=== mem_port_arbiter ===
**mem_port_arbiter: ports around the boundary**

(2 px per um) Pins as bars across the die edge, other pins in gray.
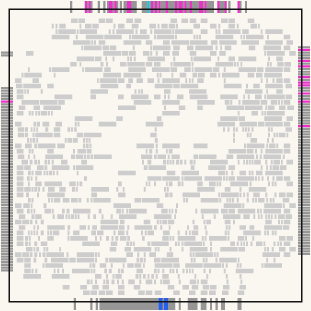
**mem_port_arbiter: M4 wires**

(2 px per um) Supply wires on this layer in gray.
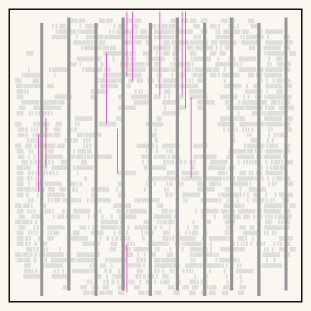
**mem_port_arbiter: close-up of the layout**

Window x 84 to 134, y 84 to 134 um. Cells in gray, sequential cells in the stronger gray; small squares are vias.
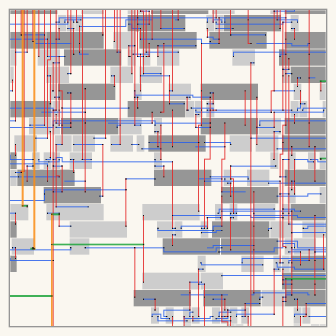
$ cat src/rtl/mem_arb_pkg.sv
// mem_arb_pkg: shared state encoding and RAM mode constants for the memory port arbiter
package mem_arb_pkg;
    typedef enum logic [1:0] {IDLE, ISSUE, WAIT, RESP} state_t;
    localparam logic [3:0] MODE_FETCH = 4'b0100;
    localparam logic [2:0] F3_LB  = 3'b000;
    localparam logic [2:0] F3_LH  = 3'b001;
    localparam logic [2:0] F3_LW  = 3'b010;
    localparam logic [2:0] F3_LBU = 3'b100;
    localparam logic [2:0] F3_LHU = 3'b101;
    localparam logic [2:0] F3_SB  = 3'b000;
    localparam logic [2:0] F3_SH  = 3'b001;
    localparam logic [2:0] F3_SW  = 3'b010;
endpackage

$ cat src/rtl/mem_mode_check.sv
// mem_mode_check: flags whether a {funct3, we} RAM mode is a legal load or store
module mem_mode_check
    import mem_arb_pkg::*;
(
    input  logic [3:0] i_mode,
    output logic       o_legal
);
    logic [2:0] w_f3;
    assign w_f3    = i_mode[3:1];
    assign o_legal = i_mode[0] ? (w_f3 == F3_SB || w_f3 == F3_SH || w_f3 == F3_SW)
                               : (w_f3 == F3_LB || w_f3 == F3_LH || w_f3 == F3_LW ||
                                  w_f3 == F3_LBU || w_f3 == F3_LHU);
endmodule

$ cat src/rtl/mem_port_arbiter.sv
// mem_port_arbiter: serialises fetch and load/store accesses onto one single-port RAM
module mem_port_arbiter
    import mem_arb_pkg::*;
#(
    parameter int ADDR_W       = 32,
    parameter int DATA_W       = 32,
    parameter int LATENCY      = 1,
    parameter int STARVE_LIMIT = 3
) (
    input  logic              clk,
    input  logic              rst_n,
    input  logic              i_if_req,
    input  logic [ADDR_W-1:0] i_if_addr,
    input  logic              i_if_flush,
    output logic              o_if_gnt,
    output logic              o_if_rvalid,
    output logic [DATA_W-1:0] o_if_rdata,
    input  logic              i_dm_req,
    input  logic [ADDR_W-1:0] i_dm_addr,
    input  logic [3:0]        i_dm_mode,
    input  logic [DATA_W-1:0] i_dm_wdata,
    output logic              o_dm_gnt,
    output logic              o_dm_rvalid,
    output logic [DATA_W-1:0] o_dm_rdata,
    output logic              o_dm_err,
    output logic              o_ram_en,
    output logic [ADDR_W-1:0] o_ram_addr,
    output logic [3:0]        o_ram_mode,
    output logic [DATA_W-1:0] o_ram_wdata,
    input  logic [DATA_W-1:0] i_ram_rdata
);
    localparam int SW = $clog2(STARVE_LIMIT + 1);
    localparam int CW = $clog2(LATENCY + 1);
    state_t            r_state, w_state;
    logic              r_sel_dm, w_sel_dm, r_legal, w_legal, r_flushed, w_flushed;
    logic [SW-1:0]     r_starve, w_starve;
    logic [CW-1:0]     r_wait, w_wait;
    logic              r_if_gnt, w_if_gnt, r_if_rvalid, w_if_rvalid;
    logic              r_dm_gnt, w_dm_gnt, r_dm_rvalid, w_dm_rvalid, r_dm_err, w_dm_err;
    logic              r_ram_en, w_ram_en;
    logic [DATA_W-1:0] r_if_rdata, w_if_rdata, r_dm_rdata, w_dm_rdata;
    logic [ADDR_W-1:0] r_ram_addr, w_ram_addr;
    logic [3:0]        r_ram_mode, w_ram_mode;
    logic [DATA_W-1:0] r_ram_wdata, w_ram_wdata;
    logic              w_dm_legal, w_if_win;

    mem_mode_check u_mode_check (.i_mode(i_dm_mode), .o_legal(w_dm_legal));

    assign w_if_win = i_if_req && (!i_dm_req || r_starve == SW'(STARVE_LIMIT));

    always_comb begin
        w_state     = r_state;
        w_sel_dm    = r_sel_dm;
        w_legal     = r_legal;
        w_flushed   = r_flushed;
        w_starve    = r_starve;
        w_wait      = r_wait;
        w_if_gnt    = 1'b0;
        w_dm_gnt    = 1'b0;
        w_if_rvalid = 1'b0;
        w_dm_rvalid = 1'b0;
        w_dm_err    = 1'b0;
        w_if_rdata  = '0;
        w_dm_rdata  = '0;
        w_ram_en    = 1'b0;
        w_ram_addr  = r_ram_addr;
        w_ram_mode  = r_ram_mode;
        w_ram_wdata = r_ram_wdata;
        case (r_state)
            IDLE: if (i_if_req || i_dm_req) begin
                w_state     = ISSUE;
                w_sel_dm    = !w_if_win;
                w_legal     = w_if_win || w_dm_legal;
                w_flushed   = 1'b0;
                w_starve    = w_if_win ? '0 : (i_if_req ? r_starve + 1'b1 : r_starve);
                w_if_gnt    = w_if_win;
                w_dm_gnt    = !w_if_win;
                w_ram_en    = w_legal;
                w_ram_addr  = !w_legal ? '0 : (w_if_win ? i_if_addr : i_dm_addr);
                w_ram_mode  = !w_legal ? '0 : (w_if_win ? MODE_FETCH : i_dm_mode);
                w_ram_wdata = (!w_legal || w_if_win) ? '0 : i_dm_wdata;
            end
            ISSUE: begin
                w_flushed = r_flushed || (!r_sel_dm && i_if_flush);
                if (!r_legal) begin
                    w_state     = IDLE;
                    w_dm_rvalid = 1'b1;
                    w_dm_err    = 1'b1;
                end else if (LATENCY == 1) begin
                    w_state = RESP;
                end else begin
                    w_state = WAIT;
                    w_wait  = CW'(1);
                end
            end
            WAIT: begin
                w_flushed = r_flushed || (!r_sel_dm && i_if_flush);
                w_state   = (r_wait == CW'(LATENCY - 1)) ? RESP : WAIT;
                w_wait    = (r_wait == CW'(LATENCY - 1)) ? '0 : r_wait + 1'b1;
            end
            RESP: begin
                w_state     = IDLE;
                w_flushed   = 1'b0;
                w_ram_addr  = '0;
                w_ram_mode  = '0;
                w_ram_wdata = '0;
                w_dm_rvalid = r_sel_dm;
                w_dm_rdata  = (r_sel_dm && !r_ram_mode[0]) ? i_ram_rdata : '0;
                w_if_rvalid = !r_sel_dm && !r_flushed && !i_if_flush;
                w_if_rdata  = w_if_rvalid ? i_ram_rdata : '0;
            end
        endcase
    end

    always_ff @(posedge clk or negedge rst_n) begin
        if (!rst_n) begin
            r_state     <= IDLE;
            r_sel_dm    <= 1'b0;
            r_legal     <= 1'b0;
            r_flushed   <= 1'b0;
            r_starve    <= '0;
            r_wait      <= '0;
            r_if_gnt    <= 1'b0;
            r_dm_gnt    <= 1'b0;
            r_if_rvalid <= 1'b0;
            r_dm_rvalid <= 1'b0;
            r_dm_err    <= 1'b0;
            r_if_rdata  <= '0;
            r_dm_rdata  <= '0;
            r_ram_en    <= 1'b0;
            r_ram_addr  <= '0;
            r_ram_mode  <= '0;
            r_ram_wdata <= '0;
        end else begin
            r_state     <= w_state;
            r_sel_dm    <= w_sel_dm;
            r_legal     <= w_legal;
            r_flushed   <= w_flushed;
            r_starve    <= w_starve;
            r_wait      <= w_wait;
            r_if_gnt    <= w_if_gnt;
            r_dm_gnt    <= w_dm_gnt;
            r_if_rvalid <= w_if_rvalid;
            r_dm_rvalid <= w_dm_rvalid;
            r_dm_err    <= w_dm_err;
            r_if_rdata  <= w_if_rdata;
            r_dm_rdata  <= w_dm_rdata;
            r_ram_en    <= w_ram_en;
            r_ram_addr  <= w_ram_addr;
            r_ram_mode  <= w_ram_mode;
            r_ram_wdata <= w_ram_wdata;
        end
    end

    assign o_if_gnt    = r_if_gnt;
    assign o_if_rvalid = r_if_rvalid;
    assign o_if_rdata  = r_if_rdata;
    assign o_dm_gnt    = r_dm_gnt;
    assign o_dm_rvalid = r_dm_rvalid;
    assign o_dm_rdata  = r_dm_rdata;
    assign o_dm_err    = r_dm_err;
    assign o_ram_en    = r_ram_en;
    assign o_ram_addr  = r_ram_addr;
    assign o_ram_mode  = r_ram_mode;
    assign o_ram_wdata = r_ram_wdata;
endmodule

$ cat config.mk
export PLATFORM = sky130hd
export DESIGN_NAME = mem_port_arbiter
export DESIGN_NICKNAME = d
export VERILOG_FILES = /design/src/rtl/mem_arb_pkg.sv /design/src/rtl/mem_mode_check.sv /design/src/rtl/mem_port_arbiter.sv
export SDC_FILE = /design/constraint.sdc
export NUM_CORES = 1
export LEC_CHECK = 0
export ABC_AREA = 1
export CAP_MARGIN = 20
export CORE_MARGIN = 2
export CORE_UTILIZATION = 30
export DETAILED_ROUTE_END_ITERATION = 8
export SLEW_MARGIN = 20
export SYNTH_ARGS = -nofsm -noshare
export SYNTH_HDL_FRONTEND = slang
export SYNTH_SLANG_ARGS = --single-unit
$ cat constraint.sdc
create_clock -name clk -period 2.7 [get_ports clk]
set_input_delay 0.54 -clock clk [delete_from_list [all_inputs] [get_ports clk]]
set_output_delay 0.54 -clock clk [all_outputs]
set_load 0.02 [all_outputs]
==> deck_impl_summary.md <==
Synthesis and Place & Route Summary

Run status
  • Status: finished clean

Synthesis
  • Top-area cell share: 60.5%
  • Registers, synthesis: 145
  • Yosys cell count: 712
  • Cell area leaders: dfrtp_1 60%, nand2_1 16%, nor2_1 6.6%, nand3_1 5.6%, inv_1 5.1%
  • Mapped Avg Cell Area: between 8 and 9 um^2

Finish
  • Storage element area: 3630 um^2
  • Area-dominant class: sequential cells
  • Layout cell share with drive strength beyond 1: 6.02%
  • Final non-clock buffer share: 30.1%
  • Flip-flops: 145

GRT
  • Total gr overflow: 0

Critical path
  • CP dominant cell by count: nand2_1
  • Stages on the worst setup path: 6
  • CP Class: in2reg

Floorplanning
  • Die area: 21200 um^2
  • Init Core Util: 30.7%

CTS
  • # H-tree levels: 4
  • Clock tree sinks: around 150

Routing
  • Metal3 WL: 1.39 mm
  • Post-Route WL: 17.4 mm

Timing
  • Final Skew: between 0.009 and 0.01 ns

Placement
  • Post-DP Area: 9020 um^2

Power
  • Pwr/cell area: 925 nW/um^2
## Picture notes: 'ports around the boundary' of mem_port_arbiter
| color | port | pins | direction | edge |
|---|---|---|---|---|
| magenta | o_if_rdata | 32 | output | 22 top, 9 right, 1 left |
| cyan | i_if_flush | 1 | input | top |
| blue | i_dm_mode | 4 | input | bottom |
Port Buf Inserts: 274
Die X: 145 um
Die Span Y: 145 um

## Picture notes: 'M4 wires' of mem_port_arbiter
longest straight run: 48.3 um
main direction: vertical
share of all routed wire: 2.1%

## Picture notes: 'close-up of the layout' of mem_port_arbiter
| color | layer |
|---|---|
| orange | met4 |
| red | met2 |
| green | met3 |
| blue | met1 |
netlist names of flops here include: o_dm_rdata (15), o_if_rdata (15), o_ram_wdata (3)
sequential cells in the window: 33
most frequent: dfrtp_1 (33), nor2_1 (29), clkdlybuf4s50_1 (27)
cells with their middle in the window: 116

## metrics by stage
step	hold slack [ns]	utilization (%)	total power (uW)	cells
2_1_floorplan	0.244	-	4970	712
3_3_place_gp	0.461	46.2	6730	1229
3_5_place_dp	0.464	46.2	6740	1229
4_1_cts	0.145	49.0	8990	1261
5_1_grt	0.159	49.0	9400	1262
6_report	0.126	49.0	8850	1262
## kinds of logic after synthesis
logic type / synth area share (%)
buffers and inverters: 8.51
AOI/OAI and AO/OA: 1.06
DFF: 60.5
adders and majority gates: 0.834
and+or+nand+nor: 29.1
## power breakdown
part           leakage [uW]  total (uW)  switching (uW)  internal, uW
Sequential          0.00196        3070             312          2760
Combinational       0.00272        3590            2040          1550
Clock              0.000256        2190             989          1200
## cell usage in the layout, fill, tap and decap left out, types with 2 or more instances in the layout
master	count
a21oi_1	4
buf_12	2
buf_4	13
clkbuf_16	17
clkdlybuf4s50_1	273
clkinv_2	2
clkinvlp_4	5
dfrtp_1	145
ha_1	4
inv_1	81
inv_6	7
nand2_1	250
nand2_2	4
nand3_1	67
nor2_1	105
nor2_2	2
o21ai_0	4

=== m_div_unit_flat ===
**config.mk**
```make
export PLATFORM = sky130hd
export DESIGN_NAME = m_div_unit_flat
export DESIGN_NICKNAME = d
export VERILOG_FILES = /design/src/rtl/m_div_unit_if.sv /design/src/rtl/m_div_unit.sv /design/src/flat_wrapper.sv
export SDC_FILE = /design/constraint.sdc
export NUM_CORES = 1
export LEC_CHECK = 0
export CORE_UTILIZATION = 51
export CTS_BUF_LIST = sky130_fd_sc_hd__clkbuf_2
export DETAILED_ROUTE_END_ITERATION = 16
export PLACE_DENSITY = 0.73
export RECOVER_POWER = 25
export SLEW_MARGIN = 30
export SYNTH_ARGS = -nofsm -noshare
export SYNTH_HDL_FRONTEND = slang
export SYNTH_SLANG_ARGS = --single-unit
```
**constraint.sdc**
```tcl
create_clock -name clk -period 6.52 [get_ports clk]
set_clock_uncertainty 0.05 [all_clocks]
set_input_delay 0.978 -clock clk [delete_from_list [all_inputs] [get_ports clk]]
set_output_delay 0.978 -clock clk [all_outputs]
set_load 0.05 [all_outputs]
```
**src/rtl/m_div_unit_if.sv**
```systemverilog
// Handshake bundle between the operand stage, the divider and writeback.
// The divider takes the slave side; the issuing stage drives the master side.
interface m_div_unit_if #(
  parameter int XLEN  = 32,
  parameter int TAG_W = 5
);
  logic             flush;
  logic             in_valid;
  logic             in_ready;
  logic [1:0]       op;
  logic [XLEN-1:0]  rs1;
  logic [XLEN-1:0]  rs2;
  logic [TAG_W-1:0] in_tag;
  logic             out_valid;
  logic             out_ready;
  logic [XLEN-1:0]  result;
  logic [TAG_W-1:0] out_tag;
  logic             busy;

  modport master (
    output flush, in_valid, op, rs1, rs2, in_tag, out_ready,
    input  in_ready, out_valid, result, out_tag, busy
  );

  modport slave (
    input  flush, in_valid, op, rs1, rs2, in_tag, out_ready,
    output in_ready, out_valid, result, out_tag, busy
  );
endinterface

```
**src/rtl/m_div_unit.sv**
```systemverilog
// Iterative restoring divider for DIV/DIVU/REM/REMU, resolving UNROLL quotient
// bits per cycle, with RISC-V divide-by-zero / overflow results and sign fix-up.
module m_div_unit #(
  parameter int XLEN   = 32,
  parameter int UNROLL = 1,
  parameter int TAG_W  = 5
) (
  input  logic        clk,
  input  logic        reset,
  m_div_unit_if.slave bus
);
  localparam int DW = 2 * XLEN - 1;
  localparam int N  = XLEN / UNROLL;
  localparam int CW = $clog2(N + 1);

  typedef enum logic [1:0] {IDLE, CALC, FIX, DONE} state_t;

  state_t           state_q;
  logic [XLEN-1:0]  r_q, z_q, result_q;
  logic [DW-1:0]    d_q;
  logic [CW-1:0]    cnt_q;
  logic [1:0]       op_q;
  logic [TAG_W-1:0] tag_q;
  logic             s1_q, s2_q, special_q, out_valid_q;

  // Operand conditioning for the accept cycle
  logic            signed_op, neg1, neg2, div_zero, ovf;
  logic [XLEN-1:0] abs1, abs2;

  assign signed_op = ~bus.op[0];
  assign neg1      = signed_op & bus.rs1[XLEN-1];
  assign neg2      = signed_op & bus.rs2[XLEN-1];
  assign abs1      = neg1 ? ('0 - bus.rs1) : bus.rs1;
  assign abs2      = neg2 ? ('0 - bus.rs2) : bus.rs2;
  assign div_zero  = (bus.rs2 == '0);
  assign ovf       = signed_op && (bus.rs1 == {1'b1, {(XLEN-1){1'b0}}}) && (&bus.rs2);

  logic [XLEN-1:0] r_s [UNROLL+1];
  logic [XLEN-1:0] z_s [UNROLL+1];
  logic [DW-1:0]   d_s [UNROLL+1];

  assign r_s[0] = r_q;
  assign z_s[0] = z_q;
  assign d_s[0] = d_q;

  // {0,R} >= D holds only when D has no bits above R's width and the low part fits.
  genvar gi;
  generate
    for (gi = 0; gi < UNROLL; gi++) begin : g_step
      logic [XLEN:0] sub;
      logic          ge;
      assign sub          = {1'b0, r_s[gi]} - {1'b0, d_s[gi][XLEN-1:0]};
      assign ge           = (d_s[gi][DW-1:XLEN] == '0) && !sub[XLEN];
      assign r_s[gi+1]    = ge ? sub[XLEN-1:0] : r_s[gi];
      assign z_s[gi+1]    = {z_s[gi][XLEN-2:0], ge};
      assign d_s[gi+1]    = d_s[gi] >> 1;
    end
  endgenerate

  logic [XLEN-1:0] sel_val, fix_val;
  logic            negate;

  assign sel_val = op_q[1] ? r_q : z_q;
  assign negate  = !special_q && (op_q[1] ? s1_q : (s1_q ^ s2_q));
  assign fix_val = negate ? ('0 - sel_val) : sel_val;

  always_ff @(posedge clk or posedge reset) begin
    if (reset) begin
      state_q     <= IDLE;
      r_q         <= '0;
      z_q         <= '0;
      d_q         <= '0;
      cnt_q       <= '0;
      op_q        <= '0;
      tag_q       <= '0;
      s1_q        <= 1'b0;
      s2_q        <= 1'b0;
      special_q   <= 1'b0;
      result_q    <= '0;
      out_valid_q <= 1'b0;
    end else if (bus.flush) begin
      state_q     <= IDLE;
      out_valid_q <= 1'b0;
    end else begin
      case (state_q)
        IDLE: begin
          if (bus.in_valid) begin
            op_q  <= bus.op;
            tag_q <= bus.in_tag;
            s1_q  <= neg1;
            s2_q  <= neg2;
            if (div_zero) begin
              r_q       <= bus.rs1;
              z_q       <= '1;
              special_q <= 1'b1;
              state_q   <= FIX;
            end else if (ovf) begin
              r_q       <= '0;
              z_q       <= bus.rs1;
              special_q <= 1'b1;
              state_q   <= FIX;
            end else begin
              r_q       <= abs1;
              z_q       <= '0;
              d_q       <= {abs2, {(XLEN-1){1'b0}}};
              cnt_q     <= '0;
              special_q <= 1'b0;
              state_q   <= CALC;
            end
          end
        end
        CALC: begin
          r_q   <= r_s[UNROLL];
          z_q   <= z_s[UNROLL];
          d_q   <= d_s[UNROLL];
          cnt_q <= cnt_q + 1'b1;
          if (cnt_q == CW'(N - 1)) state_q <= FIX;
        end
        FIX: begin
          result_q    <= fix_val;
          out_valid_q <= 1'b1;
          state_q     <= DONE;
        end
        DONE: begin
          if (bus.out_ready) begin
            out_valid_q <= 1'b0;
            state_q     <= IDLE;
          end
        end
        default: state_q <= IDLE;
      endcase
    end
  end

  assign bus.in_ready  = (state_q == IDLE) && !bus.flush;
  assign bus.busy      = (state_q != IDLE);
  assign bus.out_valid = out_valid_q;
  assign bus.result    = result_q;
  assign bus.out_tag   = tag_q;
endmodule

```
**src/flat_wrapper.sv**
```systemverilog
// flat-port wrapper written by rule: the top's interface ports become plain ports
module m_div_unit_flat 
#(
  parameter int XLEN   = 32,
  parameter int UNROLL = 1,
  parameter int TAG_W  = 5
)
  (clk, reset, bus_flush, bus_in_valid, bus_op, bus_rs1, bus_rs2, bus_in_tag, bus_out_ready, bus_in_ready, bus_out_valid, bus_result, bus_out_tag, bus_busy);
  m_div_unit_if #(.XLEN(XLEN), .TAG_W(TAG_W)) bus_i ();
  input  logic clk;
  input  logic reset;
  input wire logic [$bits(bus_i.flush)-1:0] bus_flush;
  input wire logic [$bits(bus_i.in_valid)-1:0] bus_in_valid;
  input wire logic [$bits(bus_i.op)-1:0] bus_op;
  input wire logic [$bits(bus_i.rs1)-1:0] bus_rs1;
  input wire logic [$bits(bus_i.rs2)-1:0] bus_rs2;
  input wire logic [$bits(bus_i.in_tag)-1:0] bus_in_tag;
  input wire logic [$bits(bus_i.out_ready)-1:0] bus_out_ready;
  output wire logic [$bits(bus_i.in_ready)-1:0] bus_in_ready;
  output wire logic [$bits(bus_i.out_valid)-1:0] bus_out_valid;
  output wire logic [$bits(bus_i.result)-1:0] bus_result;
  output wire logic [$bits(bus_i.out_tag)-1:0] bus_out_tag;
  output wire logic [$bits(bus_i.busy)-1:0] bus_busy;
  assign bus_i.flush = bus_flush;
  assign bus_i.in_valid = bus_in_valid;
  assign bus_i.op = bus_op;
  assign bus_i.rs1 = bus_rs1;
  assign bus_i.rs2 = bus_rs2;
  assign bus_i.in_tag = bus_in_tag;
  assign bus_i.out_ready = bus_out_ready;
  assign bus_in_ready = bus_i.in_ready;
  assign bus_out_valid = bus_i.out_valid;
  assign bus_result = bus_i.result;
  assign bus_out_tag = bus_i.out_tag;
  assign bus_busy = bus_i.busy;
  m_div_unit #(.XLEN(XLEN), .UNROLL(UNROLL), .TAG_W(TAG_W)) u_core (.clk(clk), .reset(reset), .bus(bus_i));
endmodule
```
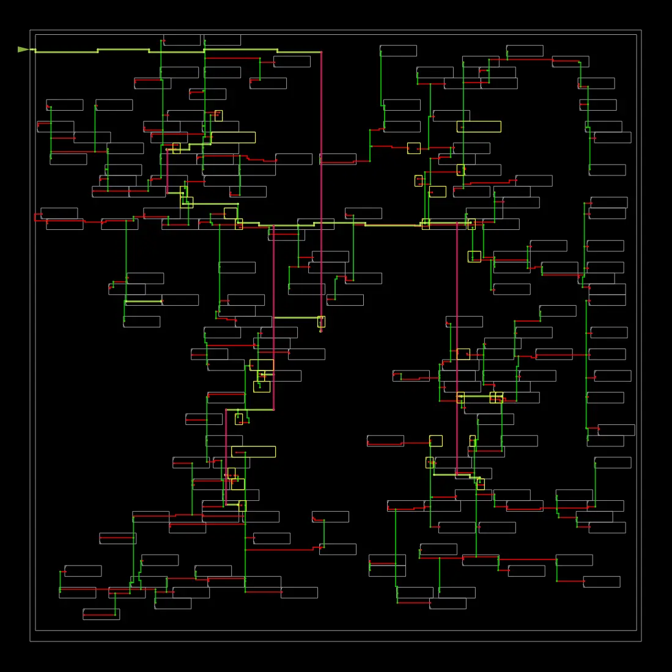
**Above:** m_div_unit_flat (clock wiring as the flow saved it).
final-layout clock buffer total: 17
CTS Buf Count: 17

==> deck_impl_summary.md <==
Synthesis and Place & Route Summary

Run status
  • Status: finished with violations
  • Failing checks: max-capacitance violations, max-slew violations

Finish
  • Final non-clock buffer share: 9.49%
  • Synth-to-layout area growth: 13.6%
  • Ant diodes: 1
  • Most instantiated logic cell after routing: nand2_1
  • Seq area share: 33.3%
  • Cell area after layout: 13300 um^2

Timing
  • Tmin final: 4.25 ns
  • Final setup viols: 0
  • Fin. max-slew vios: 99
  • Actual slew at the worst max-slew pin: between 4 and 5 ns

Synthesis
  • Cell area leaders: dfrtp_1 38%, o21ai_0 6.3%, nand2_1 6.0%, a21oi_1 5.8%, xor2_1 4.9%
  • Top-area cell share: between 30% and 40%
  • AO/OA Area Share: 22.0%
  • Yosys Warn Count: 0
  • Synthesis area per yosys: 11700 um^2
  • Simple Share, Synth: approximately 18%
  • Main logic family: AND-OR/OR-AND gates
  • Registers, synthesis: 177
  • Seq/Total Area, Yosys: ~38%

Critical path
  • Worst R2R Path Depth: 14
  • Crit path DAT: 4.88 ns
  • CP dominant cell by count: a211oi_1
  • Buf+Inv Stages, Crit Path: 3
  • Worst setup endpoint: u_core.r_q[18]$_DFFE_PP0P_
  • Worst path slowest cell: a211oi_1
  • Stages on the worst setup path: 14
  • CP Class: reg2reg

GRT
  • Grt met2 use: between 40% and 50%
  • First-pass GRT wire length: approximately 49 mm
  • Initial antenna violation count: 1
  • Largest net degree at the start of global routing: 99
  • Total gr overflow: 0

Routing
  • DR pass1 iterations: 5
  • Wirelength per Cell: 16.9 um
  • Antenna Nets Post-Route: 0

Placement
  • DPL Wire Length: about 22 mm
  • GPL Wtd Cong: roughly 0.95
  • Dpl ws: 1.75 ns
  • Placed Cells: roughly 1700
  • Post-DP Area: 13000 um^2

Floorplanning
  • Die Span Y: about 150 um

Job
  • Max-cap viol count: 1

CTS
  • TritonCTS clock tree: yes
  • Post-CTS Hold Buffers: 0

Hold path
  • Hold depth: 2
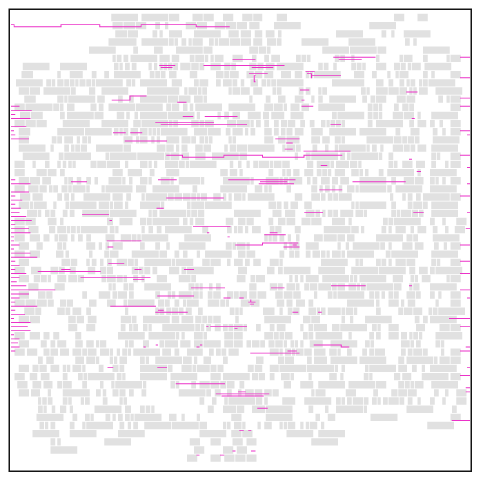
**Above:** m_div_unit_flat (metal 3).
(3 px per um)
wire length on this layer: 1040 um
longest straight run: 28.5 um
nets with wire on the layer: 143
share of all routed wire: 3.5%
main direction: horizontal
GR met3 Demand/Resource: 2.89%
Post-Route WL: 29.9 mm
vias: 10321

==> sequential cells by signal (all words and copies together), names as in the netlist, 2 cells and up <==
register	flops
u_core.d_q	63
u_core.bus.result	32
u_core.r_q	32
u_core.z_q	32
u_core.cnt_q	6
u_core.bus.out_tag	5
u_core.state_q	2
==> Yosys cell counts, drive strengths merged (23+ instances only) <==
cell	instances
mux2i	42
ha	41
xnor2	40
inv	48
dfrtp	177
buf	23
clkbuf	59
a21oi	136
nor2	119
o21ai	154
nor3	33
xor2	66
o31ai	50
nand2	186
==> power breakdown <==
group | internal, uW | leakage, uW | switching, uW
Sequential | 1420 | 0.00229 | 279
Clock | 229 | 0.000166 | 431
Combinational | 1310 | 0.00294 | 2180
Total | 2960 | 0.00540 | 2890
==> routing by layer <==
| layer | wire length, um | part of all wire, % | vias up |
|---|---|---|---|
| met5 | 0 | 0 | - |
| met4 | 806 | 2.7 | 0 |
| met3 | 1040 | 3.5 | 50 |
| met2 | 14500 | 48 | 247 |
| met1 | 13600 | 45 | 4901 |
| li1 | - | - | 5123 |

=== fwd_scoreboard ===
**fwd_scoreboard: clock wiring as the flow saved it**

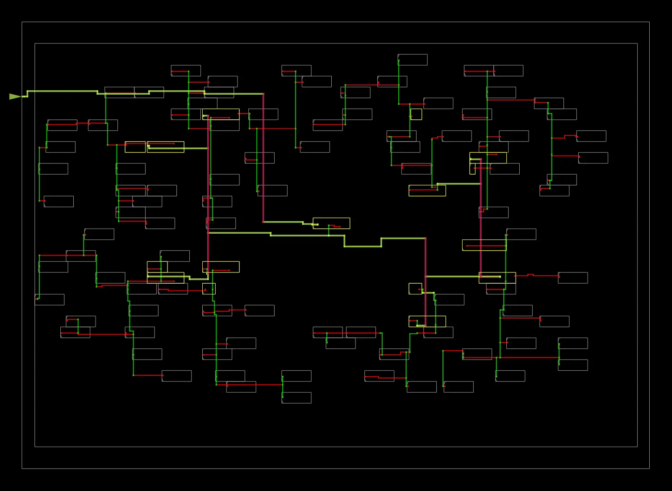
`src/rtl/fwd_scoreboard.sv`:
```
// Forwarding scoreboard: per-register latency countdown, operand source select and RAW/WAW stall.
// Define FWD_SCOREBOARD_PERF_EN to build the saturating stall_cycles performance counter.
module fwd_scoreboard #(
    parameter int NUM_REGS     = 32,
    parameter int NUM_RD_PORTS = 2,
    parameter int LAT_W        = 3,
    parameter int RA_IDX       = 1,
    localparam int REG_W       = $clog2(NUM_REGS)
) (
    input  logic                          clk,
    input  logic                          reset,
    input  logic [NUM_RD_PORTS*REG_W-1:0] rs,
    input  logic [NUM_RD_PORTS-1:0]       rs_valid,
    input  logic                          wr_en,
    input  logic [REG_W-1:0]              wr_rd,
    input  logic                          write_ra_en,
    input  logic                          issue_valid,
    input  logic [REG_W-1:0]              issue_rd,
    input  logic [LAT_W-1:0]              issue_lat,
    input  logic                          flush,
    output logic [NUM_RD_PORTS*2-1:0]     src_sel,
    output logic                          stall,
    output logic [31:0]                   stall_cycles
);

    typedef enum logic [1:0] {
        SEL_RF_OUT = 2'd0,
        SEL_RF_IN  = 2'd1,
        SEL_MAGIC  = 2'd2
    } sel_e;

    localparam logic [LAT_W-1:0] LAT_ONE = LAT_W'(1);
    localparam logic [REG_W-1:0] RA_REG  = REG_W'(RA_IDX);

    logic [LAT_W-1:0] cnt_q [NUM_REGS];
    logic [LAT_W-1:0] cnt_d [NUM_REGS];

    logic [REG_W-1:0] rs_p;
    sel_e             sel_p;
    logic             raw_hazard;
    logic             waw_hazard;
    logic             issue_accept;

    // Source select and RAW detection per read port.
    always_comb begin
        raw_hazard = 1'b0;
        src_sel    = '0;
        rs_p       = '0;
        sel_p      = SEL_RF_OUT;
        for (int p = 0; p < NUM_RD_PORTS; p++) begin
            rs_p  = rs[p*REG_W +: REG_W];
            sel_p = SEL_RF_OUT;
            if (rs_p == '0) begin
                sel_p = SEL_RF_OUT;
            end else if (write_ra_en && (rs_p == RA_REG)) begin
                sel_p = SEL_MAGIC;
            end else if ((wr_en && (wr_rd == rs_p)) || (cnt_q[rs_p] == LAT_ONE)) begin
                sel_p = SEL_RF_IN;
            end
            src_sel[p*2 +: 2] = sel_p;
            if (rs_valid[p] && (rs_p != '0) && (cnt_q[rs_p] > LAT_ONE)) begin
                raw_hazard = 1'b1;
            end
        end
    end

    // A destination on the write port this cycle (cnt==1) may be reissued without waiting.
    assign waw_hazard   = issue_valid && (issue_rd != '0) && (cnt_q[issue_rd] > LAT_ONE);
    assign stall        = reset && (raw_hazard || waw_hazard);
    assign issue_accept = issue_valid && !stall && (issue_rd != '0) && (issue_lat != '0);

    always_comb begin
        for (int r = 0; r < NUM_REGS; r++) begin
            cnt_d[r] = (cnt_q[r] != '0) ? (cnt_q[r] - LAT_ONE) : '0;
        end
        if (issue_accept) begin
            cnt_d[issue_rd] = issue_lat;
        end
        if (flush) begin
            for (int r = 0; r < NUM_REGS; r++) begin
                cnt_d[r] = '0;
            end
        end
        cnt_d[0] = '0;
    end

    always_ff @(posedge clk) begin
        if (!reset) begin
            for (int r = 0; r < NUM_REGS; r++) begin
                cnt_q[r] <= '0;
            end
        end else begin
            for (int r = 0; r < NUM_REGS; r++) begin
                cnt_q[r] <= cnt_d[r];
            end
        end
    end

`ifdef FWD_SCOREBOARD_PERF_EN
    logic [31:0] stall_cycles_q;
    logic [31:0] stall_cycles_d;

    always_comb begin
        stall_cycles_d = stall_cycles_q;
        if (stall && (stall_cycles_q != 32'hFFFF_FFFF)) begin
            stall_cycles_d = stall_cycles_q + 32'd1;
        end
    end

    always_ff @(posedge clk) begin
        if (!reset) begin
            stall_cycles_q <= '0;
        end else begin
            stall_cycles_q <= stall_cycles_d;
        end
    end

    assign stall_cycles = stall_cycles_q;
`else
    assign stall_cycles = '0;
`endif

endmodule

```
`config.mk`:
```
export PLATFORM = sky130hd
export DESIGN_NAME = fwd_scoreboard
export DESIGN_NICKNAME = d
export VERILOG_FILES = /design/src/rtl/fwd_scoreboard.sv
export SDC_FILE = /design/constraint.sdc
export NUM_CORES = 1
export LEC_CHECK = 0
export ABC_CLOCK_PERIOD_IN_PS = 4900
export CAP_MARGIN = 10
export CORE_ASPECT_RATIO = 0.7
export CORE_MARGIN = 3
export CORE_UTILIZATION = 45
export DETAILED_ROUTE_END_ITERATION = 10
export PLACE_DENSITY = 0.76
export SYNTH_ARGS = -nofsm -noshare
export SYNTH_HDL_FRONTEND = slang
export SYNTH_SLANG_ARGS = --single-unit
```
`constraint.sdc`:
```
create_clock -name clk -period 4.9 [get_ports clk]
set_input_delay 0.98 -clock clk [delete_from_list [all_inputs] [get_ports clk]]
set_output_delay 0.98 -clock clk [all_outputs]
set_load 0.02 [all_outputs]
```
==> deck_impl_summary.md <==
Synthesis and Place & Route Summary

Run status
  • Status: finished clean

CTS
  • TritonCTS clock tree: yes
  • Post-CTS Hold Buffers: 0
  • Post_cts resized: 0
  • Post-CTS Setup Inserts: 0

Finish
  • FILL cells: between 1000 and 1500
  • Top reg by flops: cnt_q
  • Final non-clock buffer share: 8.08%
  • Synth-to-layout area growth: 12.7%
  • Layout cell share with drive strength beyond 1: around 18%

Placement
  • DPL Wire Length: ~14 mm
  • Port Buf Inserts: 35

Power
  • P_sw: 481 uW
  • Net Sw Frac: 27.5%
  • P_leak: 0.00344 uW

Critical path
  • Startpoint types: input pin
  • Worst setup endpoint: src_sel[2]
  • CP Cell Sequence: clkdlybuf4s50_1 > buf_12 > mux4_2 > mux4_2 > nor2_1 > nor3_1 > a31oi_1 > nor2b_1 > clkdlybuf4s50_1
  • Stages on the worst setup path: 9
  • CP top delay family: buffers and inverters
  • Worst path slowest cell: clkdlybuf4s50_1
  • CP Capture Type: primary output
  • CP Class: in2out

Timing
  • Tmin final: 4.80 ns
  • Final setup viols: 0
  • Fin. max-slew vios: 0
  • Fin crit share: 97.9%
  • Setup_tns: 0 ns

Synthesis
  • Cell taking the most area after synthesis: dfxtp_1
  • Cells after Synth: between 700 and 800
  • Synthesized cell area: roughly 7100 um^2
  • Seq/Total Area, Yosys: 26.0%
  • Ys flop type: dfxtp_1
  • Most numerous cell in the Yosys netlist: dfxtp_1

GRT
  • Vias in the first global route: 5672
  • Total gr overflow: 0
  • GRT Resource Usage Total: a little under a quarter

Routing
  • Metal3 WL: 2.50 mm
  • Initial DRC count: 753
  • Wirelength per Cell: roughly 20 um
  • Vias: 6063
  • DR pass1 iterations: 6
  • Wl on met1: 9.00 mm

Floorplanning
  • # Taps: a little under 200
  • Die Span Y: 111 um
  • Init Core Util: 47.2%

Hold path
  • Hold depth: 2
  • Worst Hold Launch: cnt_q[9][2]$_SDFF_PP0_

Job
  • Log Warnings: 88
About 'clock wiring as the flow saved it' of fwd_scoreboard:
CTS Buf Count: 9
clock tree sinks: 93
clk latency of the worst-skew pair: 0.35 ns
flip-flops: 93
Final Skew: 0.00776 ns

-- through the flow --
stage	worst slack, ns	area, um^2	cells	total power (uW)	util, %
finish	0.104	8050	1022	1750	53.2
global route	0.0795	8050	1021	1800	53.2
CTS	0.0146	8040	1021	1750	53.1
detailed placement	0.0605	7730	1005	1020	51.1
global placement	0.0718	7730	1005	1020	51.1
floorplan	0.814	7260	818	948	-
-- power by group through the flow --
| stage | sequential, uW | clock (uW) | combinational (uW) |
|---|---|---|---|
| final | 760 | 738 | 252 |
| after global routing | 759 | 777 | 264 |
| after CTS | 759 | 744 | 244 |
| after detailed placement | 777 | 0 | 242 |
| after global placement | 777 | 0 | 241 |
| after floorplan | 776 | 0 | 172 |
-- routing by layer --
layer	up-vias	GRT usage (%)
met3	62	7.85
met5	-	0
met2	357	32.3
met1	2865	34.3
met4	0	6.53
li1	2779	-
-- kinds of logic after synthesis --
logic type	Yosys count	share of synthesized area (%)
adder cells (fa/ha/maj)	62	10.9
AND/OR/NAND/NOR	231	16.7
buffers and inverters	147	9.75
AND-OR/OR-AND	142	15.6
XOR/XNOR	10	1.23
flip-flops	93	26.0
other	1	0.0525
multiplexers	101	19.8

=== execute_stage ===
==> config.mk <==
export PLATFORM = sky130hd
export DESIGN_NAME = execute_stage
export DESIGN_NICKNAME = d
export VERILOG_FILES = /design/src/rtl/rv32_pkg.sv /design/src/rtl/rv32_iter_divider.sv /design/src/rtl/execute_stage.sv
export SDC_FILE = /design/constraint.sdc
export NUM_CORES = 1
export LEC_CHECK = 0
export CORE_UTILIZATION = 23
export CTS_CLUSTER_DIAMETER = 50
export DETAILED_ROUTE_END_ITERATION = 8
export HOLD_SLACK_MARGIN = 0.1
export PLACE_DENSITY = 0.42
export SLEW_MARGIN = 20
export SYNTH_ARGS = -nofsm -noshare
export SYNTH_HDL_FRONTEND = slang
export SYNTH_SLANG_ARGS = --single-unit
export TNS_END_PERCENT = 5
==> constraint.sdc <==
create_clock -name clk -period 7.2 [get_ports clk]
set_clock_uncertainty 0.1 [all_clocks]
set_input_delay 1.08 -clock clk [delete_from_list [all_inputs] [get_ports clk]]
set_output_delay 1.08 -clock clk [all_outputs]
set_load 0.02 [all_outputs]
==> src/rtl/rv32_pkg.sv <==
// rtl/rv32_pkg.sv - shared RV32 pipeline packet types, ALU op encoding and decode helpers
package rv32_pkg;

    typedef enum logic [4:0] {
        ALU_NOP, ALU_ADD, ALU_SUB, ALU_AND, ALU_OR, ALU_XOR, ALU_SLL, ALU_SRL,
        ALU_SRA, ALU_SLT, ALU_SLTU, ALU_LUI, ALU_ADDI, ALU_ANDI, ALU_ORI,
        ALU_XORI, ALU_SLLI, ALU_SRLI, ALU_SRAI, ALU_SLTI, ALU_SLTIU, ALU_STORE,
        ALU_DIV, ALU_DIVU, ALU_REM, ALU_REMU
    } rv32_alu_op_t;

    typedef enum logic [1:0] {IDLE, BUSY, DONE} div_state_t;

    typedef struct packed {
        logic [31:0]  pc;
        logic [31:0]  rs1_value;
        logic [31:0]  rs2_value;
        logic [31:0]  imm32;
        logic [4:0]   rs1_sel;
        logic [4:0]   rs2_sel;
        logic [4:0]   rd_sel;
        rv32_alu_op_t alu_op;
        logic         valid_opcode;
        logic         dont_forward;
    } rv32_issue_packet_t;

    typedef struct packed {
        logic [31:0] wb_data;
        logic [4:0]  wb_addr;
        logic        wb_enable;
        logic        valid_opcode;
    } rv32_mem2wb_packet_t;

    typedef struct packed {
        logic [31:0] alu_result;
        logic [31:0] store_data;
        logic [31:0] pc;
        logic [4:0]  rd_sel;
        logic        valid_opcode;
        logic        wb_enable;
        logic        dont_forward;
    } rv32_ex2mem_packet_t;

    function automatic logic alu_op_uses_imm(input rv32_alu_op_t op);
        return op inside {ALU_LUI, ALU_ADDI, ALU_ANDI, ALU_ORI, ALU_XORI, ALU_SLLI,
                          ALU_SRLI, ALU_SRAI, ALU_SLTI, ALU_SLTIU, ALU_STORE};
    endfunction

    function automatic logic alu_op_writes_rd(input rv32_alu_op_t op);
        return !(op inside {ALU_NOP, ALU_STORE});
    endfunction

    function automatic logic alu_op_is_div(input rv32_alu_op_t op);
        return op inside {ALU_DIV, ALU_DIVU, ALU_REM, ALU_REMU};
    endfunction

endpackage

==> src/rtl/rv32_iter_divider.sv <==
// rtl/rv32_iter_divider.sv - iterative restoring divider, one quotient bit per cycle
module rv32_iter_divider
    import rv32_pkg::*;
#(
    parameter int XLEN       = 32,
    parameter int DIV_CYCLES = 32
) (
    input  logic            clk,
    input  logic            resetn,
    input  logic            start,
    input  logic            abort,
    input  logic            signed_op,
    input  logic            rem_op,
    input  logic [XLEN-1:0] dividend,
    input  logic [XLEN-1:0] divisor,
    output logic            busy,
    output logic            done,
    output logic [XLEN-1:0] result
);
    localparam int CNT_W = $clog2(DIV_CYCLES);

    div_state_t       r_state, w_state_next;
    logic [CNT_W-1:0] r_count;
    logic [XLEN-1:0]  r_quot, r_rem, r_divisor;
    logic             r_neg_q, r_neg_r, r_rem_op;
    logic [XLEN-1:0]  w_abs_a, w_abs_b;
    logic [XLEN:0]    w_shift;
    logic             w_ge;

    assign w_abs_a = (signed_op && dividend[XLEN-1]) ? -dividend : dividend;
    assign w_abs_b = (signed_op && divisor[XLEN-1])  ? -divisor  : divisor;
    assign w_shift = {r_rem, r_quot[XLEN-1]};
    assign w_ge    = w_shift >= {1'b0, r_divisor};

    always_ff @(posedge clk or negedge resetn) begin
        if (!resetn) r_state <= IDLE;
        else         r_state <= w_state_next;
    end

    always_comb begin
        w_state_next = r_state;
        case (r_state)
            IDLE:    if (start) w_state_next = BUSY;
            BUSY:    if (r_count == CNT_W'(DIV_CYCLES - 1)) w_state_next = DONE;
            DONE:    w_state_next = IDLE;
            default: w_state_next = IDLE;
        endcase
        if (abort) w_state_next = IDLE;
    end

    // A zero divisor leaves the quotient unsigned all-ones and the remainder equal to the dividend
    always_ff @(posedge clk or negedge resetn) begin
        if (!resetn) begin
            r_count   <= '0;
            r_quot    <= '0;
            r_rem     <= '0;
            r_divisor <= '0;
            r_neg_q   <= 1'b0;
            r_neg_r   <= 1'b0;
            r_rem_op  <= 1'b0;
        end else if (r_state == IDLE && start) begin
            r_count   <= '0;
            r_quot    <= w_abs_a;
            r_rem     <= '0;
            r_divisor <= w_abs_b;
            r_neg_q   <= signed_op && (dividend[XLEN-1] ^ divisor[XLEN-1]) && (divisor != '0);
            r_neg_r   <= signed_op && dividend[XLEN-1];
            r_rem_op  <= rem_op;
        end else if (r_state == BUSY) begin
            r_count <= r_count + 1'b1;
            r_quot  <= {r_quot[XLEN-2:0], w_ge};
            r_rem   <= w_ge ? (w_shift[XLEN-1:0] - r_divisor) : w_shift[XLEN-1:0];
        end
    end

    assign busy   = (r_state == BUSY);
    assign done   = (r_state == DONE);
    assign result = r_rem_op ? (r_neg_r ? -r_rem : r_rem) : (r_neg_q ? -r_quot : r_quot);

endmodule

==> src/rtl/execute_stage.sv <==
// rtl/execute_stage.sv - RV32 execute stage: operand forwarding, ALU, divider control, EX/MEM register
module execute_stage
    import rv32_pkg::*;
#(
    parameter int XLEN       = 32,
    parameter int DIV_CYCLES = 32
) (
    input  logic                clk,
    input  logic                resetn,
    input  rv32_issue_packet_t  issue_packet,
    input  rv32_mem2wb_packet_t writeback_packet,
    input  logic                flush,
    output logic                stall,
    output rv32_ex2mem_packet_t ex_packet
);
    rv32_ex2mem_packet_t r_ex, w_ex_next;
    logic                w_ex1, w_ex2, w_wb1, w_wb2, w_load_use, w_is_div, w_start;
    logic                w_div_busy, w_div_done, w_div_idle;
    logic [XLEN-1:0]     w_rs1, w_rs2, w_op_b, w_alu, w_div_result;
    logic [4:0]          w_shamt;

    assign w_ex1 = (issue_packet.rs1_sel != '0) && r_ex.valid_opcode && r_ex.wb_enable
                   && (r_ex.rd_sel == issue_packet.rs1_sel);
    assign w_ex2 = (issue_packet.rs2_sel != '0) && r_ex.valid_opcode && r_ex.wb_enable
                   && (r_ex.rd_sel == issue_packet.rs2_sel);
    assign w_wb1 = (issue_packet.rs1_sel != '0) && writeback_packet.valid_opcode
                   && writeback_packet.wb_enable && (writeback_packet.wb_addr == issue_packet.rs1_sel);
    assign w_wb2 = (issue_packet.rs2_sel != '0) && writeback_packet.valid_opcode
                   && writeback_packet.wb_enable && (writeback_packet.wb_addr == issue_packet.rs2_sel);

    assign w_rs1 = (issue_packet.rs1_sel == '0) ? '0 : w_ex1 ? r_ex.alu_result
                 : w_wb1 ? writeback_packet.wb_data : issue_packet.rs1_value;
    assign w_rs2 = (issue_packet.rs2_sel == '0) ? '0 : w_ex2 ? r_ex.alu_result
                 : w_wb2 ? writeback_packet.wb_data : issue_packet.rs2_value;
    assign w_op_b  = alu_op_uses_imm(issue_packet.alu_op) ? issue_packet.imm32 : w_rs2;
    assign w_shamt = w_op_b[4:0];

    // A producer still in EX/MEM marked dont_forward has no data yet
    assign w_load_use = issue_packet.valid_opcode && r_ex.dont_forward && (w_ex1 || w_ex2);
    assign w_is_div   = issue_packet.valid_opcode && alu_op_is_div(issue_packet.alu_op);
    assign w_div_idle = !w_div_busy && !w_div_done;
    assign w_start    = w_div_idle && w_is_div && !flush && !w_load_use;
    assign stall      = !flush && ((w_div_idle && w_is_div) || w_div_busy || w_load_use);

    always_comb begin
        w_alu = '0;
        case (issue_packet.alu_op)
            ALU_ADD, ALU_ADDI, ALU_STORE: w_alu = w_rs1 + w_op_b;
            ALU_SUB:                      w_alu = w_rs1 - w_op_b;
            ALU_AND, ALU_ANDI:            w_alu = w_rs1 & w_op_b;
            ALU_OR, ALU_ORI:              w_alu = w_rs1 | w_op_b;
            ALU_XOR, ALU_XORI:            w_alu = w_rs1 ^ w_op_b;
            ALU_SLL, ALU_SLLI:            w_alu = w_rs1 << w_shamt;
            ALU_SRL, ALU_SRLI:            w_alu = w_rs1 >> w_shamt;
            ALU_SRA, ALU_SRAI:            w_alu = $unsigned($signed(w_rs1) >>> w_shamt);
            ALU_SLT, ALU_SLTI:            w_alu = {{(XLEN-1){1'b0}}, $signed(w_rs1) < $signed(w_op_b)};
            ALU_SLTU, ALU_SLTIU:          w_alu = {{(XLEN-1){1'b0}}, w_rs1 < w_op_b};
            ALU_LUI:                      w_alu = issue_packet.imm32;
            default:                      w_alu = '0;
        endcase
    end

    rv32_iter_divider #(
        .XLEN       (XLEN),
        .DIV_CYCLES (DIV_CYCLES)
    ) u_div (
        .clk       (clk),
        .resetn    (resetn),
        .start     (w_start),
        .abort     (flush),
        .signed_op (issue_packet.alu_op inside {ALU_DIV, ALU_REM}),
        .rem_op    (issue_packet.alu_op inside {ALU_REM, ALU_REMU}),
        .dividend  (w_rs1),
        .divisor   (w_rs2),
        .busy      (w_div_busy),
        .done      (w_div_done),
        .result    (w_div_result)
    );

    // The DONE cycle has stall low, so the held div op retires with the divider result
    always_comb begin
        w_ex_next              = '0;
        w_ex_next.alu_result   = w_div_done ? w_div_result : w_alu;
        w_ex_next.store_data   = w_rs2;
        w_ex_next.pc           = issue_packet.pc;
        w_ex_next.rd_sel       = issue_packet.rd_sel;
        w_ex_next.valid_opcode = issue_packet.valid_opcode;
        w_ex_next.wb_enable    = issue_packet.valid_opcode && alu_op_writes_rd(issue_packet.alu_op);
        w_ex_next.dont_forward = issue_packet.dont_forward;
        if (flush || stall) w_ex_next = '0;
    end

    always_ff @(posedge clk or negedge resetn) begin
        if (!resetn) r_ex <= '0;
        else         r_ex <= w_ex_next;
    end

    assign ex_packet = r_ex;

endmodule

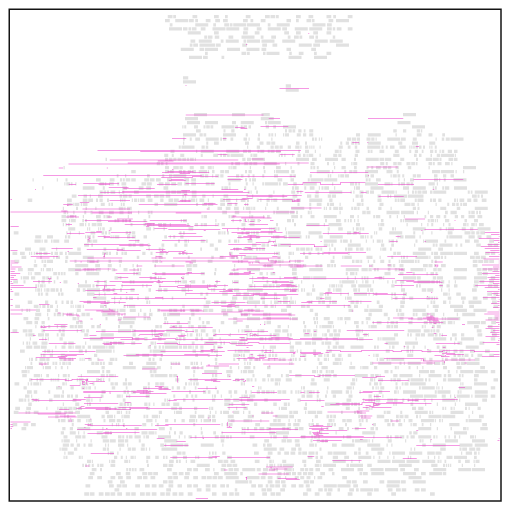
**Above:** execute_stage (metal 3).
(1.5 px per um)
main direction: horizontal
nets with wire on the layer: 447
share of all routed wire: 7.1%
Post-Route WL: 141 mm
GR met3 Demand/Resource: 4.47%
vias: 27013

==> deck_impl_summary.md <==
Synthesis and Place & Route Summary

Run status
  • Status: finished clean

Timing
  • Worst Hold Slack: 0.266 ns
  • RSZ-0062 raised after global routing: false
  • Fin. max-slew vios: 0
  • Endpoints failing hold: 0
  • Actual slew at the worst max-slew pin: 1.27 ns
  • Final setup viols: 0

Floorplanning
  • CORE AREA: 104000 um^2
  • Die Span Y: 327 um
  • Init Core Util: 23.3%
  • # Taps: 1380

Synthesis
  • Main logic family: AND-OR/OR-AND gates
  • Mapped Avg Cell Area: roughly 7.6 um^2
  • Seq/Total Area, Yosys: a little over a fifth
  • Post-synth top cells: 332 x nand2_1, 283 x o21ai_0, 266 x a21oi_1
  • Synthesized Nets: about 3500
  • Top-area cell share: 21.7%
  • FFs w/ async S/R, synth: 100%
  • Ys flop type: dfrtp_1
  • Yosys cell count: roughly 3200
  • AO/OA Area Share: 28.4%
  • Mux cell area share after synthesis: 10.7%
  • Adder share: 7.78%

Finish
  • Non-clock buffer count: 453
  • Synth-to-layout area growth: 27.8%
  • Most instantiated logic cell after routing: nand2_1
  • Final Net Count: 3796
  • Logic share of the area: 56.6%
  • Non-filler cells, final: between 4000 and 5000
  • Clock-cell share of area: 5.59%
  • Final non-clock buffer share: 13.5%
  • Multi-In Gates: 2593
  • Final-layout clock buffer total: 55
  • Cell area after layout: 31000 um^2
  • Layout cell share with drive strength beyond 1: 9.62%

GRT
  • First-pass GRT wire length: 199 mm
  • GR Util met1: 36.2%
  • Vias in the first global route: 25903

Job
  • Max-cap viol count: 0

Power
  • P_leak: 0.0129 uW
  • Pwr/cell area: approximately 270 nW/um^2
  • Clock share of power: roughly 29%
  • Leading power group: combinational logic
  • Tot Pwr: 8450 uW
  • Internal power: 4680 uW
  • Net Sw Frac: 44.6%

CTS
  • Post-CTS Hold Buffers: 0
  • TritonCTS clock tree: yes
  • Clk latency of the worst-skew pair: 0.61 ns
  • Clock tree sinks: 210

Placement
  • Port Buf Inserts: 296
  • Post-DP Area: ~29000 um^2

Routing
  • Vias per inst: 5.54
  • DR pass1 iterations: 6

Critical path
  • CP Class: in2reg
  • Critical Path Start: issue_packet[15]
  • Worst setup endpoint: ex_packet[72]$_DFF_PN0_
  • Worst-path fanout max: 15

Hold path
  • Worst Hold Class: in2async
per-stage QoR:
stage / worst slack, ns / util, %
3_5_place_dp: 0.355 / 28.1
3_3_place_gp: 0.437 / 28.1
6_report: 0.726 / 29.8
2_1_floorplan: 0.918 / -
5_1_grt: 0.504 / 29.8
4_1_cts: 0.982 / 29.8
state kept, by name, summed over array words and instances, names as in the netlist:
| signal | cells |
|---|---|
| u_div.r_quot | 32 |
| u_div.r_rem_op | 1 |
| u_div.r_state | 2 |
| u_div.r_rem | 32 |
| u_div.r_count | 5 |
| ex_packet | 104 |
| u_div.r_neg_q | 1 |
| u_div.r_neg_r | 1 |
| u_div.r_divisor | 32 |
critical path, stage by stage:
cell and delay [ns]:
clkdlybuf4s50_1 0.49, xor2_1 0.20, or4_4 0.60, or3_2 0.64
a211o_1 0.41, o21ai_0 0.33, ha_1 0.43, nor2_1 0.20
o21ai_0 0.18, a21oi_1 0.47, a221o_1 0.44, nand2_1 0.09
a31oi_1 0.28, a21oi_1 0.16, o31a_1 0.26, o41ai_1 0.27
buf_4 0.20, a31oi_1 0.09
per-layer routing:
layer,up-vias,wire length (um)
met5,-,34
met3,248,9960
met2,1180,60400
met4,6,5650
met1,13387,64700
li1,12192,-

=== act_pool_stream ===
**act_pool_stream: metal 3**

(4 px per um)
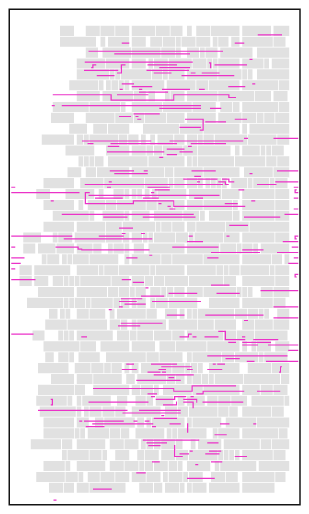
**act_pool_stream: ports around the boundary**

(4 px per um) Pins as bars across the die edge, other pins in gray.
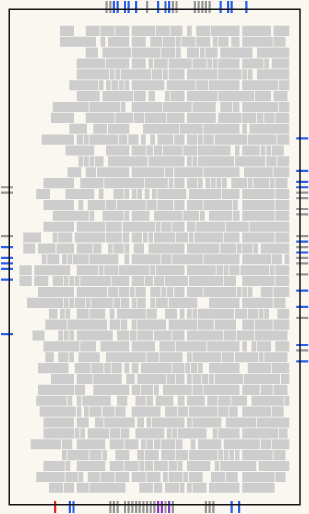
--- config.mk ---
export PLATFORM = sky130hd
export DESIGN_NAME = act_pool_stream
export DESIGN_NICKNAME = d
export VERILOG_FILES = /design/src/rtl/act_pkg.sv /design/src/rtl/act_lane.sv /design/src/rtl/act_pool_stream.sv
export SDC_FILE = /design/constraint.sdc
export NUM_CORES = 1
export LEC_CHECK = 0
export CAP_MARGIN = 5
export CORE_ASPECT_RATIO = 1.75
export CORE_MARGIN = 2
export CORE_UTILIZATION = 47
export CTS_CLUSTER_DIAMETER = 50
export DETAILED_ROUTE_END_ITERATION = 8
export GPL_TIMING_DRIVEN = 0
export PLACE_DENSITY = 0.87
export SETUP_SLACK_MARGIN = 0.3
export SYNTH_ARGS = -nofsm -noshare
export SYNTH_HDL_FRONTEND = slang
export SYNTH_SLANG_ARGS = --single-unit
--- constraint.sdc ---
create_clock -name CLK -period 2.3 [get_ports CLK]
set_input_delay 0.23 -clock CLK [delete_from_list [all_inputs] [get_ports CLK]]
set_output_delay 0.23 -clock CLK [all_outputs]
set_load 0.05 [all_outputs]
--- src/rtl/act_pkg.sv ---
// Shared mode/state encodings and lane helper for the streaming
// activation/pooling unit.
package act_pkg;

  localparam logic [1:0] MODE_PASS      = 2'b00;
  localparam logic [1:0] MODE_RELU      = 2'b01;
  localparam logic [1:0] MODE_POOL      = 2'b10;
  localparam logic [1:0] MODE_POOL_RELU = 2'b11;

  localparam int ACT_WMAX = 32;

  typedef enum logic {
    S_IDLE = 1'b0,
    S_ACC  = 1'b1
  } act_state_e;

  // Operates on a sign-extended sample; callers truncate back.
  function automatic logic signed [ACT_WMAX-1:0] relu_lane(
    input logic signed [ACT_WMAX-1:0] x
  );
    return x[ACT_WMAX-1] ? '0 : x;
  endfunction

endpackage

--- src/rtl/act_lane.sv ---
// One lane: signed running max and ReLU (ReLU-N clamp when
// ACT_CLIP_EN is defined).
module act_lane
  import act_pkg::*;
#(
  parameter int DATA_W = 8
) (
  input  logic [DATA_W-1:0] x_i,
  input  logic [DATA_W-1:0] m_i,
  input  logic              beat_i,
  input  logic              first_i,
  input  logic              relu_i,
`ifdef ACT_CLIP_EN
  input  logic [DATA_W-1:0] clip_i,
`endif
  output logic [DATA_W-1:0] mx_o,
  output logic [DATA_W-1:0] res_o
);

  logic signed [ACT_WMAX-1:0] rl;
  logic [DATA_W-1:0]          rv;
  logic [DATA_W-1:0]          rc;

  always_comb begin
    mx_o = m_i;
    if (beat_i) begin
      if (first_i) begin
        mx_o = x_i;
      end else if ($signed(x_i) > $signed(m_i)) begin
        mx_o = x_i;
      end
    end
  end

  assign rl = relu_lane(ACT_WMAX'($signed(mx_o)));
  assign rv = rl[DATA_W-1:0];

`ifdef ACT_CLIP_EN
  // rv is non-negative here, so an unsigned compare is correct.
  assign rc = (rv > clip_i) ? clip_i : rv;
`else
  assign rc = rv;
`endif

  assign res_o = relu_i ? rc : mx_o;

endmodule

--- src/rtl/act_pool_stream.sv ---
// Streaming ReLU / max-pool stage with valid/ready and flush.
// Optional ReLU-N clamp via ACT_CLIP_EN.
module act_pool_stream
  import act_pkg::*;
#(
  parameter int DATA_W   = 8,
  parameter int LANES    = 4,
  parameter int POOL_MAX = 4,
  localparam int LW      = $clog2(POOL_MAX+1)
) (
  input  logic                    CLK,
  input  logic                    rst,
  input  logic                    epol,
  input  logic                    eact,
  input  logic [LW-1:0]           pool_len,
  input  logic                    in_valid,
  output logic                    in_ready,
  input  logic [LANES*DATA_W-1:0] in_data,
  input  logic                    flush,
`ifdef ACT_CLIP_EN
  input  logic [DATA_W-1:0]       clip_max,
`endif
  output logic                    out_valid,
  input  logic                    out_ready,
  output logic [LANES*DATA_W-1:0] out_data,
  output logic                    busy
);

  act_state_e state_q, state_d;
  logic [LW-1:0]           cnt_q, cnt_d;
  logic [LW-1:0]           len_q, len_d;
  logic [1:0]              mode_q, mode_d;
  logic [LANES*DATA_W-1:0] max_q, max_d;
  logic                    ov_q, ov_d;
  logic [LANES*DATA_W-1:0] od_q, od_d;
  logic                    pend_q, pend_d;
`ifdef ACT_CLIP_EN
  logic [DATA_W-1:0]       clip_q, clip_d, clip_e;
`endif

  logic                    idle, acc, fl, emit, last;
  logic [1:0]              mode_e;
  logic [LW-1:0]           len_new, len_e;
  logic [LANES*DATA_W-1:0] mx, res;

  assign idle     = (state_q == S_IDLE);
  assign in_ready = !rst && (!ov_q || out_ready);
  assign acc      = in_valid && in_ready;
  assign fl       = flush || pend_q;
  assign mode_e   = idle ? {epol, eact} : mode_q;
`ifdef ACT_CLIP_EN
  assign clip_e   = idle ? clip_max : clip_q;
`endif

  always_comb begin
    len_new = LW'(1);
    if (epol) begin
      if (pool_len > LW'(POOL_MAX)) begin
        len_new = LW'(POOL_MAX);
      end else if (pool_len != '0) begin
        len_new = pool_len;
      end
    end
  end

  assign len_e = idle ? len_new : len_q;
  assign last  = (cnt_q + LW'(1)) == len_e;

  // Flush without a beat drains only a held partial window.
  assign emit = acc ? (last || fl)
                    : (!idle && fl && in_ready);

  for (genvar g = 0; g < LANES; g++) begin : g_lane
    act_lane #(.DATA_W(DATA_W)) u_lane (
      .x_i    (in_data[g*DATA_W +: DATA_W]),
      .m_i    (max_q[g*DATA_W +: DATA_W]),
      .beat_i (acc),
      .first_i(idle),
      .relu_i (mode_e[0]),
`ifdef ACT_CLIP_EN
      .clip_i (clip_e),
`endif
      .mx_o   (mx[g*DATA_W +: DATA_W]),
      .res_o  (res[g*DATA_W +: DATA_W])
    );
  end

  always_comb begin
    state_d = state_q;
    cnt_d   = cnt_q;
    len_d   = len_q;
    mode_d  = mode_q;
    max_d   = max_q;
    ov_d    = ov_q;
    od_d    = od_q;
    pend_d  = 1'b0;
`ifdef ACT_CLIP_EN
    clip_d  = clip_q;
`endif
    if (acc) begin
      max_d = mx;
      if (idle) begin
        mode_d = mode_e;
        len_d  = len_e;
`ifdef ACT_CLIP_EN
        clip_d = clip_e;
`endif
      end
    end
    if (emit) begin
      state_d = S_IDLE;
      cnt_d   = '0;
    end else if (acc) begin
      state_d = S_ACC;
      cnt_d   = cnt_q + LW'(1);
    end
    if (!idle && fl && !emit) begin
      pend_d = 1'b1;
    end
    if (emit) begin
      ov_d = 1'b1;
      od_d = res;
    end else if (out_ready) begin
      ov_d = 1'b0;
    end
  end

  always_ff @(posedge CLK) begin
    if (rst) begin
      state_q <= S_IDLE;
      cnt_q   <= '0;
      len_q   <= LW'(1);
      mode_q  <= MODE_PASS;
      max_q   <= '0;
      ov_q    <= 1'b0;
      od_q    <= '0;
      pend_q  <= 1'b0;
`ifdef ACT_CLIP_EN
      clip_q  <= '0;
`endif
    end else begin
      state_q <= state_d;
      cnt_q   <= cnt_d;
      len_q   <= len_d;
      mode_q  <= mode_d;
      max_q   <= max_d;
      ov_q    <= ov_d;
      od_q    <= od_d;
      pend_q  <= pend_d;
`ifdef ACT_CLIP_EN
      clip_q  <= clip_d;
`endif
    end
  end

  assign out_valid = ov_q;
  assign out_data  = od_q;
  assign busy      = !idle;

endmodule

==> deck_impl_summary.md <==
Synthesis and Place & Route Summary

Run status
  • Status: finished with violations
  • Failing checks: negative setup slack

Finish
  • Storage element area: 1520 um^2
  • Final Net Count: 646
  • Final non-clock buffer share: 22.1%
  • Clock-cell share of area: under 10%
  • Combinational Area: about 3100 um^2
  • Inverters: 63
  • Seq area share: between 20% and 30%
  • Area-dominant class: logic gates
  • Flip-flops: 74
  • Layout cell share with drive strength beyond 1: 45.0%
  • Synth-to-layout area growth: 74.0%

CTS
  • CTS Buf Count: 9
  • Clk buf depth: 2
  • Post_cts resized: 136
  • # H-tree levels: 3
  • Post-CTS Setup Inserts: 29

Critical path
  • Worst-path fanout max: 5
  • CP Class: reg2reg
  • Crit-path max cell delay: ~0.47 ns
  • CP Cell Sequence: inv_1 > ha_1 > nand2b_1 > a21oi_2 > a31oi_2 > mux2i_4 > buf_12 > mux2i_4 > buf_6 > o32ai_2
  • CP top delay family: AND-OR/OR-AND gates
  • Worst path slowest cell: o32ai_2

Synthesis
  • Ys flop type: dfxtp_1
  • Yosys cell types: ~52
  • Mux cell area share after synthesis: 10.1%
  • FFs w/ async S/R, synth: 0%
  • Most numerous cell in the Yosys netlist: dfxtp_1
  • Simple Share, Synth: approximately 14%
  • Cell area leaders: dfxtp_1 39%, ha_1 11%, mux2i_1 6.8%, inv_1 6.2%, o32ai_1 5.0%
  • Count of library flops with an enable pin: 0
  • Xor/xnor share: 1.37%
  • Main logic family: AND-OR/OR-AND gates

Timing
  • Final setup viols: 36
  • Actual slew at the worst max-slew pin: 0.811 ns
  • Post-route setup slack: -0.288 ns
  • Fin crit share: 113%
  • Tmin final: between 2 and 3 ns
  • Worst rel slew slack: 45.9%
  • RSZ-0062 raised after global routing: true

GRT
  • GRT Resource Usage Total: about 32%
  • Initial antenna violation count: 2
  • Grt met2 use: about three fifths
  • GR Util met1: 29.6%
  • Vias in the first global route: 4267
  • Total gr overflow: 0

Routing
  • Wl on met1: 5.87 mm
  • Wirelength per Cell: 27.6 um
  • Top Layer Used: met5
  • DRC: 0
  • Vias per inst: 6.53
  • Antenna Nets Post-Route: 0
  • Met2 wire len: 9.55 mm

Placement
  • GPL Wtd Cong: 0.924

Power
  • Clk pwr: 1310 uW
  • Clock share of power: roughly 28%

Floorplanning
  • CORE AREA: around 7900 um^2
Notes on 'metal 3' of act_pool_stream above:
longest straight run: 34.5 um
wire length on this layer: 1340 um
nets with wire on the layer: 140
Post-Route WL: 18.4 mm
vias: 4346
GR met3 Demand/Resource: 7.33%

Notes on 'ports around the boundary' of act_pool_stream above:
| color | port | pins | direction | edge |
|---|---|---|---|---|
| blue | in_data | 32 | input | 12 top, 10 right, 6 left, 4 bottom |
| red | CLK | 1 | input | bottom |
| purple | pool_len | 3 | input | bottom |
all pins by edge: 25 bottom, 22 top, 21 right, 9 left
Die X: 72.3 um
Port Buf Inserts: 76
Die Span Y: 124 um

==> metrics by stage <==
step | cells | setup TNS (ns) | cell area (um^2) | utilization (%) | hold slack (ns)
floorplan | 427 | 0 | 4070 | - | 0.338
detailed placement | 593 | -25.41 | 4940 | 62.5 | 0.455
global route | 666 | -3.85 | 6680 | 84.4 | 0.227
global placement | 593 | -21.31 | 4940 | 62.5 | 0.441
CTS | 640 | 0 | 5930 | 75.0 | 0.342
finish | 666 | -2.75 | 6680 | 84.4 | 0.211
==> worst paths after layout <==
kind	from	endpoint	slack, ns	cells after the start
setup / recovery	max_q[25]$_SDFFE_PP0P_	out_data[26]$_SDFFE_PP0P_	-0.29	10
hold / removal	in_data[18]	max_q[18]$_SDFFE_PP0P_	0.21	3
setup reg to reg	max_q[25]$_SDFFE_PP0P_	out_data[26]$_SDFFE_PP0P_	-0.29	10
hold reg to reg	out_data[1]$_SDFFE_PP0P_	out_data[1]$_SDFFE_PP0P_	0.48	2
==> sequential cells by signal, indices dropped and copies added (netlist names) <==
name and count:
out_data 32, max_q 32, mode_q 1, out_valid 1, pend_q 1, cnt_q 3
busy 1, len_q 3

=== mc_decode ===
`config.mk`:
```
export PLATFORM = sky130hd
export DESIGN_NAME = mc_decode
export DESIGN_NICKNAME = d
export VERILOG_FILES = /design/src/rtl/mc_defs.sv /design/src/rtl/mc_decode.sv
export SDC_FILE = /design/constraint.sdc
export NUM_CORES = 1
export LEC_CHECK = 0
export CORE_AREA = 2 2 39 41
export DETAILED_ROUTE_END_ITERATION = 16
export DIE_AREA = 0 0 41 43
export PLACE_DENSITY = 0.63
export SLEW_MARGIN = 20
export SYNTH_ARGS = -nofsm -noshare
export SYNTH_HDL_FRONTEND = slang
export SYNTH_SLANG_ARGS = --single-unit
```
`constraint.sdc`:
```
create_clock -name vclk -period 1.15
set_input_delay 0.23 -clock vclk [all_inputs]
set_output_delay 0.23 -clock vclk [all_outputs]
set_load 0.05 [all_outputs]
```
`src/rtl/mc_defs.sv`:
```
// rtl/mc_defs.sv - opcode/func constants, control encodings and state encoding for mc_controller
package mc_defs;

   localparam logic [5:0] OP_RTYPE = 6'b000000;
   localparam logic [5:0] OP_ORI   = 6'b001101;
   localparam logic [5:0] OP_LUI   = 6'b001111;
   localparam logic [5:0] OP_LW    = 6'b100011;
   localparam logic [5:0] OP_LB    = 6'b100000;
   localparam logic [5:0] OP_SW    = 6'b101011;
   localparam logic [5:0] OP_SB    = 6'b101000;
   localparam logic [5:0] OP_BEQ   = 6'b000100;
   localparam logic [5:0] OP_J     = 6'b000010;
   localparam logic [5:0] OP_JAL   = 6'b000011;

   localparam logic [5:0] FN_ADD  = 6'b100000;
   localparam logic [5:0] FN_SUB  = 6'b100010;
   localparam logic [5:0] FN_SLL  = 6'b000000;
   localparam logic [5:0] FN_JR   = 6'b001000;
   localparam logic [5:0] FN_JALR = 6'b001001;

   localparam logic [2:0] NPC_PC4 = 3'd0;
   localparam logic [2:0] NPC_BEQ = 3'd1;
   localparam logic [2:0] NPC_J   = 3'd2;
   localparam logic [2:0] NPC_JR  = 3'd3;

   localparam logic [4:0] ALU_ADD = 5'd0;
   localparam logic [4:0] ALU_SUB = 5'd1;
   localparam logic [4:0] ALU_OR  = 5'd2;
   localparam logic [4:0] ALU_SLL = 5'd3;
   localparam logic [4:0] ALU_LUI = 5'd4;

   localparam logic [2:0] WD_DM  = 3'd0;
   localparam logic [2:0] WD_ALU = 3'd1;
   localparam logic [2:0] WD_PC4 = 3'd2;

   localparam logic [2:0] WRA3_RD = 3'd0;
   localparam logic [2:0] WRA3_RT = 3'd1;
   localparam logic [2:0] WRA3_RA = 3'd2;

   localparam logic [2:0] DM_WORD = 3'd0;
   localparam logic [2:0] DM_BYTE = 3'd1;

   localparam logic [2:0] ALUB_RT  = 3'd0;
   localparam logic [2:0] ALUB_IMM = 3'd1;

   typedef enum logic [4:0] {
      S_FETCH  = 5'b00001,
      S_DECODE = 5'b00010,
      S_EXEC   = 5'b00100,
      S_MEM    = 5'b01000,
      S_WB     = 5'b10000
   } state_e;

   typedef struct packed {
      logic r_alu;
      logic ori;
      logic lui;
      logic load;
      logic store;
      logic beq;
      logic j;
      logic jal;
      logic jr;
      logic jalr;
      logic byte_acc;
      logic illegal;
   } instr_class_t;

endpackage

```
`src/rtl/mc_decode.sv`:
```
// rtl/mc_decode.sv - combinational opcode/func to instruction-class decode
module mc_decode
   import mc_defs::*;
(
   input  logic [5:0]   opcode,
   input  logic [5:0]   func,
   output instr_class_t cls
);

   always_comb begin
      cls = '0;
      case (opcode)
         OP_RTYPE: begin
            case (func)
               FN_ADD, FN_SUB, FN_SLL: cls.r_alu = 1'b1;
               FN_JR:                  cls.jr    = 1'b1;
               FN_JALR:                cls.jalr  = 1'b1;
               default:                cls.illegal = 1'b1;
            endcase
         end
         OP_ORI: cls.ori  = 1'b1;
         OP_LUI: cls.lui  = 1'b1;
         OP_LW:  cls.load = 1'b1;
         OP_LB: begin
            cls.load     = 1'b1;
            cls.byte_acc = 1'b1;
         end
         OP_SW:  cls.store = 1'b1;
         OP_SB: begin
            cls.store    = 1'b1;
            cls.byte_acc = 1'b1;
         end
         OP_BEQ: cls.beq = 1'b1;
         OP_J:   cls.j   = 1'b1;
         OP_JAL: cls.jal = 1'b1;
         default: cls.illegal = 1'b1;
      endcase
   end

endmodule

```
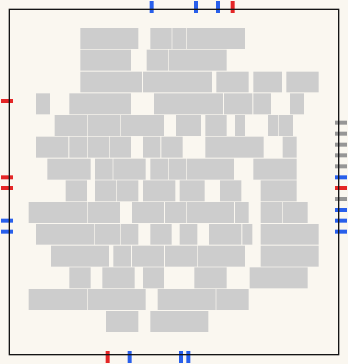
**Above:** mc_decode (ports around the boundary).
(8 px per um) Pins as bars across the die edge, other pins in gray.
| color | port | pins | direction | edge |
|---|---|---|---|---|
| red | opcode | 6 | input | 3 left, 1 bottom, 1 right, 1 top |
| blue | cls | 12 | output | 4 right, 3 top, 3 bottom, 2 left |
all pins by edge: 11 right, 5 left, 4 top, 4 bottom
Die X: 41 um
Die Span Y: 43 um
Port Buf Inserts: 24

==> deck_impl_summary.md <==
Synthesis and Place & Route Summary

Finish
  • FILL cells: 110
  • Final-layout clock buffer total: 0
  • Combinational Area: 384 um^2
  • Final core occ: 69.3%
  • Final Net Count: ~95

GRT
  • First-pass GRT wire length: 1.78 mm
  • GRT Resource Usage Total: 13.7%

Run status
  • Status: finished with violations
  • Failing checks: negative setup slack

Power
  • P_leak: 0.000375 uW
  • Peak VDD IR: 0.196 mV

Placement
  • Dpl ws: -0.683 ns
  • Post-DP Area: 865 um^2
  • DPL Wire Length: ~900 um

Synthesis
  • Yosys cell types: 19
  • Yosys Warn Count: 0
  • Synthesized Nets: 49
  • Cell taking the most area after synthesis: nor2_1
  • Cells after Synth: 37

Routing
  • Wirelength per Cell: 12.1 um
  • Initial DRC count: 0

Floorplanning
  • CORE AREA: 1380 um^2
  • Init Core Util: around 16%

Job
  • Log Warnings: 36

Critical path
  • Crit path DAT: 1.21 ns
  • Startpoint types: input pin
  • Worst-path fanout max: 3
  • Worst endpoint required time: 0.92 ns

Timing
  • Post-route setup slack: -0.288 ns
  • RSZ-0062 raised after global routing: true
  • Worst Hold Slack: 0.855 ns
  • Worst rel slew slack: ~80%
  • Final setup viols: 12
  • Fin crit share: 125%
  • F_max: 695 MHz

Hold path
  • Worst Hold Class: in2out
path summary, 6_finish.rpt:
check                    end  slack, ns  depth (start not counted)
worst max-delay path  cls[0]      -0.29                          6
worst min-delay path  cls[8]       0.86                          4
cell families after synthesis:
group / count (synthesis) / synth area share (%)
AOI/OAI and AO/OA: 8 / 23.6
buffers and inverters: 4 / 10.3
and+or+nand+nor: 25 / 66.1
metal layers:
metal	wire, um	track usage (%)	vias up
met5	0	0	-
met3	78	0.524	0
met4	0	0	0
met1	387	16.3	216
li1	-	-	224
met2	710	26.6	16
layout make-up:
cell class         instances  area share (%)
repair buffers            45            56.5
inverters                  3            1.43
multi-input cells         33            40.0
well taps                 16            2.09
worst max-delay path, cell delays in order:
cell and delay (ns):
buf_8 0.10, nor4_4 0.32, buf_4 0.19, a41oi_2 0.11, o21ai_2 0.10, buf_12 0.16
metrics by stage:
step	setup TNS (ns)	total power (uW)	cells
finish	-2.28	253	97
CTS	-2.68	233	96
floorplan	-1.52	86.5	37
global route	-2.82	268	97
global placement	-7.69	219	95
detailed placement	-7.79	222	95
where the power goes:
part	leakage [uW]	switching (uW)	internal, uW
registers	0	0	0
logic	0.000375	124	129
clock network	0	0	0
total	0.000375	124	129

=== lsu_arbiter ===
<file path="config.mk">
export PLATFORM = sky130hd
export DESIGN_NAME = lsu_arbiter
export DESIGN_NICKNAME = d
export VERILOG_FILES = /design/src/rtl/lsu_arbiter.sv
export SDC_FILE = /design/constraint.sdc
export NUM_CORES = 1
export LEC_CHECK = 0
export ABC_AREA = 1
export CORE_UTILIZATION = 31
export CTS_CLUSTER_SIZE = 10
export DETAILED_ROUTE_END_ITERATION = 16
export HOLD_SLACK_MARGIN = 0.15
export PLACE_DENSITY = 0.73
export SLEW_MARGIN = 20
export SYNTH_ARGS = -nofsm -noshare
export SYNTH_HDL_FRONTEND = slang
export SYNTH_SLANG_ARGS = --single-unit
</file>
<file path="constraint.sdc">
create_clock -name i_clk -period 2.1 [get_ports i_clk]
set_clock_uncertainty 0.05 [all_clocks]
set_input_delay 0.42 -clock i_clk [delete_from_list [all_inputs] [get_ports i_clk]]
set_output_delay 0.42 -clock i_clk [all_outputs]
set_load 0.02 [all_outputs]
</file>
<file path="src/rtl/lsu_arbiter.sv">
// Two-requester front end for the single LSU port: round-robin arbitration with a
// bounded lock, one registered access cycle per command and a registered response.
`timescale 1ns/1ps
module lsu_arbiter #(
  parameter int unsigned LOCK_MAX = 4
) (
  input  logic        i_clk,
  input  logic        i_reset,
  input  logic        i_m0_req,
  input  logic        i_m1_req,
  input  logic        i_m0_wren,
  input  logic        i_m1_wren,
  input  logic [31:0] i_m0_addr,
  input  logic [31:0] i_m1_addr,
  input  logic [31:0] i_m0_wdata,
  input  logic [31:0] i_m1_wdata,
  input  logic [2:0]  i_m0_size,
  input  logic [2:0]  i_m1_size,
  input  logic        i_m0_lock,
  input  logic        i_m1_lock,
  output logic        o_m0_gnt,
  output logic        o_m1_gnt,
  output logic        o_m0_rvalid,
  output logic        o_m1_rvalid,
  output logic [31:0] o_m0_rdata,
  output logic [31:0] o_m1_rdata,
  output logic [31:0] o_lsu_addr,
  output logic [31:0] o_st_data,
  output logic        o_lsu_wren,
  output logic [2:0]  o_num_byte,
  input  logic [31:0] i_ld_data,
  output logic        o_busy,
  output logic        o_owner
);

  typedef enum logic [1:0] {
    S_IDLE   = 2'd0,
    S_ACCESS = 2'd1,
    S_RESP   = 2'd2
  } state_e;

  localparam logic [3:0] LOCK_MAX_C = 4'(LOCK_MAX);
  localparam logic [3:0] CNT_SAT    = 4'hF;

  state_e      state_q, state_d;
  logic        last_q, last_d;
  logic        owner_q, owner_d;
  logic [3:0]  lock_cnt_q, lock_cnt_d;
  logic        cmd_wren_q, cmd_wren_d;
  logic        cmd_lock_q, cmd_lock_d;
  logic [31:0] cmd_addr_q, cmd_addr_d;
  logic [31:0] cmd_wdata_q, cmd_wdata_d;
  logic [2:0]  cmd_size_q, cmd_size_d;
  logic [31:0] rdata0_q, rdata0_d;
  logic [31:0] rdata1_q, rdata1_d;

  logic [1:0]  req;
  logic        arb_en;
  logic        lock_hold;
  logic        winner;
  logic        grant;
  logic        sel_wren;
  logic        sel_lock;
  logic [31:0] sel_addr;
  logic [31:0] sel_wdata;
  logic [2:0]  sel_size;

  assign req = {i_m1_req, i_m0_req};

  // A locked owner keeps the port until its run hits LOCK_MAX while the other side waits.
  always_comb begin : arbitrate
    arb_en    = (state_q != S_ACCESS) && i_reset;
    lock_hold = (state_q == S_RESP) && cmd_lock_q && req[owner_q] &&
                !((lock_cnt_q >= LOCK_MAX_C) && req[~owner_q]);
    if (lock_hold) begin
      winner = owner_q;
    end else if (req == 2'b10) begin
      winner = 1'b1;
    end else if (req == 2'b01) begin
      winner = 1'b0;
    end else begin
      winner = ~last_q;
    end
    grant = arb_en && (req != 2'b00);
  end

  always_comb begin : select_fields
    if (winner) begin
      sel_wren  = i_m1_wren;
      sel_lock  = i_m1_lock;
      sel_addr  = i_m1_addr;
      sel_wdata = i_m1_wdata;
      sel_size  = i_m1_size;
    end else begin
      sel_wren  = i_m0_wren;
      sel_lock  = i_m0_lock;
      sel_addr  = i_m0_addr;
      sel_wdata = i_m0_wdata;
      sel_size  = i_m0_size;
    end
  end

  always_comb begin : next_state
    // NOTE: every variable gets its hold value first so no path through the case infers a latch.
    state_d     = state_q;
    last_d      = last_q;
    owner_d     = owner_q;
    lock_cnt_d  = lock_cnt_q;
    cmd_wren_d  = cmd_wren_q;
    cmd_lock_d  = cmd_lock_q;
    cmd_addr_d  = cmd_addr_q;
    cmd_wdata_d = cmd_wdata_q;
    cmd_size_d  = cmd_size_q;
    rdata0_d    = rdata0_q;
    rdata1_d    = rdata1_q;

    unique case (state_q)
      S_IDLE, S_RESP: begin
        if (grant) begin
          if (!sel_lock) begin
            lock_cnt_d = '0;
          end else if (winner != owner_q) begin
            lock_cnt_d = 4'd1;
          end else if (lock_cnt_q != CNT_SAT) begin
            lock_cnt_d = lock_cnt_q + 4'd1;
          end
          last_d      = winner;
          owner_d     = winner;
          cmd_wren_d  = sel_wren;
          cmd_lock_d  = sel_lock;
          cmd_addr_d  = sel_addr;
          cmd_wdata_d = sel_wdata;
          cmd_size_d  = sel_size;
          state_d     = S_ACCESS;
        end else begin
          state_d = S_IDLE;
        end
      end
      S_ACCESS: begin
        if (owner_q) begin
          rdata1_d = cmd_wren_q ? '0 : i_ld_data;
        end else begin
          rdata0_d = cmd_wren_q ? '0 : i_ld_data;
        end
        state_d = S_RESP;
      end
      default: state_d = S_IDLE;
    endcase
  end

  always_ff @(posedge i_clk or negedge i_reset) begin
    if (!i_reset) begin
      state_q     <= S_IDLE;
      last_q      <= 1'b1;
      owner_q     <= 1'b0;
      lock_cnt_q  <= '0;
      cmd_wren_q  <= 1'b0;
      cmd_lock_q  <= 1'b0;
      cmd_addr_q  <= '0;
      cmd_wdata_q <= '0;
      cmd_size_q  <= '0;
      rdata0_q    <= '0;
      rdata1_q    <= '0;
    end else begin
      // NOTE: non-blocking updates so every register samples the pre-edge values.
      state_q     <= state_d;
      last_q      <= last_d;
      owner_q     <= owner_d;
      lock_cnt_q  <= lock_cnt_d;
      cmd_wren_q  <= cmd_wren_d;
      cmd_lock_q  <= cmd_lock_d;
      cmd_addr_q  <= cmd_addr_d;
      cmd_wdata_q <= cmd_wdata_d;
      cmd_size_q  <= cmd_size_d;
      rdata0_q    <= rdata0_d;
      rdata1_q    <= rdata1_d;
    end
  end

  // Command registers only change on a grant, so the LSU bus holds its last value outside ACCESS.
  assign o_lsu_addr  = cmd_addr_q;
  assign o_st_data   = cmd_wdata_q;
  assign o_num_byte  = cmd_size_q;
  assign o_lsu_wren  = (state_q == S_ACCESS) && cmd_wren_q;
  assign o_busy      = (state_q == S_ACCESS);
  assign o_owner     = owner_q;
  assign o_m0_gnt    = grant && !winner;
  assign o_m1_gnt    = grant && winner;
  assign o_m0_rvalid = (state_q == S_RESP) && !owner_q;
  assign o_m1_rvalid = (state_q == S_RESP) && owner_q;
  assign o_m0_rdata  = rdata0_q;
  assign o_m1_rdata  = rdata1_q;

endmodule

</file>
==> deck_impl_summary.md <==
Synthesis and Place & Route Summary

Run status
  • Status: finished clean

Routing
  • Wl on met1: 7.84 mm
  • Post-Route WL: 19.6 mm
  • Top Layer Used: met4
  • Wirelength per Cell: about 15 um
  • Initial DRC count: 155

Finish
  • Dominant logic cell types in the final layout: 301 x clkdlybuf4s50_1, 139 x dfrtp_1, 123 x o21ai_0
  • Final Net Count: 1177

Critical path
  • Worst R2R Path Depth: 13
  • CP Class: reg2out
  • CP Capture Type: primary output
  • FF-to-FF End: lock_cnt_q[0]$_DFFE_PN0P_
  • Worst endpoint required time: 1.63 ns
  • CP Cell Sequence: o21ai_0 > nand2_1 > inv_1 > nand2_2 > nand2_2 > nor2_1 > buf_4
  • Stages on the worst setup path: 7
  • Worst path slowest cell: dfstp_2
  • Worst setup endpoint: o_m0_gnt
  • Crit-path max cell delay: roughly 0.52 ns
  • Critical Path Start: last_q$_DFFE_PN1P_
  • CP dominant cell by count: nand2_2
  • Crit Reg-Reg Startpoint: last_q$_DFFE_PN1P_
  • Buf+Inv Stages, Crit Path: 2

Synthesis
  • Adder share: 0.199%
  • Cell taking the most area after synthesis: dfrtp_1
  • Synthesized Nets: 844
  • Mux cell area share after synthesis: between 10 and 15%
  • Top-area cell share: 55.7%
  • Yosys Warn Count: 0
  • Most numerous cell in the Yosys netlist: dfrtp_1
  • Mapped Avg Cell Area: 9.40 um^2
  • Cell area leaders: dfrtp_1 56%, mux2_2 11%, o21ai_0 9.8%, nor2_1 6.7%, nand2_1 6.0%
  • Post-synth top cells: 140 x dfrtp_1, 123 x o21ai_0, 113 x nor2_1
  • FFs w/ async S/R, synth: 100%
  • Count of library flops with an enable pin: 0

Job
  • Log Warnings: 30

CTS
  • Clock tree sinks: 141
  • Root buffer cell: clkbuf_16
  • CTS Buf Count: 17
  • Worst-path clk slew: 0.06 ns
  • # H-tree levels: 4

Floorplanning
  • Die area: around 21000 um^2
  • Row count: a little over 50
  • CORE AREA: 19700 um^2
  • I/O pin total: about 310

Placement
  • DPL Wire Length: 13.7 mm
  • Port Buf Inserts: 311
  • Post-DP Area: 9880 um^2
  • Placed Cells: 1233

Timing
  • Post-route setup slack: 0.00863 ns
  • Worst rel slew slack: 47.2%
  • F_max: 478 MHz
  • RSZ-0062 raised after global routing: true
  • Actual slew at the worst max-slew pin: 0.793 ns
  • Final setup viols: 0
  • Tmin final: 2.09 ns

GRT
  • Total gr overflow: 0
  • GR met3 Demand/Resource: 6.62%
  • Grt met2 use: 32.7%
  • Vias in the first global route: 5787
  • GRT Resource Usage Total: 19.0%

Hold path
  • Worst Hold Class: reg2reg
  • Worst Hold Launch: last_q$_DFFE_PN1P_

Power
  • Peak VDD IR: about 0.54 mV
  • Tot Pwr: 13600 uW
==> power breakdown <==
group | internal (uW) | total, uW | switching (uW) | leakage [uW]
sequential | 3780 | 4350 | 569 | 0.00175
clock | 1900 | 3140 | 1240 | 0.000295
combinational | 3070 | 6120 | 3050 | 0.00269
total | 8750 | 13600 | 4860 | 0.00474
==> what timing repair did <==
action / in CTS / in global routing
setup endpoints to repair: 6 / 2
gates resized: 23 / 2
pin swaps: 6 / 3
gates cloned: 0 / 0
endpoints found under the hold margin: 13 / 0
buffers inserted: 8 / 6
hold buffers: 1 / 0
==> sequential cells by signal, indices dropped and copies added (netlist names) <==
register,cells
o_lsu_addr,32
o_m0_rdata,32
o_m1_rdata,32
o_st_data,32
lock_cnt_q,4
o_num_byte,3
state_q,2
cmd_lock_q,1
cmd_wren_q,1
last_q,1
o_owner,1
==> area by class of cell <==
| cell class | instances | area, um^2 | share of cell area, % |
|---|---|---|---|
| clock buffers | 18 | 429 | 4.02 |
| well taps | 265 | 332 | 3.11 |
| repair buffers | 353 | 3560 | 33.4 |
| inverters | 47 | 179 | 1.68 |
| flip-flops and latches | 141 | 3530 | 33.1 |
| multi-input cells | 442 | 2450 | 23.0 |
| clock inverters | 14 | 185 | 1.74 |
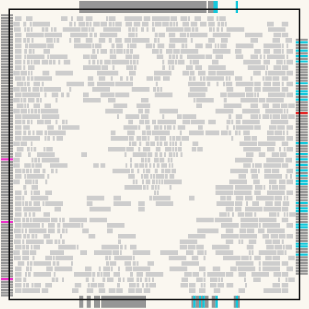
**Above:** lsu_arbiter (ports around the boundary).
(2 px per um) Pins as bars across the die edge, other pins in gray.
| color | port | pins | direction | edge |
|---|---|---|---|---|
| magenta | i_m1_size | 3 | input | left |
| cyan | o_m1_rdata | 32 | output | 24 right, 5 bottom, 3 top |
| red | i_m1_wren | 1 | input | right |

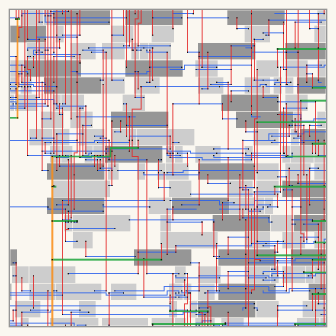
**Above:** lsu_arbiter (close-up of the layout).
Window x 83 to 133, y 83 to 133 um. Cells in gray, sequential cells in the stronger gray; small squares are vias.
| color | layer |
|---|---|
| orange | met4 |
| green | met3 |
| red | met2 |
| blue | met1 |
most frequent: clkdlybuf4s50_1 (28), dfrtp_1 (26), mux2_2 (15)
cells with their middle in the window: 120
sequential cells in the window: 26
netlist names of flops here include: o_m0_rdata (9), o_m1_rdata (9), o_lsu_addr (7)

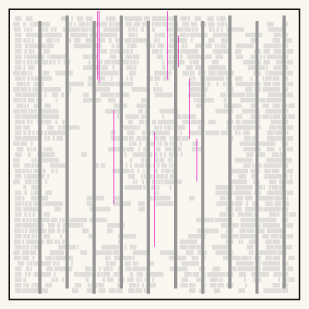
**Above:** lsu_arbiter (M4 wires).
(2 px per um) Supply wires on this layer in gray.
main direction: vertical
nets with wire on the layer: 6
longest straight run: 57.1 um
share of all routed wire: 1.4%
wire length on this layer: 274 um


=== pipeline_hazard_ctrl ===
**pipeline_hazard_ctrl: metal 3**

(4 px per um)
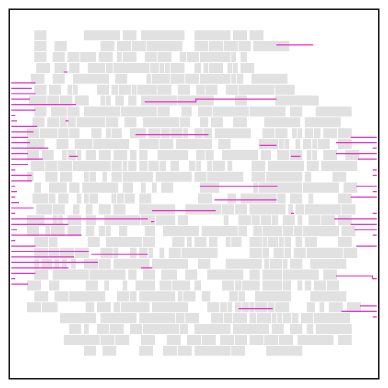
**pipeline_hazard_ctrl: clock wiring as the flow saved it**

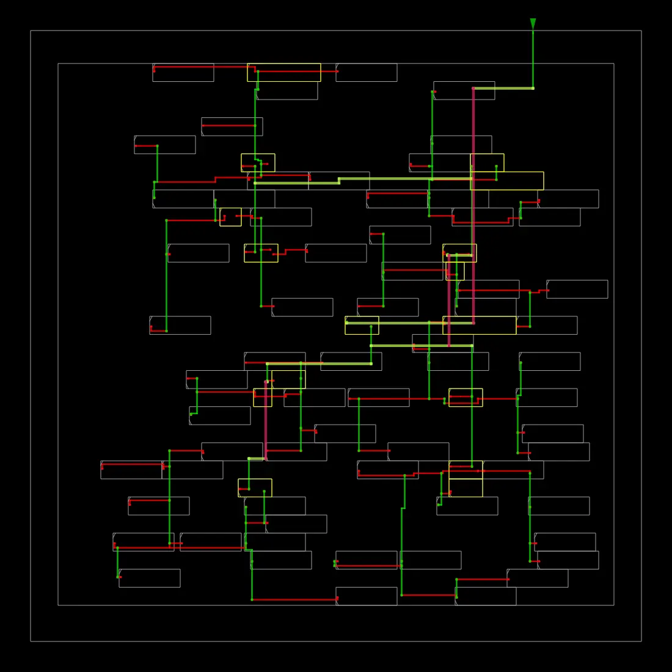
**pipeline_hazard_ctrl: ports around the boundary**

(4 px per um) Pins as bars across the die edge, other pins in gray.
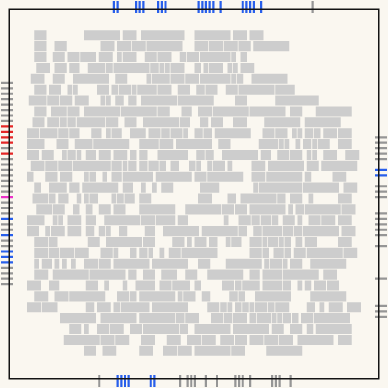
[src/rtl/pipeline_hazard_ctrl.sv]
// Stall/flush controller for the five-stage pipeline: decides register enables/flushes and PC write.
// Control outputs are combinational (zero latency); halt and the perf counters are registered.
module pipeline_hazard_ctrl (
    input  logic        CLK,
    input  logic        nRST,
    input  logic        ihit,
    input  logic        dhit,
    input  logic        mm_dREN,
    input  logic        mm_dWEN,
    input  logic        mm_halt,
    input  logic        ex_dREN,
    input  logic [4:0]  ex_rd,
    input  logic [4:0]  id_rs,
    input  logic [4:0]  id_rt,
    input  logic        id_uses_rt,
    input  logic        ex_redirect,
    output logic        pc_en,
    output logic        ifid_en,
    output logic        ifid_flush,
    output logic        idex_en,
    output logic        idex_flush,
    output logic        exmm_en,
    output logic        exmm_flush,
    output logic        mmwb_en,
    output logic        mmwb_flush,
    output logic        halt,
    output logic [31:0] stall_cnt,
    output logic [31:0] flush_cnt
);

    typedef enum logic {RUN, HALTED} state_t;

    state_t      state_q, state_d;
    logic        ihit_q, ihit_d;
    logic [31:0] stall_cnt_q, stall_cnt_d;
    logic [31:0] flush_cnt_q, flush_cnt_d;

    logic fetch_ok;
    logic dstall;
    logic lu_haz;
    logic redirect_taken;

    assign fetch_ok = ihit | ihit_q;
    assign dstall   = (mm_dREN | mm_dWEN) & ~dhit;
    assign lu_haz   = ex_dREN & (ex_rd != 5'd0) &
                      ((ex_rd == id_rs) | (id_uses_rt & (ex_rd == id_rt)));

    always_comb begin
        state_d        = state_q;
        ihit_d         = ihit_q;
        stall_cnt_d    = stall_cnt_q;
        flush_cnt_d    = flush_cnt_q;
        redirect_taken = 1'b0;
        pc_en          = 1'b1;
        ifid_en        = 1'b1;
        ifid_flush     = 1'b0;
        idex_en        = 1'b1;
        idex_flush     = 1'b0;
        exmm_en        = 1'b1;
        exmm_flush     = 1'b0;
        mmwb_en        = 1'b1;
        mmwb_flush     = 1'b0;

        if (state_q == RUN) begin
            if (dstall) begin
                // Freeze everything up to MEM; bubble into WB until the data access returns.
                pc_en      = 1'b0;
                ifid_en    = 1'b0;
                idex_en    = 1'b0;
                exmm_en    = 1'b0;
                mmwb_flush = 1'b1;
            end else if (mm_halt) begin
                pc_en      = 1'b0;
                ifid_flush = 1'b1;
                idex_flush = 1'b1;
                exmm_flush = 1'b1;
                state_d    = HALTED;
            end else if (ex_redirect) begin
                ifid_flush     = 1'b1;
                idex_flush     = 1'b1;
                redirect_taken = 1'b1;
            end else if (lu_haz) begin
                pc_en      = 1'b0;
                ifid_en    = 1'b0;
                idex_flush = 1'b1;
            end else if (!fetch_ok) begin
                pc_en      = 1'b0;
                ifid_flush = 1'b1;
            end

            // Remember a fetch that completed while the PC was held, so it is not refetched.
            if (pc_en || ex_redirect) begin
                ihit_d = 1'b0;
            end else if (ihit) begin
                ihit_d = 1'b1;
            end

            if (!pc_en && (stall_cnt_q != 32'hFFFF_FFFF)) begin
                stall_cnt_d = stall_cnt_q + 32'd1;
            end
            if (redirect_taken && (flush_cnt_q != 32'hFFFF_FFFF)) begin
                flush_cnt_d = flush_cnt_q + 32'd1;
            end
        end else begin
            pc_en   = 1'b0;
            ifid_en = 1'b0;
            idex_en = 1'b0;
            exmm_en = 1'b0;
            mmwb_en = 1'b0;
        end
    end

    always_ff @(posedge CLK or negedge nRST) begin
        if (!nRST) begin
            state_q     <= RUN;
            ihit_q      <= 1'b0;
            stall_cnt_q <= 32'd0;
            flush_cnt_q <= 32'd0;
        end else begin
            state_q     <= state_d;
            ihit_q      <= ihit_d;
            stall_cnt_q <= stall_cnt_d;
            flush_cnt_q <= flush_cnt_d;
        end
    end

    assign halt      = (state_q == HALTED);
    assign stall_cnt = stall_cnt_q;
    assign flush_cnt = flush_cnt_q;

endmodule

[config.mk]
export PLATFORM = sky130hd
export DESIGN_NAME = pipeline_hazard_ctrl
export DESIGN_NICKNAME = d
export VERILOG_FILES = /design/src/rtl/pipeline_hazard_ctrl.sv
export SDC_FILE = /design/constraint.sdc
export NUM_CORES = 1
export LEC_CHECK = 0
export ABC_AREA = 0
export CORE_MARGIN = 4
export CORE_UTILIZATION = 48
export CTS_CLUSTER_SIZE = 16
export DETAILED_ROUTE_END_ITERATION = 10
export PLACE_DENSITY = 0.81
export SYNTH_ARGS = -nofsm -noshare
export SYNTH_HDL_FRONTEND = slang
export SYNTH_SLANG_ARGS = --single-unit
[constraint.sdc]
create_clock -name CLK -period 2.73 [get_ports CLK]
set_clock_uncertainty 0.1 [all_clocks]
set_input_delay 0.546 -clock CLK [delete_from_list [all_inputs] [get_ports CLK]]
set_output_delay 0.546 -clock CLK [all_outputs]
set_load 0.02 [all_outputs]
==> deck_impl_summary.md <==
Synthesis and Place & Route Summary

Finish
  • Dominant logic cell types in the final layout: 78 x clkdlybuf4s50_1, 66 x dfrtp_1, 45 x xnor2_1
  • Most instantiated logic cell after routing: clkdlybuf4s50_1
  • Inverters: 6
  • Final Net Count: 481
  • Layout cell share with drive strength beyond 1: 15.0%
  • Logic share of the area: 35.3%

Routing
  • Metal3 WL: 501 um
  • Vias per inst: 5.10
  • Initial DRC count: 92
  • Vias: approximately 2800
  • Met2 wire len: 4.06 mm
  • Top Layer Used: met4

Floorplanning
  • Die area: ~8500 um^2
  • CORE AREA: 6830 um^2

Synthesis
  • Cells after Synth: about 320
  • Adder share: less than 1%
  • Registers, synthesis: 66
  • Mapped Avg Cell Area: 10.5 um^2
  • AO/OA Area Share: 2.96%
  • Simple Share, Synth: a little over a quarter
  • Synthesis area per yosys: 3390 um^2
  • Ys flop type: dfrtp_1
  • Yosys cell types: 39

CTS
  • Post-CTS Setup Inserts: 0
  • Post_cts resized: 35
  • TritonCTS clock tree: yes
  • # H-tree levels: 3

Run status
  • Status: finished clean

GRT
  • First-pass GRT wire length: 13.7 mm
  • Total gr overflow: 0
  • Busiest grt layer: met2

Power
  • Seq group: a little over 1000 uW
  • P_sw: approximately 500 uW
  • Logic power comb: 192 uW
  • Clock share of power: between 40% and 50%
  • Combinational power share: ~8.6%
  • Sequential share of power: 45.8%
  • Tot Pwr: 2230 uW

Timing
  • RSZ-0062 raised after global routing: true
  • Worst Hold Slack: a little over 0.1 ns
  • Final setup viols: 0
  • Post-route setup slack: between 0.07 and 0.08 ns
  • Tmin final: approximately 2.7 ns
  • Fin. max-slew vios: 0
  • Setup_tns: 0 ns
  • Endpoints failing hold: 0

Critical path
  • CP Capture Type: primary output
  • Worst path slowest cell: clkdlybuf4s50_1
  • Crit path DAT: 2.01 ns
  • Buf+Inv Stages, Crit Path: 3

Hold path
  • Worst Hold Class: in2async

Placement
  • Post-DP Area: 4660 um^2
  • DPL Wire Length: 5.93 mm
## Picture notes: 'metal 3' of pipeline_hazard_ctrl
share of all routed wire: 6.3%
wire length on this layer: 501 um
main direction: horizontal

## Picture notes: 'clock wiring as the flow saved it' of pipeline_hazard_ctrl
final-layout clock buffer total: 10
CTS Buf Count: 9
flip-flops: 66
clk latency of the worst-skew pair: 0.34 ns
clk pwr: 1020 uW

## Picture notes: 'ports around the boundary' of pipeline_hazard_ctrl
| color | port | pins | direction | edge |
|---|---|---|---|---|
| blue | stall_cnt | 32 | output | 19 top, 6 bottom, 5 left, 2 right |
| magenta | idex_flush | 1 | output | left |
| red | id_rt | 5 | input | left |
all pins by edge: 38 left, 21 bottom, 20 top, 20 right
Port Buf Inserts: 98
Die Span Y: 92 um
Die X: 92 um

worst paths after layout:
kind | startpoint | endpoint | cells after the start
worst max register to register | stall_cnt[14]$_DFFE_PN0P_ | stall_cnt[12]$_DFFE_PN0P_ | 8
min in group CLK | flush_cnt[19]$_DFFE_PN0P_ | flush_cnt[19]$_DFFE_PN0P_ | 1
worst max-delay path | id_rs[2] | idex_flush | 8
worst min-delay path | nRST | stall_cnt[16]$_DFFE_PN0P_ | 2
max in group asynchronous | nRST | stall_cnt[2]$_DFFE_PN0P_ | 2
worst min register to register | flush_cnt[19]$_DFFE_PN0P_ | flush_cnt[19]$_DFFE_PN0P_ | 1
synthesized netlist by cell type (2+ instances only):
cell	count	area share, %
nand3_1	24	3.5
inv_1	6	0.66
a21oi_1	5	0.74
nor3_1	8	1.2
nor4_4	4	2.5
xor2_1	27	7.0
nor2_1	26	2.9
nor3b_1	2	0.44
dfrtp_1	66	49
nand2_1	38	4.2
nand4_1	15	2.8
mux2_2	2	0.66
xnor2_1	45	12
nor4_1	3	0.55
and2_1	5	0.92
ha_1	2	0.74
or3_1	3	0.55
nor3_2	3	0.89
and3_1	14	2.6
and4_1	7	1.8

=== uart_bytes_rx ===
**uart_bytes_rx: metal 3**

(4 px per um)
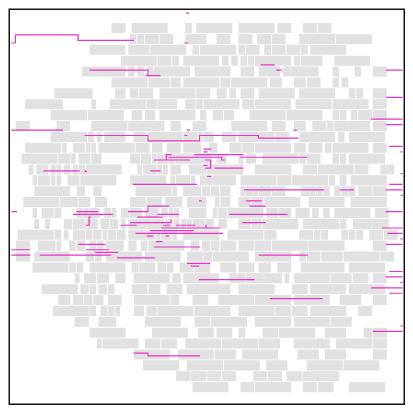
`src/rtl/uart_bytes_rx.sv`:
```
// rtl/uart_bytes_rx.sv - UART word receiver and packet deframer; optional inter-word timeout via UART_BYTES_RX_TIMEOUT_EN.
module uart_bytes_rx #(
    parameter int CLKS_PER_BIT = 868,
    parameter int DATA_BITS    = 12,
    parameter int BYTE_COUNT   = 4,
    parameter int TIMEOUT_CLKS = 65535
) (
    input  logic        clk,
    input  logic        reset,
    input  logic        rx,
    output logic [41:0] data_out,
    output logic        valid,
    output logic        error,
    output logic        busy
);

    localparam int CNT_W = $clog2(CLKS_PER_BIT);
    localparam int BIT_W = $clog2(DATA_BITS);
    localparam logic [CNT_W-1:0] HALF_LAST = CNT_W'(CLKS_PER_BIT / 2 - 1);
    localparam logic [CNT_W-1:0] FULL_LAST = CNT_W'(CLKS_PER_BIT - 1);
    localparam logic [BIT_W-1:0] BIT_LAST  = BIT_W'(DATA_BITS - 1);
    localparam logic [2:0]       K_LAST    = 3'(BYTE_COUNT - 1);

    typedef enum logic [1:0] {W_IDLE, W_START, W_DATA, W_STOP} w_state_t;
    typedef enum logic [1:0] {P_HDR, P_DATA, P_DONE} p_state_t;

    logic [1:0]           sync_q, sync_d;
    w_state_t             w_state_q, w_state_d;
    logic [CNT_W-1:0]     cnt_q, cnt_d;
    logic [BIT_W-1:0]     bit_q, bit_d;
    logic [DATA_BITS-1:0] shreg_q, shreg_d;
    p_state_t             p_state_q, p_state_d;
    logic                 mem_q, mem_d;
    logic [8:0]           addr_q, addr_d;
    logic [31:0]          data_q, data_d;
    logic [2:0]           k_q, k_d;
    logic [41:0]          data_out_q, data_out_d;
    logic                 valid_q, valid_d;
    logic                 error_q, error_d;
    logic                 rx_s;
    logic                 word_done;
    logic                 word_ferr;

`ifdef UART_BYTES_RX_TIMEOUT_EN
    localparam int TO_W = $clog2(TIMEOUT_CLKS + 1);
    localparam logic [TO_W-1:0] TO_LAST = TO_W'(TIMEOUT_CLKS - 1);
    logic [TO_W-1:0] tcnt_q, tcnt_d;

    always_ff @(posedge clk or posedge reset) begin
        if (reset) tcnt_q <= '0;
        else       tcnt_q <= tcnt_d;
    end
`else
    logic unused_timeout;
    assign unused_timeout = ^TIMEOUT_CLKS;
`endif

    assign sync_d = {sync_q[0], rx};
    assign rx_s   = sync_q[1];

    always_ff @(posedge clk or posedge reset) begin
        if (reset) begin
            sync_q     <= 2'b11;
            w_state_q  <= W_IDLE;
            cnt_q      <= '0;
            bit_q      <= '0;
            shreg_q    <= '0;
            p_state_q  <= P_HDR;
            mem_q      <= 1'b0;
            addr_q     <= '0;
            data_q     <= '0;
            k_q        <= '0;
            data_out_q <= '0;
            valid_q    <= 1'b0;
            error_q    <= 1'b0;
        end else begin
            sync_q     <= sync_d;
            w_state_q  <= w_state_d;
            cnt_q      <= cnt_d;
            bit_q      <= bit_d;
            shreg_q    <= shreg_d;
            p_state_q  <= p_state_d;
            mem_q      <= mem_d;
            addr_q     <= addr_d;
            data_q     <= data_d;
            k_q        <= k_d;
            data_out_q <= data_out_d;
            valid_q    <= valid_d;
            error_q    <= error_d;
        end
    end

    // Word receiver: the stop sample lands mid-bit, so the next start edge is caught while idling.
    always_comb begin
        w_state_d = w_state_q;
        cnt_d     = cnt_q;
        bit_d     = bit_q;
        shreg_d   = shreg_q;
        word_done = 1'b0;
        word_ferr = 1'b0;
        case (w_state_q)
            W_IDLE: begin
                cnt_d = '0;
                bit_d = '0;
                if (!rx_s) w_state_d = W_START;
            end
            W_START: begin
                if (cnt_q == HALF_LAST) begin
                    cnt_d     = '0;
                    w_state_d = rx_s ? W_IDLE : W_DATA;
                end else begin
                    cnt_d = cnt_q + CNT_W'(1);
                end
            end
            W_DATA: begin
                if (cnt_q == FULL_LAST) begin
                    cnt_d   = '0;
                    shreg_d = {rx_s, shreg_q[DATA_BITS-1:1]};
                    if (bit_q == BIT_LAST) w_state_d = W_STOP;
                    else                   bit_d     = bit_q + BIT_W'(1);
                end else begin
                    cnt_d = cnt_q + CNT_W'(1);
                end
            end
            W_STOP: begin
                if (cnt_q == FULL_LAST) begin
                    cnt_d     = '0;
                    word_done = rx_s;
                    word_ferr = !rx_s;
                    w_state_d = W_IDLE;
                end else begin
                    cnt_d = cnt_q + CNT_W'(1);
                end
            end
            default: w_state_d = W_IDLE;
        endcase
    end

    // Packet deframer: data_out and valid are loaded together on entry to P_DONE.
    always_comb begin
        p_state_d  = p_state_q;
        mem_d      = mem_q;
        addr_d     = addr_q;
        data_d     = data_q;
        k_d        = k_q;
        data_out_d = data_out_q;
        valid_d    = 1'b0;
        error_d    = 1'b0;
`ifdef UART_BYTES_RX_TIMEOUT_EN
        tcnt_d     = '0;
`endif
        case (p_state_q)
            P_HDR: begin
                if (word_done) begin
                    if (shreg_q[11:10] == 2'b01) begin
                        mem_d     = shreg_q[9];
                        addr_d    = shreg_q[8:0];
                        data_d    = '0;
                        k_d       = '0;
                        p_state_d = P_DATA;
                    end else begin
                        error_d = 1'b1;
                    end
                end
            end
            P_DATA: begin
                if (word_done) begin
                    if (shreg_q[11:8] == 4'b0000) begin
                        for (int i = 0; i < 4; i++) begin
                            if (k_q == 3'(i)) data_d[8*i +: 8] = shreg_q[7:0];
                        end
                        k_d = k_q + 3'd1;
                        if (k_q == K_LAST) begin
                            data_out_d = {mem_q, addr_q, data_d};
                            valid_d    = 1'b1;
                            p_state_d  = P_DONE;
                        end
                    end else begin
                        error_d   = 1'b1;
                        p_state_d = P_HDR;
                    end
                end
`ifdef UART_BYTES_RX_TIMEOUT_EN
                if (w_state_q == W_IDLE) begin
                    if (tcnt_q == TO_LAST) begin
                        error_d   = 1'b1;
                        p_state_d = P_HDR;
                    end else begin
                        tcnt_d = tcnt_q + TO_W'(1);
                    end
                end
`endif
            end
            P_DONE: p_state_d = P_HDR;
            default: p_state_d = P_HDR;
        endcase
        if (word_ferr) begin
            error_d   = 1'b1;
            p_state_d = P_HDR;
        end
    end

    assign data_out = data_out_q;
    assign valid    = valid_q;
    assign error    = error_q;
    assign busy     = (w_state_q != W_IDLE) || (p_state_q != P_HDR);

endmodule
```
`config.mk`:
```
export PLATFORM = sky130hd
export DESIGN_NAME = uart_bytes_rx
export DESIGN_NICKNAME = d
export VERILOG_FILES = /design/src/rtl/uart_bytes_rx.sv
export SDC_FILE = /design/constraint.sdc
export NUM_CORES = 1
export LEC_CHECK = 0
export CORE_UTILIZATION = 55
export DETAILED_ROUTE_END_ITERATION = 7
export GPL_ROUTABILITY_DRIVEN = 0
export PLACE_DENSITY = 0.85
export SYNTH_ARGS = -nofsm -noshare
export SYNTH_HDL_FRONTEND = slang
export SYNTH_SLANG_ARGS = --single-unit
```
`constraint.sdc`:
```
create_clock -name clk -period 9.3 [get_ports clk]
set_input_delay 1.395 -clock clk [delete_from_list [all_inputs] [get_ports clk]]
set_output_delay 1.395 -clock clk [all_outputs]
set_load 0.02 [all_outputs]
```
==> deck_impl_summary.md <==
Synthesis and Place & Route Summary

Power
  • Seq group: between 400 and 500 uW
  • Net Sw Frac: 20.8%
  • Logic power comb: around 11 uW

Routing
  • Initial DRC count: ~270
  • Met2 wire len: between 5 and 6 mm
  • Vias per inst: 6.04
  • Wirelength per Cell: 18.9 um

Critical path
  • Reg2Reg Setup Slack: 5.75 ns
  • CP Class: reg2reg
  • Worst endpoint required time: between 9 and 10 ns

Run status
  • Status: finished clean

Synthesis
  • Count of library flops with an enable pin: 0

Timing
  • Endpoints failing hold: 0

CTS
  • TritonCTS clock tree: yes

GRT
  • GRT Resource Usage Total: 25.0%
  • Initial antenna violation count: 0

Floorplanning
  • # Taps: about 110
  • I/O pin total: 48
  • Die X: 98.4 um
## Picture notes: 'metal 3' of uart_bytes_rx
wire length on this layer: 584 um
share of all routed wire: 5.3%
vias: 3544
Post-Route WL: 11.1 mm
GR met3 Demand/Resource: 5.23%

==> worst reg2reg max path, cell delays in order, from the launching register on <==
cell	delay, ns
dfrtp_1	0.41
ha_1	0.24
nor3b_1	0.45
nand4_1	1.04
or3_1	0.93
mux2_2	0.38
==> cell families after synthesis <==
| family | count (synthesis) | share of synthesized area [%] |
|---|---|---|
| simple gates | 91 | 9.88 |
| mux | 69 | 15.7 |
| fa+ha+maj | 8 | 1.96 |
| flops | 113 | 55.4 |
| xor+xnor | 8 | 1.37 |
| buf+inv | 40 | 3.48 |
| compound gates | 98 | 12.2 |
==> flip-flops by register name, indices dropped and copies added, names as in the netlist, named ones only <==
signal     cells
addr_q         9
mem_q          1
p_state_q      2
sync_q         2
w_state_q      1
data_q        24
k_q            3
shreg_q       12
bit_q          4
data_out      42
valid          1
cnt_q         10
error          1
==> per-stage QoR <==
step | std cells | worst slack [ns] | total power (uW) | utilization [%]
6_report | 587 | 5.75 | 1150 | 70.0
5_1_grt | 587 | 5.48 | 1180 | 70.0
4_1_cts | 587 | 5.76 | 1150 | 70.0
3_5_place_dp | 555 | 5.80 | 513 | 63.2
3_3_place_gp | 555 | 5.96 | 513 | 63.2
2_1_floorplan | 427 | 4.92 | 509 | -

=== mem_ext_arbiter_flat ===
**mem_ext_arbiter_flat: metal 3**

(1 px per um)
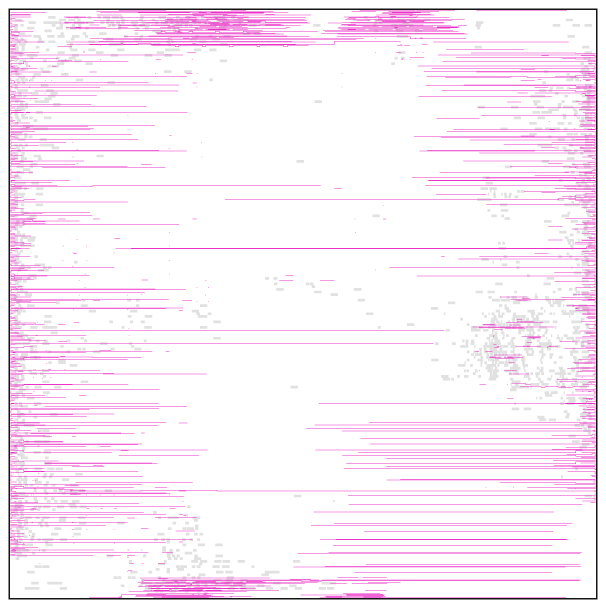
**mem_ext_arbiter_flat: ports around the boundary**

(0.5 px per um) Pins as bars across the die edge, other pins in gray.
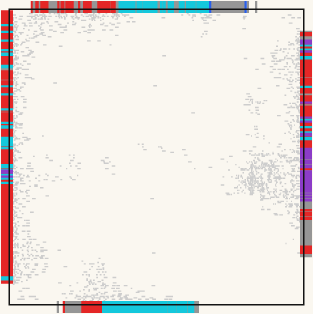
### src/rtl/mem_ext_arb_pkg.sv
// Shared constants and request record for the mem_ext port arbiter.
package mem_ext_arb_pkg;

  localparam int unsigned ADDR_W     = 26;
  localparam int unsigned DATA_W     = 256;
  localparam int unsigned MASK_W     = DATA_W / 8;
  localparam int unsigned PERF_CNT_W = 32;

  typedef struct packed {
    logic              write;
    logic [ADDR_W-1:0] addr;
    logic [DATA_W-1:0] data;
    logic [MASK_W-1:0] mask;
  } mem_req_t;

  function automatic logic [PERF_CNT_W-1:0] sat_inc(input logic [PERF_CNT_W-1:0] x);
    return (x == '1) ? x : x + 1'b1;
  endfunction

endpackage

### src/rtl/mem_ext_arb_if.sv
// Requester and mem_ext-side signals of the arbiter; slave = arbiter view.
interface mem_ext_arb_if
  import mem_ext_arb_pkg::*;
#(
  parameter int unsigned NUM_REQ = 2
) ();

  logic [NUM_REQ-1:0]        req_valid;
  logic [NUM_REQ-1:0]        req_ready;
  logic [NUM_REQ-1:0]        req_write;
  logic [NUM_REQ*ADDR_W-1:0] req_addr;
  logic [NUM_REQ*DATA_W-1:0] req_data;
  logic [NUM_REQ*MASK_W-1:0] req_mask;
  logic [NUM_REQ-1:0]        resp_valid;
  logic [DATA_W-1:0]         resp_data;
  logic                      mem_w_en;
  logic [ADDR_W-1:0]         mem_w_addr;
  logic [DATA_W-1:0]         mem_w_data;
  logic [MASK_W-1:0]         mem_w_mask;
  logic                      mem_r_en;
  logic [ADDR_W-1:0]         mem_r_addr;
  logic [DATA_W-1:0]         mem_r_data;

  modport slave (
    input  req_valid, req_write, req_addr, req_data, req_mask, mem_r_data,
    output req_ready, resp_valid, resp_data,
    output mem_w_en, mem_w_addr, mem_w_data, mem_w_mask, mem_r_en, mem_r_addr
  );

  modport master (
    output req_valid, req_write, req_addr, req_data, req_mask, mem_r_data,
    input  req_ready, resp_valid, resp_data,
    input  mem_w_en, mem_w_addr, mem_w_data, mem_w_mask, mem_r_en, mem_r_addr
  );

endinterface

### src/rtl/rr_arbiter.sv
// Round-robin arbiter: search starts at ptr+1, ptr moves to the winner only on advance.
module rr_arbiter #(
  parameter int unsigned N = 2
) (
  input  logic         clock,
  input  logic         reset,
  input  logic [N-1:0] req,
  input  logic         advance,
  output logic [N-1:0] gnt
);

  localparam int unsigned PtrW = (N > 1) ? $clog2(N) : 1;

  logic [PtrW-1:0] ptr_q, ptr_d;
  logic [PtrW-1:0] gnt_idx;

  always_comb begin
    int unsigned idx;
    gnt     = '0;
    gnt_idx = ptr_q;
    idx     = 0;
    for (int unsigned k = 1; k <= N; k++) begin
      idx = (32'(ptr_q) + k) % N;
      if (req[idx] && (gnt == '0)) begin
        gnt[idx] = 1'b1;
        gnt_idx  = PtrW'(idx);
      end
    end
  end

  // Separate process so the advance -> ptr path never loops back into gnt.
  always_comb begin
    ptr_d = ptr_q;
    if (advance && (gnt != '0)) ptr_d = gnt_idx;
  end

  always_ff @(posedge clock) begin
    if (reset) ptr_q <= PtrW'(N - 1);
    else       ptr_q <= ptr_d;
  end

endmodule

### src/rtl/mem_ext_arbiter.sv
// Shares mem_ext W0/R0 between NUM_REQ requesters; perf counters under MEM_EXT_ARB_PERF_EN.
module mem_ext_arbiter
  import mem_ext_arb_pkg::*;
#(
  parameter int unsigned NUM_REQ = 2
) (
  input  logic                          clock,
  input  logic                          reset,
`ifdef MEM_EXT_ARB_PERF_EN
  output logic [NUM_REQ*PERF_CNT_W-1:0] perf_grant_cnt,
  output logic [PERF_CNT_W-1:0]         perf_conflict_cnt,
`endif
  mem_ext_arb_if.slave                  bus
);

  mem_req_t           req [NUM_REQ];
  mem_req_t           w_sel, r_sel;
  logic [NUM_REQ-1:0] w_pool, r_pool, w_gnt, r_gnt;
  logic [NUM_REQ-1:0] pend_q, pend_d;
  logic               w_issue, r_issue, conflict;

  always_comb begin
    for (int i = 0; i < NUM_REQ; i++) begin
      req[i].write = bus.req_write[i];
      req[i].addr  = bus.req_addr[i*ADDR_W +: ADDR_W];
      req[i].data  = bus.req_data[i*DATA_W +: DATA_W];
      req[i].mask  = bus.req_mask[i*MASK_W +: MASK_W];
    end
  end

  assign w_pool = bus.req_valid & bus.req_write & {NUM_REQ{~reset}};
  assign r_pool = bus.req_valid & ~bus.req_write & {NUM_REQ{~reset}};

  rr_arbiter #(.N(NUM_REQ)) u_w_arb (
    .clock   (clock),
    .reset   (reset),
    .req     (w_pool),
    .advance (w_issue),
    .gnt     (w_gnt)
  );

  rr_arbiter #(.N(NUM_REQ)) u_r_arb (
    .clock   (clock),
    .reset   (reset),
    .req     (r_pool),
    .advance (r_issue),
    .gnt     (r_gnt)
  );

  always_comb begin
    w_sel = '0;
    r_sel = '0;
    for (int i = 0; i < NUM_REQ; i++) begin
      if (w_gnt[i]) w_sel = req[i];
      if (r_gnt[i]) r_sel = req[i];
    end
  end

  // Same-address read loses this cycle so it observes the write next cycle.
  assign w_issue  = |w_gnt;
  assign conflict = w_issue && (|r_gnt) && (r_sel.addr == w_sel.addr);
  assign r_issue  = (|r_gnt) && !conflict;
  assign pend_d   = r_issue ? r_gnt : '0;

  always_ff @(posedge clock) begin
    if (reset) pend_q <= '0;
    else       pend_q <= pend_d;
  end

  always_comb begin
    bus.req_ready  = w_gnt | (r_issue ? r_gnt : '0);
    bus.mem_w_en   = w_issue;
    bus.mem_w_addr = w_sel.addr;
    bus.mem_w_data = w_sel.data;
    bus.mem_w_mask = w_sel.mask;
    bus.mem_r_en   = r_issue;
    bus.mem_r_addr = r_sel.addr;
    bus.resp_valid = reset ? '0 : pend_q;
    bus.resp_data  = bus.mem_r_data;
  end

`ifdef MEM_EXT_ARB_PERF_EN
  logic [PERF_CNT_W-1:0] grant_cnt_q [NUM_REQ];
  logic [PERF_CNT_W-1:0] grant_cnt_d [NUM_REQ];
  logic [PERF_CNT_W-1:0] conflict_cnt_q, conflict_cnt_d;

  always_comb begin
    for (int i = 0; i < NUM_REQ; i++) begin
      grant_cnt_d[i] = grant_cnt_q[i];
      if (bus.req_valid[i] && bus.req_ready[i]) grant_cnt_d[i] = sat_inc(grant_cnt_q[i]);
      perf_grant_cnt[i*PERF_CNT_W +: PERF_CNT_W] = grant_cnt_q[i];
    end
    conflict_cnt_d    = conflict ? sat_inc(conflict_cnt_q) : conflict_cnt_q;
    perf_conflict_cnt = conflict_cnt_q;
  end

  always_ff @(posedge clock) begin
    if (reset) begin
      for (int i = 0; i < NUM_REQ; i++) grant_cnt_q[i] <= '0;
      conflict_cnt_q <= '0;
    end else begin
      for (int i = 0; i < NUM_REQ; i++) grant_cnt_q[i] <= grant_cnt_d[i];
      conflict_cnt_q <= conflict_cnt_d;
    end
  end
`endif

endmodule

### src/flat_wrapper.sv
// flat-port wrapper written by rule: the top's interface ports become plain ports
module mem_ext_arbiter_flat import mem_ext_arb_pkg::*;
#(
  parameter int unsigned NUM_REQ = 2
)
  (clock, reset, bus_req_valid, bus_req_write, bus_req_addr, bus_req_data, bus_req_mask, bus_mem_r_data, bus_req_ready, bus_resp_valid, bus_resp_data, bus_mem_w_en, bus_mem_w_addr, bus_mem_w_data, bus_mem_w_mask, bus_mem_r_en, bus_mem_r_addr);
  mem_ext_arb_if #(.NUM_REQ(NUM_REQ)) bus_i ();
  input  logic clock;
  input  logic reset;
  input wire logic [$bits(bus_i.req_valid)-1:0] bus_req_valid;
  input wire logic [$bits(bus_i.req_write)-1:0] bus_req_write;
  input wire logic [$bits(bus_i.req_addr)-1:0] bus_req_addr;
  input wire logic [$bits(bus_i.req_data)-1:0] bus_req_data;
  input wire logic [$bits(bus_i.req_mask)-1:0] bus_req_mask;
  input wire logic [$bits(bus_i.mem_r_data)-1:0] bus_mem_r_data;
  output wire logic [$bits(bus_i.req_ready)-1:0] bus_req_ready;
  output wire logic [$bits(bus_i.resp_valid)-1:0] bus_resp_valid;
  output wire logic [$bits(bus_i.resp_data)-1:0] bus_resp_data;
  output wire logic [$bits(bus_i.mem_w_en)-1:0] bus_mem_w_en;
  output wire logic [$bits(bus_i.mem_w_addr)-1:0] bus_mem_w_addr;
  output wire logic [$bits(bus_i.mem_w_data)-1:0] bus_mem_w_data;
  output wire logic [$bits(bus_i.mem_w_mask)-1:0] bus_mem_w_mask;
  output wire logic [$bits(bus_i.mem_r_en)-1:0] bus_mem_r_en;
  output wire logic [$bits(bus_i.mem_r_addr)-1:0] bus_mem_r_addr;
  assign bus_i.req_valid = bus_req_valid;
  assign bus_i.req_write = bus_req_write;
  assign bus_i.req_addr = bus_req_addr;
  assign bus_i.req_data = bus_req_data;
  assign bus_i.req_mask = bus_req_mask;
  assign bus_i.mem_r_data = bus_mem_r_data;
  assign bus_req_ready = bus_i.req_ready;
  assign bus_resp_valid = bus_i.resp_valid;
  assign bus_resp_data = bus_i.resp_data;
  assign bus_mem_w_en = bus_i.mem_w_en;
  assign bus_mem_w_addr = bus_i.mem_w_addr;
  assign bus_mem_w_data = bus_i.mem_w_data;
  assign bus_mem_w_mask = bus_i.mem_w_mask;
  assign bus_mem_r_en = bus_i.mem_r_en;
  assign bus_mem_r_addr = bus_i.mem_r_addr;
  mem_ext_arbiter #(.NUM_REQ(NUM_REQ)) u_core (.clock(clock), .reset(reset), .bus(bus_i));
endmodule
### config.mk
export PLATFORM = sky130hd
export DESIGN_NAME = mem_ext_arbiter_flat
export DESIGN_NICKNAME = d
export VERILOG_FILES = /design/src/rtl/mem_ext_arb_pkg.sv /design/src/rtl/mem_ext_arb_if.sv /design/src/rtl/rr_arbiter.sv /design/src/rtl/mem_ext_arbiter.sv /design/src/flat_wrapper.sv
export SDC_FILE = /design/constraint.sdc
export NUM_CORES = 1
export LEC_CHECK = 0
export ABC_AREA = 0
export CAP_MARGIN = 20
export CORE_AREA = 4 4 582 584
export DETAILED_ROUTE_END_ITERATION = 12
export DIE_AREA = 0 0 586 588
export PLACE_DENSITY = 0.3
export SYNTH_ARGS = -nofsm -noshare
export SYNTH_HDL_FRONTEND = slang
export SYNTH_SLANG_ARGS = --single-unit
### constraint.sdc
create_clock -name clock -period 5.41 [get_ports clock]
set_input_delay 1.3525 -clock clock [delete_from_list [all_inputs] [get_ports clock]]
set_output_delay 1.3525 -clock clock [all_outputs]
set_load 0.1 [all_outputs]
==> deck_impl_summary.md <==
Synthesis and Place & Route Summary

Run status
  • Status: finished with violations
  • Failing checks: negative setup slack

Floorplanning
  • CORE AREA: 333000 um^2
  • I/O pin total: approximately 1500
  • Die area: 345000 um^2
  • Init Core Util: 2.01%

GRT
  • GRT Resource Usage Total: a little over an eighth
  • Vias in the first global route: 12802
  • Busiest grt layer: met2
  • Initial antenna violation count: between 150 and 200

Routing
  • Wirelength per Cell: 39.0 um
  • Antenna Nets Post-Route: 0
  • DR pass1 iterations: 5
  • Metal3 WL: 46.9 mm
  • Post-Route WL: 243 mm

Synthesis
  • Cells after Synth: around 940
  • Count of library flops with an enable pin: 0
  • Xor/xnor share: 0.392%
  • Yosys cell count: roughly 940
  • Synthesized Nets: 1825
  • Synthesized cell area: 6710 um^2
  • AO/OA Area Share: 53.1%
  • Registers, synthesis: 4
  • Synthesis area per yosys: 6710 um^2
  • Simple Share, Synth: 10.9%
  • Yosys cell types: approximately 65

Placement
  • Placed Cells: 6114
  • Dpl ws: -0.774 ns
  • GPL Wtd Cong: 0.961

CTS
  • CTS Buf Count: 3
  • Post_cts resized: ~59
  • Root buffer cell: clkbuf_16
  • Clock tree sinks: 4
  • # H-tree levels: 1
  • Worst-path clk slew: 0.03 ns
  • Post-CTS Hold Buffers: 0

Finish
  • Combinational Area: around 4600 um^2
  • Layout cell share with drive strength beyond 1: 33.1%
  • Synth-to-layout area growth: 278%
  • Cell area after layout: 25400 um^2
  • Max reg flops: 2

Timing
  • RSZ-0062 raised after global routing: true
  • F_max: 183 MHz
  • Post-route setup slack: -0.0407 ns
  • Final Skew: approximately 0.0017 ns
  • Worst rel slew slack: 50.5%
  • Fin crit share: 101%
  • Final setup viols: 2

Critical path
  • Crit path DAT: 4.10 ns
  • FF-to-FF End: u_core.u_r_arb.ptr_q$_SDFFE_PP1P_
  • Worst-path fanout max: 6
  • CP Capture Type: primary output
  • Startpoint types: input pin

Hold path
  • Worst Hold End: u_core.u_w_arb.ptr_q$_SDFFE_PP1P_
  • Worst Hold Class: reg2reg

Job
  • Log Warnings: 28
About 'metal 3' of mem_ext_arbiter_flat:
longest straight run: 479 um
share of all routed wire: 19%

About 'ports around the boundary' of mem_ext_arbiter_flat:
| color | port | pins | direction | edge |
|---|---|---|---|---|
| purple | bus_req_addr | 52 | input | 49 right, 3 left |
| red | bus_req_data | 512 | input | 303 left, 123 right, 49 top, 37 bottom |
| cyan | bus_mem_w_data | 256 | output | 122 bottom, 88 top, 34 left, 12 right |
| blue | bus_req_ready | 2 | output | top |
all pins by edge: 468 top, 400 left, 331 right, 293 bottom
Die Span Y: 588 um
Port Buf Inserts: 979
Die X: 586 um

-- power breakdown --
group	switching, uW	internal [uW]
clock	20.6	94.4
combinational	1730	1110
sequential	2.82	31.4
-- Yosys cell counts, types with 7 or more instances --
cell type	count
a21oi_1	8
a22o_1	289
a22oi_1	51
and3_1	8
buf_1	8
buf_4	259
clkbuf_1	72
inv_1	12
nand2_1	23
nand3_1	13
nor2_1	55
nor2b_1	7
nor3_1	9
o21ai_0	14
o22ai_1	11
-- final cells by class --
| class | count | area share, % |
|---|---|---|
| well taps | 4387 | 21.6 |
| diodes | 88 | 0.868 |
| multi-input cells | 575 | 18.1 |
| repair buffers | 1158 | 58.6 |
| clock buffers | 3 | 0.296 |
| flip-flops and latches | 4 | 0.316 |
| inverters | 13 | 0.207 |
-- worst max-delay path, stage by stage --
cell and delay (ns):
buf_12 0.12, buf_4 0.15, xnor2_4 0.18, nor2_2 0.16, buf_4 0.17, a211oi_4 0.07, a2111oi_2 0.33, nand4_1 0.16
or4b_4 0.57, o21a_4 0.26, buf_12 0.14, a21o_4 0.23, buf_12 0.16

=== ptpv2_bus_arbiter ===
**ptpv2_bus_arbiter: M4 wires**

(2 px per um) Supply wires on this layer in gray.
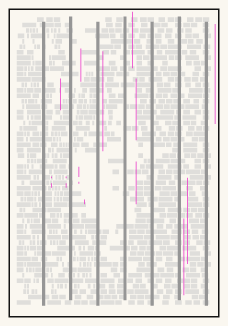
**ptpv2_bus_arbiter: close-up of the layout**

Window x 53 to 103, y 90 to 140 um. Cells in gray, sequential cells in the stronger gray; small squares are vias.
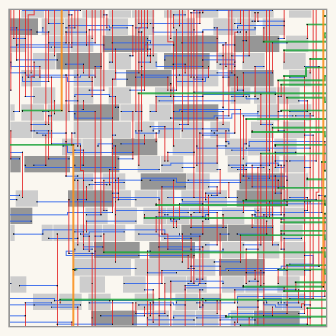
**ptpv2_bus_arbiter: metal 3**

(3 px per um)
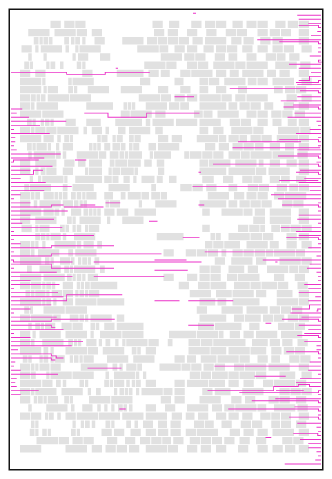
==> src/rtl/ptpv2_bus_arbiter_pkg.sv <==
// Shared types and constants for the ptpv2 bus2ip arbiter: FSM state
// encoding, read-latency bound and grant helpers.
package ptpv2_bus_arbiter_pkg;

  typedef enum logic [1:0] {
    IDLE  = 2'd0,
    ISSUE = 2'd1,
    WAIT  = 2'd2,
    DONE  = 2'd3
  } arb_state_t;

  localparam int unsigned RD_LAT_MAX = 7;
  localparam int unsigned CNT_W      = 3;

  function automatic logic [1:0] onehot2(input logic idx);
    return idx ? 2'b10 : 2'b01;
  endfunction

endpackage

==> src/rtl/ptpv2_bus_arbiter_rr_arb2.sv <==
// Combinational two-way round-robin grant: ties go to the master not served
// last; mask_i restricts the eligible set (used for lock parking).
module ptpv2_rr_arb2 (
  input  logic [1:0] req_i,
  input  logic       last_i,
  input  logic [1:0] mask_i,
  output logic       valid_o,
  output logic       idx_o
);

  logic [1:0] elig;

  always_comb begin
    elig    = req_i & mask_i;
    valid_o = |elig;
    idx_o   = 1'b0;
    if (elig == 2'b11) begin
      idx_o = ~last_i;
    end else if (elig[1]) begin
      idx_o = 1'b1;
    end
  end

endmodule

==> src/rtl/ptpv2_bus_arbiter.sv <==
// Two-master arbiter/sequencer for the ptpv2 bus2ip register interface.
// Optional master lock parking is enabled by defining PTPV2_ARB_LOCK_EN.
module ptpv2_bus_arbiter
  import ptpv2_bus_arbiter_pkg::*;
#(
  parameter int unsigned RD_LAT = 1,
  parameter int unsigned ADDR_W = 32
) (
  input  logic                bus2ip_clk,
  input  logic                bus2ip_rst,
  input  logic [1:0]          req_i,
  input  logic [1:0]          wr_i,
  input  logic [2*ADDR_W-1:0] addr_i,
  input  logic [63:0]         wdata_i,
  input  logic [1:0]          lock_i,
  output logic [1:0]          ack_o,
  output logic [63:0]         rdata_o,
  output logic [31:0]         bus2ip_addr_o,
  output logic [31:0]         bus2ip_data_o,
  output logic                bus2ip_rd_ce_o,
  output logic                bus2ip_wr_ce_o,
  input  logic [31:0]         ip2bus_data_i,
  output logic                busy_o
);

  localparam int unsigned RD_LAT_EFF = (RD_LAT > RD_LAT_MAX) ? RD_LAT_MAX :
                                       ((RD_LAT == 0) ? 1 : RD_LAT);
  localparam logic [CNT_W-1:0] RD_LAT_C = CNT_W'(RD_LAT_EFF);

  arb_state_t       state_q, state_d;
  logic             gnt_q, gnt_d;
  logic             wr_q, wr_d;
  logic             last_q, last_d;
  logic [31:0]      addr_q, addr_d;
  logic [31:0]      wdata_q, wdata_d;
  logic [CNT_W-1:0] cnt_q, cnt_d;
  logic [1:0]       ack_q, ack_d;
  logic             rd_ce_q, rd_ce_d;
  logic             wr_ce_q, wr_ce_d;
  logic [63:0]      rdata_q, rdata_d;
  logic             busy_q, busy_d;

  logic             arb_valid;
  logic             arb_idx;
  logic [1:0]       lock_mask;
  logic [ADDR_W-1:0] sel_addr;

`ifdef PTPV2_ARB_LOCK_EN
  logic lock_q, lock_d;

  // Parked on gnt_q while its lock stays high; a low lock seen in IDLE
  // releases the mask in the same cycle so normal arbitration resumes at once.
  assign lock_mask = (lock_q && lock_i[gnt_q]) ? onehot2(gnt_q) : 2'b11;

  always_comb begin
    lock_d = lock_q;
    if (state_q == DONE) begin
      lock_d = lock_i[gnt_q];
    end else if (state_q == IDLE && !lock_i[gnt_q]) begin
      lock_d = 1'b0;
    end
  end

  always_ff @(posedge bus2ip_clk) begin
    if (bus2ip_rst) begin
      lock_q <= 1'b0;
    end else begin
      lock_q <= lock_d;
    end
  end
`else
  logic unused_lock;
  assign unused_lock = ^lock_i;
  assign lock_mask   = 2'b11;
`endif

  ptpv2_rr_arb2 u_rr (
    .req_i   (req_i),
    .last_i  (last_q),
    .mask_i  (lock_mask),
    .valid_o (arb_valid),
    .idx_o   (arb_idx)
  );

  assign sel_addr = arb_idx ? addr_i[2*ADDR_W-1:ADDR_W] : addr_i[ADDR_W-1:0];

  always_comb begin
    state_d = state_q;
    gnt_d   = gnt_q;
    wr_d    = wr_q;
    last_d  = last_q;
    addr_d  = addr_q;
    wdata_d = wdata_q;
    cnt_d   = cnt_q;
    rdata_d = rdata_q;
    ack_d   = '0;
    rd_ce_d = 1'b0;
    wr_ce_d = 1'b0;
    case (state_q)
      IDLE: begin
        if (arb_valid) begin
          gnt_d   = arb_idx;
          wr_d    = wr_i[arb_idx];
          addr_d  = 32'(sel_addr);
          wdata_d = arb_idx ? wdata_i[63:32] : wdata_i[31:0];
          wr_ce_d = wr_i[arb_idx];
          rd_ce_d = ~wr_i[arb_idx];
          state_d = ISSUE;
        end
      end
      ISSUE: begin
        if (wr_q) begin
          ack_d   = onehot2(gnt_q);
          state_d = DONE;
        end else begin
          cnt_d   = 3'd1;
          state_d = WAIT;
        end
      end
      WAIT: begin
        if (cnt_q == RD_LAT_C) begin
          if (gnt_q) begin
            rdata_d[63:32] = ip2bus_data_i;
          end else begin
            rdata_d[31:0] = ip2bus_data_i;
          end
          ack_d   = onehot2(gnt_q);
          state_d = DONE;
        end else begin
          cnt_d = cnt_q + 3'd1;
        end
      end
      DONE: begin
        last_d  = gnt_q;
        addr_d  = '0;
        wdata_d = '0;
        state_d = IDLE;
      end
      default: state_d = IDLE;
    endcase
    busy_d = (state_d != IDLE);
  end

  always_ff @(posedge bus2ip_clk) begin
    if (bus2ip_rst) begin
      state_q <= IDLE;
      gnt_q   <= 1'b0;
      wr_q    <= 1'b0;
      last_q  <= 1'b1;
      addr_q  <= '0;
      wdata_q <= '0;
      cnt_q   <= '0;
      ack_q   <= '0;
      rd_ce_q <= 1'b0;
      wr_ce_q <= 1'b0;
      rdata_q <= '0;
      busy_q  <= 1'b0;
    end else begin
      state_q <= state_d;
      gnt_q   <= gnt_d;
      wr_q    <= wr_d;
      last_q  <= last_d;
      addr_q  <= addr_d;
      wdata_q <= wdata_d;
      cnt_q   <= cnt_d;
      ack_q   <= ack_d;
      rd_ce_q <= rd_ce_d;
      wr_ce_q <= wr_ce_d;
      rdata_q <= rdata_d;
      busy_q  <= busy_d;
    end
  end

  assign ack_o          = ack_q;
  assign rdata_o        = rdata_q;
  assign bus2ip_addr_o  = addr_q;
  assign bus2ip_data_o  = wdata_q;
  assign bus2ip_rd_ce_o = rd_ce_q;
  assign bus2ip_wr_ce_o = wr_ce_q;
  assign busy_o         = busy_q;

endmodule

==> config.mk <==
export PLATFORM = sky130hd
export DESIGN_NAME = ptpv2_bus_arbiter
export DESIGN_NICKNAME = d
export VERILOG_FILES = /design/src/rtl/ptpv2_bus_arbiter_pkg.sv /design/src/rtl/ptpv2_bus_arbiter_rr_arb2.sv /design/src/rtl/ptpv2_bus_arbiter.sv
export SDC_FILE = /design/constraint.sdc
export NUM_CORES = 1
export LEC_CHECK = 0
export ABC_CLOCK_PERIOD_IN_PS = 2200
export CAP_MARGIN = 5
export CORE_ASPECT_RATIO = 1.5
export CORE_MARGIN = 3
export CORE_UTILIZATION = 39
export DETAILED_ROUTE_END_ITERATION = 8
export GPL_TIMING_DRIVEN = 0
export PLACE_DENSITY = 0.8
export SKIP_CTS_REPAIR_TIMING = 1
export SLEW_MARGIN = 30
export SYNTH_ARGS = -nofsm -noshare
export SYNTH_HDL_FRONTEND = slang
export SYNTH_SLANG_ARGS = --single-unit
export TNS_END_PERCENT = 30
==> constraint.sdc <==
create_clock -name bus2ip_clk -period 2.2 [get_ports bus2ip_clk]
set_clock_uncertainty 0.1 [all_clocks]
set_input_delay 0.22 -clock bus2ip_clk [delete_from_list [all_inputs] [get_ports bus2ip_clk]]
set_output_delay 0.22 -clock bus2ip_clk [all_outputs]
set_load 0.02 [all_outputs]
==> deck_impl_summary.md <==
Synthesis and Place & Route Summary

Run status
  • Status: finished clean

CTS
  • Clock tree sinks: 141
  • # H-tree levels: 4
  • Worst-path clk slew: 0.06 ns

Hold path
  • Worst Hold End: state_q[1]$_SDFF_PP0_
  • Worst Hold Class: in2reg

Routing
  • DR pass1 iterations: 6
  • Wl on met1: about 6.9 mm
  • Top Layer Used: met5
  • Vias: 5264
  • Antenna Nets Post-Route: 0

Power
  • Pwr/cell area: 904 nW/um^2
  • Peak VDD IR: between 0.4 and 0.5 mV

Finish
  • Dominant logic cell types in the final layout: 297 x clkdlybuf4s50_1, 141 x dfxtp_1, 131 x nand2_1
  • Layout cell share with drive strength beyond 1: 9.75%

Timing
  • Fin crit share: 91.5%
  • Setup_tns: 0 ns
  • RSZ-0062 raised after global routing: false

GRT
  • GRT Resource Usage Total: 23.4%
  • Grt met2 use: 41.2%

Synthesis
  • Post-synth top cells: 141 x dfxtp_1, 131 x nand2_1, 65 x a21oi_1, 65 x mux2i_1, 44 x o2bb2ai_1
  • Ys flop type: dfxtp_1
  • Top-area cell share: 50.2%
  • Cells after Synth: 563
  • Xor/xnor share: 0%

Placement
  • Port Buf Inserts: about 300
  • DPL Wire Length: 14.8 mm
  • Post-DP Area: 8830 um^2

Critical path
  • CP Capture Type: register
  • Reg2Reg Setup Slack: about 0.19 ns
  • Worst endpoint required time: 2.44 ns
  • Crit Reg-Reg Startpoint: state_q[0]$_SDFF_PP0_
  • Worst setup endpoint: bus2ip_data_o[25]$_SDFFE_PP0P_

Job
  • Max-cap viol count: 0
About 'M4 wires' of ptpv2_bus_arbiter:
share of all routed wire: 1.6%
longest straight run: 49.6 um
nets with wire on the layer: 11

About 'close-up of the layout' of ptpv2_bus_arbiter:
| color | layer |
|---|---|
| green | met3 |
| orange | met4 |
| blue | met1 |
| red | met2 |
netlist names of flops here include: bus2ip_addr_o (20), bus2ip_data_o (4)
cells with their middle in the window: 140
most frequent: clkdlybuf4s50_1 (58), o2bb2ai_1 (25), dfxtp_1 (24)
sequential cells in the window: 24

About 'metal 3' of ptpv2_bus_arbiter:
longest straight run: 42.6 um
main direction: horizontal
wire length on this layer: 2060 um

-- power breakdown --
| group | internal (uW) | leakage, uW | switching (uW) |
|---|---|---|---|
| registers | 2920 | 0.00115 | 225 |
| logic | 1250 | 0.00195 | 1280 |
| clock network | 1630 | 0.000276 | 1220 |
| total | 5800 | 0.00338 | 2720 |
-- layout make-up --
class	instances	area, um^2
antenna	1	2.50
buffer	45	263
clock buffer	18	439
clock inverter	14	146
fill	1168	4630
inverter	5	18.8
multi-input combinational	372	2520
sequential	141	2820
tap	192	240
timing repair buffer	297	2970
-- registers in the layout, summed over array words and instances (netlist names) --
name / count
cnt_q: 3
wr_q: 1
state_q: 2
bus2ip_addr_o: 32
ack_o: 2
rdata_o: 64
busy_o: 1
last_q: 1
bus2ip_rd_ce_o: 1
bus2ip_data_o: 32
bus2ip_wr_ce_o: 1
gnt_q: 1
-- stage by stage --
step | std cells | hold slack [ns] | setup WS [ns]
6_report | 1085 | 0.129 | 0.188
5_1_grt | 1085 | 0.188 | 0.00284
4_1_cts | 1084 | 0.136 | 0.0943
3_5_place_dp | 1052 | 0.346 | 0.0403
3_3_place_gp | 1052 | 0.341 | 0.0143
2_1_floorplan | 563 | 0.256 | 0.481

=== rsa_modexp_ctrl ===
<file path="config.mk">
export PLATFORM = sky130hd
export DESIGN_NAME = rsa_modexp_ctrl
export DESIGN_NICKNAME = d
export VERILOG_FILES = /design/src/rtl/rsa_ctrl_pkg.sv /design/src/rtl/rsa_exp_scanner.sv /design/src/rtl/rsa_modexp_ctrl.sv
export SDC_FILE = /design/constraint.sdc
export NUM_CORES = 2
export LEC_CHECK = 0
export CELL_PAD_IN_SITES_DETAIL_PLACEMENT = 0
export CELL_PAD_IN_SITES_GLOBAL_PLACEMENT = 1
export CORE_AREA = 4 4 401 403
export DETAILED_ROUTE_END_ITERATION = 6
export DIE_AREA = 0 0 405 407
export GPL_TIMING_DRIVEN = 0
export PLACE_DENSITY = 0.65
export RECOVER_POWER = 25
export SYNTH_ARGS = -nofsm -noshare
export SYNTH_HDL_FRONTEND = slang
export SYNTH_SLANG_ARGS = --single-unit
export TNS_END_PERCENT = 100
</file>
<file path="constraint.sdc">
create_clock -name clk -period 4.3 [get_ports clk]
set_input_delay 1.075 -clock clk [delete_from_list [all_inputs] [get_ports clk]]
set_output_delay 1.075 -clock clk [all_outputs]
set_load 0.01 [all_outputs]
</file>
<file path="src/rtl/rsa_ctrl_pkg.sv">
// Shared types and constants for the RSA modular-exponentiation sequencer.
package rsa_ctrl_pkg;

  localparam int E_WIDTH_DEF = 1024;
  localparam int LEN_W_DEF   = 11;

  typedef enum logic [2:0] {
    ST_IDLE = 3'd0,
    ST_PRE  = 3'd1,
    ST_SQR  = 3'd2,
    ST_MUL  = 3'd3,
    ST_POST = 3'd4,
    ST_DONE = 3'd5
  } state_t;

  // Operand A select
  localparam logic A_SEL_X = 1'b0;
  localparam logic A_SEL_A = 1'b1;

  // Operand B select
  localparam logic [1:0] B_SEL_R2  = 2'd0;
  localparam logic [1:0] B_SEL_A   = 2'd1;
  localparam logic [1:0] B_SEL_XT  = 2'd2;
  localparam logic [1:0] B_SEL_ONE = 2'd3;

endpackage

</file>
<file path="src/rtl/rsa_exp_scanner.sv">
// Holds the captured exponent and the bit cursor walked MSB-first by the FSM.
module rsa_exp_scanner
  import rsa_ctrl_pkg::*;
#(
  parameter int E_WIDTH = E_WIDTH_DEF,
  parameter int LEN_W   = LEN_W_DEF
) (
  input  logic               clk,
  input  logic               resetn,
  input  logic               load,
  input  logic               dec,
  input  logic [E_WIDTH-1:0] exp_in,
  input  logic [LEN_W-1:0]   exp_len,
  output logic               cur_bit,
  output logic               last,
  output logic               zero_len
);

  localparam int CNT_W = (E_WIDTH > 1) ? $clog2(E_WIDTH) : 1;
  localparam logic [LEN_W-1:0] E_WIDTH_L = LEN_W'(E_WIDTH);

  logic [E_WIDTH-1:0] exp_reg;
  logic [CNT_W-1:0]   cnt_reg;
  logic               zero_len_reg;
  logic [LEN_W-1:0]   len_clamped;

  // Lengths beyond the register width scan the full exponent.
  always_comb begin
    len_clamped = (exp_len > E_WIDTH_L) ? E_WIDTH_L : exp_len;
  end

  // Capture exponent and cursor on load; step the cursor down on dec.
  always_ff @(posedge clk or negedge resetn) begin
    if (!resetn) begin
      exp_reg      <= '0;
      cnt_reg      <= '0;
      zero_len_reg <= 1'b0;
    end else if (load) begin
      exp_reg      <= exp_in;
      zero_len_reg <= (len_clamped == '0);
      cnt_reg      <= (len_clamped == '0) ? '0 : CNT_W'(len_clamped - LEN_W'(1));
    end else if (dec) begin
      cnt_reg <= cnt_reg - CNT_W'(1);
    end
  end

  assign cur_bit  = exp_reg[cnt_reg];
  assign last     = (cnt_reg == '0);
  assign zero_len = zero_len_reg;

endmodule

</file>
<file path="src/rtl/rsa_modexp_ctrl.sv">
// Left-to-right square-and-multiply sequencer driving a shared Montgomery
// multiplier through a start/done handshake.
module rsa_modexp_ctrl
  import rsa_ctrl_pkg::*;
#(
  parameter int E_WIDTH = E_WIDTH_DEF,
  parameter int LEN_W   = LEN_W_DEF
) (
  input  logic               clk,
  input  logic               resetn,
  input  logic               start,
  input  logic [E_WIDTH-1:0] exp_in,
  input  logic [LEN_W-1:0]   exp_len,
  output logic               busy,
  output logic               done,
  output logic               mm_start,
  output logic               mm_a_sel,
  output logic [1:0]         mm_b_sel,
  input  logic               mm_done,
  output logic               xt_we,
  output logic               a_we,
  output logic               res_we
);

  state_t state_reg, state_next;
  // Set once the current op's multiplication has been launched.
  logic   issued_reg, issued_next;
  logic   scan_load, scan_dec;
  logic   cur_bit, last, zero_len;

  rsa_exp_scanner #(
    .E_WIDTH (E_WIDTH),
    .LEN_W   (LEN_W)
  ) u_scanner (
    .clk      (clk),
    .resetn   (resetn),
    .load     (scan_load),
    .dec      (scan_dec),
    .exp_in   (exp_in),
    .exp_len  (exp_len),
    .cur_bit  (cur_bit),
    .last     (last),
    .zero_len (zero_len)
  );

  // State and launch-flag registers.
  always_ff @(posedge clk or negedge resetn) begin
    if (!resetn) begin
      state_reg  <= ST_IDLE;
      issued_reg <= 1'b0;
    end else begin
      state_reg  <= state_next;
      issued_reg <= issued_next;
    end
  end

  // Next-state, operand selects and same-cycle write enables.
  always_comb begin
    state_next  = state_reg;
    issued_next = 1'b0;
    scan_load   = 1'b0;
    scan_dec    = 1'b0;
    busy        = 1'b0;
    done        = 1'b0;
    mm_start    = 1'b0;
    mm_a_sel    = A_SEL_X;
    mm_b_sel    = B_SEL_R2;
    xt_we       = 1'b0;
    a_we        = 1'b0;
    res_we      = 1'b0;
    case (state_reg)
      ST_IDLE: begin
        if (start) begin
          scan_load  = 1'b1;
          state_next = ST_PRE;
        end
      end
      ST_PRE: begin
        busy        = 1'b1;
        mm_start    = !issued_reg;
        issued_next = !mm_done;
        if (mm_done) begin
          xt_we      = 1'b1;
          state_next = zero_len ? ST_POST : ST_SQR;
        end
      end
      ST_SQR: begin
        busy        = 1'b1;
        mm_start    = !issued_reg;
        issued_next = !mm_done;
        mm_a_sel    = A_SEL_A;
        mm_b_sel    = B_SEL_A;
        if (mm_done) begin
          a_we = 1'b1;
          if (cur_bit) begin
            state_next = ST_MUL;
          end else if (last) begin
            state_next = ST_POST;
          end else begin
            scan_dec   = 1'b1;
            state_next = ST_SQR;
          end
        end
      end
      ST_MUL: begin
        busy        = 1'b1;
        mm_start    = !issued_reg;
        issued_next = !mm_done;
        mm_a_sel    = A_SEL_A;
        mm_b_sel    = B_SEL_XT;
        if (mm_done) begin
          a_we = 1'b1;
          if (last) begin
            state_next = ST_POST;
          end else begin
            scan_dec   = 1'b1;
            state_next = ST_SQR;
          end
        end
      end
      ST_POST: begin
        busy        = 1'b1;
        mm_start    = !issued_reg;
        issued_next = !mm_done;
        mm_a_sel    = A_SEL_A;
        mm_b_sel    = B_SEL_ONE;
        if (mm_done) begin
          res_we     = 1'b1;
          state_next = ST_DONE;
        end
      end
      ST_DONE: begin
        done = 1'b1;
        if (!start) state_next = ST_IDLE;
      end
      default: state_next = ST_IDLE;
    endcase
  end

endmodule

</file>
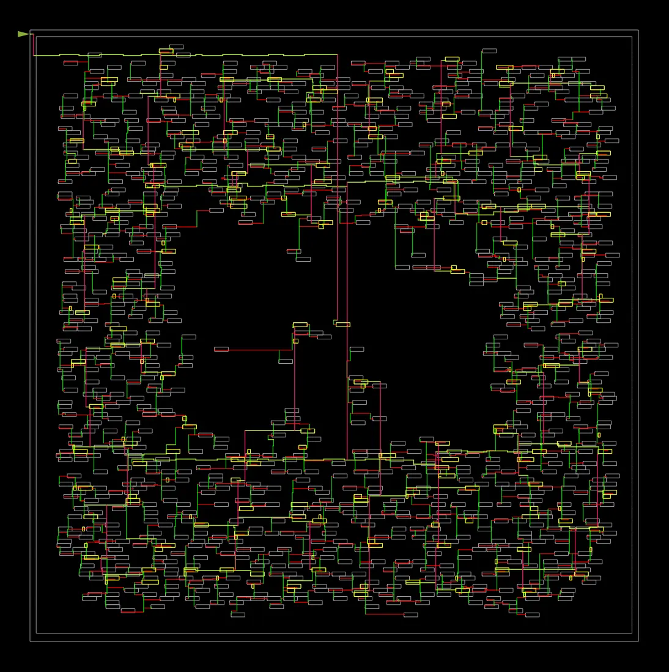
**Above:** rsa_modexp_ctrl (clock wiring as the flow saved it).
clock tree sinks: 1039
Final Skew: 0.0228 ns

==> deck_impl_summary.md <==
Synthesis and Place & Route Summary

Finish
  • Seq area share: around 39%
  • FILL cells: ~16000
  • Layout cell share with drive strength beyond 1: 9.51%
  • Max reg flops: 1024
  • Logic share of the area: 31.3%
  • Clock-cell share of area: 6.15%

Power
  • P_leak: roughly 0.032 uW
  • Pwr/cell area: 735 nW/um^2

CTS
  • Root buffer cell: clkbuf_16
  • Clk latency of the worst-skew pair: 0.76 ns
  • Clk buf depth: 3
  • # H-tree levels: 3

Job
  • Max-cap viol count: 3

Critical path
  • Worst R2R Path Depth: 14
  • CP Cell Sequence: buf_6 > buf_4 > buf_12 > buf_8 > buf_8 > mux4_2 > mux2i_2 > o32ai_1 > o31ai_1 > nand3_2 > o2111ai_4 > buf_6 > a31oi_4 > a221oi_4
  • Worst-path fanout max: 10
  • Worst setup endpoint: u_scanner.cnt_reg[1]$_DFFE_PN0P_

Synthesis
  • Adder share: less than 1%
  • Simple Share, Synth: 26.1%
  • AO/OA Area Share: 3.36%
  • Seq/Total Area, Yosys: 54.0%

Floorplanning
  • CORE AREA: 157000 um^2
  • Die X: ~410 um

Timing
  • Fin. max-slew vios: 462
  • Final setup viols: 0
  • Tmin final: 4.30 ns
  • F_max: 233 MHz

GRT
  • Total gr overflow: 0

Run status
  • Status: finished with violations
  • Failing checks: max-capacitance violations, max-slew violations

Routing
  • DRC: 0
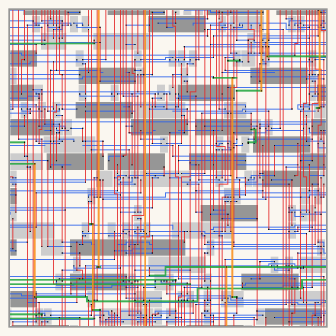
**Above:** rsa_modexp_ctrl (close-up of the layout).
Window x 279 to 329, y 280 to 330 um. Cells in gray, sequential cells in the stronger gray; small squares are vias.
| color | layer |
|---|---|
| blue | met1 |
| orange | met4 |
| red | met2 |
| green | met3 |
cells with their middle in the window: 125
sequential cells in the window: 19
most frequent: nand2_1 (76), dfrtp_1 (19)
netlist names of flops here include: u_scanner.exp_reg (19)

cell usage after synthesis (5+ instances only):
library cell	instances	area, um^2
a211oi_1	9	67.6
a21oi_1	36	180
a221oi_1	6	52.6
a22oi_1	38	285
a311oi_1	7	61.3
a31oi_1	7	43.8
and2_1	6	37.5
and3_1	8	50.1
buf_1	7	26.3
buf_2	30	150
buf_4	15	113
buf_6	24	270
clkbuf_1	253	950
dfrtp_1	1039	26000
inv_1	14	52.6
mux2_2	18	203
mux2i_1	93	931
mux4_2	226	5090
nand2_1	3139	11800
nand2b_1	11	68.8
nand3_1	12	60.1
nor2_1	56	210
nor2b_1	13	81.3
nor3_1	14	70.1
nor4_1	5	31.3
o2111ai_1	5	43.8
o211ai_1	8	60.1
o21ai_0	16	80.1
o22ai_1	15	93.8
o31a_1	6	52.6
o31ai_1	6	45.0
layer usage:
metal / routed length, um / share of wire, % / vias up / global-route usage (%)
met4: 7570 / 3.0 / 36 / 8.84
li1: - / - / 19282 / -
met3: 16200 / 6.4 / 373 / 6.09
met1: 105000 / 42 / 21618 / 38.6
met2: 124000 / 49 / 1574 / 51.1
met5: 241 / 0.095 / - / 0

=== seg_capture_decoder ===
**seg_capture_decoder: metal 3**

(4 px per um)
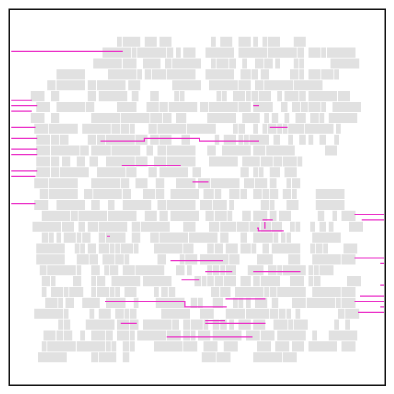
**seg_capture_decoder: ports around the boundary**

(4 px per um) Pins as bars across the die edge, other pins in gray.
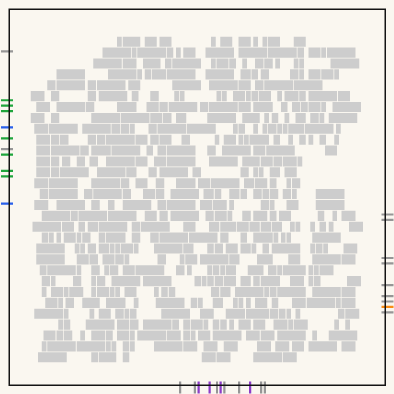
--- src/rtl/seg_capture_decoder.sv ---
// Passive decoder for a two-digit multiplexed common-anode seven-segment bus.
// Latency: pins stable from edge k are reflected on outputs after edge k+STABLE_CYCLES+3.
// Backpressure: none; observe-only, outputs are status registers and a one-cycle update pulse.
module seg_capture_decoder #(
  parameter int STABLE_CYCLES  = 16,
  parameter int TIMEOUT_CYCLES = 100000
) (
  input  logic       clk,
  input  logic       reset,
  input  logic [6:0] seg_in,
  input  logic [1:0] an_in,
  input  logic       clear,
  output logic [3:0] digit0,
  output logic [3:0] digit1,
  output logic [1:0] digit_valid,
  output logic       update,
  output logic       bad_pattern,
  output logic [6:0] bad_seg
);

  localparam int CW = $clog2(STABLE_CYCLES + 1);
  localparam int TW = $clog2(TIMEOUT_CYCLES + 1);
  localparam logic [CW-1:0] CNT_MAX = CW'(STABLE_CYCLES);
  localparam logic [TW-1:0] TMO_MAX = TW'(TIMEOUT_CYCLES);
  localparam logic [TW-1:0] TMO_HIT = TW'(TIMEOUT_CYCLES - 1);
  localparam logic [0:0] ST_SETTLE = 1'b0;
  localparam logic [0:0] ST_HOLD   = 1'b1;

  // Returns {legal, value}; blank and garbage both decode as not legal.
  function automatic logic [4:0] seg_decode(input logic [6:0] seg);
    logic [4:0] r;
    r = 5'b0;
    case (seg)
      7'b1000000: r = {1'b1, 4'h0};
      7'b1111001: r = {1'b1, 4'h1};
      7'b0100100: r = {1'b1, 4'h2};
      7'b0110000: r = {1'b1, 4'h3};
      7'b0011001: r = {1'b1, 4'h4};
      7'b0010010: r = {1'b1, 4'h5};
      7'b0000010: r = {1'b1, 4'h6};
      7'b1111000: r = {1'b1, 4'h7};
      7'b0000000: r = {1'b1, 4'h8};
      7'b0011000: r = {1'b1, 4'h9};
      7'b0001000: r = {1'b1, 4'hA};
      7'b0000011: r = {1'b1, 4'hB};
      7'b1000110: r = {1'b1, 4'hC};
      7'b0100001: r = {1'b1, 4'hD};
      7'b0000110: r = {1'b1, 4'hE};
      7'b0001110: r = {1'b1, 4'hF};
      default:    r = 5'b0;
    endcase
    return r;
  endfunction

  logic [8:0]          sync_a, samp, samp_prev;
  logic                changed;
  logic [CW-1:0]       cnt;
  logic [0:0]          state;
  logic                cmt_vld;
  logic [8:0]          cmt_dat;
  logic [1:0]          an_sel, sel;
  logic [4:0]          dec;
  logic [1:0][3:0]     digit_q, digit_nxt;
  logic [1:0]          valid_q, valid_nxt;
  logic [1:0][TW-1:0]  tcnt, tcnt_nxt;
  logic                bad_nxt, upd_nxt;
  logic [6:0]          bad_seg_nxt;

  assign changed = (samp != samp_prev);
  assign an_sel  = ~cmt_dat[8:7];
  assign sel     = cmt_vld ? {an_sel == 2'b10, an_sel == 2'b01} : 2'b00;
  assign dec     = seg_decode(cmt_dat[6:0]);

  assign digit0      = digit_q[0];
  assign digit1      = digit_q[1];
  assign digit_valid = valid_q;

  // Two-flop synchronizer plus one-sample history; idle bus (all ones) after reset.
  always_ff @(posedge clk) begin
    if (reset) begin
      sync_a    <= '1;
      samp      <= '1;
      samp_prev <= '1;
    end else begin
      sync_a    <= {an_in, seg_in};
      samp      <= sync_a;
      samp_prev <= samp;
    end
  end

  // Stability counter and SETTLE/HOLD FSM; one commit request per stable run.
  always_ff @(posedge clk) begin
    if (reset) begin
      cnt     <= '0;
      state   <= ST_SETTLE;
      cmt_vld <= 1'b0;
      cmt_dat <= '1;
    end else begin
      cmt_vld <= (state == ST_SETTLE) && (cnt == CNT_MAX);
      // samp_prev is still inside the stable run even if samp changes this cycle
      cmt_dat <= samp_prev;
      if (changed) begin
        cnt   <= CW'(1);
        state <= ST_SETTLE;
      end else begin
        if (cnt != CNT_MAX) cnt <= cnt + CW'(1);
        if (state == ST_SETTLE && cnt == CNT_MAX) state <= ST_HOLD;
      end
    end
  end

  // Commit/timeout resolution per digit; a commit beats a timeout on the same digit.
  always_comb begin
    digit_nxt   = digit_q;
    valid_nxt   = valid_q;
    tcnt_nxt    = tcnt;
    bad_nxt     = bad_pattern;
    bad_seg_nxt = bad_seg;
    if (clear) bad_nxt = 1'b0;
    for (int i = 0; i < 2; i++) begin
      if (sel[i]) begin
        tcnt_nxt[i] = '0;
        if (dec[4]) begin
          digit_nxt[i] = dec[3:0];
          valid_nxt[i] = 1'b1;
        end else begin
          valid_nxt[i] = 1'b0;
          if (cmt_dat[6:0] != 7'h7f) begin
            bad_nxt     = 1'b1;
            bad_seg_nxt = cmt_dat[6:0];
          end
        end
      end else begin
        if (tcnt[i] != TMO_MAX) tcnt_nxt[i] = tcnt[i] + TW'(1);
        if (valid_q[i] && tcnt[i] == TMO_HIT) valid_nxt[i] = 1'b0;
      end
    end
    upd_nxt = (digit_nxt != digit_q) || (valid_nxt != valid_q);
  end

  // Output register stage.
  always_ff @(posedge clk) begin
    if (reset) begin
      digit_q     <= '0;
      valid_q     <= '0;
      tcnt        <= '0;
      bad_pattern <= 1'b0;
      bad_seg     <= '0;
      update      <= 1'b0;
    end else begin
      digit_q     <= digit_nxt;
      valid_q     <= valid_nxt;
      tcnt        <= tcnt_nxt;
      bad_pattern <= bad_nxt;
      bad_seg     <= bad_seg_nxt;
      update      <= upd_nxt;
    end
  end

endmodule

--- config.mk ---
export PLATFORM = sky130hd
export DESIGN_NAME = seg_capture_decoder
export DESIGN_NICKNAME = d
export VERILOG_FILES = /design/src/rtl/seg_capture_decoder.sv
export SDC_FILE = /design/constraint.sdc
export NUM_CORES = 1
export LEC_CHECK = 0
export ABC_CLOCK_PERIOD_IN_PS = 4000
export CORE_MARGIN = 5
export CORE_UTILIZATION = 60
export CTS_BUF_LIST = sky130_fd_sc_hd__clkbuf_8
export DETAILED_ROUTE_END_ITERATION = 16
export GPL_ROUTABILITY_DRIVEN = 0
export HOLD_SLACK_MARGIN = 0.03
export PLACE_DENSITY = 0.77
export SYNTH_ARGS = -nofsm -noshare
export SYNTH_HDL_FRONTEND = slang
export SYNTH_SLANG_ARGS = --single-unit
--- constraint.sdc ---
create_clock -name clk -period 4 [get_ports clk]
set_input_delay 0.6 -clock clk [delete_from_list [all_inputs] [get_ports clk]]
set_output_delay 0.6 -clock clk [all_outputs]
set_load 0.005 [all_outputs]
==> deck_impl_summary.md <==
Synthesis and Place & Route Summary

Run status
  • Status: finished clean

Timing
  • Final Skew: between 0.015 and 0.02 ns
  • Post-route setup slack: 1.39 ns
  • Endpoints failing hold: 0
  • F_max: roughly 380 MHz
  • Tmin final: 2.61 ns
  • Fin crit share: 65.3%

Routing
  • Wl on met1: 3.49 mm
  • DR pass1 iterations: 4
  • DRC: 0
  • Top Layer Used: met4

Synthesis
  • Synthesis area per yosys: approximately 4200 um^2
  • Top-area cell share: 45.8%
  • Seq/Total Area, Yosys: a little under half
  • Main logic family: simple AND/OR/NAND/NOR gates
  • Cells after Synth: 471
  • Post-synth top cells: 96 x dfxtp_1, 69 x nor2_1, 39 x or2_2
  • AO/OA Area Share: 7.99%
  • FFs w/ async S/R, synth: 0%
  • Cell area leaders: dfxtp_1 46%, nor2_1 6.2%, or2_2 5.8%, xor2_1 5.2%, xnor2_1 4.0%
  • Yosys cell count: 471

Critical path
  • Crit-path max cell delay: 0.67 ns
  • Worst path slowest cell: dfxtp_1
  • Worst R2R Path Depth: 7
  • Worst-path fanout max: 16
  • FF-to-FF End: update$_SDFF_PP0_
  • Crit Reg-Reg Startpoint: cmt_dat[0]$_SDFF_PP1_
  • CP Cell Sequence: nor4bb_1 > a21oi_1 > o211ai_1 > nand2b_1 > nand2_1 > a41o_1 > a41oi_2
  • Worst setup endpoint: update$_SDFF_PP0_
  • CP Capture Type: register

Placement
  • Dpl ws: 1.49 ns
  • Placed Cells: roughly 580
  • Post-DP Area: 4510 um^2
  • Port Buf Inserts: 30

Finish
  • Multi-In Gates: about 340
  • Seq area share: 40.9%
  • Clock-cell share of area: 3.92%
  • Storage element area: ~1900 um^2
  • Final non-clock buffer share: approximately 6.6%
  • Most instantiated logic cell after routing: dfxtp_1
  • FILL cells: ~560
  • Ant diodes: 0
  • Final core occ: 69.1%
  • Final-layout clock buffer total: 9
  • Non-filler cells, final: 592
  • Logic share of the area: 45.1%
  • Inverters: 12
  • Non-clock buffer count: 31
  • Area-dominant class: logic gates

GRT
  • GR met3 Demand/Resource: under 10%
  • Vias in the first global route: ~2900
  • Grt met2 use: 30.0%

Job
  • Log Warnings: 29
  • Max-cap viol count: 0

CTS
  • Post-CTS Setup Inserts: 0
  • Root buffer cell: clkbuf_8

Power
  • Logic power comb: 68.6 uW
  • Leading power group: sequential cells
  • Clock share of power: a little over a third
  • Seq group: 990 uW
  • P_sw: 403 uW

Floorplanning
  • Die area: approximately 8800 um^2
  • Row count: 30
  • Init Core Util: 61.7%

Hold path
  • Worst Hold Class: reg2reg
Notes on 'metal 3' of seg_capture_decoder above:
share of all routed wire: 4.3%
wire length on this layer: 322 um
main direction: horizontal

Notes on 'ports around the boundary' of seg_capture_decoder above:
| color | port | pins | direction | edge |
|---|---|---|---|---|
| purple | digit0 | 4 | output | bottom |
| green | seg_in | 7 | input | left |
| blue | an_in | 2 | input | left |
| orange | clear | 1 | input | right |

==> worst min-delay path by stage <==
stage / startpoint / to / slack [ns] / depth (start not counted)
3_5_place_dp: sync_a[6]$_SDFF_PP1_ / samp[6]$_SDFF_PP1_ / 0.39 / 1
3_3_place_gp: sync_a[5]$_SDFF_PP1_ / samp[5]$_SDFF_PP1_ / 0.39 / 1
6_report: sync_a[5]$_SDFF_PP1_ / samp[5]$_SDFF_PP1_ / 0.40 / 1
2_1_floorplan: sync_a[0]$_SDFF_PP1_ / samp[0]$_SDFF_PP1_ / 0.39 / 1
4_1_cts: sync_a[5]$_SDFF_PP1_ / samp[5]$_SDFF_PP1_ / 0.41 / 1
5_1_grt: sync_a[5]$_SDFF_PP1_ / samp[5]$_SDFF_PP1_ / 0.41 / 1
==> state kept, by name, indices dropped and copies added (netlist names) <==
register and count:
bad_pattern 1, sync_a 9, samp_prev 9, update 1, tcnt 34, state 1
digit0 4, cmt_dat 9, cmt_vld 1, samp 9, cnt 5, bad_seg 7
digit1 4, digit_valid 2
==> worst max-delay path: cells and delay by family, from the launching register on <==
family	cells	cell delay (ns)
and+or+nand+nor	3	1.00
AOI/OAI and AO/OA	4	0.88
DFF	1	0.67

=== hov_stream_io ===
**hov_stream_io: clock wiring as the flow saved it**

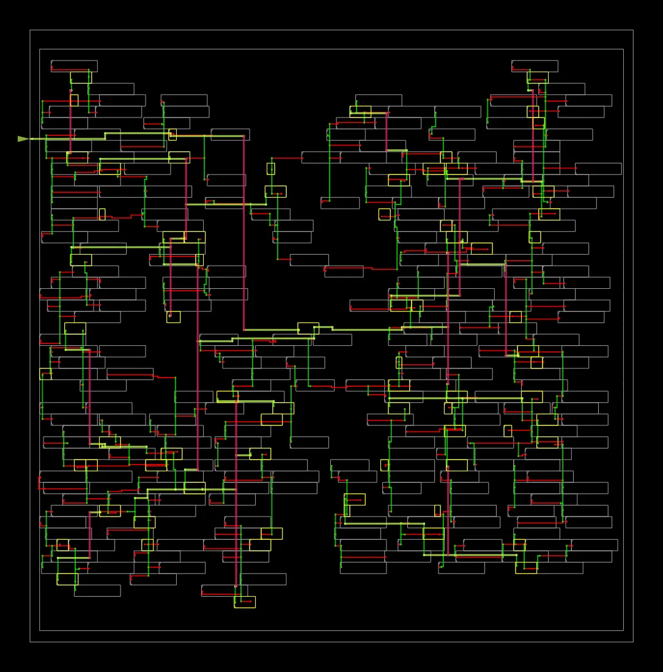
--- src/rtl/hov_io_pkg.sv ---
// Shared constants for the Hovalaag host<->CPU stream buffer: host address map,
// status register layout and control-write bit positions.
package hov_io_pkg;

    localparam logic [3:0] ADDR_IN_BASE  = 4'd0;
    localparam logic [3:0] ADDR_OUT_BASE = 4'd8;
    localparam logic [3:0] ADDR_STATUS   = 4'd15;

    localparam int ST_OVF    = 0;
    localparam int ST_UDF    = 1;
    localparam int ST_CLKEN  = 2;
    localparam int ST_INFULL = 3;
    localparam int ST_OUT_NE = 4;

    localparam int CTRL_CLEAR = 0;
    localparam int CTRL_FLUSH = 1;

    function automatic int ceil_div(input int a, input int b);
        return (a + b - 1) / b;
    endfunction

endpackage

--- src/rtl/hov_sync_fifo.sv ---
// Single-clock FIFO with flush. Push into a full FIFO is accepted only when a
// pop frees a slot in the same cycle; pop on empty is ignored.
module hov_sync_fifo #(
    parameter int W     = 12,
    parameter int DEPTH = 4
) (
    input  logic         clk,
    input  logic         reset_n,
    input  logic         i_push,
    input  logic         i_pop,
    input  logic         i_flush,
    input  logic [W-1:0] i_wdata,
    output logic [W-1:0] o_head,
    output logic         o_full,
    output logic         o_empty
);
    localparam int AW = $clog2(DEPTH);

    logic [W-1:0]  r_mem [DEPTH];
    logic [AW-1:0] r_wptr;
    logic [AW-1:0] r_rptr;
    logic [AW:0]   r_count;
    logic          w_do_push;
    logic          w_do_pop;

    assign o_empty   = (r_count == '0);
    assign o_full    = (r_count == (AW+1)'(DEPTH));
    assign o_head    = r_mem[r_rptr];
    assign w_do_pop  = i_pop && !o_empty;
    assign w_do_push = i_push && (!o_full || w_do_pop);

    always_ff @(posedge clk) begin
        if (w_do_push && !i_flush)
            r_mem[r_wptr] <= i_wdata;
    end

    always_ff @(posedge clk or negedge reset_n) begin
        if (!reset_n) begin
            r_wptr  <= '0;
            r_rptr  <= '0;
            r_count <= '0;
        end else if (i_flush) begin
            r_wptr  <= '0;
            r_rptr  <= '0;
            r_count <= '0;
        end else begin
            if (w_do_push) r_wptr <= r_wptr + 1'b1;
            if (w_do_pop)  r_rptr <= r_rptr + 1'b1;
            case ({w_do_push, w_do_pop})
                2'b10:   r_count <= r_count + 1'b1;
                2'b01:   r_count <= r_count - 1'b1;
                default: r_count <= r_count;
            endcase
        end
    end

endmodule

--- src/rtl/hov_stream_io.sv ---
// Host<->CPU stream buffer: chunked host writes into per-channel input FIFOs,
// chunked host reads from output FIFOs, and the core step enable.
module hov_stream_io
    import hov_io_pkg::*;
#(
    parameter int DATA_W  = 12,
    parameter int BUS_W   = 6,
    parameter int NUM_IN  = 2,
    parameter int NUM_OUT = 2,
    parameter int DEPTH   = 4
) (
    input  logic                                  clk,
    input  logic                                  reset_n,
    input  logic [3:0]                            i_host_addr,
    input  logic                                  i_host_wr,
    input  logic                                  i_host_rd,
    input  logic [BUS_W-1:0]                      i_host_wdata,
    output logic [7:0]                            o_host_rdata,
    output logic [NUM_IN*DATA_W-1:0]              o_cpu_in_data,
    input  logic [NUM_IN-1:0]                     i_cpu_in_adv,
    input  logic [DATA_W-1:0]                     i_cpu_out_data,
    input  logic                                  i_cpu_out_valid,
    input  logic [$clog2(NUM_OUT>1?NUM_OUT:2)-1:0] i_cpu_out_sel,
    output logic                                  o_cpu_clk_en
);
    localparam int WR_CHUNKS = ceil_div(DATA_W, BUS_W);
    localparam int RD_CHUNKS = ceil_div(DATA_W, 8);
    localparam int WC_W      = (WR_CHUNKS > 1) ? $clog2(WR_CHUNKS) : 1;
    localparam int RC_W      = (RD_CHUNKS > 1) ? $clog2(RD_CHUNKS) : 1;
    localparam int RD_W      = RD_CHUNKS * 8;
    localparam int SEL_W     = $clog2(NUM_OUT > 1 ? NUM_OUT : 2);

    logic [NUM_IN-1:0]              w_in_push;
    logic [NUM_IN-1:0]              w_in_pop;
    logic [NUM_IN-1:0]              w_in_full;
    logic [NUM_IN-1:0]              w_in_empty;
    logic [NUM_IN-1:0]              w_ovf_set;
    logic [NUM_IN-1:0][DATA_W-1:0]  w_in_word;
    logic [NUM_IN-1:0][DATA_W-1:0]  w_in_head;
    logic [NUM_OUT-1:0]             w_out_push;
    logic [NUM_OUT-1:0]             w_out_pop;
    logic [NUM_OUT-1:0]             w_out_full;
    logic [NUM_OUT-1:0]             w_out_empty;
    logic [NUM_OUT-1:0]             w_udf_set;
    logic [NUM_OUT-1:0][DATA_W-1:0] w_out_head;
    logic [NUM_OUT-1:0][7:0]        w_rdata;
    logic [7:0]                     w_status;
    logic                           r_ovf;
    logic                           r_udf;
    logic                           w_ctrl_wr;
    logic                           w_clear;
    logic                           w_flush;
    logic                           w_clk_en;

    assign w_ctrl_wr    = i_host_wr && (i_host_addr == ADDR_STATUS);
    assign w_clear      = w_ctrl_wr && i_host_wdata[CTRL_CLEAR];
    assign w_flush      = w_ctrl_wr && i_host_wdata[CTRL_FLUSH];
    assign w_clk_en     = (&(~w_in_empty)) && (&(~w_out_full));
    assign o_cpu_clk_en = w_clk_en;

    for (genvar k = 0; k < NUM_IN; k++) begin : g_in
        logic [WC_W-1:0]            r_wr_cnt;
        logic [WR_CHUNKS*BUS_W-1:0] r_asm;
        logic [WR_CHUNKS*BUS_W-1:0] w_asm;
        logic                       w_sel;
        logic                       w_last;

        assign w_sel  = i_host_wr && (i_host_addr == 4'(ADDR_IN_BASE + k));
        assign w_last = (r_wr_cnt == WC_W'(WR_CHUNKS - 1));

        // Final chunk is merged combinationally so the word pushes in the same cycle.
        always_comb begin
            w_asm = r_asm;
            w_asm[r_wr_cnt*BUS_W +: BUS_W] = i_host_wdata;
        end

        assign w_in_push[k] = w_sel && w_last;
        assign w_in_word[k] = w_asm[DATA_W-1:0];
        assign w_in_pop[k]  = w_clk_en && i_cpu_in_adv[k];
        assign w_ovf_set[k] = w_in_push[k] && w_in_full[k] && !w_in_pop[k];

        always_ff @(posedge clk or negedge reset_n) begin
            if (!reset_n) begin
                r_wr_cnt <= '0;
                r_asm    <= '0;
            end else if (w_clear) begin
                r_wr_cnt <= '0;
            end else if (w_sel) begin
                r_asm    <= w_asm;
                r_wr_cnt <= w_last ? '0 : r_wr_cnt + 1'b1;
            end
        end

        hov_sync_fifo #(.W(DATA_W), .DEPTH(DEPTH)) u_fifo (
            .clk     (clk),
            .reset_n (reset_n),
            .i_push  (w_in_push[k]),
            .i_pop   (w_in_pop[k]),
            .i_flush (w_flush),
            .i_wdata (w_in_word[k]),
            .o_head  (w_in_head[k]),
            .o_full  (w_in_full[k]),
            .o_empty (w_in_empty[k])
        );

        assign o_cpu_in_data[k*DATA_W +: DATA_W] = w_in_head[k];
    end

    for (genvar j = 0; j < NUM_OUT; j++) begin : g_out
        logic [RC_W-1:0] r_rd_cnt;
        logic [RD_W-1:0] w_head_pad;
        logic            w_sel;
        logic            w_last;
        logic            w_rd_ok;

        assign w_sel      = (i_host_addr == 4'(ADDR_OUT_BASE + j));
        assign w_last     = (r_rd_cnt == RC_W'(RD_CHUNKS - 1));
        assign w_rd_ok    = i_host_rd && w_sel && !w_out_empty[j];
        assign w_out_push[j] = w_clk_en && i_cpu_out_valid && (i_cpu_out_sel == SEL_W'(j));
        assign w_out_pop[j]  = w_rd_ok && w_last;
        assign w_udf_set[j]  = i_host_rd && w_sel && w_out_empty[j];
        assign w_head_pad    = RD_W'(w_out_head[j]);
        assign w_rdata[j]    = w_out_empty[j] ? 8'h00 : w_head_pad[r_rd_cnt*8 +: 8];

        always_ff @(posedge clk or negedge reset_n) begin
            if (!reset_n)
                r_rd_cnt <= '0;
            else if (w_clear)
                r_rd_cnt <= '0;
            else if (w_rd_ok)
                r_rd_cnt <= w_last ? '0 : r_rd_cnt + 1'b1;
        end

        hov_sync_fifo #(.W(DATA_W), .DEPTH(DEPTH)) u_fifo (
            .clk     (clk),
            .reset_n (reset_n),
            .i_push  (w_out_push[j]),
            .i_pop   (w_out_pop[j]),
            .i_flush (w_flush),
            .i_wdata (i_cpu_out_data),
            .o_head  (w_out_head[j]),
            .o_full  (w_out_full[j]),
            .o_empty (w_out_empty[j])
        );
    end

    always_ff @(posedge clk or negedge reset_n) begin
        if (!reset_n) begin
            r_ovf <= 1'b0;
            r_udf <= 1'b0;
        end else if (w_clear) begin
            r_ovf <= 1'b0;
            r_udf <= 1'b0;
        end else begin
            if (|w_ovf_set) r_ovf <= 1'b1;
            if (|w_udf_set) r_udf <= 1'b1;
        end
    end

    always_comb begin
        w_status            = '0;
        w_status[ST_OVF]    = r_ovf;
        w_status[ST_UDF]    = r_udf;
        w_status[ST_CLKEN]  = w_clk_en;
        w_status[ST_INFULL] = |w_in_full;
        for (int j = 0; j < NUM_OUT; j++)
            w_status[ST_OUT_NE + j] = !w_out_empty[j];
        o_host_rdata = '0;
        if (i_host_addr == ADDR_STATUS)
            o_host_rdata = w_status;
        for (int j = 0; j < NUM_OUT; j++)
            if (i_host_addr == 4'(ADDR_OUT_BASE + j))
                o_host_rdata = w_rdata[j];
    end

endmodule

--- config.mk ---
export PLATFORM = sky130hd
export DESIGN_NAME = hov_stream_io
export DESIGN_NICKNAME = d
export VERILOG_FILES = /design/src/rtl/hov_io_pkg.sv /design/src/rtl/hov_sync_fifo.sv /design/src/rtl/hov_stream_io.sv
export SDC_FILE = /design/constraint.sdc
export NUM_CORES = 1
export LEC_CHECK = 0
export CAP_MARGIN = 10
export CORE_AREA = 2 2 142 144
export CTS_BUF_LIST = sky130_fd_sc_hd__clkbuf_4 sky130_fd_sc_hd__clkbuf_8
export DETAILED_ROUTE_END_ITERATION = 8
export DIE_AREA = 0 0 144 146
export PLACE_DENSITY = 0.83
export SLEW_MARGIN = 30
export SYNTH_ARGS = -nofsm -noshare
export SYNTH_HDL_FRONTEND = slang
export SYNTH_SLANG_ARGS = --single-unit
--- constraint.sdc ---
create_clock -name clk -period 3.6 [get_ports clk]
set_clock_uncertainty 0.1 [all_clocks]
set_input_delay 0.54 -clock clk [delete_from_list [all_inputs] [get_ports clk]]
set_output_delay 0.54 -clock clk [all_outputs]
set_load 0.05 [all_outputs]
==> deck_impl_summary.md <==
Synthesis and Place & Route Summary

Synthesis
  • Cell area leaders: edfxtp_1 54%, dfrtp_1 14%, mux4_2 10%, mux2_2 6.0%, ha_1 1.9%
  • Mux cell area share after synthesis: roughly 17%
  • Xor/xnor share: 1.15%
  • Count of library flops with an enable pin: 192
  • Simple Share, Synth: 7.05%
  • FFs w/ async S/R, synth: 23.2%

GRT
  • Busiest grt layer: met2

Floorplanning
  • I/O pin total: between 60 and 70

CTS
  • Post-CTS Hold Buffers: 0
  • Clk buf depth: 3
  • CTS Buf Count: 40

Run status
  • Status: finished clean

Finish
  • Storage element area: 7220 um^2
  • Inverters: 9
  • Final non-clock buffer share: 6.94%
  • Final Net Count: 743

Critical path
  • Crit-path max cell delay: 0.72 ns
  • Worst R2R Path Depth: 7
  • CP Capture Type: primary output
  • Buf+Inv Stages, Crit Path: 2
  • CP top delay family: simple AND/OR/NAND/NOR gates

Timing
  • Post-route setup slack: 0.177 ns
  • Setup_tns: 0 ns
  • Fin crit share: 95.1%
  • Tmin final: 3.42 ns

Routing
  • Vias per inst: approximately 5.8

Power
  • Combinational power share: a little under a third
About 'clock wiring as the flow saved it' of hov_stream_io:
final-layout clock buffer total: 61
clk latency of the worst-skew pair: 0.54 ns
clock tree sinks: 250

==> worst reg2reg max path: stages, from the launching register on <==
cell and delay (ns):
dfrtp_1 0.45, or3_1 0.49, and2_1 0.27, and4_1 0.25, fa_1 0.39, a211o_1 0.25
a211o_1 0.29, nand2_1 0.06
==> cells in the final DEF (no fill, tap or decap), types with 7 or more instances in the layout <==
cell type / count
inv_1: 9
nor2_1: 21
buf_12: 8
ha_1: 16
clkdlybuf4s50_1: 53
a21oi_1: 11
buf_4: 22
and2_1: 18
nor3_1: 12
xor2_1: 9
dfrtp_1: 58
clkinv_2: 7
mux2_2: 57
edfxtp_1: 192
clkbuf_8: 46
nand2_1: 28
mux4_2: 48
clkbuf_4: 15
==> state kept, by name, summed over array words and instances (netlist names) <==
name	count
g_in.r_wr_cnt	2
g_out.u_fifo.r_wptr	4
r_ovf	1
g_in.u_fifo.r_count	6
g_in.u_fifo.r_wptr	4
g_in.r_asm	24
g_out.u_fifo.r_count	6
r_udf	1
g_out.u_fifo.r_mem	96
g_out.r_rd_cnt	2
g_in.u_fifo.r_rptr	4
g_out.u_fifo.r_rptr	4
g_in.u_fifo.r_mem	96

=== alu_op_sequencer_flat ===
**alu_op_sequencer_flat: metal 3**

(4 px per um)
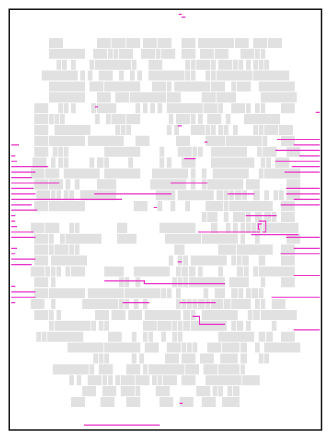
**alu_op_sequencer_flat: ports around the boundary**

(4 px per um) Pins as bars across the die edge, other pins in gray.
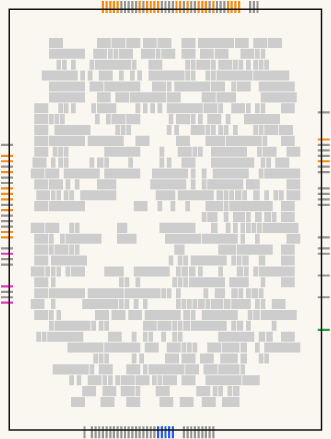
`src/rtl/alu_op_sequencer_if.sv`:
```
// Command channel between the switch/command front end and the ALU op sequencer.
// The front end is the master and offers one command per valid/ready handshake.
interface alu_op_sequencer_if #(
    parameter int CNT_W = 4
);
    logic             cmd_valid;
    logic             cmd_ready;
    logic [2:0]       cmd_op;
    logic [4:0]       cmd_ra;
    logic [4:0]       cmd_rb;
    logic [4:0]       cmd_rw;
    logic [CNT_W-1:0] cmd_cnt;
    logic             abort;

    modport master (
        output cmd_valid, cmd_op, cmd_ra, cmd_rb, cmd_rw, cmd_cnt, abort,
        input  cmd_ready
    );

    modport slave (
        input  cmd_valid, cmd_op, cmd_ra, cmd_rb, cmd_rw, cmd_cnt, abort,
        output cmd_ready
    );
endinterface

```
`src/rtl/alu_op_sequencer.sv`:
```
// Micro-sequencer driving the register-file/ALU datapath: each accepted command runs
// N read/write-back iterations, feeding the destination back as operand A.
module alu_op_sequencer #(
    parameter int CNT_W = 4
) (
    input  logic                clk,
    input  logic                reset,
    alu_op_sequencer_if.slave   cmd,
    output logic [4:0]          R_Addr_A,
    output logic [4:0]          R_Addr_B,
    output logic [4:0]          W_Addr,
    output logic                Write_Reg,
    output logic [2:0]          ALU_OP,
    input  logic [31:0]         alu_f,
    input  logic                alu_zf,
    input  logic                alu_of,
    output logic                busy,
    output logic                done,
    output logic                aborted,
    output logic [31:0]         res_f,
    output logic                res_zf,
    output logic                of_sticky
);

    typedef enum logic [1:0] {
        IDLE = 2'd0,
        READ = 2'd1,
        WB   = 2'd2,
        DONE = 2'd3
    } state_t;

    state_t           state;
    state_t           next_state;
    logic [CNT_W-1:0] remaining;
    logic             abort_pend;
    logic             abort_now;
    logic             last_iter;
    logic             wb_stop;

    // An abort seen during READ is remembered so it still ends the command at the next WB.
    assign abort_now = cmd.abort || abort_pend;
    assign last_iter = (remaining == CNT_W'(1));
    assign wb_stop   = abort_now || last_iter;

    always_ff @(posedge clk or posedge reset) begin
        if (reset) begin
            state <= IDLE;
        end else begin
            state <= next_state;
        end
    end

    always_comb begin
        next_state    = state;
        cmd.cmd_ready = 1'b0;
        Write_Reg     = 1'b0;
        busy          = 1'b0;
        done          = 1'b0;
        case (state)
            IDLE: begin
                cmd.cmd_ready = 1'b1;
                if (cmd.cmd_valid) begin
                    next_state = READ;
                end
            end
            READ: begin
                busy       = 1'b1;
                next_state = WB;
            end
            WB: begin
                busy       = 1'b1;
                Write_Reg  = 1'b1;
                next_state = wb_stop ? DONE : READ;
            end
            DONE: begin
                done       = 1'b1;
                next_state = IDLE;
            end
            default: next_state = IDLE;
        endcase
    end

    // Addresses are loaded on entry to READ so they are stable across READ and WB;
    // the captured command itself lives in W_Addr, R_Addr_B and ALU_OP.
    always_ff @(posedge clk or posedge reset) begin
        if (reset) begin
            R_Addr_A   <= 5'd0;
            R_Addr_B   <= 5'd0;
            W_Addr     <= 5'd0;
            ALU_OP     <= 3'd0;
            remaining  <= '0;
            abort_pend <= 1'b0;
            aborted    <= 1'b0;
            res_f      <= 32'd0;
            res_zf     <= 1'b0;
            of_sticky  <= 1'b0;
        end else begin
            case (state)
                IDLE: begin
                    if (cmd.cmd_valid) begin
                        R_Addr_A   <= cmd.cmd_ra;
                        R_Addr_B   <= cmd.cmd_rb;
                        W_Addr     <= cmd.cmd_rw;
                        ALU_OP     <= cmd.cmd_op;
                        remaining  <= (cmd.cmd_cnt == '0) ? CNT_W'(1) : cmd.cmd_cnt;
                        abort_pend <= 1'b0;
                        aborted    <= 1'b0;
                        of_sticky  <= 1'b0;
                    end
                end
                READ: begin
                    if (cmd.abort) begin
                        abort_pend <= 1'b1;
                    end
                end
                WB: begin
                    res_f      <= alu_f;
                    res_zf     <= alu_zf;
                    of_sticky  <= of_sticky | alu_of;
                    remaining  <= remaining - CNT_W'(1);
                    abort_pend <= 1'b0;
                    if (wb_stop) begin
                        aborted <= abort_now && !last_iter;
                    end else begin
                        R_Addr_A <= W_Addr;
                    end
                end
                default: begin
                end
            endcase
        end
    end

endmodule

```
`src/flat_wrapper.sv`:
```
// flat-port wrapper written by rule: the top's interface ports become plain ports
module alu_op_sequencer_flat 
#(
    parameter int CNT_W = 4
)
  (clk, reset, R_Addr_A, R_Addr_B, W_Addr, Write_Reg, ALU_OP, alu_f, alu_zf, alu_of, busy, done, aborted, res_f, res_zf, of_sticky, cmd_cmd_valid, cmd_cmd_op, cmd_cmd_ra, cmd_cmd_rb, cmd_cmd_rw, cmd_cmd_cnt, cmd_abort, cmd_cmd_ready);
  alu_op_sequencer_if #(.CNT_W(CNT_W)) cmd_i ();
  input  logic clk;
  input  logic reset;
  output logic [4:0] R_Addr_A;
  output logic [4:0] R_Addr_B;
  output logic [4:0] W_Addr;
  output logic Write_Reg;
  output logic [2:0] ALU_OP;
  input  logic [31:0] alu_f;
  input  logic alu_zf;
  input  logic alu_of;
  output logic busy;
  output logic done;
  output logic aborted;
  output logic [31:0] res_f;
  output logic res_zf;
  output logic of_sticky;
  input wire logic [$bits(cmd_i.cmd_valid)-1:0] cmd_cmd_valid;
  input wire logic [$bits(cmd_i.cmd_op)-1:0] cmd_cmd_op;
  input wire logic [$bits(cmd_i.cmd_ra)-1:0] cmd_cmd_ra;
  input wire logic [$bits(cmd_i.cmd_rb)-1:0] cmd_cmd_rb;
  input wire logic [$bits(cmd_i.cmd_rw)-1:0] cmd_cmd_rw;
  input wire logic [$bits(cmd_i.cmd_cnt)-1:0] cmd_cmd_cnt;
  input wire logic [$bits(cmd_i.abort)-1:0] cmd_abort;
  output wire logic [$bits(cmd_i.cmd_ready)-1:0] cmd_cmd_ready;
  assign cmd_i.cmd_valid = cmd_cmd_valid;
  assign cmd_i.cmd_op = cmd_cmd_op;
  assign cmd_i.cmd_ra = cmd_cmd_ra;
  assign cmd_i.cmd_rb = cmd_cmd_rb;
  assign cmd_i.cmd_rw = cmd_cmd_rw;
  assign cmd_i.cmd_cnt = cmd_cmd_cnt;
  assign cmd_i.abort = cmd_abort;
  assign cmd_cmd_ready = cmd_i.cmd_ready;
  alu_op_sequencer #(.CNT_W(CNT_W)) u_core (.clk(clk), .reset(reset), .cmd(cmd_i), .R_Addr_A(R_Addr_A), .R_Addr_B(R_Addr_B), .W_Addr(W_Addr), .Write_Reg(Write_Reg), .ALU_OP(ALU_OP), .alu_f(alu_f), .alu_zf(alu_zf), .alu_of(alu_of), .busy(busy), .done(done), .aborted(aborted), .res_f(res_f), .res_zf(res_zf), .of_sticky(of_sticky));
endmodule
```
`config.mk`:
```
export PLATFORM = sky130hd
export DESIGN_NAME = alu_op_sequencer_flat
export DESIGN_NICKNAME = d
export VERILOG_FILES = /design/src/rtl/alu_op_sequencer_if.sv /design/src/rtl/alu_op_sequencer.sv /design/src/flat_wrapper.sv
export SDC_FILE = /design/constraint.sdc
export NUM_CORES = 1
export LEC_CHECK = 0
export ABC_AREA = 1
export ABC_CLOCK_PERIOD_IN_PS = 3850
export CAP_MARGIN = 20
export CORE_ASPECT_RATIO = 1.4
export CORE_MARGIN = 5
export CORE_UTILIZATION = 40
export DETAILED_ROUTE_END_ITERATION = 10
export HOLD_SLACK_MARGIN = 0.06
export PLACE_DENSITY = 0.78
export SLEW_MARGIN = 20
export SYNTH_ARGS = -nofsm -noshare
export SYNTH_HDL_FRONTEND = slang
export SYNTH_SLANG_ARGS = --single-unit
```
`constraint.sdc`:
```
create_clock -name clk -period 3.85 [get_ports clk]
set_input_delay 0.385 -clock clk [delete_from_list [all_inputs] [get_ports clk]]
set_output_delay 0.385 -clock clk [all_outputs]
set_load 0.01 [all_outputs]
```
==> deck_impl_summary.md <==
Synthesis and Place & Route Summary

Run status
  • Status: finished clean

Synthesis
  • Top-area cell share: 58.5%
  • Yosys cell types: 16
  • Ys flop type: dfrtp_1
  • Mux cell area share after synthesis: 0%

Floorplanning
  • Die X: 77.7 um
  • Row count: 34

CTS
  • Post_cts resized: 0

Placement
  • Port Buf Inserts: around 120

Timing
  • Post-route setup slack: 1.16 ns
  • Worst Hold Slack: 0.446 ns
  • Tmin final: 2.69 ns

GRT
  • GRT Resource Usage Total: 17.7%
  • Vias in the first global route: ~2400

Critical path
  • CP Capture Type: register
  • Crit-path max cell delay: 0.55 ns

Finish
  • Final core occ: 63.6%
  • Final non-clock buffer share: 29.6%
  • Storage element area: 1500 um^2
  • Synth-to-layout area growth: 55.0%

Power
  • Pwr/cell area: 848 nW/um^2

Hold path
  • Worst Hold Class: in2async

Routing
  • Antenna Nets Post-Route: 0
Notes on 'metal 3' of alu_op_sequencer_flat above:
longest straight run: 27.4 um
wire length on this layer: 417 um
share of all routed wire: 6.0%
nets with wire on the layer: 56

Notes on 'ports around the boundary' of alu_op_sequencer_flat above:
| color | port | pins | direction | edge |
|---|---|---|---|---|
| orange | alu_f | 32 | input | 21 top, 9 left, 2 right |
| green | done | 1 | output | right |
| magenta | ALU_OP | 3 | output | left |
| blue | cmd_cmd_ra | 5 | input | bottom |
all pins by edge: 41 top, 33 bottom, 25 left, 18 right

## path summary, 6_finish.rpt
kind | startpoint | end | slack (ns)
min in group clk | u_core.res_f[7]$_DFFE_PP0P_ | u_core.res_f[7]$_DFFE_PP0P_ | 0.47
setup / recovery | u_core.state[0]$_DFFE_PP0P_ | u_core.R_Addr_A[1]$_DFFE_PP0P_ | 1.16
hold reg to reg | u_core.res_f[7]$_DFFE_PP0P_ | u_core.res_f[7]$_DFFE_PP0P_ | 0.47
max in group asynchronous | reset | u_core.res_f[26]$_DFFE_PP0P_ | 2.57
setup reg to reg | u_core.state[0]$_DFFE_PP0P_ | u_core.R_Addr_A[1]$_DFFE_PP0P_ | 1.16
hold / removal | reset | u_core.res_f[13]$_DFFE_PP0P_ | 0.45
## routing by layer
metal  up-vias  track usage, %  part of all wire [%]
met4         0            9.58                   2.6
met2        79            30.8                    53
li1       1181               -                     -
met1      1092            20.0                    38
met3        12            3.18                   6.0
met5         -               0                     0
## power by group
part	leakage, uW	internal (uW)	switching, uW	total (uW)
logic	0.00115	800	837	1640
registers	0.000740	944	194	1140
clock network	0.000102	359	239	598
total	0.00199	2100	1270	3370

=== qlf_k6n10_seg_adder ===
**qlf_k6n10_seg_adder: flops by top-level scope**

(1 px per um) Other sequential cells in the stronger gray, the rest of the logic in the fainter gray.
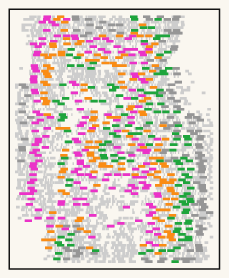
**qlf_k6n10_seg_adder: M4 wires**

(1.5 px per um) Supply wires on this layer in gray.
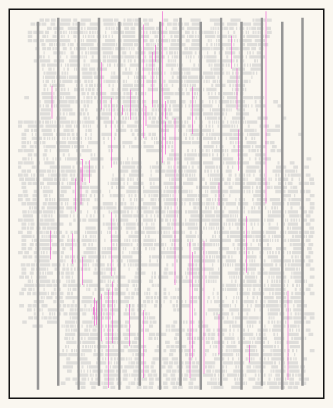
===== src/rtl/qlf_k6n10_seg_adder.sv =====
// Pipelined wide adder/subtractor: one SEG-bit carry-chain slice per stage, registered inter-slice carry.
// Optional signed-overflow output is enabled by defining QLF_SEG_ADDER_OVF_EN.
module qlf_k6n10_seg_adder #(
    parameter int WIDTH = 64,
    parameter int SEG   = 20
) (
    input  logic             clk,
    input  logic             rst_n,
    input  logic             in_valid,
    output logic             in_ready,
    input  logic [WIDTH-1:0] a,
    input  logic [WIDTH-1:0] b,
    input  logic             ci,
    input  logic             bi,
    output logic             out_valid,
    input  logic             out_ready,
    output logic [WIDTH-1:0] y,
    output logic [WIDTH-1:0] x,
    output logic             co
`ifdef QLF_SEG_ADDER_OVF_EN
    ,
    output logic             ovf
`endif
);

    localparam int NSEG = (WIDTH + SEG - 1) / SEG;

    logic             adv;
    logic [WIDTH-1:0] bb;

    assign bb       = bi ? ~b : b;
    assign in_ready = ~out_valid | out_ready;
    assign adv      = in_ready;

    // Stage k keeps only what is still needed downstream: the operand bits above
    // its slice (skew) and the sum bits produced so far (deskew).
    for (genvar k = 0; k < NSEG; k++) begin : stg
        localparam int LO = k * SEG;
        localparam int SW = (k == NSEG - 1) ? WIDTH - LO : SEG;
        localparam int HI = LO + SW;

        logic [WIDTH-LO-1:0] op_a;
        logic [WIDTH-LO-1:0] op_b;
        logic [WIDTH-1:0]    x_in;
        logic                c_in;
        logic                v_in;
        logic [SW:0]         slice;
        logic [HI-1:0]       s_nxt;

        logic                v_r;
        logic                c_r;
        logic [WIDTH-1:0]    x_r;
        logic [HI-1:0]       s_r;

        if (k == 0) begin : g_head
            assign op_a  = a;
            assign op_b  = bb;
            assign x_in  = a ^ bb;
            assign c_in  = ci;
            assign v_in  = in_valid;
            assign s_nxt = slice[SW-1:0];
        end else begin : g_body
            assign op_a  = stg[k-1].g_fwd.a_r;
            assign op_b  = stg[k-1].g_fwd.b_r;
            assign x_in  = stg[k-1].x_r;
            assign c_in  = stg[k-1].c_r;
            assign v_in  = stg[k-1].v_r;
            assign s_nxt = {slice[SW-1:0], stg[k-1].s_r};
        end

        // slice[SW] is the carry out of the top valid bit, never of padding.
        assign slice = {1'b0, op_a[SW-1:0]} + {1'b0, op_b[SW-1:0]} + {{SW{1'b0}}, c_in};

        // Data only loads with a valid beat, so the output holds through bubbles.
        always_ff @(posedge clk) begin
            if (!rst_n) begin
                v_r <= 1'b0;
                c_r <= 1'b0;
                x_r <= '0;
                s_r <= '0;
            end else if (adv) begin
                v_r <= v_in;
                if (v_in) begin
                    c_r <= slice[SW];
                    x_r <= x_in;
                    s_r <= s_nxt;
                end
            end
        end

        if (k < NSEG - 1) begin : g_fwd
            logic [WIDTH-HI-1:0] a_r;
            logic [WIDTH-HI-1:0] b_r;

            always_ff @(posedge clk) begin
                if (!rst_n) begin
                    a_r <= '0;
                    b_r <= '0;
                end else if (adv && v_in) begin
                    a_r <= op_a[WIDTH-LO-1:SW];
                    b_r <= op_b[WIDTH-LO-1:SW];
                end
            end
        end
    end

    assign out_valid = stg[NSEG-1].v_r;
    assign y         = stg[NSEG-1].s_r;
    assign x         = stg[NSEG-1].x_r;
    assign co        = stg[NSEG-1].c_r;

`ifdef QLF_SEG_ADDER_OVF_EN
    // Carry into the top bit is a^bb^sum there, i.e. x^y.
    assign ovf = x[WIDTH-1] ^ y[WIDTH-1] ^ co;
`endif

endmodule


===== config.mk =====
export PLATFORM = sky130hd
export DESIGN_NAME = qlf_k6n10_seg_adder
export DESIGN_NICKNAME = d
export VERILOG_FILES = /design/src/rtl/qlf_k6n10_seg_adder.sv
export SDC_FILE = /design/constraint.sdc
export NUM_CORES = 1
export LEC_CHECK = 0
export ABC_CLOCK_PERIOD_IN_PS = 6250
export CORE_ASPECT_RATIO = 1.25
export CORE_MARGIN = 5
export CORE_UTILIZATION = 49
export CTS_CLUSTER_SIZE = 20
export DETAILED_ROUTE_END_ITERATION = 10
export PLACE_DENSITY_LB_ADDON = 0.3
export SYNTH_ARGS = -nofsm -noshare
export SYNTH_HDL_FRONTEND = slang
export SYNTH_SLANG_ARGS = --single-unit

===== constraint.sdc =====
create_clock -name clk -period 6.25 [get_ports clk]
set_clock_uncertainty 0.05 [all_clocks]
set_input_delay 0.625 -clock clk [delete_from_list [all_inputs] [get_ports clk]]
set_output_delay 0.625 -clock clk [all_outputs]
set_load 0.05 [all_outputs]

==> deck_impl_summary.md <==
Synthesis and Place & Route Summary

Run status
  • Status: finished clean

Finish
  • Non-filler cells, final: approximately 3900
  • Layout cell share with drive strength beyond 1: a little under 4%

Critical path
  • Worst setup endpoint: stg[0].c_r$_SDFFE_PN0P_
  • Reg2Reg Setup Slack: 3.14 ns
  • CP Class: in2reg
  • Worst endpoint required time: 6.68 ns
  • Worst-path fanout max: 39

Routing
  • Vias: 21022
  • DRC: 0

Power
  • Clk pwr: 3520 uW
  • P_leak: 0.0104 uW
  • Net Sw Frac: 24.6%
  • Leading power group: sequential cells
  • Combinational power share: about 10%
  • Pwr/cell area: between 200 and 300 nW/um^2
  • P_sw: 2060 uW
  • Logic power comb: 860 uW

Floorplanning
  • I/O pin total: between 200 and 300
  • Init Core Util: 49.3%
  • CORE AREA: slightly below 50000 um^2
  • Die X: around 210 um

Timing
  • Fin. max-slew vios: 0
  • Endpoints failing hold: 0
  • Actual slew at the worst max-slew pin: 1.02 ns
  • Final setup viols: 0
  • Worst Hold Slack: 0.400 ns
  • Tmin final: 3.37 ns
  • RSZ-0062 raised after global routing: false

Synthesis
  • Xor/xnor share: 4.85%
  • Adder share: 3.82%
  • Main logic family: simple AND/OR/NAND/NOR gates
  • Synthesized cell area: roughly 24000 um^2
  • Registers, synthesis: between 500 and 600
  • FFs w/ async S/R, synth: 0%

Placement
  • Post-DP Area: around 27000 um^2
  • Placed Cells: 3771

CTS
  • Clock tree sinks: 592
  • Post_cts resized: 0

Job
  • Log Warnings: 33

Hold path
  • Worst Hold Launch: stg[0].g_fwd.b_r[26]$_SDFFE_PN0P_
Notes on 'flops by top-level scope' of qlf_k6n10_seg_adder above:
| color | scope | placed flops |
|---|---|---|
| orange | stg[1] | 154 |
| green | stg[2] | 134 |
| magenta | stg[0] | 174 |
not colored: 130
die area: 53900 um^2
final core occ: 59.0%

Notes on 'M4 wires' of qlf_k6n10_seg_adder above:
wire length on this layer: 1560 um
longest straight run: 128 um

-- metal layers --
layer | vias to the layer above | global-route usage [%]
li1 | 10418 | -
met3 | 96 | 2.97
met1 | 9864 | 32.6
met5 | - | 0
met2 | 644 | 38.9
met4 | 0 | 5.68
-- layout make-up --
class	count	area [um^2]
clock inverters	23	319
inverters	25	101
repair buffers	281	2790
fillers	4469	20100
well taps	651	815
flip-flops and latches	592	11900
diodes	1	2.50
multi-input cells	2222	11500
clock buffers	78	1600
-- state kept, by name (all words and copies together), names as in the netlist --
register / cells
co: 1
out_valid: 1
stg.c_r: 3
stg.g_fwd.a_r: 72
stg.g_fwd.b_r: 72
stg.s_r: 120
stg.v_r: 3
stg.x_r: 192
x: 64
y: 64
-- worst max-delay path: stages --
cell and delay [ns]:
buf_4 0.55, xor2_1 0.21, fa_1 0.44, fa_1 0.43, a211oi_1 0.33, o211ai_1 0.23
a32o_1 0.28, o21ai_1 0.20, a21oi_1 0.15, nor4_1 0.21, nor4_1 0.09
-- cell families (layout without fill, tap and decap cells) --
kind of cell,after synthesis,count (layout)
buf+inv,235,407
flops,592,592
xor+xnor,134,134
mux,5,5
compound gates,759,759
simple gates,1255,1255
fa+ha+maj,69,69
other cells,0,1

=== feature_unpacker ===
**feature_unpacker: close-up of the layout**

Window x 221 to 271, y 221 to 271 um. Cells in gray, sequential cells in the stronger gray; small squares are vias.
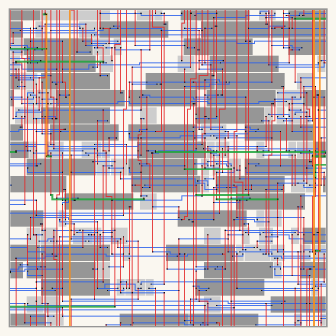
**feature_unpacker: M4 wires**

(1 px per um) Supply wires on this layer in gray.
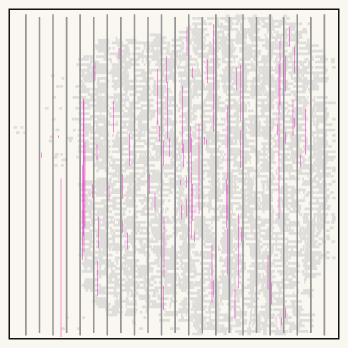
`src/rtl/feat_pkg.sv`:
```
// Shared definitions for the cepstral feature pipeline: default widths,
// block-state codes (matching the derivative stage) and the output beat layout.
package feat_pkg;

    localparam int FEAT_DATA_W = 32;
    localparam int FEAT_N_COEF = 13;
    localparam int FEAT_IDX_W  = 4;

    typedef enum logic [1:0] {
        S_CEP   = 2'b00,
        S_DCEP  = 2'b01,
        S_DDCEP = 2'b10
    } state_t;

    typedef struct packed {
        logic [FEAT_DATA_W-1:0] cep;
        logic [FEAT_DATA_W-1:0] dcep;
        logic [FEAT_DATA_W-1:0] ddcep;
        logic [FEAT_IDX_W-1:0]  idx;
    } beat_t;

endpackage

```
`src/rtl/feat_skid2.sv`:
```
// Two-entry FIFO skid buffer with valid/ready output and a full flag.
// The producer has no backpressure: the caller decides what to do with a push
// that arrives while full and nothing is leaving.
module feat_skid2 #(
    parameter int W = 8
) (
    input  logic         clk,
    input  logic         rst,
    input  logic         push,
    input  logic [W-1:0] push_data,
    input  logic         pop_ready,
    output logic         out_valid,
    output logic [W-1:0] out_data,
    output logic         full
);

    logic [W-1:0] mem_q [2];
    logic         rd_q;
    logic [1:0]   cnt_q;
    logic         pop;
    logic         accept;
    logic         wr_ptr;

    assign out_valid = (cnt_q != 2'd0);
    assign full      = (cnt_q == 2'd2);
    assign pop       = out_valid & pop_ready;
    // a push while full is still taken when the head leaves in the same cycle
    assign accept    = push & (~full | pop);
    // write slot is the one after the tail; with 0 or 2 entries it coincides with rd_q
    assign wr_ptr    = rd_q ^ (cnt_q == 2'd1);
    assign out_data  = mem_q[rd_q];

    // storage, read pointer and occupancy; entries are cleared so idle outputs read zero
    always_ff @(posedge clk) begin
        if (rst) begin
            mem_q[0] <= '0;
            mem_q[1] <= '0;
            rd_q     <= 1'b0;
            cnt_q    <= 2'd0;
        end else begin
            if (accept) begin
                mem_q[wr_ptr] <= push_data;
            end
            if (pop) begin
                rd_q <= ~rd_q;
            end
            cnt_q <= cnt_q + {1'b0, accept} - {1'b0, pop};
        end
    end

endmodule

```
`src/rtl/feature_unpacker.sv`:
```
// Re-aligns the serial cep / delta / delta-delta word stream into one beat per
// coefficient index for the classifier.
// Optional statistics counters (frames_done, drops) are built when
// FEAT_UNPACK_STATS_EN is defined.
//
// state   | meaning
// --------+----------------------------------------------------------
// S_CEP   | capturing cepstral words into cep_mem
// S_DCEP  | capturing delta words into dcep_mem
// S_DDCEP | each delta-delta word completes a beat, pushed to the skid
module feature_unpacker
    import feat_pkg::*;
#(
    parameter int DATA_W = FEAT_DATA_W,
    parameter int N_COEF = FEAT_N_COEF,
    parameter int IDX_W  = FEAT_IDX_W
) (
    input  logic              clk,
    input  logic              rst,
    input  logic              valid_in,
    input  logic [DATA_W-1:0] data_in,
    input  logic              sync_in,
    output logic              out_valid,
    input  logic              out_ready,
    output logic [DATA_W-1:0] out_cep,
    output logic [DATA_W-1:0] out_dcep,
    output logic [DATA_W-1:0] out_ddcep,
    output logic [IDX_W-1:0]  out_idx,
    output logic              out_last,
    output logic              overflow
`ifdef FEAT_UNPACK_STATS_EN
    ,
    output logic [15:0]       frames_done,
    output logic [15:0]       drops
`endif
);

    localparam int AW     = (N_COEF > 1) ? $clog2(N_COEF) : 1;
    localparam int BEAT_W = 3 * DATA_W + IDX_W + 1;
    localparam logic [IDX_W-1:0] IDX_LAST = IDX_W'(N_COEF - 1);

    state_t            state_q, state_d, state_eff;
    logic [IDX_W-1:0]  idx_q, idx_d, idx_eff;
    logic              idx_at_last;
    logic              cep_we, dcep_we, push;
    logic [AW-1:0]     wa;
    logic [DATA_W-1:0] cep_mem  [N_COEF];
    logic [DATA_W-1:0] dcep_mem [N_COEF];
    logic [BEAT_W-1:0] push_data, skid_data;
    logic              skid_full;
    logic              drop;

    // block/index sequencing; sync forces word 0 of a new frame before classification
    always_comb begin
        state_eff   = sync_in ? S_CEP : state_q;
        idx_eff     = sync_in ? '0 : idx_q;
        state_d     = state_eff;
        idx_d       = idx_eff;
        cep_we      = 1'b0;
        dcep_we     = 1'b0;
        push        = 1'b0;
        idx_at_last = (idx_eff == IDX_LAST);
        if (valid_in) begin
            idx_d = idx_at_last ? '0 : idx_eff + IDX_W'(1);
            case (state_eff)
                S_CEP: begin
                    cep_we = 1'b1;
                    if (idx_at_last) state_d = S_DCEP;
                end
                S_DCEP: begin
                    dcep_we = 1'b1;
                    if (idx_at_last) state_d = S_DDCEP;
                end
                S_DDCEP: begin
                    push = 1'b1;
                    if (idx_at_last) state_d = S_CEP;
                end
                default: begin
                    state_d = S_CEP;
                    idx_d   = '0;
                end
            endcase
        end
    end

    // state and index registers
    always_ff @(posedge clk) begin
        if (rst) begin
            state_q <= S_CEP;
            idx_q   <= '0;
        end else begin
            state_q <= state_d;
            idx_q   <= idx_d;
        end
    end

    assign wa = idx_eff[AW-1:0];

    // coefficient storage; never reset, beats only read slots written this frame
    always_ff @(posedge clk) begin
        if (cep_we)  cep_mem[wa]  <= data_in;
        if (dcep_we) dcep_mem[wa] <= data_in;
    end

    assign push_data = {cep_mem[wa], dcep_mem[wa], data_in, idx_eff, idx_at_last};
    assign drop      = push & skid_full & ~(out_valid & out_ready);

    feat_skid2 #(
        .W (BEAT_W)
    ) u_skid (
        .clk       (clk),
        .rst       (rst),
        .push      (push),
        .push_data (push_data),
        .pop_ready (out_ready),
        .out_valid (out_valid),
        .out_data  (skid_data),
        .full      (skid_full)
    );

    assign {out_cep, out_dcep, out_ddcep, out_idx, out_last} = skid_data;

    // sticky record of any beat lost to a full skid
    always_ff @(posedge clk) begin
        if (rst) begin
            overflow <= 1'b0;
        end else if (drop) begin
            overflow <= 1'b1;
        end
    end

`ifdef FEAT_UNPACK_STATS_EN
    // wrapping counts of completed frames delivered and of dropped beats
    always_ff @(posedge clk) begin
        if (rst) begin
            frames_done <= '0;
            drops       <= '0;
        end else begin
            if (out_valid & out_ready & out_last) frames_done <= frames_done + 16'd1;
            if (drop) drops <= drops + 16'd1;
        end
    end
`else
    // statistics counters not built
`endif

endmodule

```
`config.mk`:
```
export PLATFORM = sky130hd
export DESIGN_NAME = feature_unpacker
export DESIGN_NICKNAME = d
export VERILOG_FILES = /design/src/rtl/feat_pkg.sv /design/src/rtl/feat_skid2.sv /design/src/rtl/feature_unpacker.sv
export SDC_FILE = /design/constraint.sdc
export NUM_CORES = 1
export LEC_CHECK = 0
export ABC_AREA = 0
export CORE_MARGIN = 2
export CORE_UTILIZATION = 40
export CTS_BUF_LIST = sky130_fd_sc_hd__clkbuf_4
export DETAILED_ROUTE_END_ITERATION = 7
export SETUP_SLACK_MARGIN = 0.3
export SLEW_MARGIN = 20
export SYNTH_ARGS = -nofsm -noshare
export SYNTH_HDL_FRONTEND = slang
export SYNTH_HIERARCHICAL = 1
export SYNTH_SLANG_ARGS = --single-unit
```
`constraint.sdc`:
```
create_clock -name clk -period 20.5 [get_ports clk]
set_clock_uncertainty 0.05 [all_clocks]
set_input_delay 6.15 -clock clk [delete_from_list [all_inputs] [get_ports clk]]
set_output_delay 6.15 -clock clk [all_outputs]
set_load 0.1 [all_outputs]
```
==> deck_impl_summary.md <==
Synthesis and Place & Route Summary

Run status
  • Status: finished clean

Timing
  • Fin crit share: between 50% and 60%
  • Setup_tns: 0 ns
  • Fin. max-slew vios: 0
  • RSZ-0062 raised after global routing: false
  • Endpoints failing hold: 0
  • Worst Hold Slack: 0.435 ns
  • Tmin final: 10.51 ns

Hold path
  • Worst Hold End: overflow$_SDFFE_PP0P_
  • Hold depth: 2

Power
  • Internal power: 3290 uW
  • Combinational power share: 5.2%
  • Clk pwr: 1660 uW
  • Seq group: about 2400 uW
  • P_leak: about 0.016 uW
  • Sequential share of power: 55.8%

Floorplanning
  • I/O pin total: 140
  • Die Span Y: 328 um
  • Init Core Util: 40.5%

GRT
  • First-pass GRT wire length: between 150 and 200 mm
  • GR met3 Demand/Resource: 4.50%

Finish
  • Storage element area: roughly 31000 um^2
  • Final Net Count: between 3000 and 4000
  • Combinational Area: 9440 um^2
  • FILL cells: 8987
  • Layout cell share with drive strength beyond 1: 22.3%
  • Dominant logic cell types in the final layout: 1034 x edfxtp_1, 385 x nand2_1, 369 x clkbuf_4
  • Final non-clock buffer share: 3.91%
  • Flip-flops: 1045
  • Final-layout clock buffer total: 369

CTS
  • # H-tree levels: 4
  • CTS Buf Count: 238
  • Clock tree sinks: about 1000
  • Clk buf depth: 3
  • Worst-path clk slew: ~0.060 ns
  • TritonCTS clock tree: yes

Critical path
  • Worst endpoint required time: 14.30 ns
  • CP Class: reg2out

Routing
  • Top Layer Used: met5
  • Vias per inst: about 5.4
  • Metal3 WL: about 8.4 mm
  • Antenna Nets Post-Route: 0
  • Met2 wire len: 49.3 mm

Job
  • Max-cap viol count: 0

Synthesis
  • Synthesized Nets: roughly 2800
  • Count of library flops with an enable pin: 1034
  • Yosys cell types: 38
  • Yosys Warn Count: 6
  • Registers, synthesis: 1045

Placement
  • Post-DP Area: 44600 um^2
  • GPL Wtd Cong: 0.779
About 'close-up of the layout' of feature_unpacker:
| color | layer |
|---|---|
| red | met2 |
| green | met3 |
| blue | met1 |
| orange | met4 |
most frequent: edfxtp_1 (41), nand2_1 (28), clkbuf_4 (13)
cells with their middle in the window: 115
netlist names of flops here include: dcep_mem (41)
sequential cells in the window: 41

About 'M4 wires' of feature_unpacker:
share of all routed wire: 2.6%
longest straight run: 158 um
main direction: vertical
nets with wire on the layer: 43
vias: 24879
Post-Route WL: 107 mm

[flip-flops by register name (all words and copies together), names as in the netlist, named ones only]
| signal | cells |
|---|---|
| cep_mem | 416 |
| dcep_mem | 416 |
| u_skid/mem_q | 202 |
| idx_q | 4 |
| state_q | 2 |
| u_skid/cnt_q | 2 |
| overflow | 1 |
| u_skid/rd_q | 1 |
[synth_stat cells (5+ instances only)]
cell type,n,area share [%]
inv_1,106,0.95
clkbuf_1,76,0.68
nor2_1,22,0.20
and2_1,25,0.37
o21ai_1,6,0.071
buf_6,19,0.51
dfxtp_1,11,0.52
nand2_1,385,3.4
o21ai_0,129,1.5
ha_1,5,0.15
buf_4,9,0.16
buf_2,89,1.1
nor2b_1,70,1.0
edfxtp_1,1034,74
a2111o_1,64,1.7
mux2_2,231,6.2
nor3_1,204,2.4
a31oi_1,130,1.9
buf_1,6,0.054
a211oi_1,65,1.2
a311oi_1,65,1.4
[stage by stage]
stage	util (%)	worst slack, ns	total power [uW]	std cells
floorplan	-	5.00	2560	2779
global placement	43.0	9.06	2640	4150
detailed placement	43.0	9.01	2640	4150
CTS	46.1	9.85	4300	4585
global route	46.1	9.73	4410	4594
finish	46.1	9.99	4260	4594

=== pic10_fetch_unit ===
**pic10_fetch_unit: close-up of the layout**

Window x 34 to 84, y 34 to 84 um. Cells in gray, sequential cells in the stronger gray; small squares are vias.
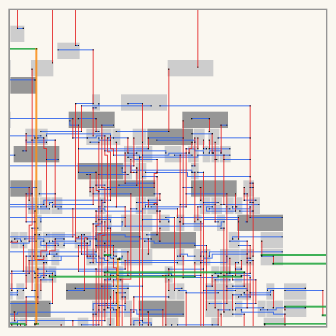
**pic10_fetch_unit: ports around the boundary**

(4 px per um) Pins as bars across the die edge, other pins in gray.
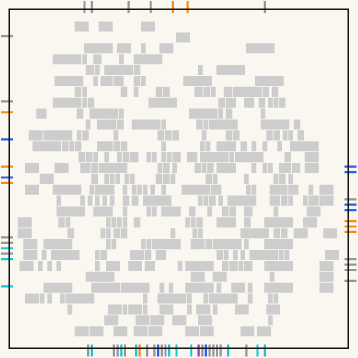
==> src/rtl/pic10_fetch_unit.sv <==
// pic10_fetch_unit
// Program-counter and fetch stage of the PIC10 core. Drives the fetch
// address to program memory, captures the returned word into the
// instruction register, resolves GOTO/CALL/RETLW, PCL writes and skips,
// and holds the 2-level hardware return stack.
//
// Ports:
//   clk             system clock, all state on rising edge
//   reset           synchronous, active-high
//   program_bus     instruction word at pc_bus (combinational from memory)
//   skip_req        ALU skip result for the instruction in IR
//   pcl_write       IR instruction writes PCL this cycle
//   pcl_data        value written to PCL
//   pc_bus          current fetch address
//   instr           instruction register (execute stage)
//   instr_valid     0 when IR holds a flush/reset NOP
//   retlw_strobe    IR is a valid RETLW (W load request)
//   retlw_literal   RETLW literal, instr[7:0]
//   stack_depth     number of live stack entries, 0..2
//   stack_overflow  sticky, set by a push at depth 2
//   stack_underflow sticky, set by a pop at depth 0
module pic10_fetch_unit #(
    parameter logic [8:0]  RESET_VECTOR = 9'h1FF,
    parameter logic [11:0] NOP_WORD     = 12'h000
) (
    input  logic        clk,
    input  logic        reset,
    input  logic [11:0] program_bus,
    input  logic        skip_req,
    input  logic        pcl_write,
    input  logic [7:0]  pcl_data,
    output logic [8:0]  pc_bus,
    output logic [11:0] instr,
    output logic        instr_valid,
    output logic        retlw_strobe,
    output logic [7:0]  retlw_literal,
    output logic [1:0]  stack_depth,
    output logic        stack_overflow,
    output logic        stack_underflow
);

    logic [8:0] stack_top;
    logic [8:0] stack_next;

    logic       is_goto;
    logic       is_call;
    logic       is_retlw;
    logic       flush;
    logic [8:0] next_pc;

    // Decode is qualified by instr_valid so a flushed slot can never act as
    // a flow-change instruction, whatever NOP_WORD happens to be.
    always_comb begin
        is_goto  = instr_valid && (instr[11:9] == 3'b101);
        is_call  = instr_valid && (instr[11:8] == 4'b1001);
        is_retlw = instr_valid && (instr[11:8] == 4'b1000);
    end

    // Flow-change instructions outrank pcl_write; skip_req never moves the
    // PC, it only turns the word being fetched into a NOP.
    always_comb begin
        next_pc = pc_bus + 9'd1;
        if (is_goto) begin
            next_pc = instr[8:0];
        end else if (is_call) begin
            next_pc = {1'b0, instr[7:0]};
        end else if (is_retlw) begin
            next_pc = stack_top;
        end else if (pcl_write) begin
            next_pc = {1'b0, pcl_data};
        end
        flush = is_goto || is_call || is_retlw || pcl_write || skip_req;
    end

    // pc_bus already points at the word after the CALL, so it is pushed
    // directly as the return address. A pop keeps s1 (duplicated into s0),
    // so popping an empty stack still returns the last value seen there.
    always_ff @(posedge clk) begin
        if (reset) begin
            pc_bus          <= RESET_VECTOR;
            instr           <= NOP_WORD;
            instr_valid     <= 1'b0;
            stack_top       <= 9'd0;
            stack_next      <= 9'd0;
            stack_depth     <= 2'd0;
            stack_overflow  <= 1'b0;
            stack_underflow <= 1'b0;
        end else begin
            pc_bus      <= next_pc;
            instr       <= flush ? NOP_WORD : program_bus;
            instr_valid <= !flush;
            if (is_call) begin
                stack_next <= stack_top;
                stack_top  <= pc_bus;
                if (stack_depth == 2'd2) begin
                    stack_overflow <= 1'b1;
                end else begin
                    stack_depth <= stack_depth + 2'd1;
                end
            end else if (is_retlw) begin
                stack_top <= stack_next;
                if (stack_depth == 2'd0) begin
                    stack_underflow <= 1'b1;
                end else begin
                    stack_depth <= stack_depth - 2'd1;
                end
            end
        end
    end

    assign retlw_strobe  = is_retlw;
    assign retlw_literal = instr[7:0];

endmodule

==> config.mk <==
export PLATFORM = sky130hd
export DESIGN_NAME = pic10_fetch_unit
export DESIGN_NICKNAME = d
export VERILOG_FILES = /design/src/rtl/pic10_fetch_unit.sv
export SDC_FILE = /design/constraint.sdc
export NUM_CORES = 1
export LEC_CHECK = 0
export ABC_AREA = 1
export CORE_MARGIN = 1.5
export CORE_UTILIZATION = 30
export CTS_CLUSTER_SIZE = 12
export DETAILED_ROUTE_END_ITERATION = 10
export PLACE_DENSITY_LB_ADDON = 0.15
export SLEW_MARGIN = 30
export SYNTH_ARGS = -nofsm -noshare
export SYNTH_HDL_FRONTEND = slang
export SYNTH_SLANG_ARGS = --single-unit
==> constraint.sdc <==
create_clock -name clk -period 1.89 [get_ports clk]
set_input_delay 0.189 -clock clk [delete_from_list [all_inputs] [get_ports clk]]
set_output_delay 0.189 -clock clk [all_outputs]
set_load 0.05 [all_outputs]
==> deck_impl_summary.md <==
Synthesis and Place & Route Summary

Floorplanning
  • Row count: 29
  • I/O pin total: between 50 and 60
  • Init Core Util: 31.1%
  • Die area: around 7100 um^2

Power
  • Peak VDD IR: 0.396 mV
  • Net Sw Frac: 28.4%
  • Combinational power share: 18.4%
  • Sequential share of power: 49.6%
  • P_leak: between 0.001 and 0.0015 uW

CTS
  • Post-CTS Setup Inserts: 0
  • Worst-path clk slew: roughly 0.080 ns
  • Clock tree sinks: 44
  • Post_cts resized: 0

GRT
  • Initial antenna violation count: 0
  • GR Util met1: 20.9%
  • GR met3 Demand/Resource: ~3.2%
  • Total gr overflow: 0
  • First-pass GRT wire length: around 8.9 mm
  • Vias in the first global route: 1833

Critical path
  • Worst-path fanout max: 6
  • Reg2Reg Setup Slack: 0.39 ns
  • Worst setup endpoint: pc_bus[0]
  • CP Class: reg2out
  • Startpoint types: register
  • Crit Reg-Reg Startpoint: pc_bus[0]$_SDFF_PP1_
  • Critical Path Start: pc_bus[0]$_SDFF_PP1_

Finish
  • Storage element area: 881 um^2
  • Seq area share: 32.5%
  • Dominant logic cell types in the final layout: 56 x nand2_1, 56 x clkdlybuf4s50_1, 44 x dfxtp_1
  • Cell area after layout: about 2700 um^2
  • Non-clock buffer count: 65
  • Layout cell share with drive strength beyond 1: 8.11%
  • Final-layout clock buffer total: 7
  • Combinational Area: 838 um^2
  • Synth-to-layout area growth: 36.4%
  • Final core occ: between 40% and 50%
  • Logic share of the area: 30.9%

Synthesis
  • Yosys Warn Count: 0
  • Yosys cell types: 28
  • Post-synth top cells: 56 x nand2_1, 44 x dfxtp_1, 38 x nor2_1
  • Seq/Total Area, Yosys: 44.3%
  • Yosys cell count: 278
  • Mapped Avg Cell Area: ~7.1 um^2
  • Synthesized cell area: roughly 2000 um^2
  • Synthesized Nets: between 300 and 400
  • Count of library flops with an enable pin: 0
  • Cells after Synth: around 280
  • FFs w/ async S/R, synth: 0%
  • Registers, synthesis: 44

Routing
  • DR pass1 iterations: 5
  • Wl on met1: 2.50 mm
  • Vias: between 1500 and 2000
  • Post-Route WL: 5.26 mm
  • Wirelength per Cell: 12.8 um
  • Met2 wire len: 2.45 mm

Timing
  • Fin crit share: 95.1%
  • Fin. max-slew vios: 0
  • Actual slew at the worst max-slew pin: a little over 0.5 ns

Placement
  • DPL Wire Length: 3.94 mm

Run status
  • Status: finished clean
About 'close-up of the layout' of pic10_fetch_unit:
| color | layer |
|---|---|
| orange | met4 |
| red | met2 |
| blue | met1 |
| green | met3 |
cells with their middle in the window: 122
sequential cells in the window: 15
netlist names of flops here include: stack_next (6), stack_top (6), pc_bus (2)
most frequent: nand2_1 (18), dfxtp_1 (15), inv_1 (14)

About 'ports around the boundary' of pic10_fetch_unit:
| color | port | pins | direction | edge |
|---|---|---|---|---|
| cyan | program_bus | 12 | input | 9 bottom, 3 left |
| orange | pc_bus | 9 | output | 3 right, 3 left, 2 top, 1 bottom |
| blue | pcl_data | 8 | input | 4 right, 2 bottom, 2 left |
| purple | instr_valid | 1 | output | bottom |
all pins by edge: 27 bottom, 13 left, 12 right, 7 top
Port Buf Inserts: 58
Die Span Y: 84.4 um
Die X: 84.4 um

-- stage by stage --
step           setup slack (ns)  cells  power (uW)  hold WS, ns
3_3_place_gp              0.207    403        1380        0.462
3_5_place_dp              0.132    403        1380        0.466
5_1_grt                 0.00837    410        2090        0.411
6_report                 0.0933    410        1990        0.409
4_1_cts                  0.0843    410        2000        0.404
2_1_floorplan             0.227    278        1240        0.301
-- flip-flops by register name, summed over array words and instances (netlist names) --
signal,cells
stack_underflow,1
stack_next,9
stack_top,9
instr,12
stack_overflow,1
instr_valid,1
pc_bus,9
stack_depth,2
-- power groups by stage --
stage          Combinational [uW]  Clock (uW)  Sequential [uW]
2_1_floorplan                 149           0             1090
3_5_place_dp                  367           0             1010
5_1_grt                       400         694              993
6_report                      366         636              987
4_1_cts                       369         647              988
3_3_place_gp                  365           0             1010
-- cells by family after synthesis --
family / Yosys count / share of synthesized area, %
buffers and inverters: 55 / 13.5
AND-OR/OR-AND: 59 / 15.7
XOR/XNOR: 2 / 0.882
AND/OR/NAND/NOR: 117 / 24.9
adder cells (fa/ha/maj): 1 / 0.630
flip-flops: 44 / 44.3

=== adder_axil_sequencer_flat ===
**adder_axil_sequencer_flat: clock wiring as the flow saved it**

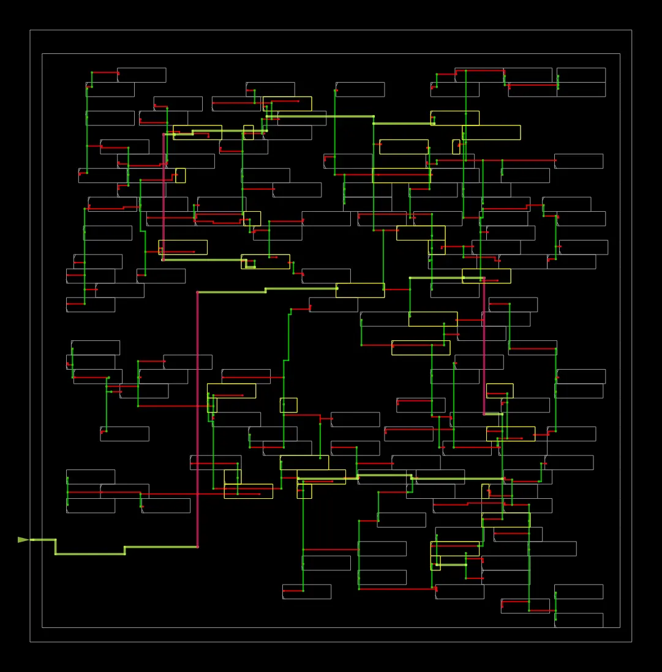
File: src/rtl/adder_axil_sequencer_if.sv
// AXI4-Lite bus bundle between the adder sequencer (master) and the adder
// register slave. All five channels are carried here. The master modport
// drives the address/data/valid/ready signals that a master owns, and the
// slave modport mirrors it.
interface adder_axil_sequencer_if #(
   parameter int DATA_WIDTH = 32,
   parameter int ADDR_WIDTH = 8
);
   logic [ADDR_WIDTH-1:0]   awaddr;
   logic                    awvalid;
   logic                    awready;
   logic [DATA_WIDTH-1:0]   wdata;
   logic [DATA_WIDTH/8-1:0] wstrb;
   logic                    wvalid;
   logic                    wready;
   logic [1:0]              bresp;
   logic                    bvalid;
   logic                    bready;
   logic [ADDR_WIDTH-1:0]   araddr;
   logic                    arvalid;
   logic                    arready;
   logic [DATA_WIDTH-1:0]   rdata;
   logic [1:0]              rresp;
   logic                    rvalid;
   logic                    rready;

   modport master (
      output awaddr, awvalid, input awready,
      output wdata, wstrb, wvalid, input wready,
      input  bresp, bvalid, output bready,
      output araddr, arvalid, input arready,
      input  rdata, rresp, rvalid, output rready
   );

   modport slave (
      input  awaddr, awvalid, output awready,
      input  wdata, wstrb, wvalid, output wready,
      output bresp, bvalid, input bready,
      input  araddr, arvalid, output arready,
      output rdata, rresp, rvalid, input rready
   );
endinterface

File: src/rtl/adder_axil_sequencer.sv
// AXI4-Lite master that performs one add on the memory-mapped adder per
// command. It writes operand A, then operand B, reads the result register,
// and returns the sum (or an error code) on the result handshake.
//
// Ports
//   s0_axi_aclk      clock, rising edge
//   s0_axi_aresetn   asynchronous active-low reset
//   cmd_valid/ready  command handshake, operands cmd_a / cmd_b
//   res_valid/ready  result handshake, res_sum / res_err
//                    (res_err: 00 ok, 01 write resp, 10 read resp, 11 timeout)
//   m0_axi           AXI4-Lite master bus
//
// state | meaning
// IDLE  | cmd_ready high, waiting for a command
// WR_A  | write operand A: AW/W phase, then B phase (bready)
// WR_B  | write operand B: AW/W phase, then B phase (bready)
// RD    | read result: AR phase, then R phase (rready)
// RESP  | res_valid high, holding sum/err until res_ready
module adder_axil_sequencer #(
   parameter int                    DATA_WIDTH = 32,
   parameter int                    ADDR_WIDTH = 8,
   parameter logic [ADDR_WIDTH-1:0] OPA_ADDR   = 'h00,
   parameter logic [ADDR_WIDTH-1:0] OPB_ADDR   = 'h04,
   parameter logic [ADDR_WIDTH-1:0] RES_ADDR   = 'h08,
   parameter int unsigned           TIMEOUT    = 255
) (
   input  logic                  s0_axi_aclk,
   input  logic                  s0_axi_aresetn,
   input  logic                  cmd_valid,
   output logic                  cmd_ready,
   input  logic [DATA_WIDTH-1:0] cmd_a,
   input  logic [DATA_WIDTH-1:0] cmd_b,
   output logic                  res_valid,
   input  logic                  res_ready,
   output logic [DATA_WIDTH-1:0] res_sum,
   output logic [1:0]            res_err,
   adder_axil_sequencer_if.master m0_axi
);

   localparam int unsigned      CNT_W    = (TIMEOUT < 2) ? 1 : $clog2(TIMEOUT + 1);
   localparam logic [CNT_W-1:0] CNT_LAST = (TIMEOUT == 0) ? '0 : CNT_W'(TIMEOUT - 1);
   localparam int               STRB_W   = DATA_WIDTH / 8;

   localparam logic [1:0] ERR_OK = 2'b00;
   localparam logic [1:0] ERR_WR = 2'b01;
   localparam logic [1:0] ERR_RD = 2'b10;
   localparam logic [1:0] ERR_TO = 2'b11;

   typedef enum logic [2:0] {IDLE, WR_A, WR_B, RD, RESP} state_t;

   state_t                  state_q,     state_d;
   logic                    cmd_ready_q, cmd_ready_d;
   logic                    res_valid_q, res_valid_d;
   logic [DATA_WIDTH-1:0]   res_sum_q,   res_sum_d;
   logic [1:0]              res_err_q,   res_err_d;
   logic [DATA_WIDTH-1:0]   op_b_q,      op_b_d;
   logic [CNT_W-1:0]        cnt_q,       cnt_d;
   logic [ADDR_WIDTH-1:0]   awaddr_q,    awaddr_d;
   logic                    awvalid_q,   awvalid_d;
   logic [DATA_WIDTH-1:0]   wdata_q,     wdata_d;
   logic [STRB_W-1:0]       wstrb_q,     wstrb_d;
   logic                    wvalid_q,    wvalid_d;
   logic                    bready_q,    bready_d;
   logic [ADDR_WIDTH-1:0]   araddr_q,    araddr_d;
   logic                    arvalid_q,   arvalid_d;
   logic                    rready_q,    rready_d;
   logic                    busy;
   logic                    to_hit;

   always_ff @(posedge s0_axi_aclk or negedge s0_axi_aresetn) begin
      if (!s0_axi_aresetn) begin
         state_q     <= IDLE;
         cmd_ready_q <= 1'b1;
         res_valid_q <= 1'b0;
         res_sum_q   <= '0;
         res_err_q   <= ERR_OK;
         op_b_q      <= '0;
         cnt_q       <= '0;
         awaddr_q    <= '0;
         awvalid_q   <= 1'b0;
         wdata_q     <= '0;
         wstrb_q     <= '0;
         wvalid_q    <= 1'b0;
         bready_q    <= 1'b0;
         araddr_q    <= '0;
         arvalid_q   <= 1'b0;
         rready_q    <= 1'b0;
      end else begin
         state_q     <= state_d;
         cmd_ready_q <= cmd_ready_d;
         res_valid_q <= res_valid_d;
         res_sum_q   <= res_sum_d;
         res_err_q   <= res_err_d;
         op_b_q      <= op_b_d;
         cnt_q       <= cnt_d;
         awaddr_q    <= awaddr_d;
         awvalid_q   <= awvalid_d;
         wdata_q     <= wdata_d;
         wstrb_q     <= wstrb_d;
         wvalid_q    <= wvalid_d;
         bready_q    <= bready_d;
         araddr_q    <= araddr_d;
         arvalid_q   <= arvalid_d;
         rready_q    <= rready_d;
      end
   end

   always_comb begin
      state_d     = state_q;
      cmd_ready_d = cmd_ready_q;
      res_valid_d = res_valid_q;
      res_sum_d   = res_sum_q;
      res_err_d   = res_err_q;
      op_b_d      = op_b_q;
      cnt_d       = cnt_q;
      awaddr_d    = awaddr_q;
      awvalid_d   = awvalid_q;
      wdata_d     = wdata_q;
      wstrb_d     = wstrb_q;
      wvalid_d    = wvalid_q;
      bready_d    = bready_q;
      araddr_d    = araddr_q;
      arvalid_d   = arvalid_q;
      rready_d    = rready_q;

      busy   = (state_q == WR_A) || (state_q == WR_B) || (state_q == RD);
      // The abort fires on the edge where the count would reach TIMEOUT.
      to_hit = (TIMEOUT != 0) && busy && (cnt_q == CNT_LAST);

      if (busy && (TIMEOUT != 0)) begin
         cnt_d = cnt_q + CNT_W'(1);
      end

      case (state_q)
         IDLE: begin
            if (cmd_valid) begin
               op_b_d      = cmd_b;
               res_err_d   = ERR_OK;
               cnt_d       = '0;
               cmd_ready_d = 1'b0;
               awaddr_d    = OPA_ADDR;
               wdata_d     = cmd_a;
               wstrb_d     = '1;
               awvalid_d   = 1'b1;
               wvalid_d    = 1'b1;
               state_d     = WR_A;
            end
         end

         WR_A, WR_B: begin
            if (bready_q) begin
               if (m0_axi.bvalid) begin
                  bready_d = 1'b0;
                  if (m0_axi.bresp != 2'b00) begin
                     res_err_d   = ERR_WR;
                     res_sum_d   = '0;
                     res_valid_d = 1'b1;
                     state_d     = RESP;
                  end else if (state_q == WR_A) begin
                     awaddr_d  = OPB_ADDR;
                     wdata_d   = op_b_q;
                     awvalid_d = 1'b1;
                     wvalid_d  = 1'b1;
                     state_d   = WR_B;
                  end else begin
                     araddr_d  = RES_ADDR;
                     arvalid_d = 1'b1;
                     state_d   = RD;
                  end
               end
            end else begin
               // AW and W complete independently; B is only accepted once both have.
               if (awvalid_q && m0_axi.awready) awvalid_d = 1'b0;
               if (wvalid_q && m0_axi.wready)   wvalid_d  = 1'b0;
               if (!awvalid_d && !wvalid_d)     bready_d  = 1'b1;
            end
         end

         RD: begin
            if (arvalid_q) begin
               if (m0_axi.arready) begin
                  arvalid_d = 1'b0;
                  rready_d  = 1'b1;
               end
            end else if (rready_q && m0_axi.rvalid) begin
               rready_d    = 1'b0;
               res_valid_d = 1'b1;
               state_d     = RESP;
               if (m0_axi.rresp != 2'b00) begin
                  res_err_d = ERR_RD;
                  res_sum_d = '0;
               end else begin
                  res_sum_d = m0_axi.rdata;
               end
            end
         end

         RESP: begin
            if (res_ready) begin
               res_valid_d = 1'b0;
               cmd_ready_d = 1'b1;
               state_d     = IDLE;
            end
         end

         default: state_d = IDLE;
      endcase

      // Timeout overrides any handshake in the same cycle; late B/R are then
      // ignored because bready/rready stay low until the next command.
      if (to_hit) begin
         awvalid_d   = 1'b0;
         wvalid_d    = 1'b0;
         bready_d    = 1'b0;
         arvalid_d   = 1'b0;
         rready_d    = 1'b0;
         res_err_d   = ERR_TO;
         res_sum_d   = '0;
         res_valid_d = 1'b1;
         state_d     = RESP;
      end
   end

   assign cmd_ready      = cmd_ready_q;
   assign res_valid      = res_valid_q;
   assign res_sum        = res_sum_q;
   assign res_err        = res_err_q;
   assign m0_axi.awaddr  = awaddr_q;
   assign m0_axi.awvalid = awvalid_q;
   assign m0_axi.wdata   = wdata_q;
   assign m0_axi.wstrb   = wstrb_q;
   assign m0_axi.wvalid  = wvalid_q;
   assign m0_axi.bready  = bready_q;
   assign m0_axi.araddr  = araddr_q;
   assign m0_axi.arvalid = arvalid_q;
   assign m0_axi.rready  = rready_q;

endmodule

File: src/flat_wrapper.sv
// flat-port wrapper written by rule: the top's interface ports become plain ports
module adder_axil_sequencer_flat 
#(
   parameter int                    DATA_WIDTH = 32,
   parameter int                    ADDR_WIDTH = 8,
   parameter logic [ADDR_WIDTH-1:0] OPA_ADDR   = 'h00,
   parameter logic [ADDR_WIDTH-1:0] OPB_ADDR   = 'h04,
   parameter logic [ADDR_WIDTH-1:0] RES_ADDR   = 'h08,
   parameter int unsigned           TIMEOUT    = 255
)
  (s0_axi_aclk, s0_axi_aresetn, cmd_valid, cmd_ready, cmd_a, cmd_b, res_valid, res_ready, res_sum, res_err, m0_axi_awaddr, m0_axi_awvalid, m0_axi_awready, m0_axi_wdata, m0_axi_wstrb, m0_axi_wvalid, m0_axi_wready, m0_axi_bresp, m0_axi_bvalid, m0_axi_bready, m0_axi_araddr, m0_axi_arvalid, m0_axi_arready, m0_axi_rdata, m0_axi_rresp, m0_axi_rvalid, m0_axi_rready);
  adder_axil_sequencer_if #(.DATA_WIDTH(DATA_WIDTH), .ADDR_WIDTH(ADDR_WIDTH)) m0_axi_i ();
  input  logic s0_axi_aclk;
  input  logic s0_axi_aresetn;
  input  logic cmd_valid;
  output logic cmd_ready;
  input  logic [DATA_WIDTH-1:0] cmd_a;
  input  logic [DATA_WIDTH-1:0] cmd_b;
  output logic res_valid;
  input  logic res_ready;
  output logic [DATA_WIDTH-1:0] res_sum;
  output logic [1:0] res_err;
  output wire logic [$bits(m0_axi_i.awaddr)-1:0] m0_axi_awaddr;
  output wire logic [$bits(m0_axi_i.awvalid)-1:0] m0_axi_awvalid;
  input wire logic [$bits(m0_axi_i.awready)-1:0] m0_axi_awready;
  output wire logic [$bits(m0_axi_i.wdata)-1:0] m0_axi_wdata;
  output wire logic [$bits(m0_axi_i.wstrb)-1:0] m0_axi_wstrb;
  output wire logic [$bits(m0_axi_i.wvalid)-1:0] m0_axi_wvalid;
  input wire logic [$bits(m0_axi_i.wready)-1:0] m0_axi_wready;
  input wire logic [$bits(m0_axi_i.bresp)-1:0] m0_axi_bresp;
  input wire logic [$bits(m0_axi_i.bvalid)-1:0] m0_axi_bvalid;
  output wire logic [$bits(m0_axi_i.bready)-1:0] m0_axi_bready;
  output wire logic [$bits(m0_axi_i.araddr)-1:0] m0_axi_araddr;
  output wire logic [$bits(m0_axi_i.arvalid)-1:0] m0_axi_arvalid;
  input wire logic [$bits(m0_axi_i.arready)-1:0] m0_axi_arready;
  input wire logic [$bits(m0_axi_i.rdata)-1:0] m0_axi_rdata;
  input wire logic [$bits(m0_axi_i.rresp)-1:0] m0_axi_rresp;
  input wire logic [$bits(m0_axi_i.rvalid)-1:0] m0_axi_rvalid;
  output wire logic [$bits(m0_axi_i.rready)-1:0] m0_axi_rready;
  assign m0_axi_awaddr = m0_axi_i.awaddr;
  assign m0_axi_awvalid = m0_axi_i.awvalid;
  assign m0_axi_i.awready = m0_axi_awready;
  assign m0_axi_wdata = m0_axi_i.wdata;
  assign m0_axi_wstrb = m0_axi_i.wstrb;
  assign m0_axi_wvalid = m0_axi_i.wvalid;
  assign m0_axi_i.wready = m0_axi_wready;
  assign m0_axi_i.bresp = m0_axi_bresp;
  assign m0_axi_i.bvalid = m0_axi_bvalid;
  assign m0_axi_bready = m0_axi_i.bready;
  assign m0_axi_araddr = m0_axi_i.araddr;
  assign m0_axi_arvalid = m0_axi_i.arvalid;
  assign m0_axi_i.arready = m0_axi_arready;
  assign m0_axi_i.rdata = m0_axi_rdata;
  assign m0_axi_i.rresp = m0_axi_rresp;
  assign m0_axi_i.rvalid = m0_axi_rvalid;
  assign m0_axi_rready = m0_axi_i.rready;
  adder_axil_sequencer #(.DATA_WIDTH(DATA_WIDTH), .ADDR_WIDTH(ADDR_WIDTH), .OPA_ADDR(OPA_ADDR), .OPB_ADDR(OPB_ADDR), .RES_ADDR(RES_ADDR), .TIMEOUT(TIMEOUT)) u_core (.s0_axi_aclk(s0_axi_aclk), .s0_axi_aresetn(s0_axi_aresetn), .cmd_valid(cmd_valid), .cmd_ready(cmd_ready), .cmd_a(cmd_a), .cmd_b(cmd_b), .res_valid(res_valid), .res_ready(res_ready), .res_sum(res_sum), .res_err(res_err), .m0_axi(m0_axi_i));
endmodule
File: config.mk
export PLATFORM = sky130hd
export DESIGN_NAME = adder_axil_sequencer_flat
export DESIGN_NICKNAME = d
export VERILOG_FILES = /design/src/rtl/adder_axil_sequencer_if.sv /design/src/rtl/adder_axil_sequencer.sv /design/src/flat_wrapper.sv
export SDC_FILE = /design/constraint.sdc
export NUM_CORES = 1
export LEC_CHECK = 0
export ABC_AREA = 1
export CAP_MARGIN = 40
export CORE_AREA = 2 2 112 114
export CTS_CLUSTER_DIAMETER = 30
export CTS_CLUSTER_SIZE = 30
export DETAILED_ROUTE_END_ITERATION = 12
export DIE_AREA = 0 0 114 116
export PLACE_DENSITY = 0.89
export SLEW_MARGIN = 25
export SYNTH_ARGS = -nofsm -noshare
export SYNTH_HDL_FRONTEND = slang
export SYNTH_SLANG_ARGS = --single-unit
File: constraint.sdc
create_clock -name s0_axi_aclk -period 3.4 [get_ports s0_axi_aclk]
set_clock_uncertainty 0.1 [all_clocks]
set_input_delay 0.34 -clock s0_axi_aclk [delete_from_list [all_inputs] [get_ports s0_axi_aclk]]
set_output_delay 0.34 -clock s0_axi_aclk [all_outputs]
set_load 0.05 [all_outputs]
==> deck_impl_summary.md <==
Synthesis and Place & Route Summary

Run status
  • Status: finished clean

Power
  • Seq group: 2210 uW
  • Clock share of power: 23.0%
  • Sequential share of power: 28.2%

Placement
  • Port Buf Inserts: 187
  • DPL Wire Length: 10.4 mm

Synthesis
  • Yosys cell count: 720
  • Synthesis area per yosys: 5730 um^2
  • Cells after Synth: 720
  • Registers, synthesis: 119
  • Top-area cell share: 51.6%

Critical path
  • Worst setup endpoint: u_core.m0_axi.wdata[5]$_DFFE_PN0P_
  • CP Cell Sequence: inv_2 > nand3_2 > nand2_2 > buf_4 > nand2_1 > nand2_1 > nor3_4 > buf_4 > nand2_1 > o21ai_1

Timing
  • Endpoints failing hold: 0
  • Tmin final: 2.48 ns

CTS
  • Worst-path clk slew: 0.06 ns

Routing
  • Antenna Nets Post-Route: 0

Finish
  • Clock-cell share of area: under 10%
  • Final-layout clock buffer total: 20
  • Combinational Area: roughly 2200 um^2
  • Multi-In Gates: between 500 and 600

GRT
  • Initial antenna violation count: 0
## Picture notes: 'clock wiring as the flow saved it' of adder_axil_sequencer_flat
clk pwr: 1810 uW
clock tree sinks: 119

metrics by stage:
step | cell area, um^2 | hold WS [ns] | total power [uW]
floorplan | 5770 | -0.0556 | 5020
finish | 8210 | 0.256 | 7850
global route | 8210 | 0.266 | 8360
global placement | 7580 | 0.353 | 5890
CTS | 8190 | 0.354 | 7890
detailed placement | 7580 | 0.358 | 6020
cells in the mapped netlist (all sizes together), types with 9 or more instances:
| library cell | number |
|---|---|
| nand4 | 33 |
| a21oi | 9 |
| nand3 | 19 |
| clkbuf | 24 |
| buf | 33 |
| nor2 | 21 |
| o21ai | 78 |
| nand2 | 316 |
| inv | 54 |
| dfrtp | 118 |
cells by family (layout without fill, tap and decap cells):
group           count (synthesis)  count (layout)  synth area share, %
xor+xnor                        1               1                0.153
compound gates                 93              93                 9.11
flops                         119             119                 52.0
buf+inv                       111             288                 9.81
fa+ha+maj                       2               2                0.437
other cells                     1              14               0.0655
simple gates                  393             393                 28.4
layout by cell type (no fill, tap or decap), types with 13 or more instances in the layout:
cell             count
nor2_1              16
nand2_1            315
nand3_1             17
buf_4               13
conb_1              14
o21ai_1             31
o21ai_0             38
clkbuf_16           17
nand4_1             33
dfrtp_1            118
clkdlybuf4s50_1    186
inv_1               52

=== pipe_hazard_ctrl ===
**pipe_hazard_ctrl: metal 3**

(10 px per um)
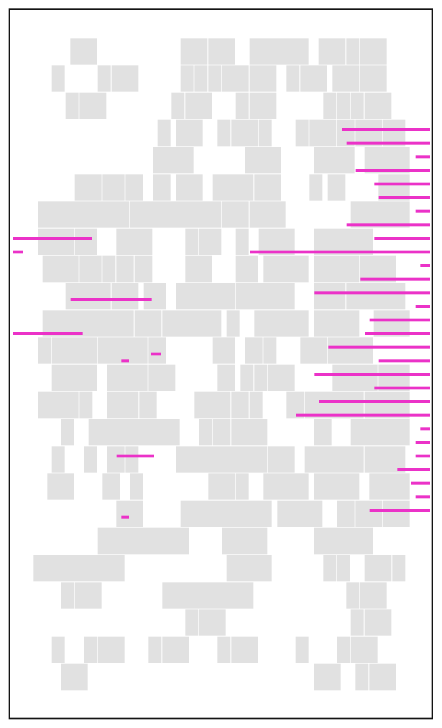
File: src/rtl/pipe_hazard_ctrl.sv
// pipe_hazard_ctrl: pipeline control for the five-stage core.
// Detects load-use hazards, taken-branch redirects and multi-cycle mul/div
// occupancy, and drives the decode bubble (halt_control), fetch stall and
// fetch flush. It is the only source of halt_control.
//
// Parameters:
//   MUL_LAT  EX busy cycles for multiply (1..63)
//   DIV_LAT  EX busy cycles for divide   (1..63)
// Ports:
//   clk, reset          rising-edge clock, async active-high reset
//   dec_rs/dec_rt       decode source registers, dec_uses_rs/rt qualify them
//   ex_load, ex_rd      load in EX and its destination register
//   ex_branch_taken     taken branch/jump resolved in EX
//   ex_muldiv_start     mul/div entering EX, ex_muldiv_div selects divide
//   halt_control        decode latches a bubble at the next edge
//   stall_if, flush_if  fetch hold / fetch discard
//   muldiv_busy/done    mul/div in progress / last busy cycle pulse
//   stall_count         stall-cycle counter
// Build option:
//   PIPE_HAZARD_STALL_CNT_EN  builds the stall_count register; otherwise
//                             stall_count is tied to zero.
module pipe_hazard_ctrl #(
    parameter int unsigned MUL_LAT = 4,
    parameter int unsigned DIV_LAT = 32
) (
    input  logic        clk,
    input  logic        reset,
    input  logic [4:0]  dec_rs,
    input  logic [4:0]  dec_rt,
    input  logic        dec_uses_rs,
    input  logic        dec_uses_rt,
    input  logic        ex_load,
    input  logic [4:0]  ex_rd,
    input  logic        ex_branch_taken,
    input  logic        ex_muldiv_start,
    input  logic        ex_muldiv_div,
    output logic        halt_control,
    output logic        stall_if,
    output logic        flush_if,
    output logic        muldiv_busy,
    output logic        muldiv_done,
    output logic [31:0] stall_count
);

    typedef enum logic [1:0] {StRun, StFlush, StMuldiv} state_e;

    state_e     state_q, state_d;
    logic [5:0] cnt_q, cnt_d;
    logic       lu;

    assign lu = ex_load && (ex_rd != 5'd0) &&
                ((dec_uses_rs && (dec_rs == ex_rd)) || (dec_uses_rt && (dec_rt == ex_rd)));

    always_comb begin
        state_d      = state_q;
        cnt_d        = cnt_q;
        halt_control = 1'b0;
        stall_if     = 1'b0;
        flush_if     = 1'b0;
        muldiv_busy  = 1'b0;
        muldiv_done  = 1'b0;
        unique case (state_q)
            StRun: begin
                if (ex_branch_taken) begin
                    halt_control = 1'b1;
                    flush_if     = 1'b1;
                    state_d      = StFlush;
                end else if (ex_muldiv_start) begin
                    // No stall in the start cycle; the unit occupies EX from next cycle.
                    cnt_d   = ex_muldiv_div ? 6'(DIV_LAT) : 6'(MUL_LAT);
                    state_d = StMuldiv;
                end else if (lu) begin
                    halt_control = 1'b1;
                    stall_if     = 1'b1;
                end
            end
            StFlush: begin
                // EX holds the killed wrong-path instruction: ignore ex_* inputs.
                halt_control = 1'b1;
                state_d      = StRun;
            end
            StMuldiv: begin
                halt_control = 1'b1;
                stall_if     = 1'b1;
                muldiv_busy  = 1'b1;
                cnt_d        = cnt_q - 6'd1;
                if (cnt_q == 6'd1) begin
                    muldiv_done = 1'b1;
                    state_d     = StRun;
                end
            end
            default: state_d = StRun;
        endcase
        // Reset overrides the outputs combinationally so they drop before the next edge.
        if (reset) begin
            halt_control = 1'b1;
            stall_if     = 1'b0;
            flush_if     = 1'b0;
            muldiv_busy  = 1'b0;
            muldiv_done  = 1'b0;
        end
    end

    always_ff @(posedge clk or posedge reset) begin
        if (reset) begin
            state_q <= StRun;
            cnt_q   <= 6'd0;
        end else begin
            state_q <= state_d;
            cnt_q   <= cnt_d;
        end
    end

`ifdef PIPE_HAZARD_STALL_CNT_EN
    logic [31:0] stall_count_q, stall_count_d;

    // Wraps naturally at 2^32.
    always_comb begin
        stall_count_d = stall_count_q + {31'd0, stall_if};
    end

    always_ff @(posedge clk or posedge reset) begin
        if (reset) begin
            stall_count_q <= 32'd0;
        end else begin
            stall_count_q <= stall_count_d;
        end
    end

    assign stall_count = stall_count_q;
`else
    assign stall_count = 32'h0;
`endif

endmodule

File: config.mk
export PLATFORM = sky130hd
export DESIGN_NAME = pipe_hazard_ctrl
export DESIGN_NICKNAME = d
export VERILOG_FILES = /design/src/rtl/pipe_hazard_ctrl.sv
export SDC_FILE = /design/constraint.sdc
export NUM_CORES = 1
export LEC_CHECK = 0
export CAP_MARGIN = 20
export CORE_ASPECT_RATIO = 1.75
export CORE_MARGIN = 2
export CORE_UTILIZATION = 38
export CTS_BUF_LIST = sky130_fd_sc_hd__clkbuf_4
export CTS_CLUSTER_SIZE = 40
export DETAILED_ROUTE_END_ITERATION = 12
export GPL_TIMING_DRIVEN = 0
export PLACE_DENSITY_LB_ADDON = 0.2
export SKIP_CTS_REPAIR_TIMING = 1
export SLEW_MARGIN = 20
export SYNTH_ARGS = -nofsm -noshare
export SYNTH_HDL_FRONTEND = slang
export SYNTH_SLANG_ARGS = --single-unit
File: constraint.sdc
create_clock -name clk -period 2.56 [get_ports clk]
set_input_delay 0.768 -clock clk [delete_from_list [all_inputs] [get_ports clk]]
set_output_delay 0.768 -clock clk [all_outputs]
set_load 0.005 [all_outputs]
==> deck_impl_summary.md <==
Synthesis and Place & Route Summary

Floorplanning
  • Init Core Util: 39.3%
  • I/O pin total: 60
  • CORE AREA: 2460 um^2

Power
  • Clock share of power: 11.1%
  • P_sw: 366 uW
  • P_leak: 0.000858 uW
  • Sequential share of power: 26.9%
  • Net Sw Frac: 42.3%
  • Pwr/cell area: 562 nW/um^2
  • Seq group: 233 uW

Timing
  • Tmin final: 2.73 ns
  • Worst Hold Slack: 0.543 ns
  • Post-route setup slack: -0.170 ns
  • Fin. max-slew vios: 0
  • Endpoints failing hold: 0
  • Setup_tns: -0.251 ns
  • Final Skew: 0.00735 ns
  • Fin crit share: 107%
  • Final setup viols: 2

Finish
  • Multi-In Gates: 95
  • Final-layout clock buffer total: 3
  • Inverters: 10
  • Logic share of the area: a little under half
  • Cell area after layout: around 1500 um^2
  • Ant diodes: 0
  • Area-dominant class: logic gates
  • Non-filler cells, final: 205
  • Synth-to-layout area growth: 58.9%
  • Non-clock buffer count: 63
  • Storage element area: 200 um^2

Critical path
  • Worst endpoint required time: between 1.5 and 2 ns
  • Crit-path max cell delay: between 0.3 and 0.4 ns
  • Crit Reg-Reg Startpoint: cnt_q[1]$_DFFE_PP0P_
  • Startpoint types: input pin
  • Worst-path fanout max: 2
  • Stages on the worst setup path: 6
  • Critical Path Start: dec_rt[2]
  • CP top delay family: AND-OR/OR-AND gates
  • Worst path slowest cell: o41ai_2

Routing
  • Met2 wire len: 1.41 mm
  • Metal3 WL: 195 um
  • Antenna Nets Post-Route: 0
  • DRC: 0

Synthesis
  • Main logic family: buffers and inverters
  • Xor/xnor share: under 10%
  • Yosys Warn Count: 0
  • Adder share: 6.46%
  • Registers, synthesis: 8
  • Synthesized cell area: a little under 1000 um^2
  • Yosys cell count: between 100 and 150
  • Mux cell area share after synthesis: 1.16%
  • Simple Share, Synth: 13.4%

CTS
  • Clock tree sinks: 8
  • # H-tree levels: 1
  • Clk latency of the worst-skew pair: approximately 0.26 ns
  • Worst-path clk slew: 0.06 ns
  • Clk buf depth: 2
  • CTS Buf Count: 3

Placement
  • GPL Wtd Cong: about 0.75
  • Dpl ws: -0.991 ns
  • DPL Wire Length: ~1.9 mm
  • Port Buf Inserts: 27

Run status
  • Status: finished with violations
  • Failing checks: negative setup slack

Job
  • Log Warnings: 30
  • Max-cap viol count: 0

GRT
  • GR Util met1: between 10% and 20%
  • Total gr overflow: 0
  • Vias in the first global route: just under 900
  • Busiest grt layer: met2
Notes on 'metal 3' of pipe_hazard_ctrl above:
nets with wire on the layer: 35
share of all routed wire: 8.1%
wire length on this layer: 196 um
longest straight run: 17.7 um

Yosys cell counts:
master	n	area share, %
nand2b_1	1	0.65
nor4_1	2	1.3
a31oi_1	1	0.65
o21ai_1	2	1.0
nor3_1	1	0.52
or4_1	1	0.78
ha_1	5	6.5
or3_4	1	1.2
o21ai_0	4	2.1
a21oi_1	4	2.1
mux2_2	1	1.2
a221o_1	1	1.0
a211oi_1	2	1.5
o31ai_1	2	1.5
nor2b_1	2	1.3
a32oi_1	1	0.90
conb_1	1	0.39
xnor2_1	2	1.8
o41ai_1	1	0.90
or3b_2	1	0.90
o22a_2	1	1.0
o2111ai_1	1	0.90
buf_2	2	1.0
o21ai_4	1	1.7
a32o_1	1	1.0
nor2_1	4	1.5
or4b_4	1	1.4
a21boi_1	1	0.78
and3_1	1	0.65
and2_0	1	0.65
a2111o_1	1	1.2
xor2_1	8	7.2
nand2_1	5	1.9
or2_2	1	0.65
buf_4	32	25
dfrtp_1	8	21
a21o_1	1	0.78
inv_1	10	3.9
tightest hold or removal path: stages:
cell and delay, ns:
clkbuf_2 0.13, clkinvlp_4 0.11, buf_4 0.12
sequential cells by signal (all words and copies together), names as in the netlist:
signal   count
cnt_q        6
state_q      2

=== mem_access_ctrl ===
--- src/rtl/mem_access_ctrl_pkg.sv ---
// mem_access_ctrl_pkg
//   Shared processor package for the MEM-stage data memory access controller.
//   Holds the controller state encoding and the default geometry of the
//   attached data memory so the pipeline and the controller agree on them.
//   No ports; import with mem_access_ctrl_pkg::*.

package mem_access_ctrl_pkg;

    // Default data memory geometry: 32 words of 32 bits, 5-bit word index.
    localparam int MEM_DEPTH_DEFAULT = 32;
    localparam int MEM_AW_DEFAULT    = 5;

    // Controller phases: wait for a request, touch memory once, report.
    typedef enum logic [1:0] {
        ST_IDLE   = 2'd0,
        ST_ACCESS = 2'd1,
        ST_RESP   = 2'd2
    } mac_state_e;

endpackage

--- src/rtl/mem_access_ctrl.sv ---
// mem_access_ctrl
//   Sits in the MEM stage between the pipeline register and the data memory.
//   Each request takes three cycles: accept (IDLE), one memory access cycle
//   (ACCESS) and a one-cycle response pulse (RESP). Out-of-range addresses
//   never reach the memory and are reported through rsp_err.
//
//   Ports
//     clk        : single clock, posedge
//     reset      : synchronous active-high reset
//     req_valid  : request present from the pipeline
//     req_ready  : request accepted this cycle (IDLE and not in reset)
//     req_we     : 1 = store, 0 = load
//     req_addr   : 32-bit word index
//     req_wdata  : store data
//     rsp_valid  : one-cycle response pulse
//     rsp_rdata  : load data, 0 for stores and errors
//     rsp_err    : address was >= DEPTH
//     stall      : pipeline hold
//     mem_wr     : memory write strobe
//     mem_rd     : memory read strobe
//     mem_addr   : memory word address
//     mem_wdata  : memory write data
//     mem_rdata  : combinational memory read data

module mem_access_ctrl
    import mem_access_ctrl_pkg::*;
#(
    parameter int DEPTH = MEM_DEPTH_DEFAULT,
    parameter int AW    = MEM_AW_DEFAULT
) (
    input  logic        clk,
    input  logic        reset,
    input  logic        req_valid,
    output logic        req_ready,
    input  logic        req_we,
    input  logic [31:0] req_addr,
    input  logic [31:0] req_wdata,
    output logic        rsp_valid,
    output logic [31:0] rsp_rdata,
    output logic        rsp_err,
    output logic        stall,
    output logic        mem_wr,
    output logic        mem_rd,
    output logic [31:0] mem_addr,
    output logic [31:0] mem_wdata,
    input  logic [31:0] mem_rdata
);

    localparam logic [31:0] DEPTH_W = 32'(DEPTH);

    mac_state_e  state_q, state_d;
    logic        we_q, we_d;
    logic [31:0] addr_q, addr_d;
    logic [31:0] wdata_q, wdata_d;
    logic [31:0] rdata_q, rdata_d;
    logic        err_q, err_d;

    logic        in_range;

    // The full 32-bit address is compared so a large index can never alias
    // onto a valid word through the truncated memory index.
    assign in_range = (addr_q < DEPTH_W);

    // Next-state logic: capture the request in IDLE, latch the load data or
    // error flag at the end of ACCESS, and return to IDLE after one RESP cycle.
    always_comb begin
        state_d = state_q;
        we_d    = we_q;
        addr_d  = addr_q;
        wdata_d = wdata_q;
        rdata_d = rdata_q;
        err_d   = err_q;
        unique case (state_q)
            ST_IDLE: begin
                if (req_valid) begin
                    we_d    = req_we;
                    addr_d  = req_addr;
                    wdata_d = req_wdata;
                    state_d = ST_ACCESS;
                end
            end
            ST_ACCESS: begin
                err_d   = ~in_range;
                rdata_d = (in_range && !we_q) ? mem_rdata : 32'd0;
                state_d = ST_RESP;
            end
            ST_RESP: begin
                state_d = ST_IDLE;
            end
            default: begin
                state_d = ST_IDLE;
            end
        endcase
    end

    // State and request registers; reset drops any in-flight transaction.
    always_ff @(posedge clk) begin
        if (reset) begin
            state_q <= ST_IDLE;
            we_q    <= 1'b0;
            addr_q  <= 32'd0;
            wdata_q <= 32'd0;
            rdata_q <= 32'd0;
            err_q   <= 1'b0;
        end else begin
            state_q <= state_d;
            we_q    <= we_d;
            addr_q  <= addr_d;
            wdata_q <= wdata_d;
            rdata_q <= rdata_d;
            err_q   <= err_d;
        end
    end

    // Output decode. Strobes are also gated by reset so memory is never
    // touched while reset is high, even if reset lands in the ACCESS cycle.
    always_comb begin
        req_ready = (state_q == ST_IDLE) && !reset;
        stall     = (req_valid && !req_ready) || (state_q != ST_IDLE);
        rsp_valid = (state_q == ST_RESP);
        rsp_rdata = rdata_q;
        rsp_err   = err_q;
        mem_wr    = 1'b0;
        mem_rd    = 1'b0;
        mem_addr  = 32'd0;
        mem_wdata = 32'd0;
        if (state_q == ST_ACCESS && in_range) begin
            mem_wr   = we_q && !reset;
            mem_rd   = !we_q && !reset;
            mem_addr = {{(32-AW){1'b0}}, addr_q[AW-1:0]};
            if (we_q) begin
                mem_wdata = wdata_q;
            end
        end
    end

endmodule

--- config.mk ---
export PLATFORM = sky130hd
export DESIGN_NAME = mem_access_ctrl
export DESIGN_NICKNAME = d
export VERILOG_FILES = /design/src/rtl/mem_access_ctrl_pkg.sv /design/src/rtl/mem_access_ctrl.sv
export SDC_FILE = /design/constraint.sdc
export NUM_CORES = 1
export LEC_CHECK = 0
export CAP_MARGIN = 10
export CORE_MARGIN = 2
export CORE_UTILIZATION = 45
export DETAILED_ROUTE_END_ITERATION = 10
export PLACE_DENSITY = 0.86
export SKIP_CTS_REPAIR_TIMING = 1
export SYNTH_ARGS = -nofsm -noshare
export SYNTH_HDL_FRONTEND = slang
export SYNTH_SLANG_ARGS = --single-unit
export TNS_END_PERCENT = 10
--- constraint.sdc ---
create_clock -name clk -period 3.8 [get_ports clk]
set_input_delay 0.76 -clock clk [delete_from_list [all_inputs] [get_ports clk]]
set_output_delay 0.76 -clock clk [all_outputs]
set_load 0.03 [all_outputs]
==> deck_impl_summary.md <==
Synthesis and Place & Route Summary

Run status
  • Status: finished clean

Synthesis
  • Mux cell area share after synthesis: 0%
  • Synthesized cell area: 4440 um^2
  • Cells after Synth: 576
  • Cell taking the most area after synthesis: dfxtp_1
  • Simple Share, Synth: 31.2%

Critical path
  • Worst endpoint required time: 3.04 ns
  • Worst-path fanout max: 72
  • Buf+Inv Stages, Crit Path: 2
  • CP Cell Sequence: nor4_1 > nand4_1 > buf_4 > nor4b_1 > clkdlybuf4s50_1

Power
  • Clk pwr: 618 uW
  • Internal power: 1530 uW

Timing
  • Tmin final: 3.42 ns

CTS
  • Clk buf depth: 2
  • Clk latency of the worst-skew pair: between 0.3 and 0.4 ns

GRT
  • Largest net degree at the start of global routing: 73
## cells in the mapped netlist
cell and number:
nand3_1 32, buf_4 27, nor2_1 2, nor2b_1 2, a211o_1 1, or3b_2 1
buf_2 18, clkbuf_2 1, nor3b_1 1, inv_1 6, o31ai_1 32, nand2b_1 1
nand2_1 164, nand4b_1 32, o221a_2 1, nor3_1 40, conb_1 1, nor4b_4 1
dfxtp_1 100, a21oi_1 65, and2_1 1, buf_1 3, nand4_1 2, nor4b_1 1
nor4_1 6, clkbuf_1 35
## cells in the final DEF (no fill, tap or decap), types with 3 or more instances in the layout
| master | instances |
|---|---|
| clkbuf_8 | 11 |
| inv_1 | 6 |
| clkinvlp_4 | 3 |
| buf_16 | 3 |
| buf_4 | 10 |
| conb_1 | 27 |
| o31ai_1 | 32 |
| nand4b_1 | 32 |
| clkdlybuf4s50_1 | 172 |
| a21oi_1 | 65 |
| nor3_1 | 40 |
| dfxtp_1 | 100 |
| nand3_1 | 32 |
| nor4_1 | 6 |
| nand2_1 | 164 |
## sequential cells by signal (all words and copies together), names as in the netlist
register   count
wdata_q       32
rsp_err        1
addr_q        32
state_q        2
rsp_rdata     32
we_q           1
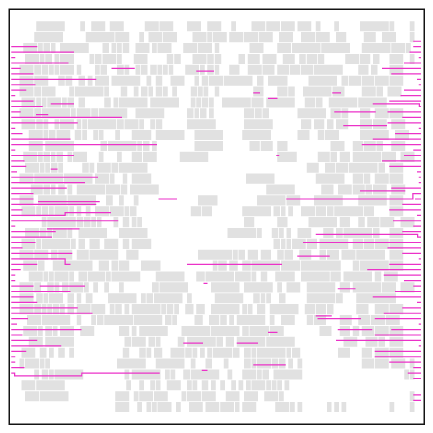
**Above:** mem_access_ctrl (metal 3).
(4 px per um)
longest straight run: 36.1 um
main direction: horizontal
GR met3 Demand/Resource: 6.45%
vias: 4525
Post-Route WL: 12.7 mm

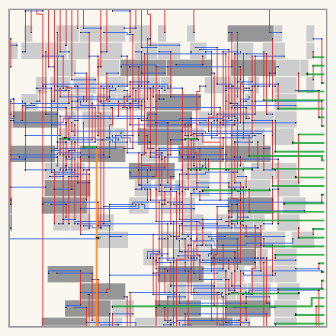
**Above:** mem_access_ctrl (close-up of the layout).
Window x 53 to 103, y 53 to 103 um. Cells in gray, sequential cells in the stronger gray; small squares are vias.
| color | layer |
|---|---|
| orange | met4 |
| green | met3 |
| blue | met1 |
| red | met2 |
cells with their middle in the window: 145
most frequent: clkdlybuf4s50_1 (43), dfxtp_1 (26)
sequential cells in the window: 26
netlist names of flops here include: rsp_rdata (22), addr_q (3)

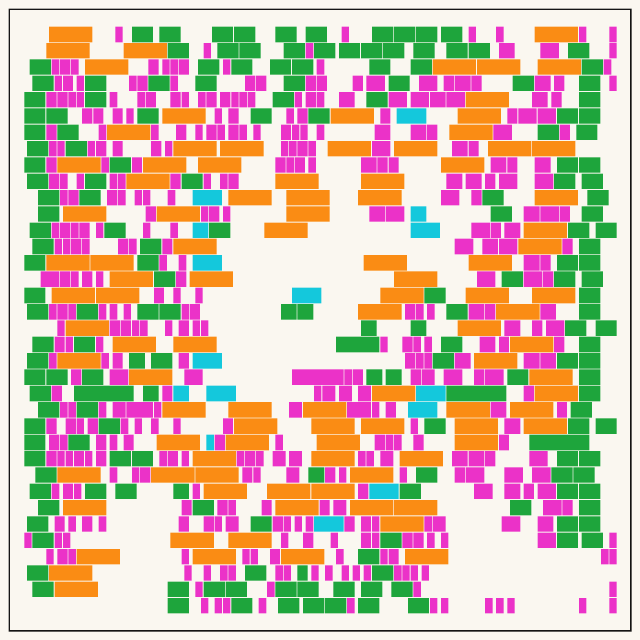
**Above:** mem_access_ctrl (cells colored by class).
(6 px per um)
| color | class | cells |
|---|---|---|
| orange | flip-flops | 100 |
| magenta | all other logic | 418 |
| cyan | clock drivers and dummy loads | 15 |
| green | other buffers and delay cells | 187 |
CORE AREA: 9680 um^2
cell area after layout: 6350 um^2
Seq area share: 31.5%
row count: 36



==> notes/layouts.md <==
Pictures saved along the way, in no particular order.

Clock wiring as the flow saved it.
panel A
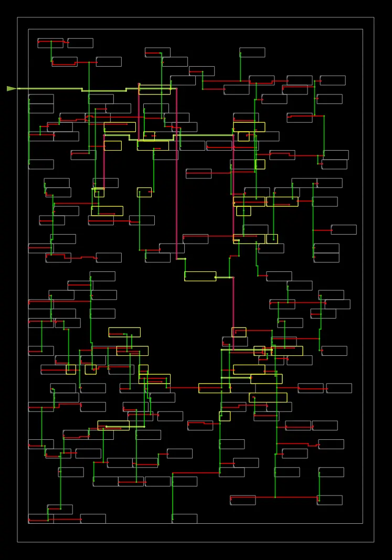
panel B
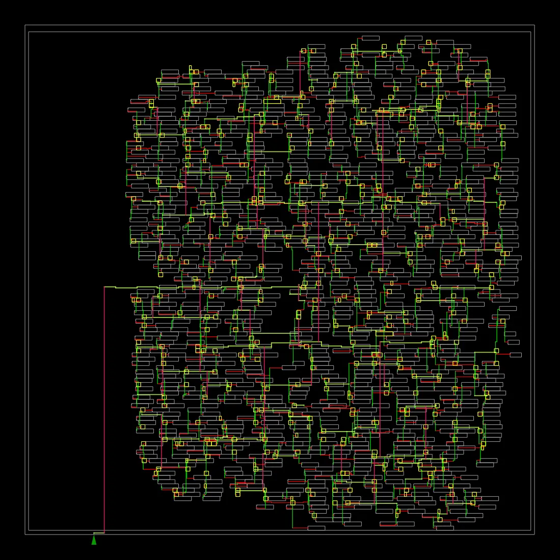
panel C
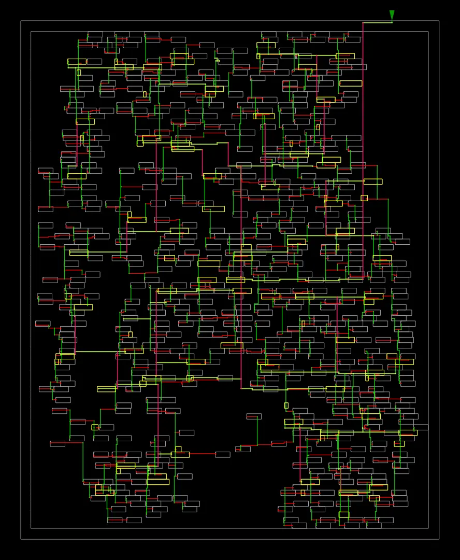
panel D
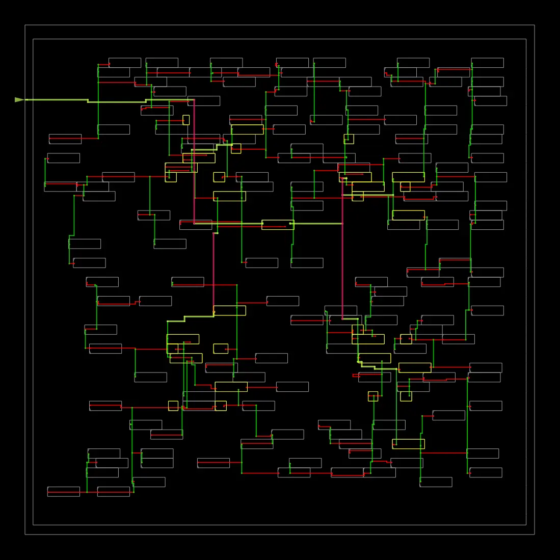
panel E
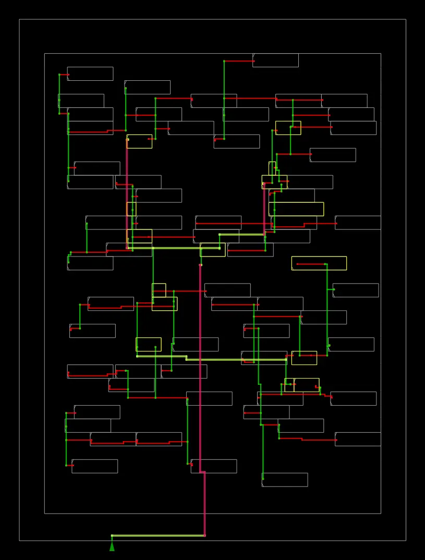
panel F
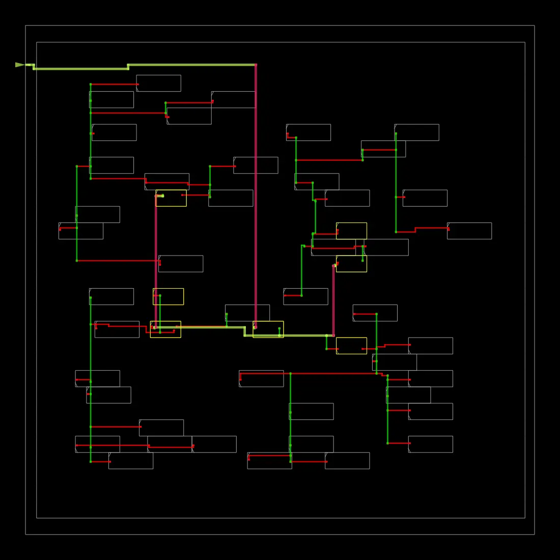
feature_unpacker: panel B
qlf_k6n10_seg_adder: panel C
alu_op_sequencer_flat: panel E
ptpv2_bus_arbiter: panel A
pic10_fetch_unit: panel F
mem_port_arbiter: panel D


==> gallery <==
Clock wiring as the flow saved it.
shot_01.png
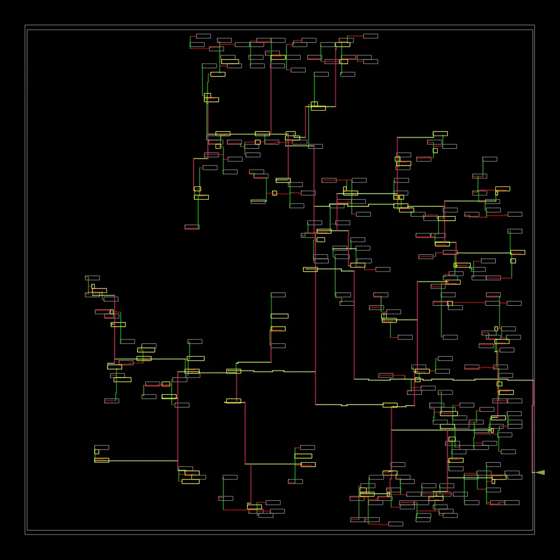
shot_02.png
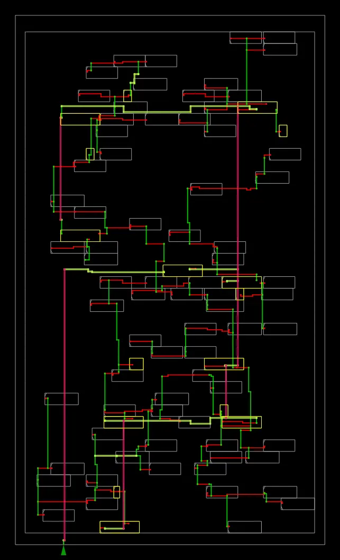
shot_03.png
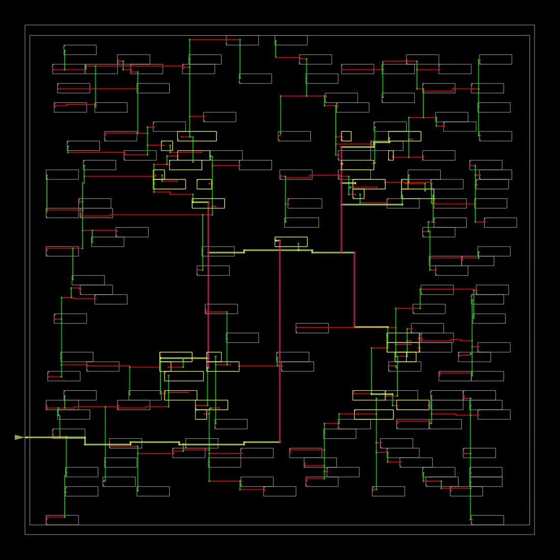
shot_04.png
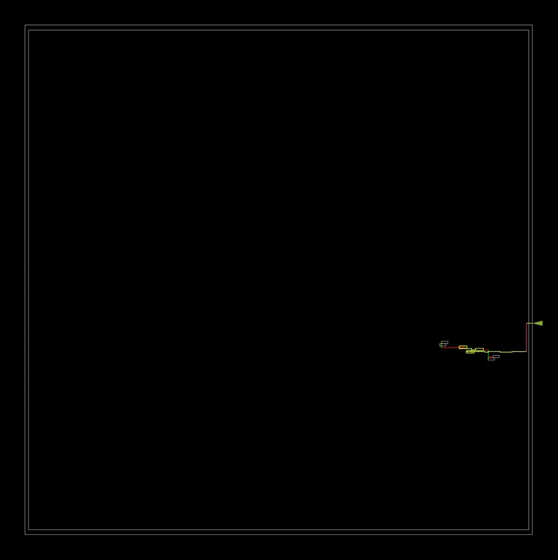
shot_05.png
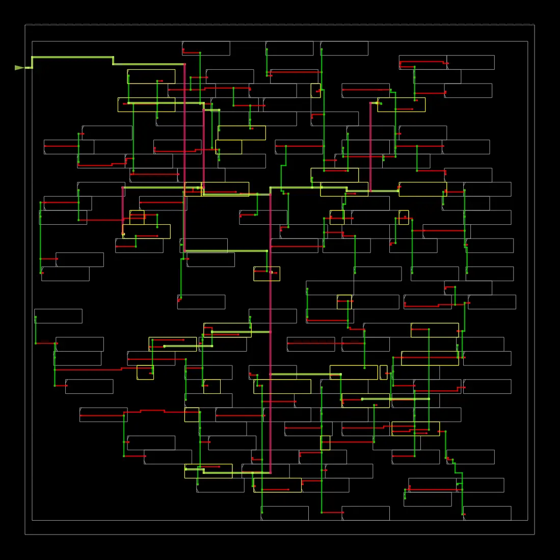
shot_06.png
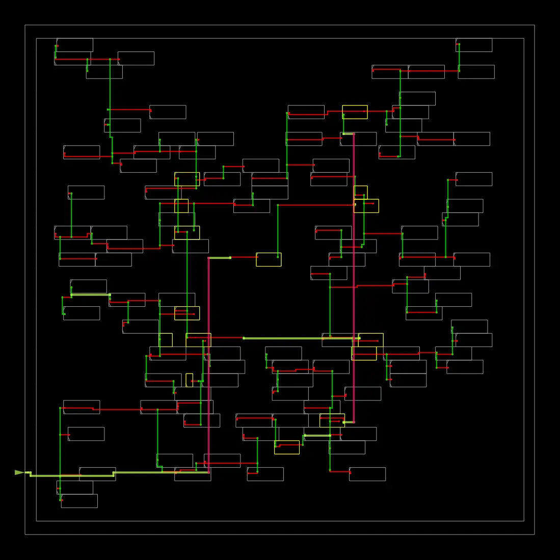
shot_01.png comes from execute_stage.
shot_04.png comes from mem_ext_arbiter_flat.
shot_03.png comes from lsu_arbiter.
shot_06.png comes from mem_access_ctrl.
shot_05.png comes from uart_bytes_rx.
shot_02.png comes from act_pool_stream.
Of these, most clock buffers: shot_01.png
Of these, fewest clock buffers: shot_04.png

Power is estimated from default activity; no workload was simulated.
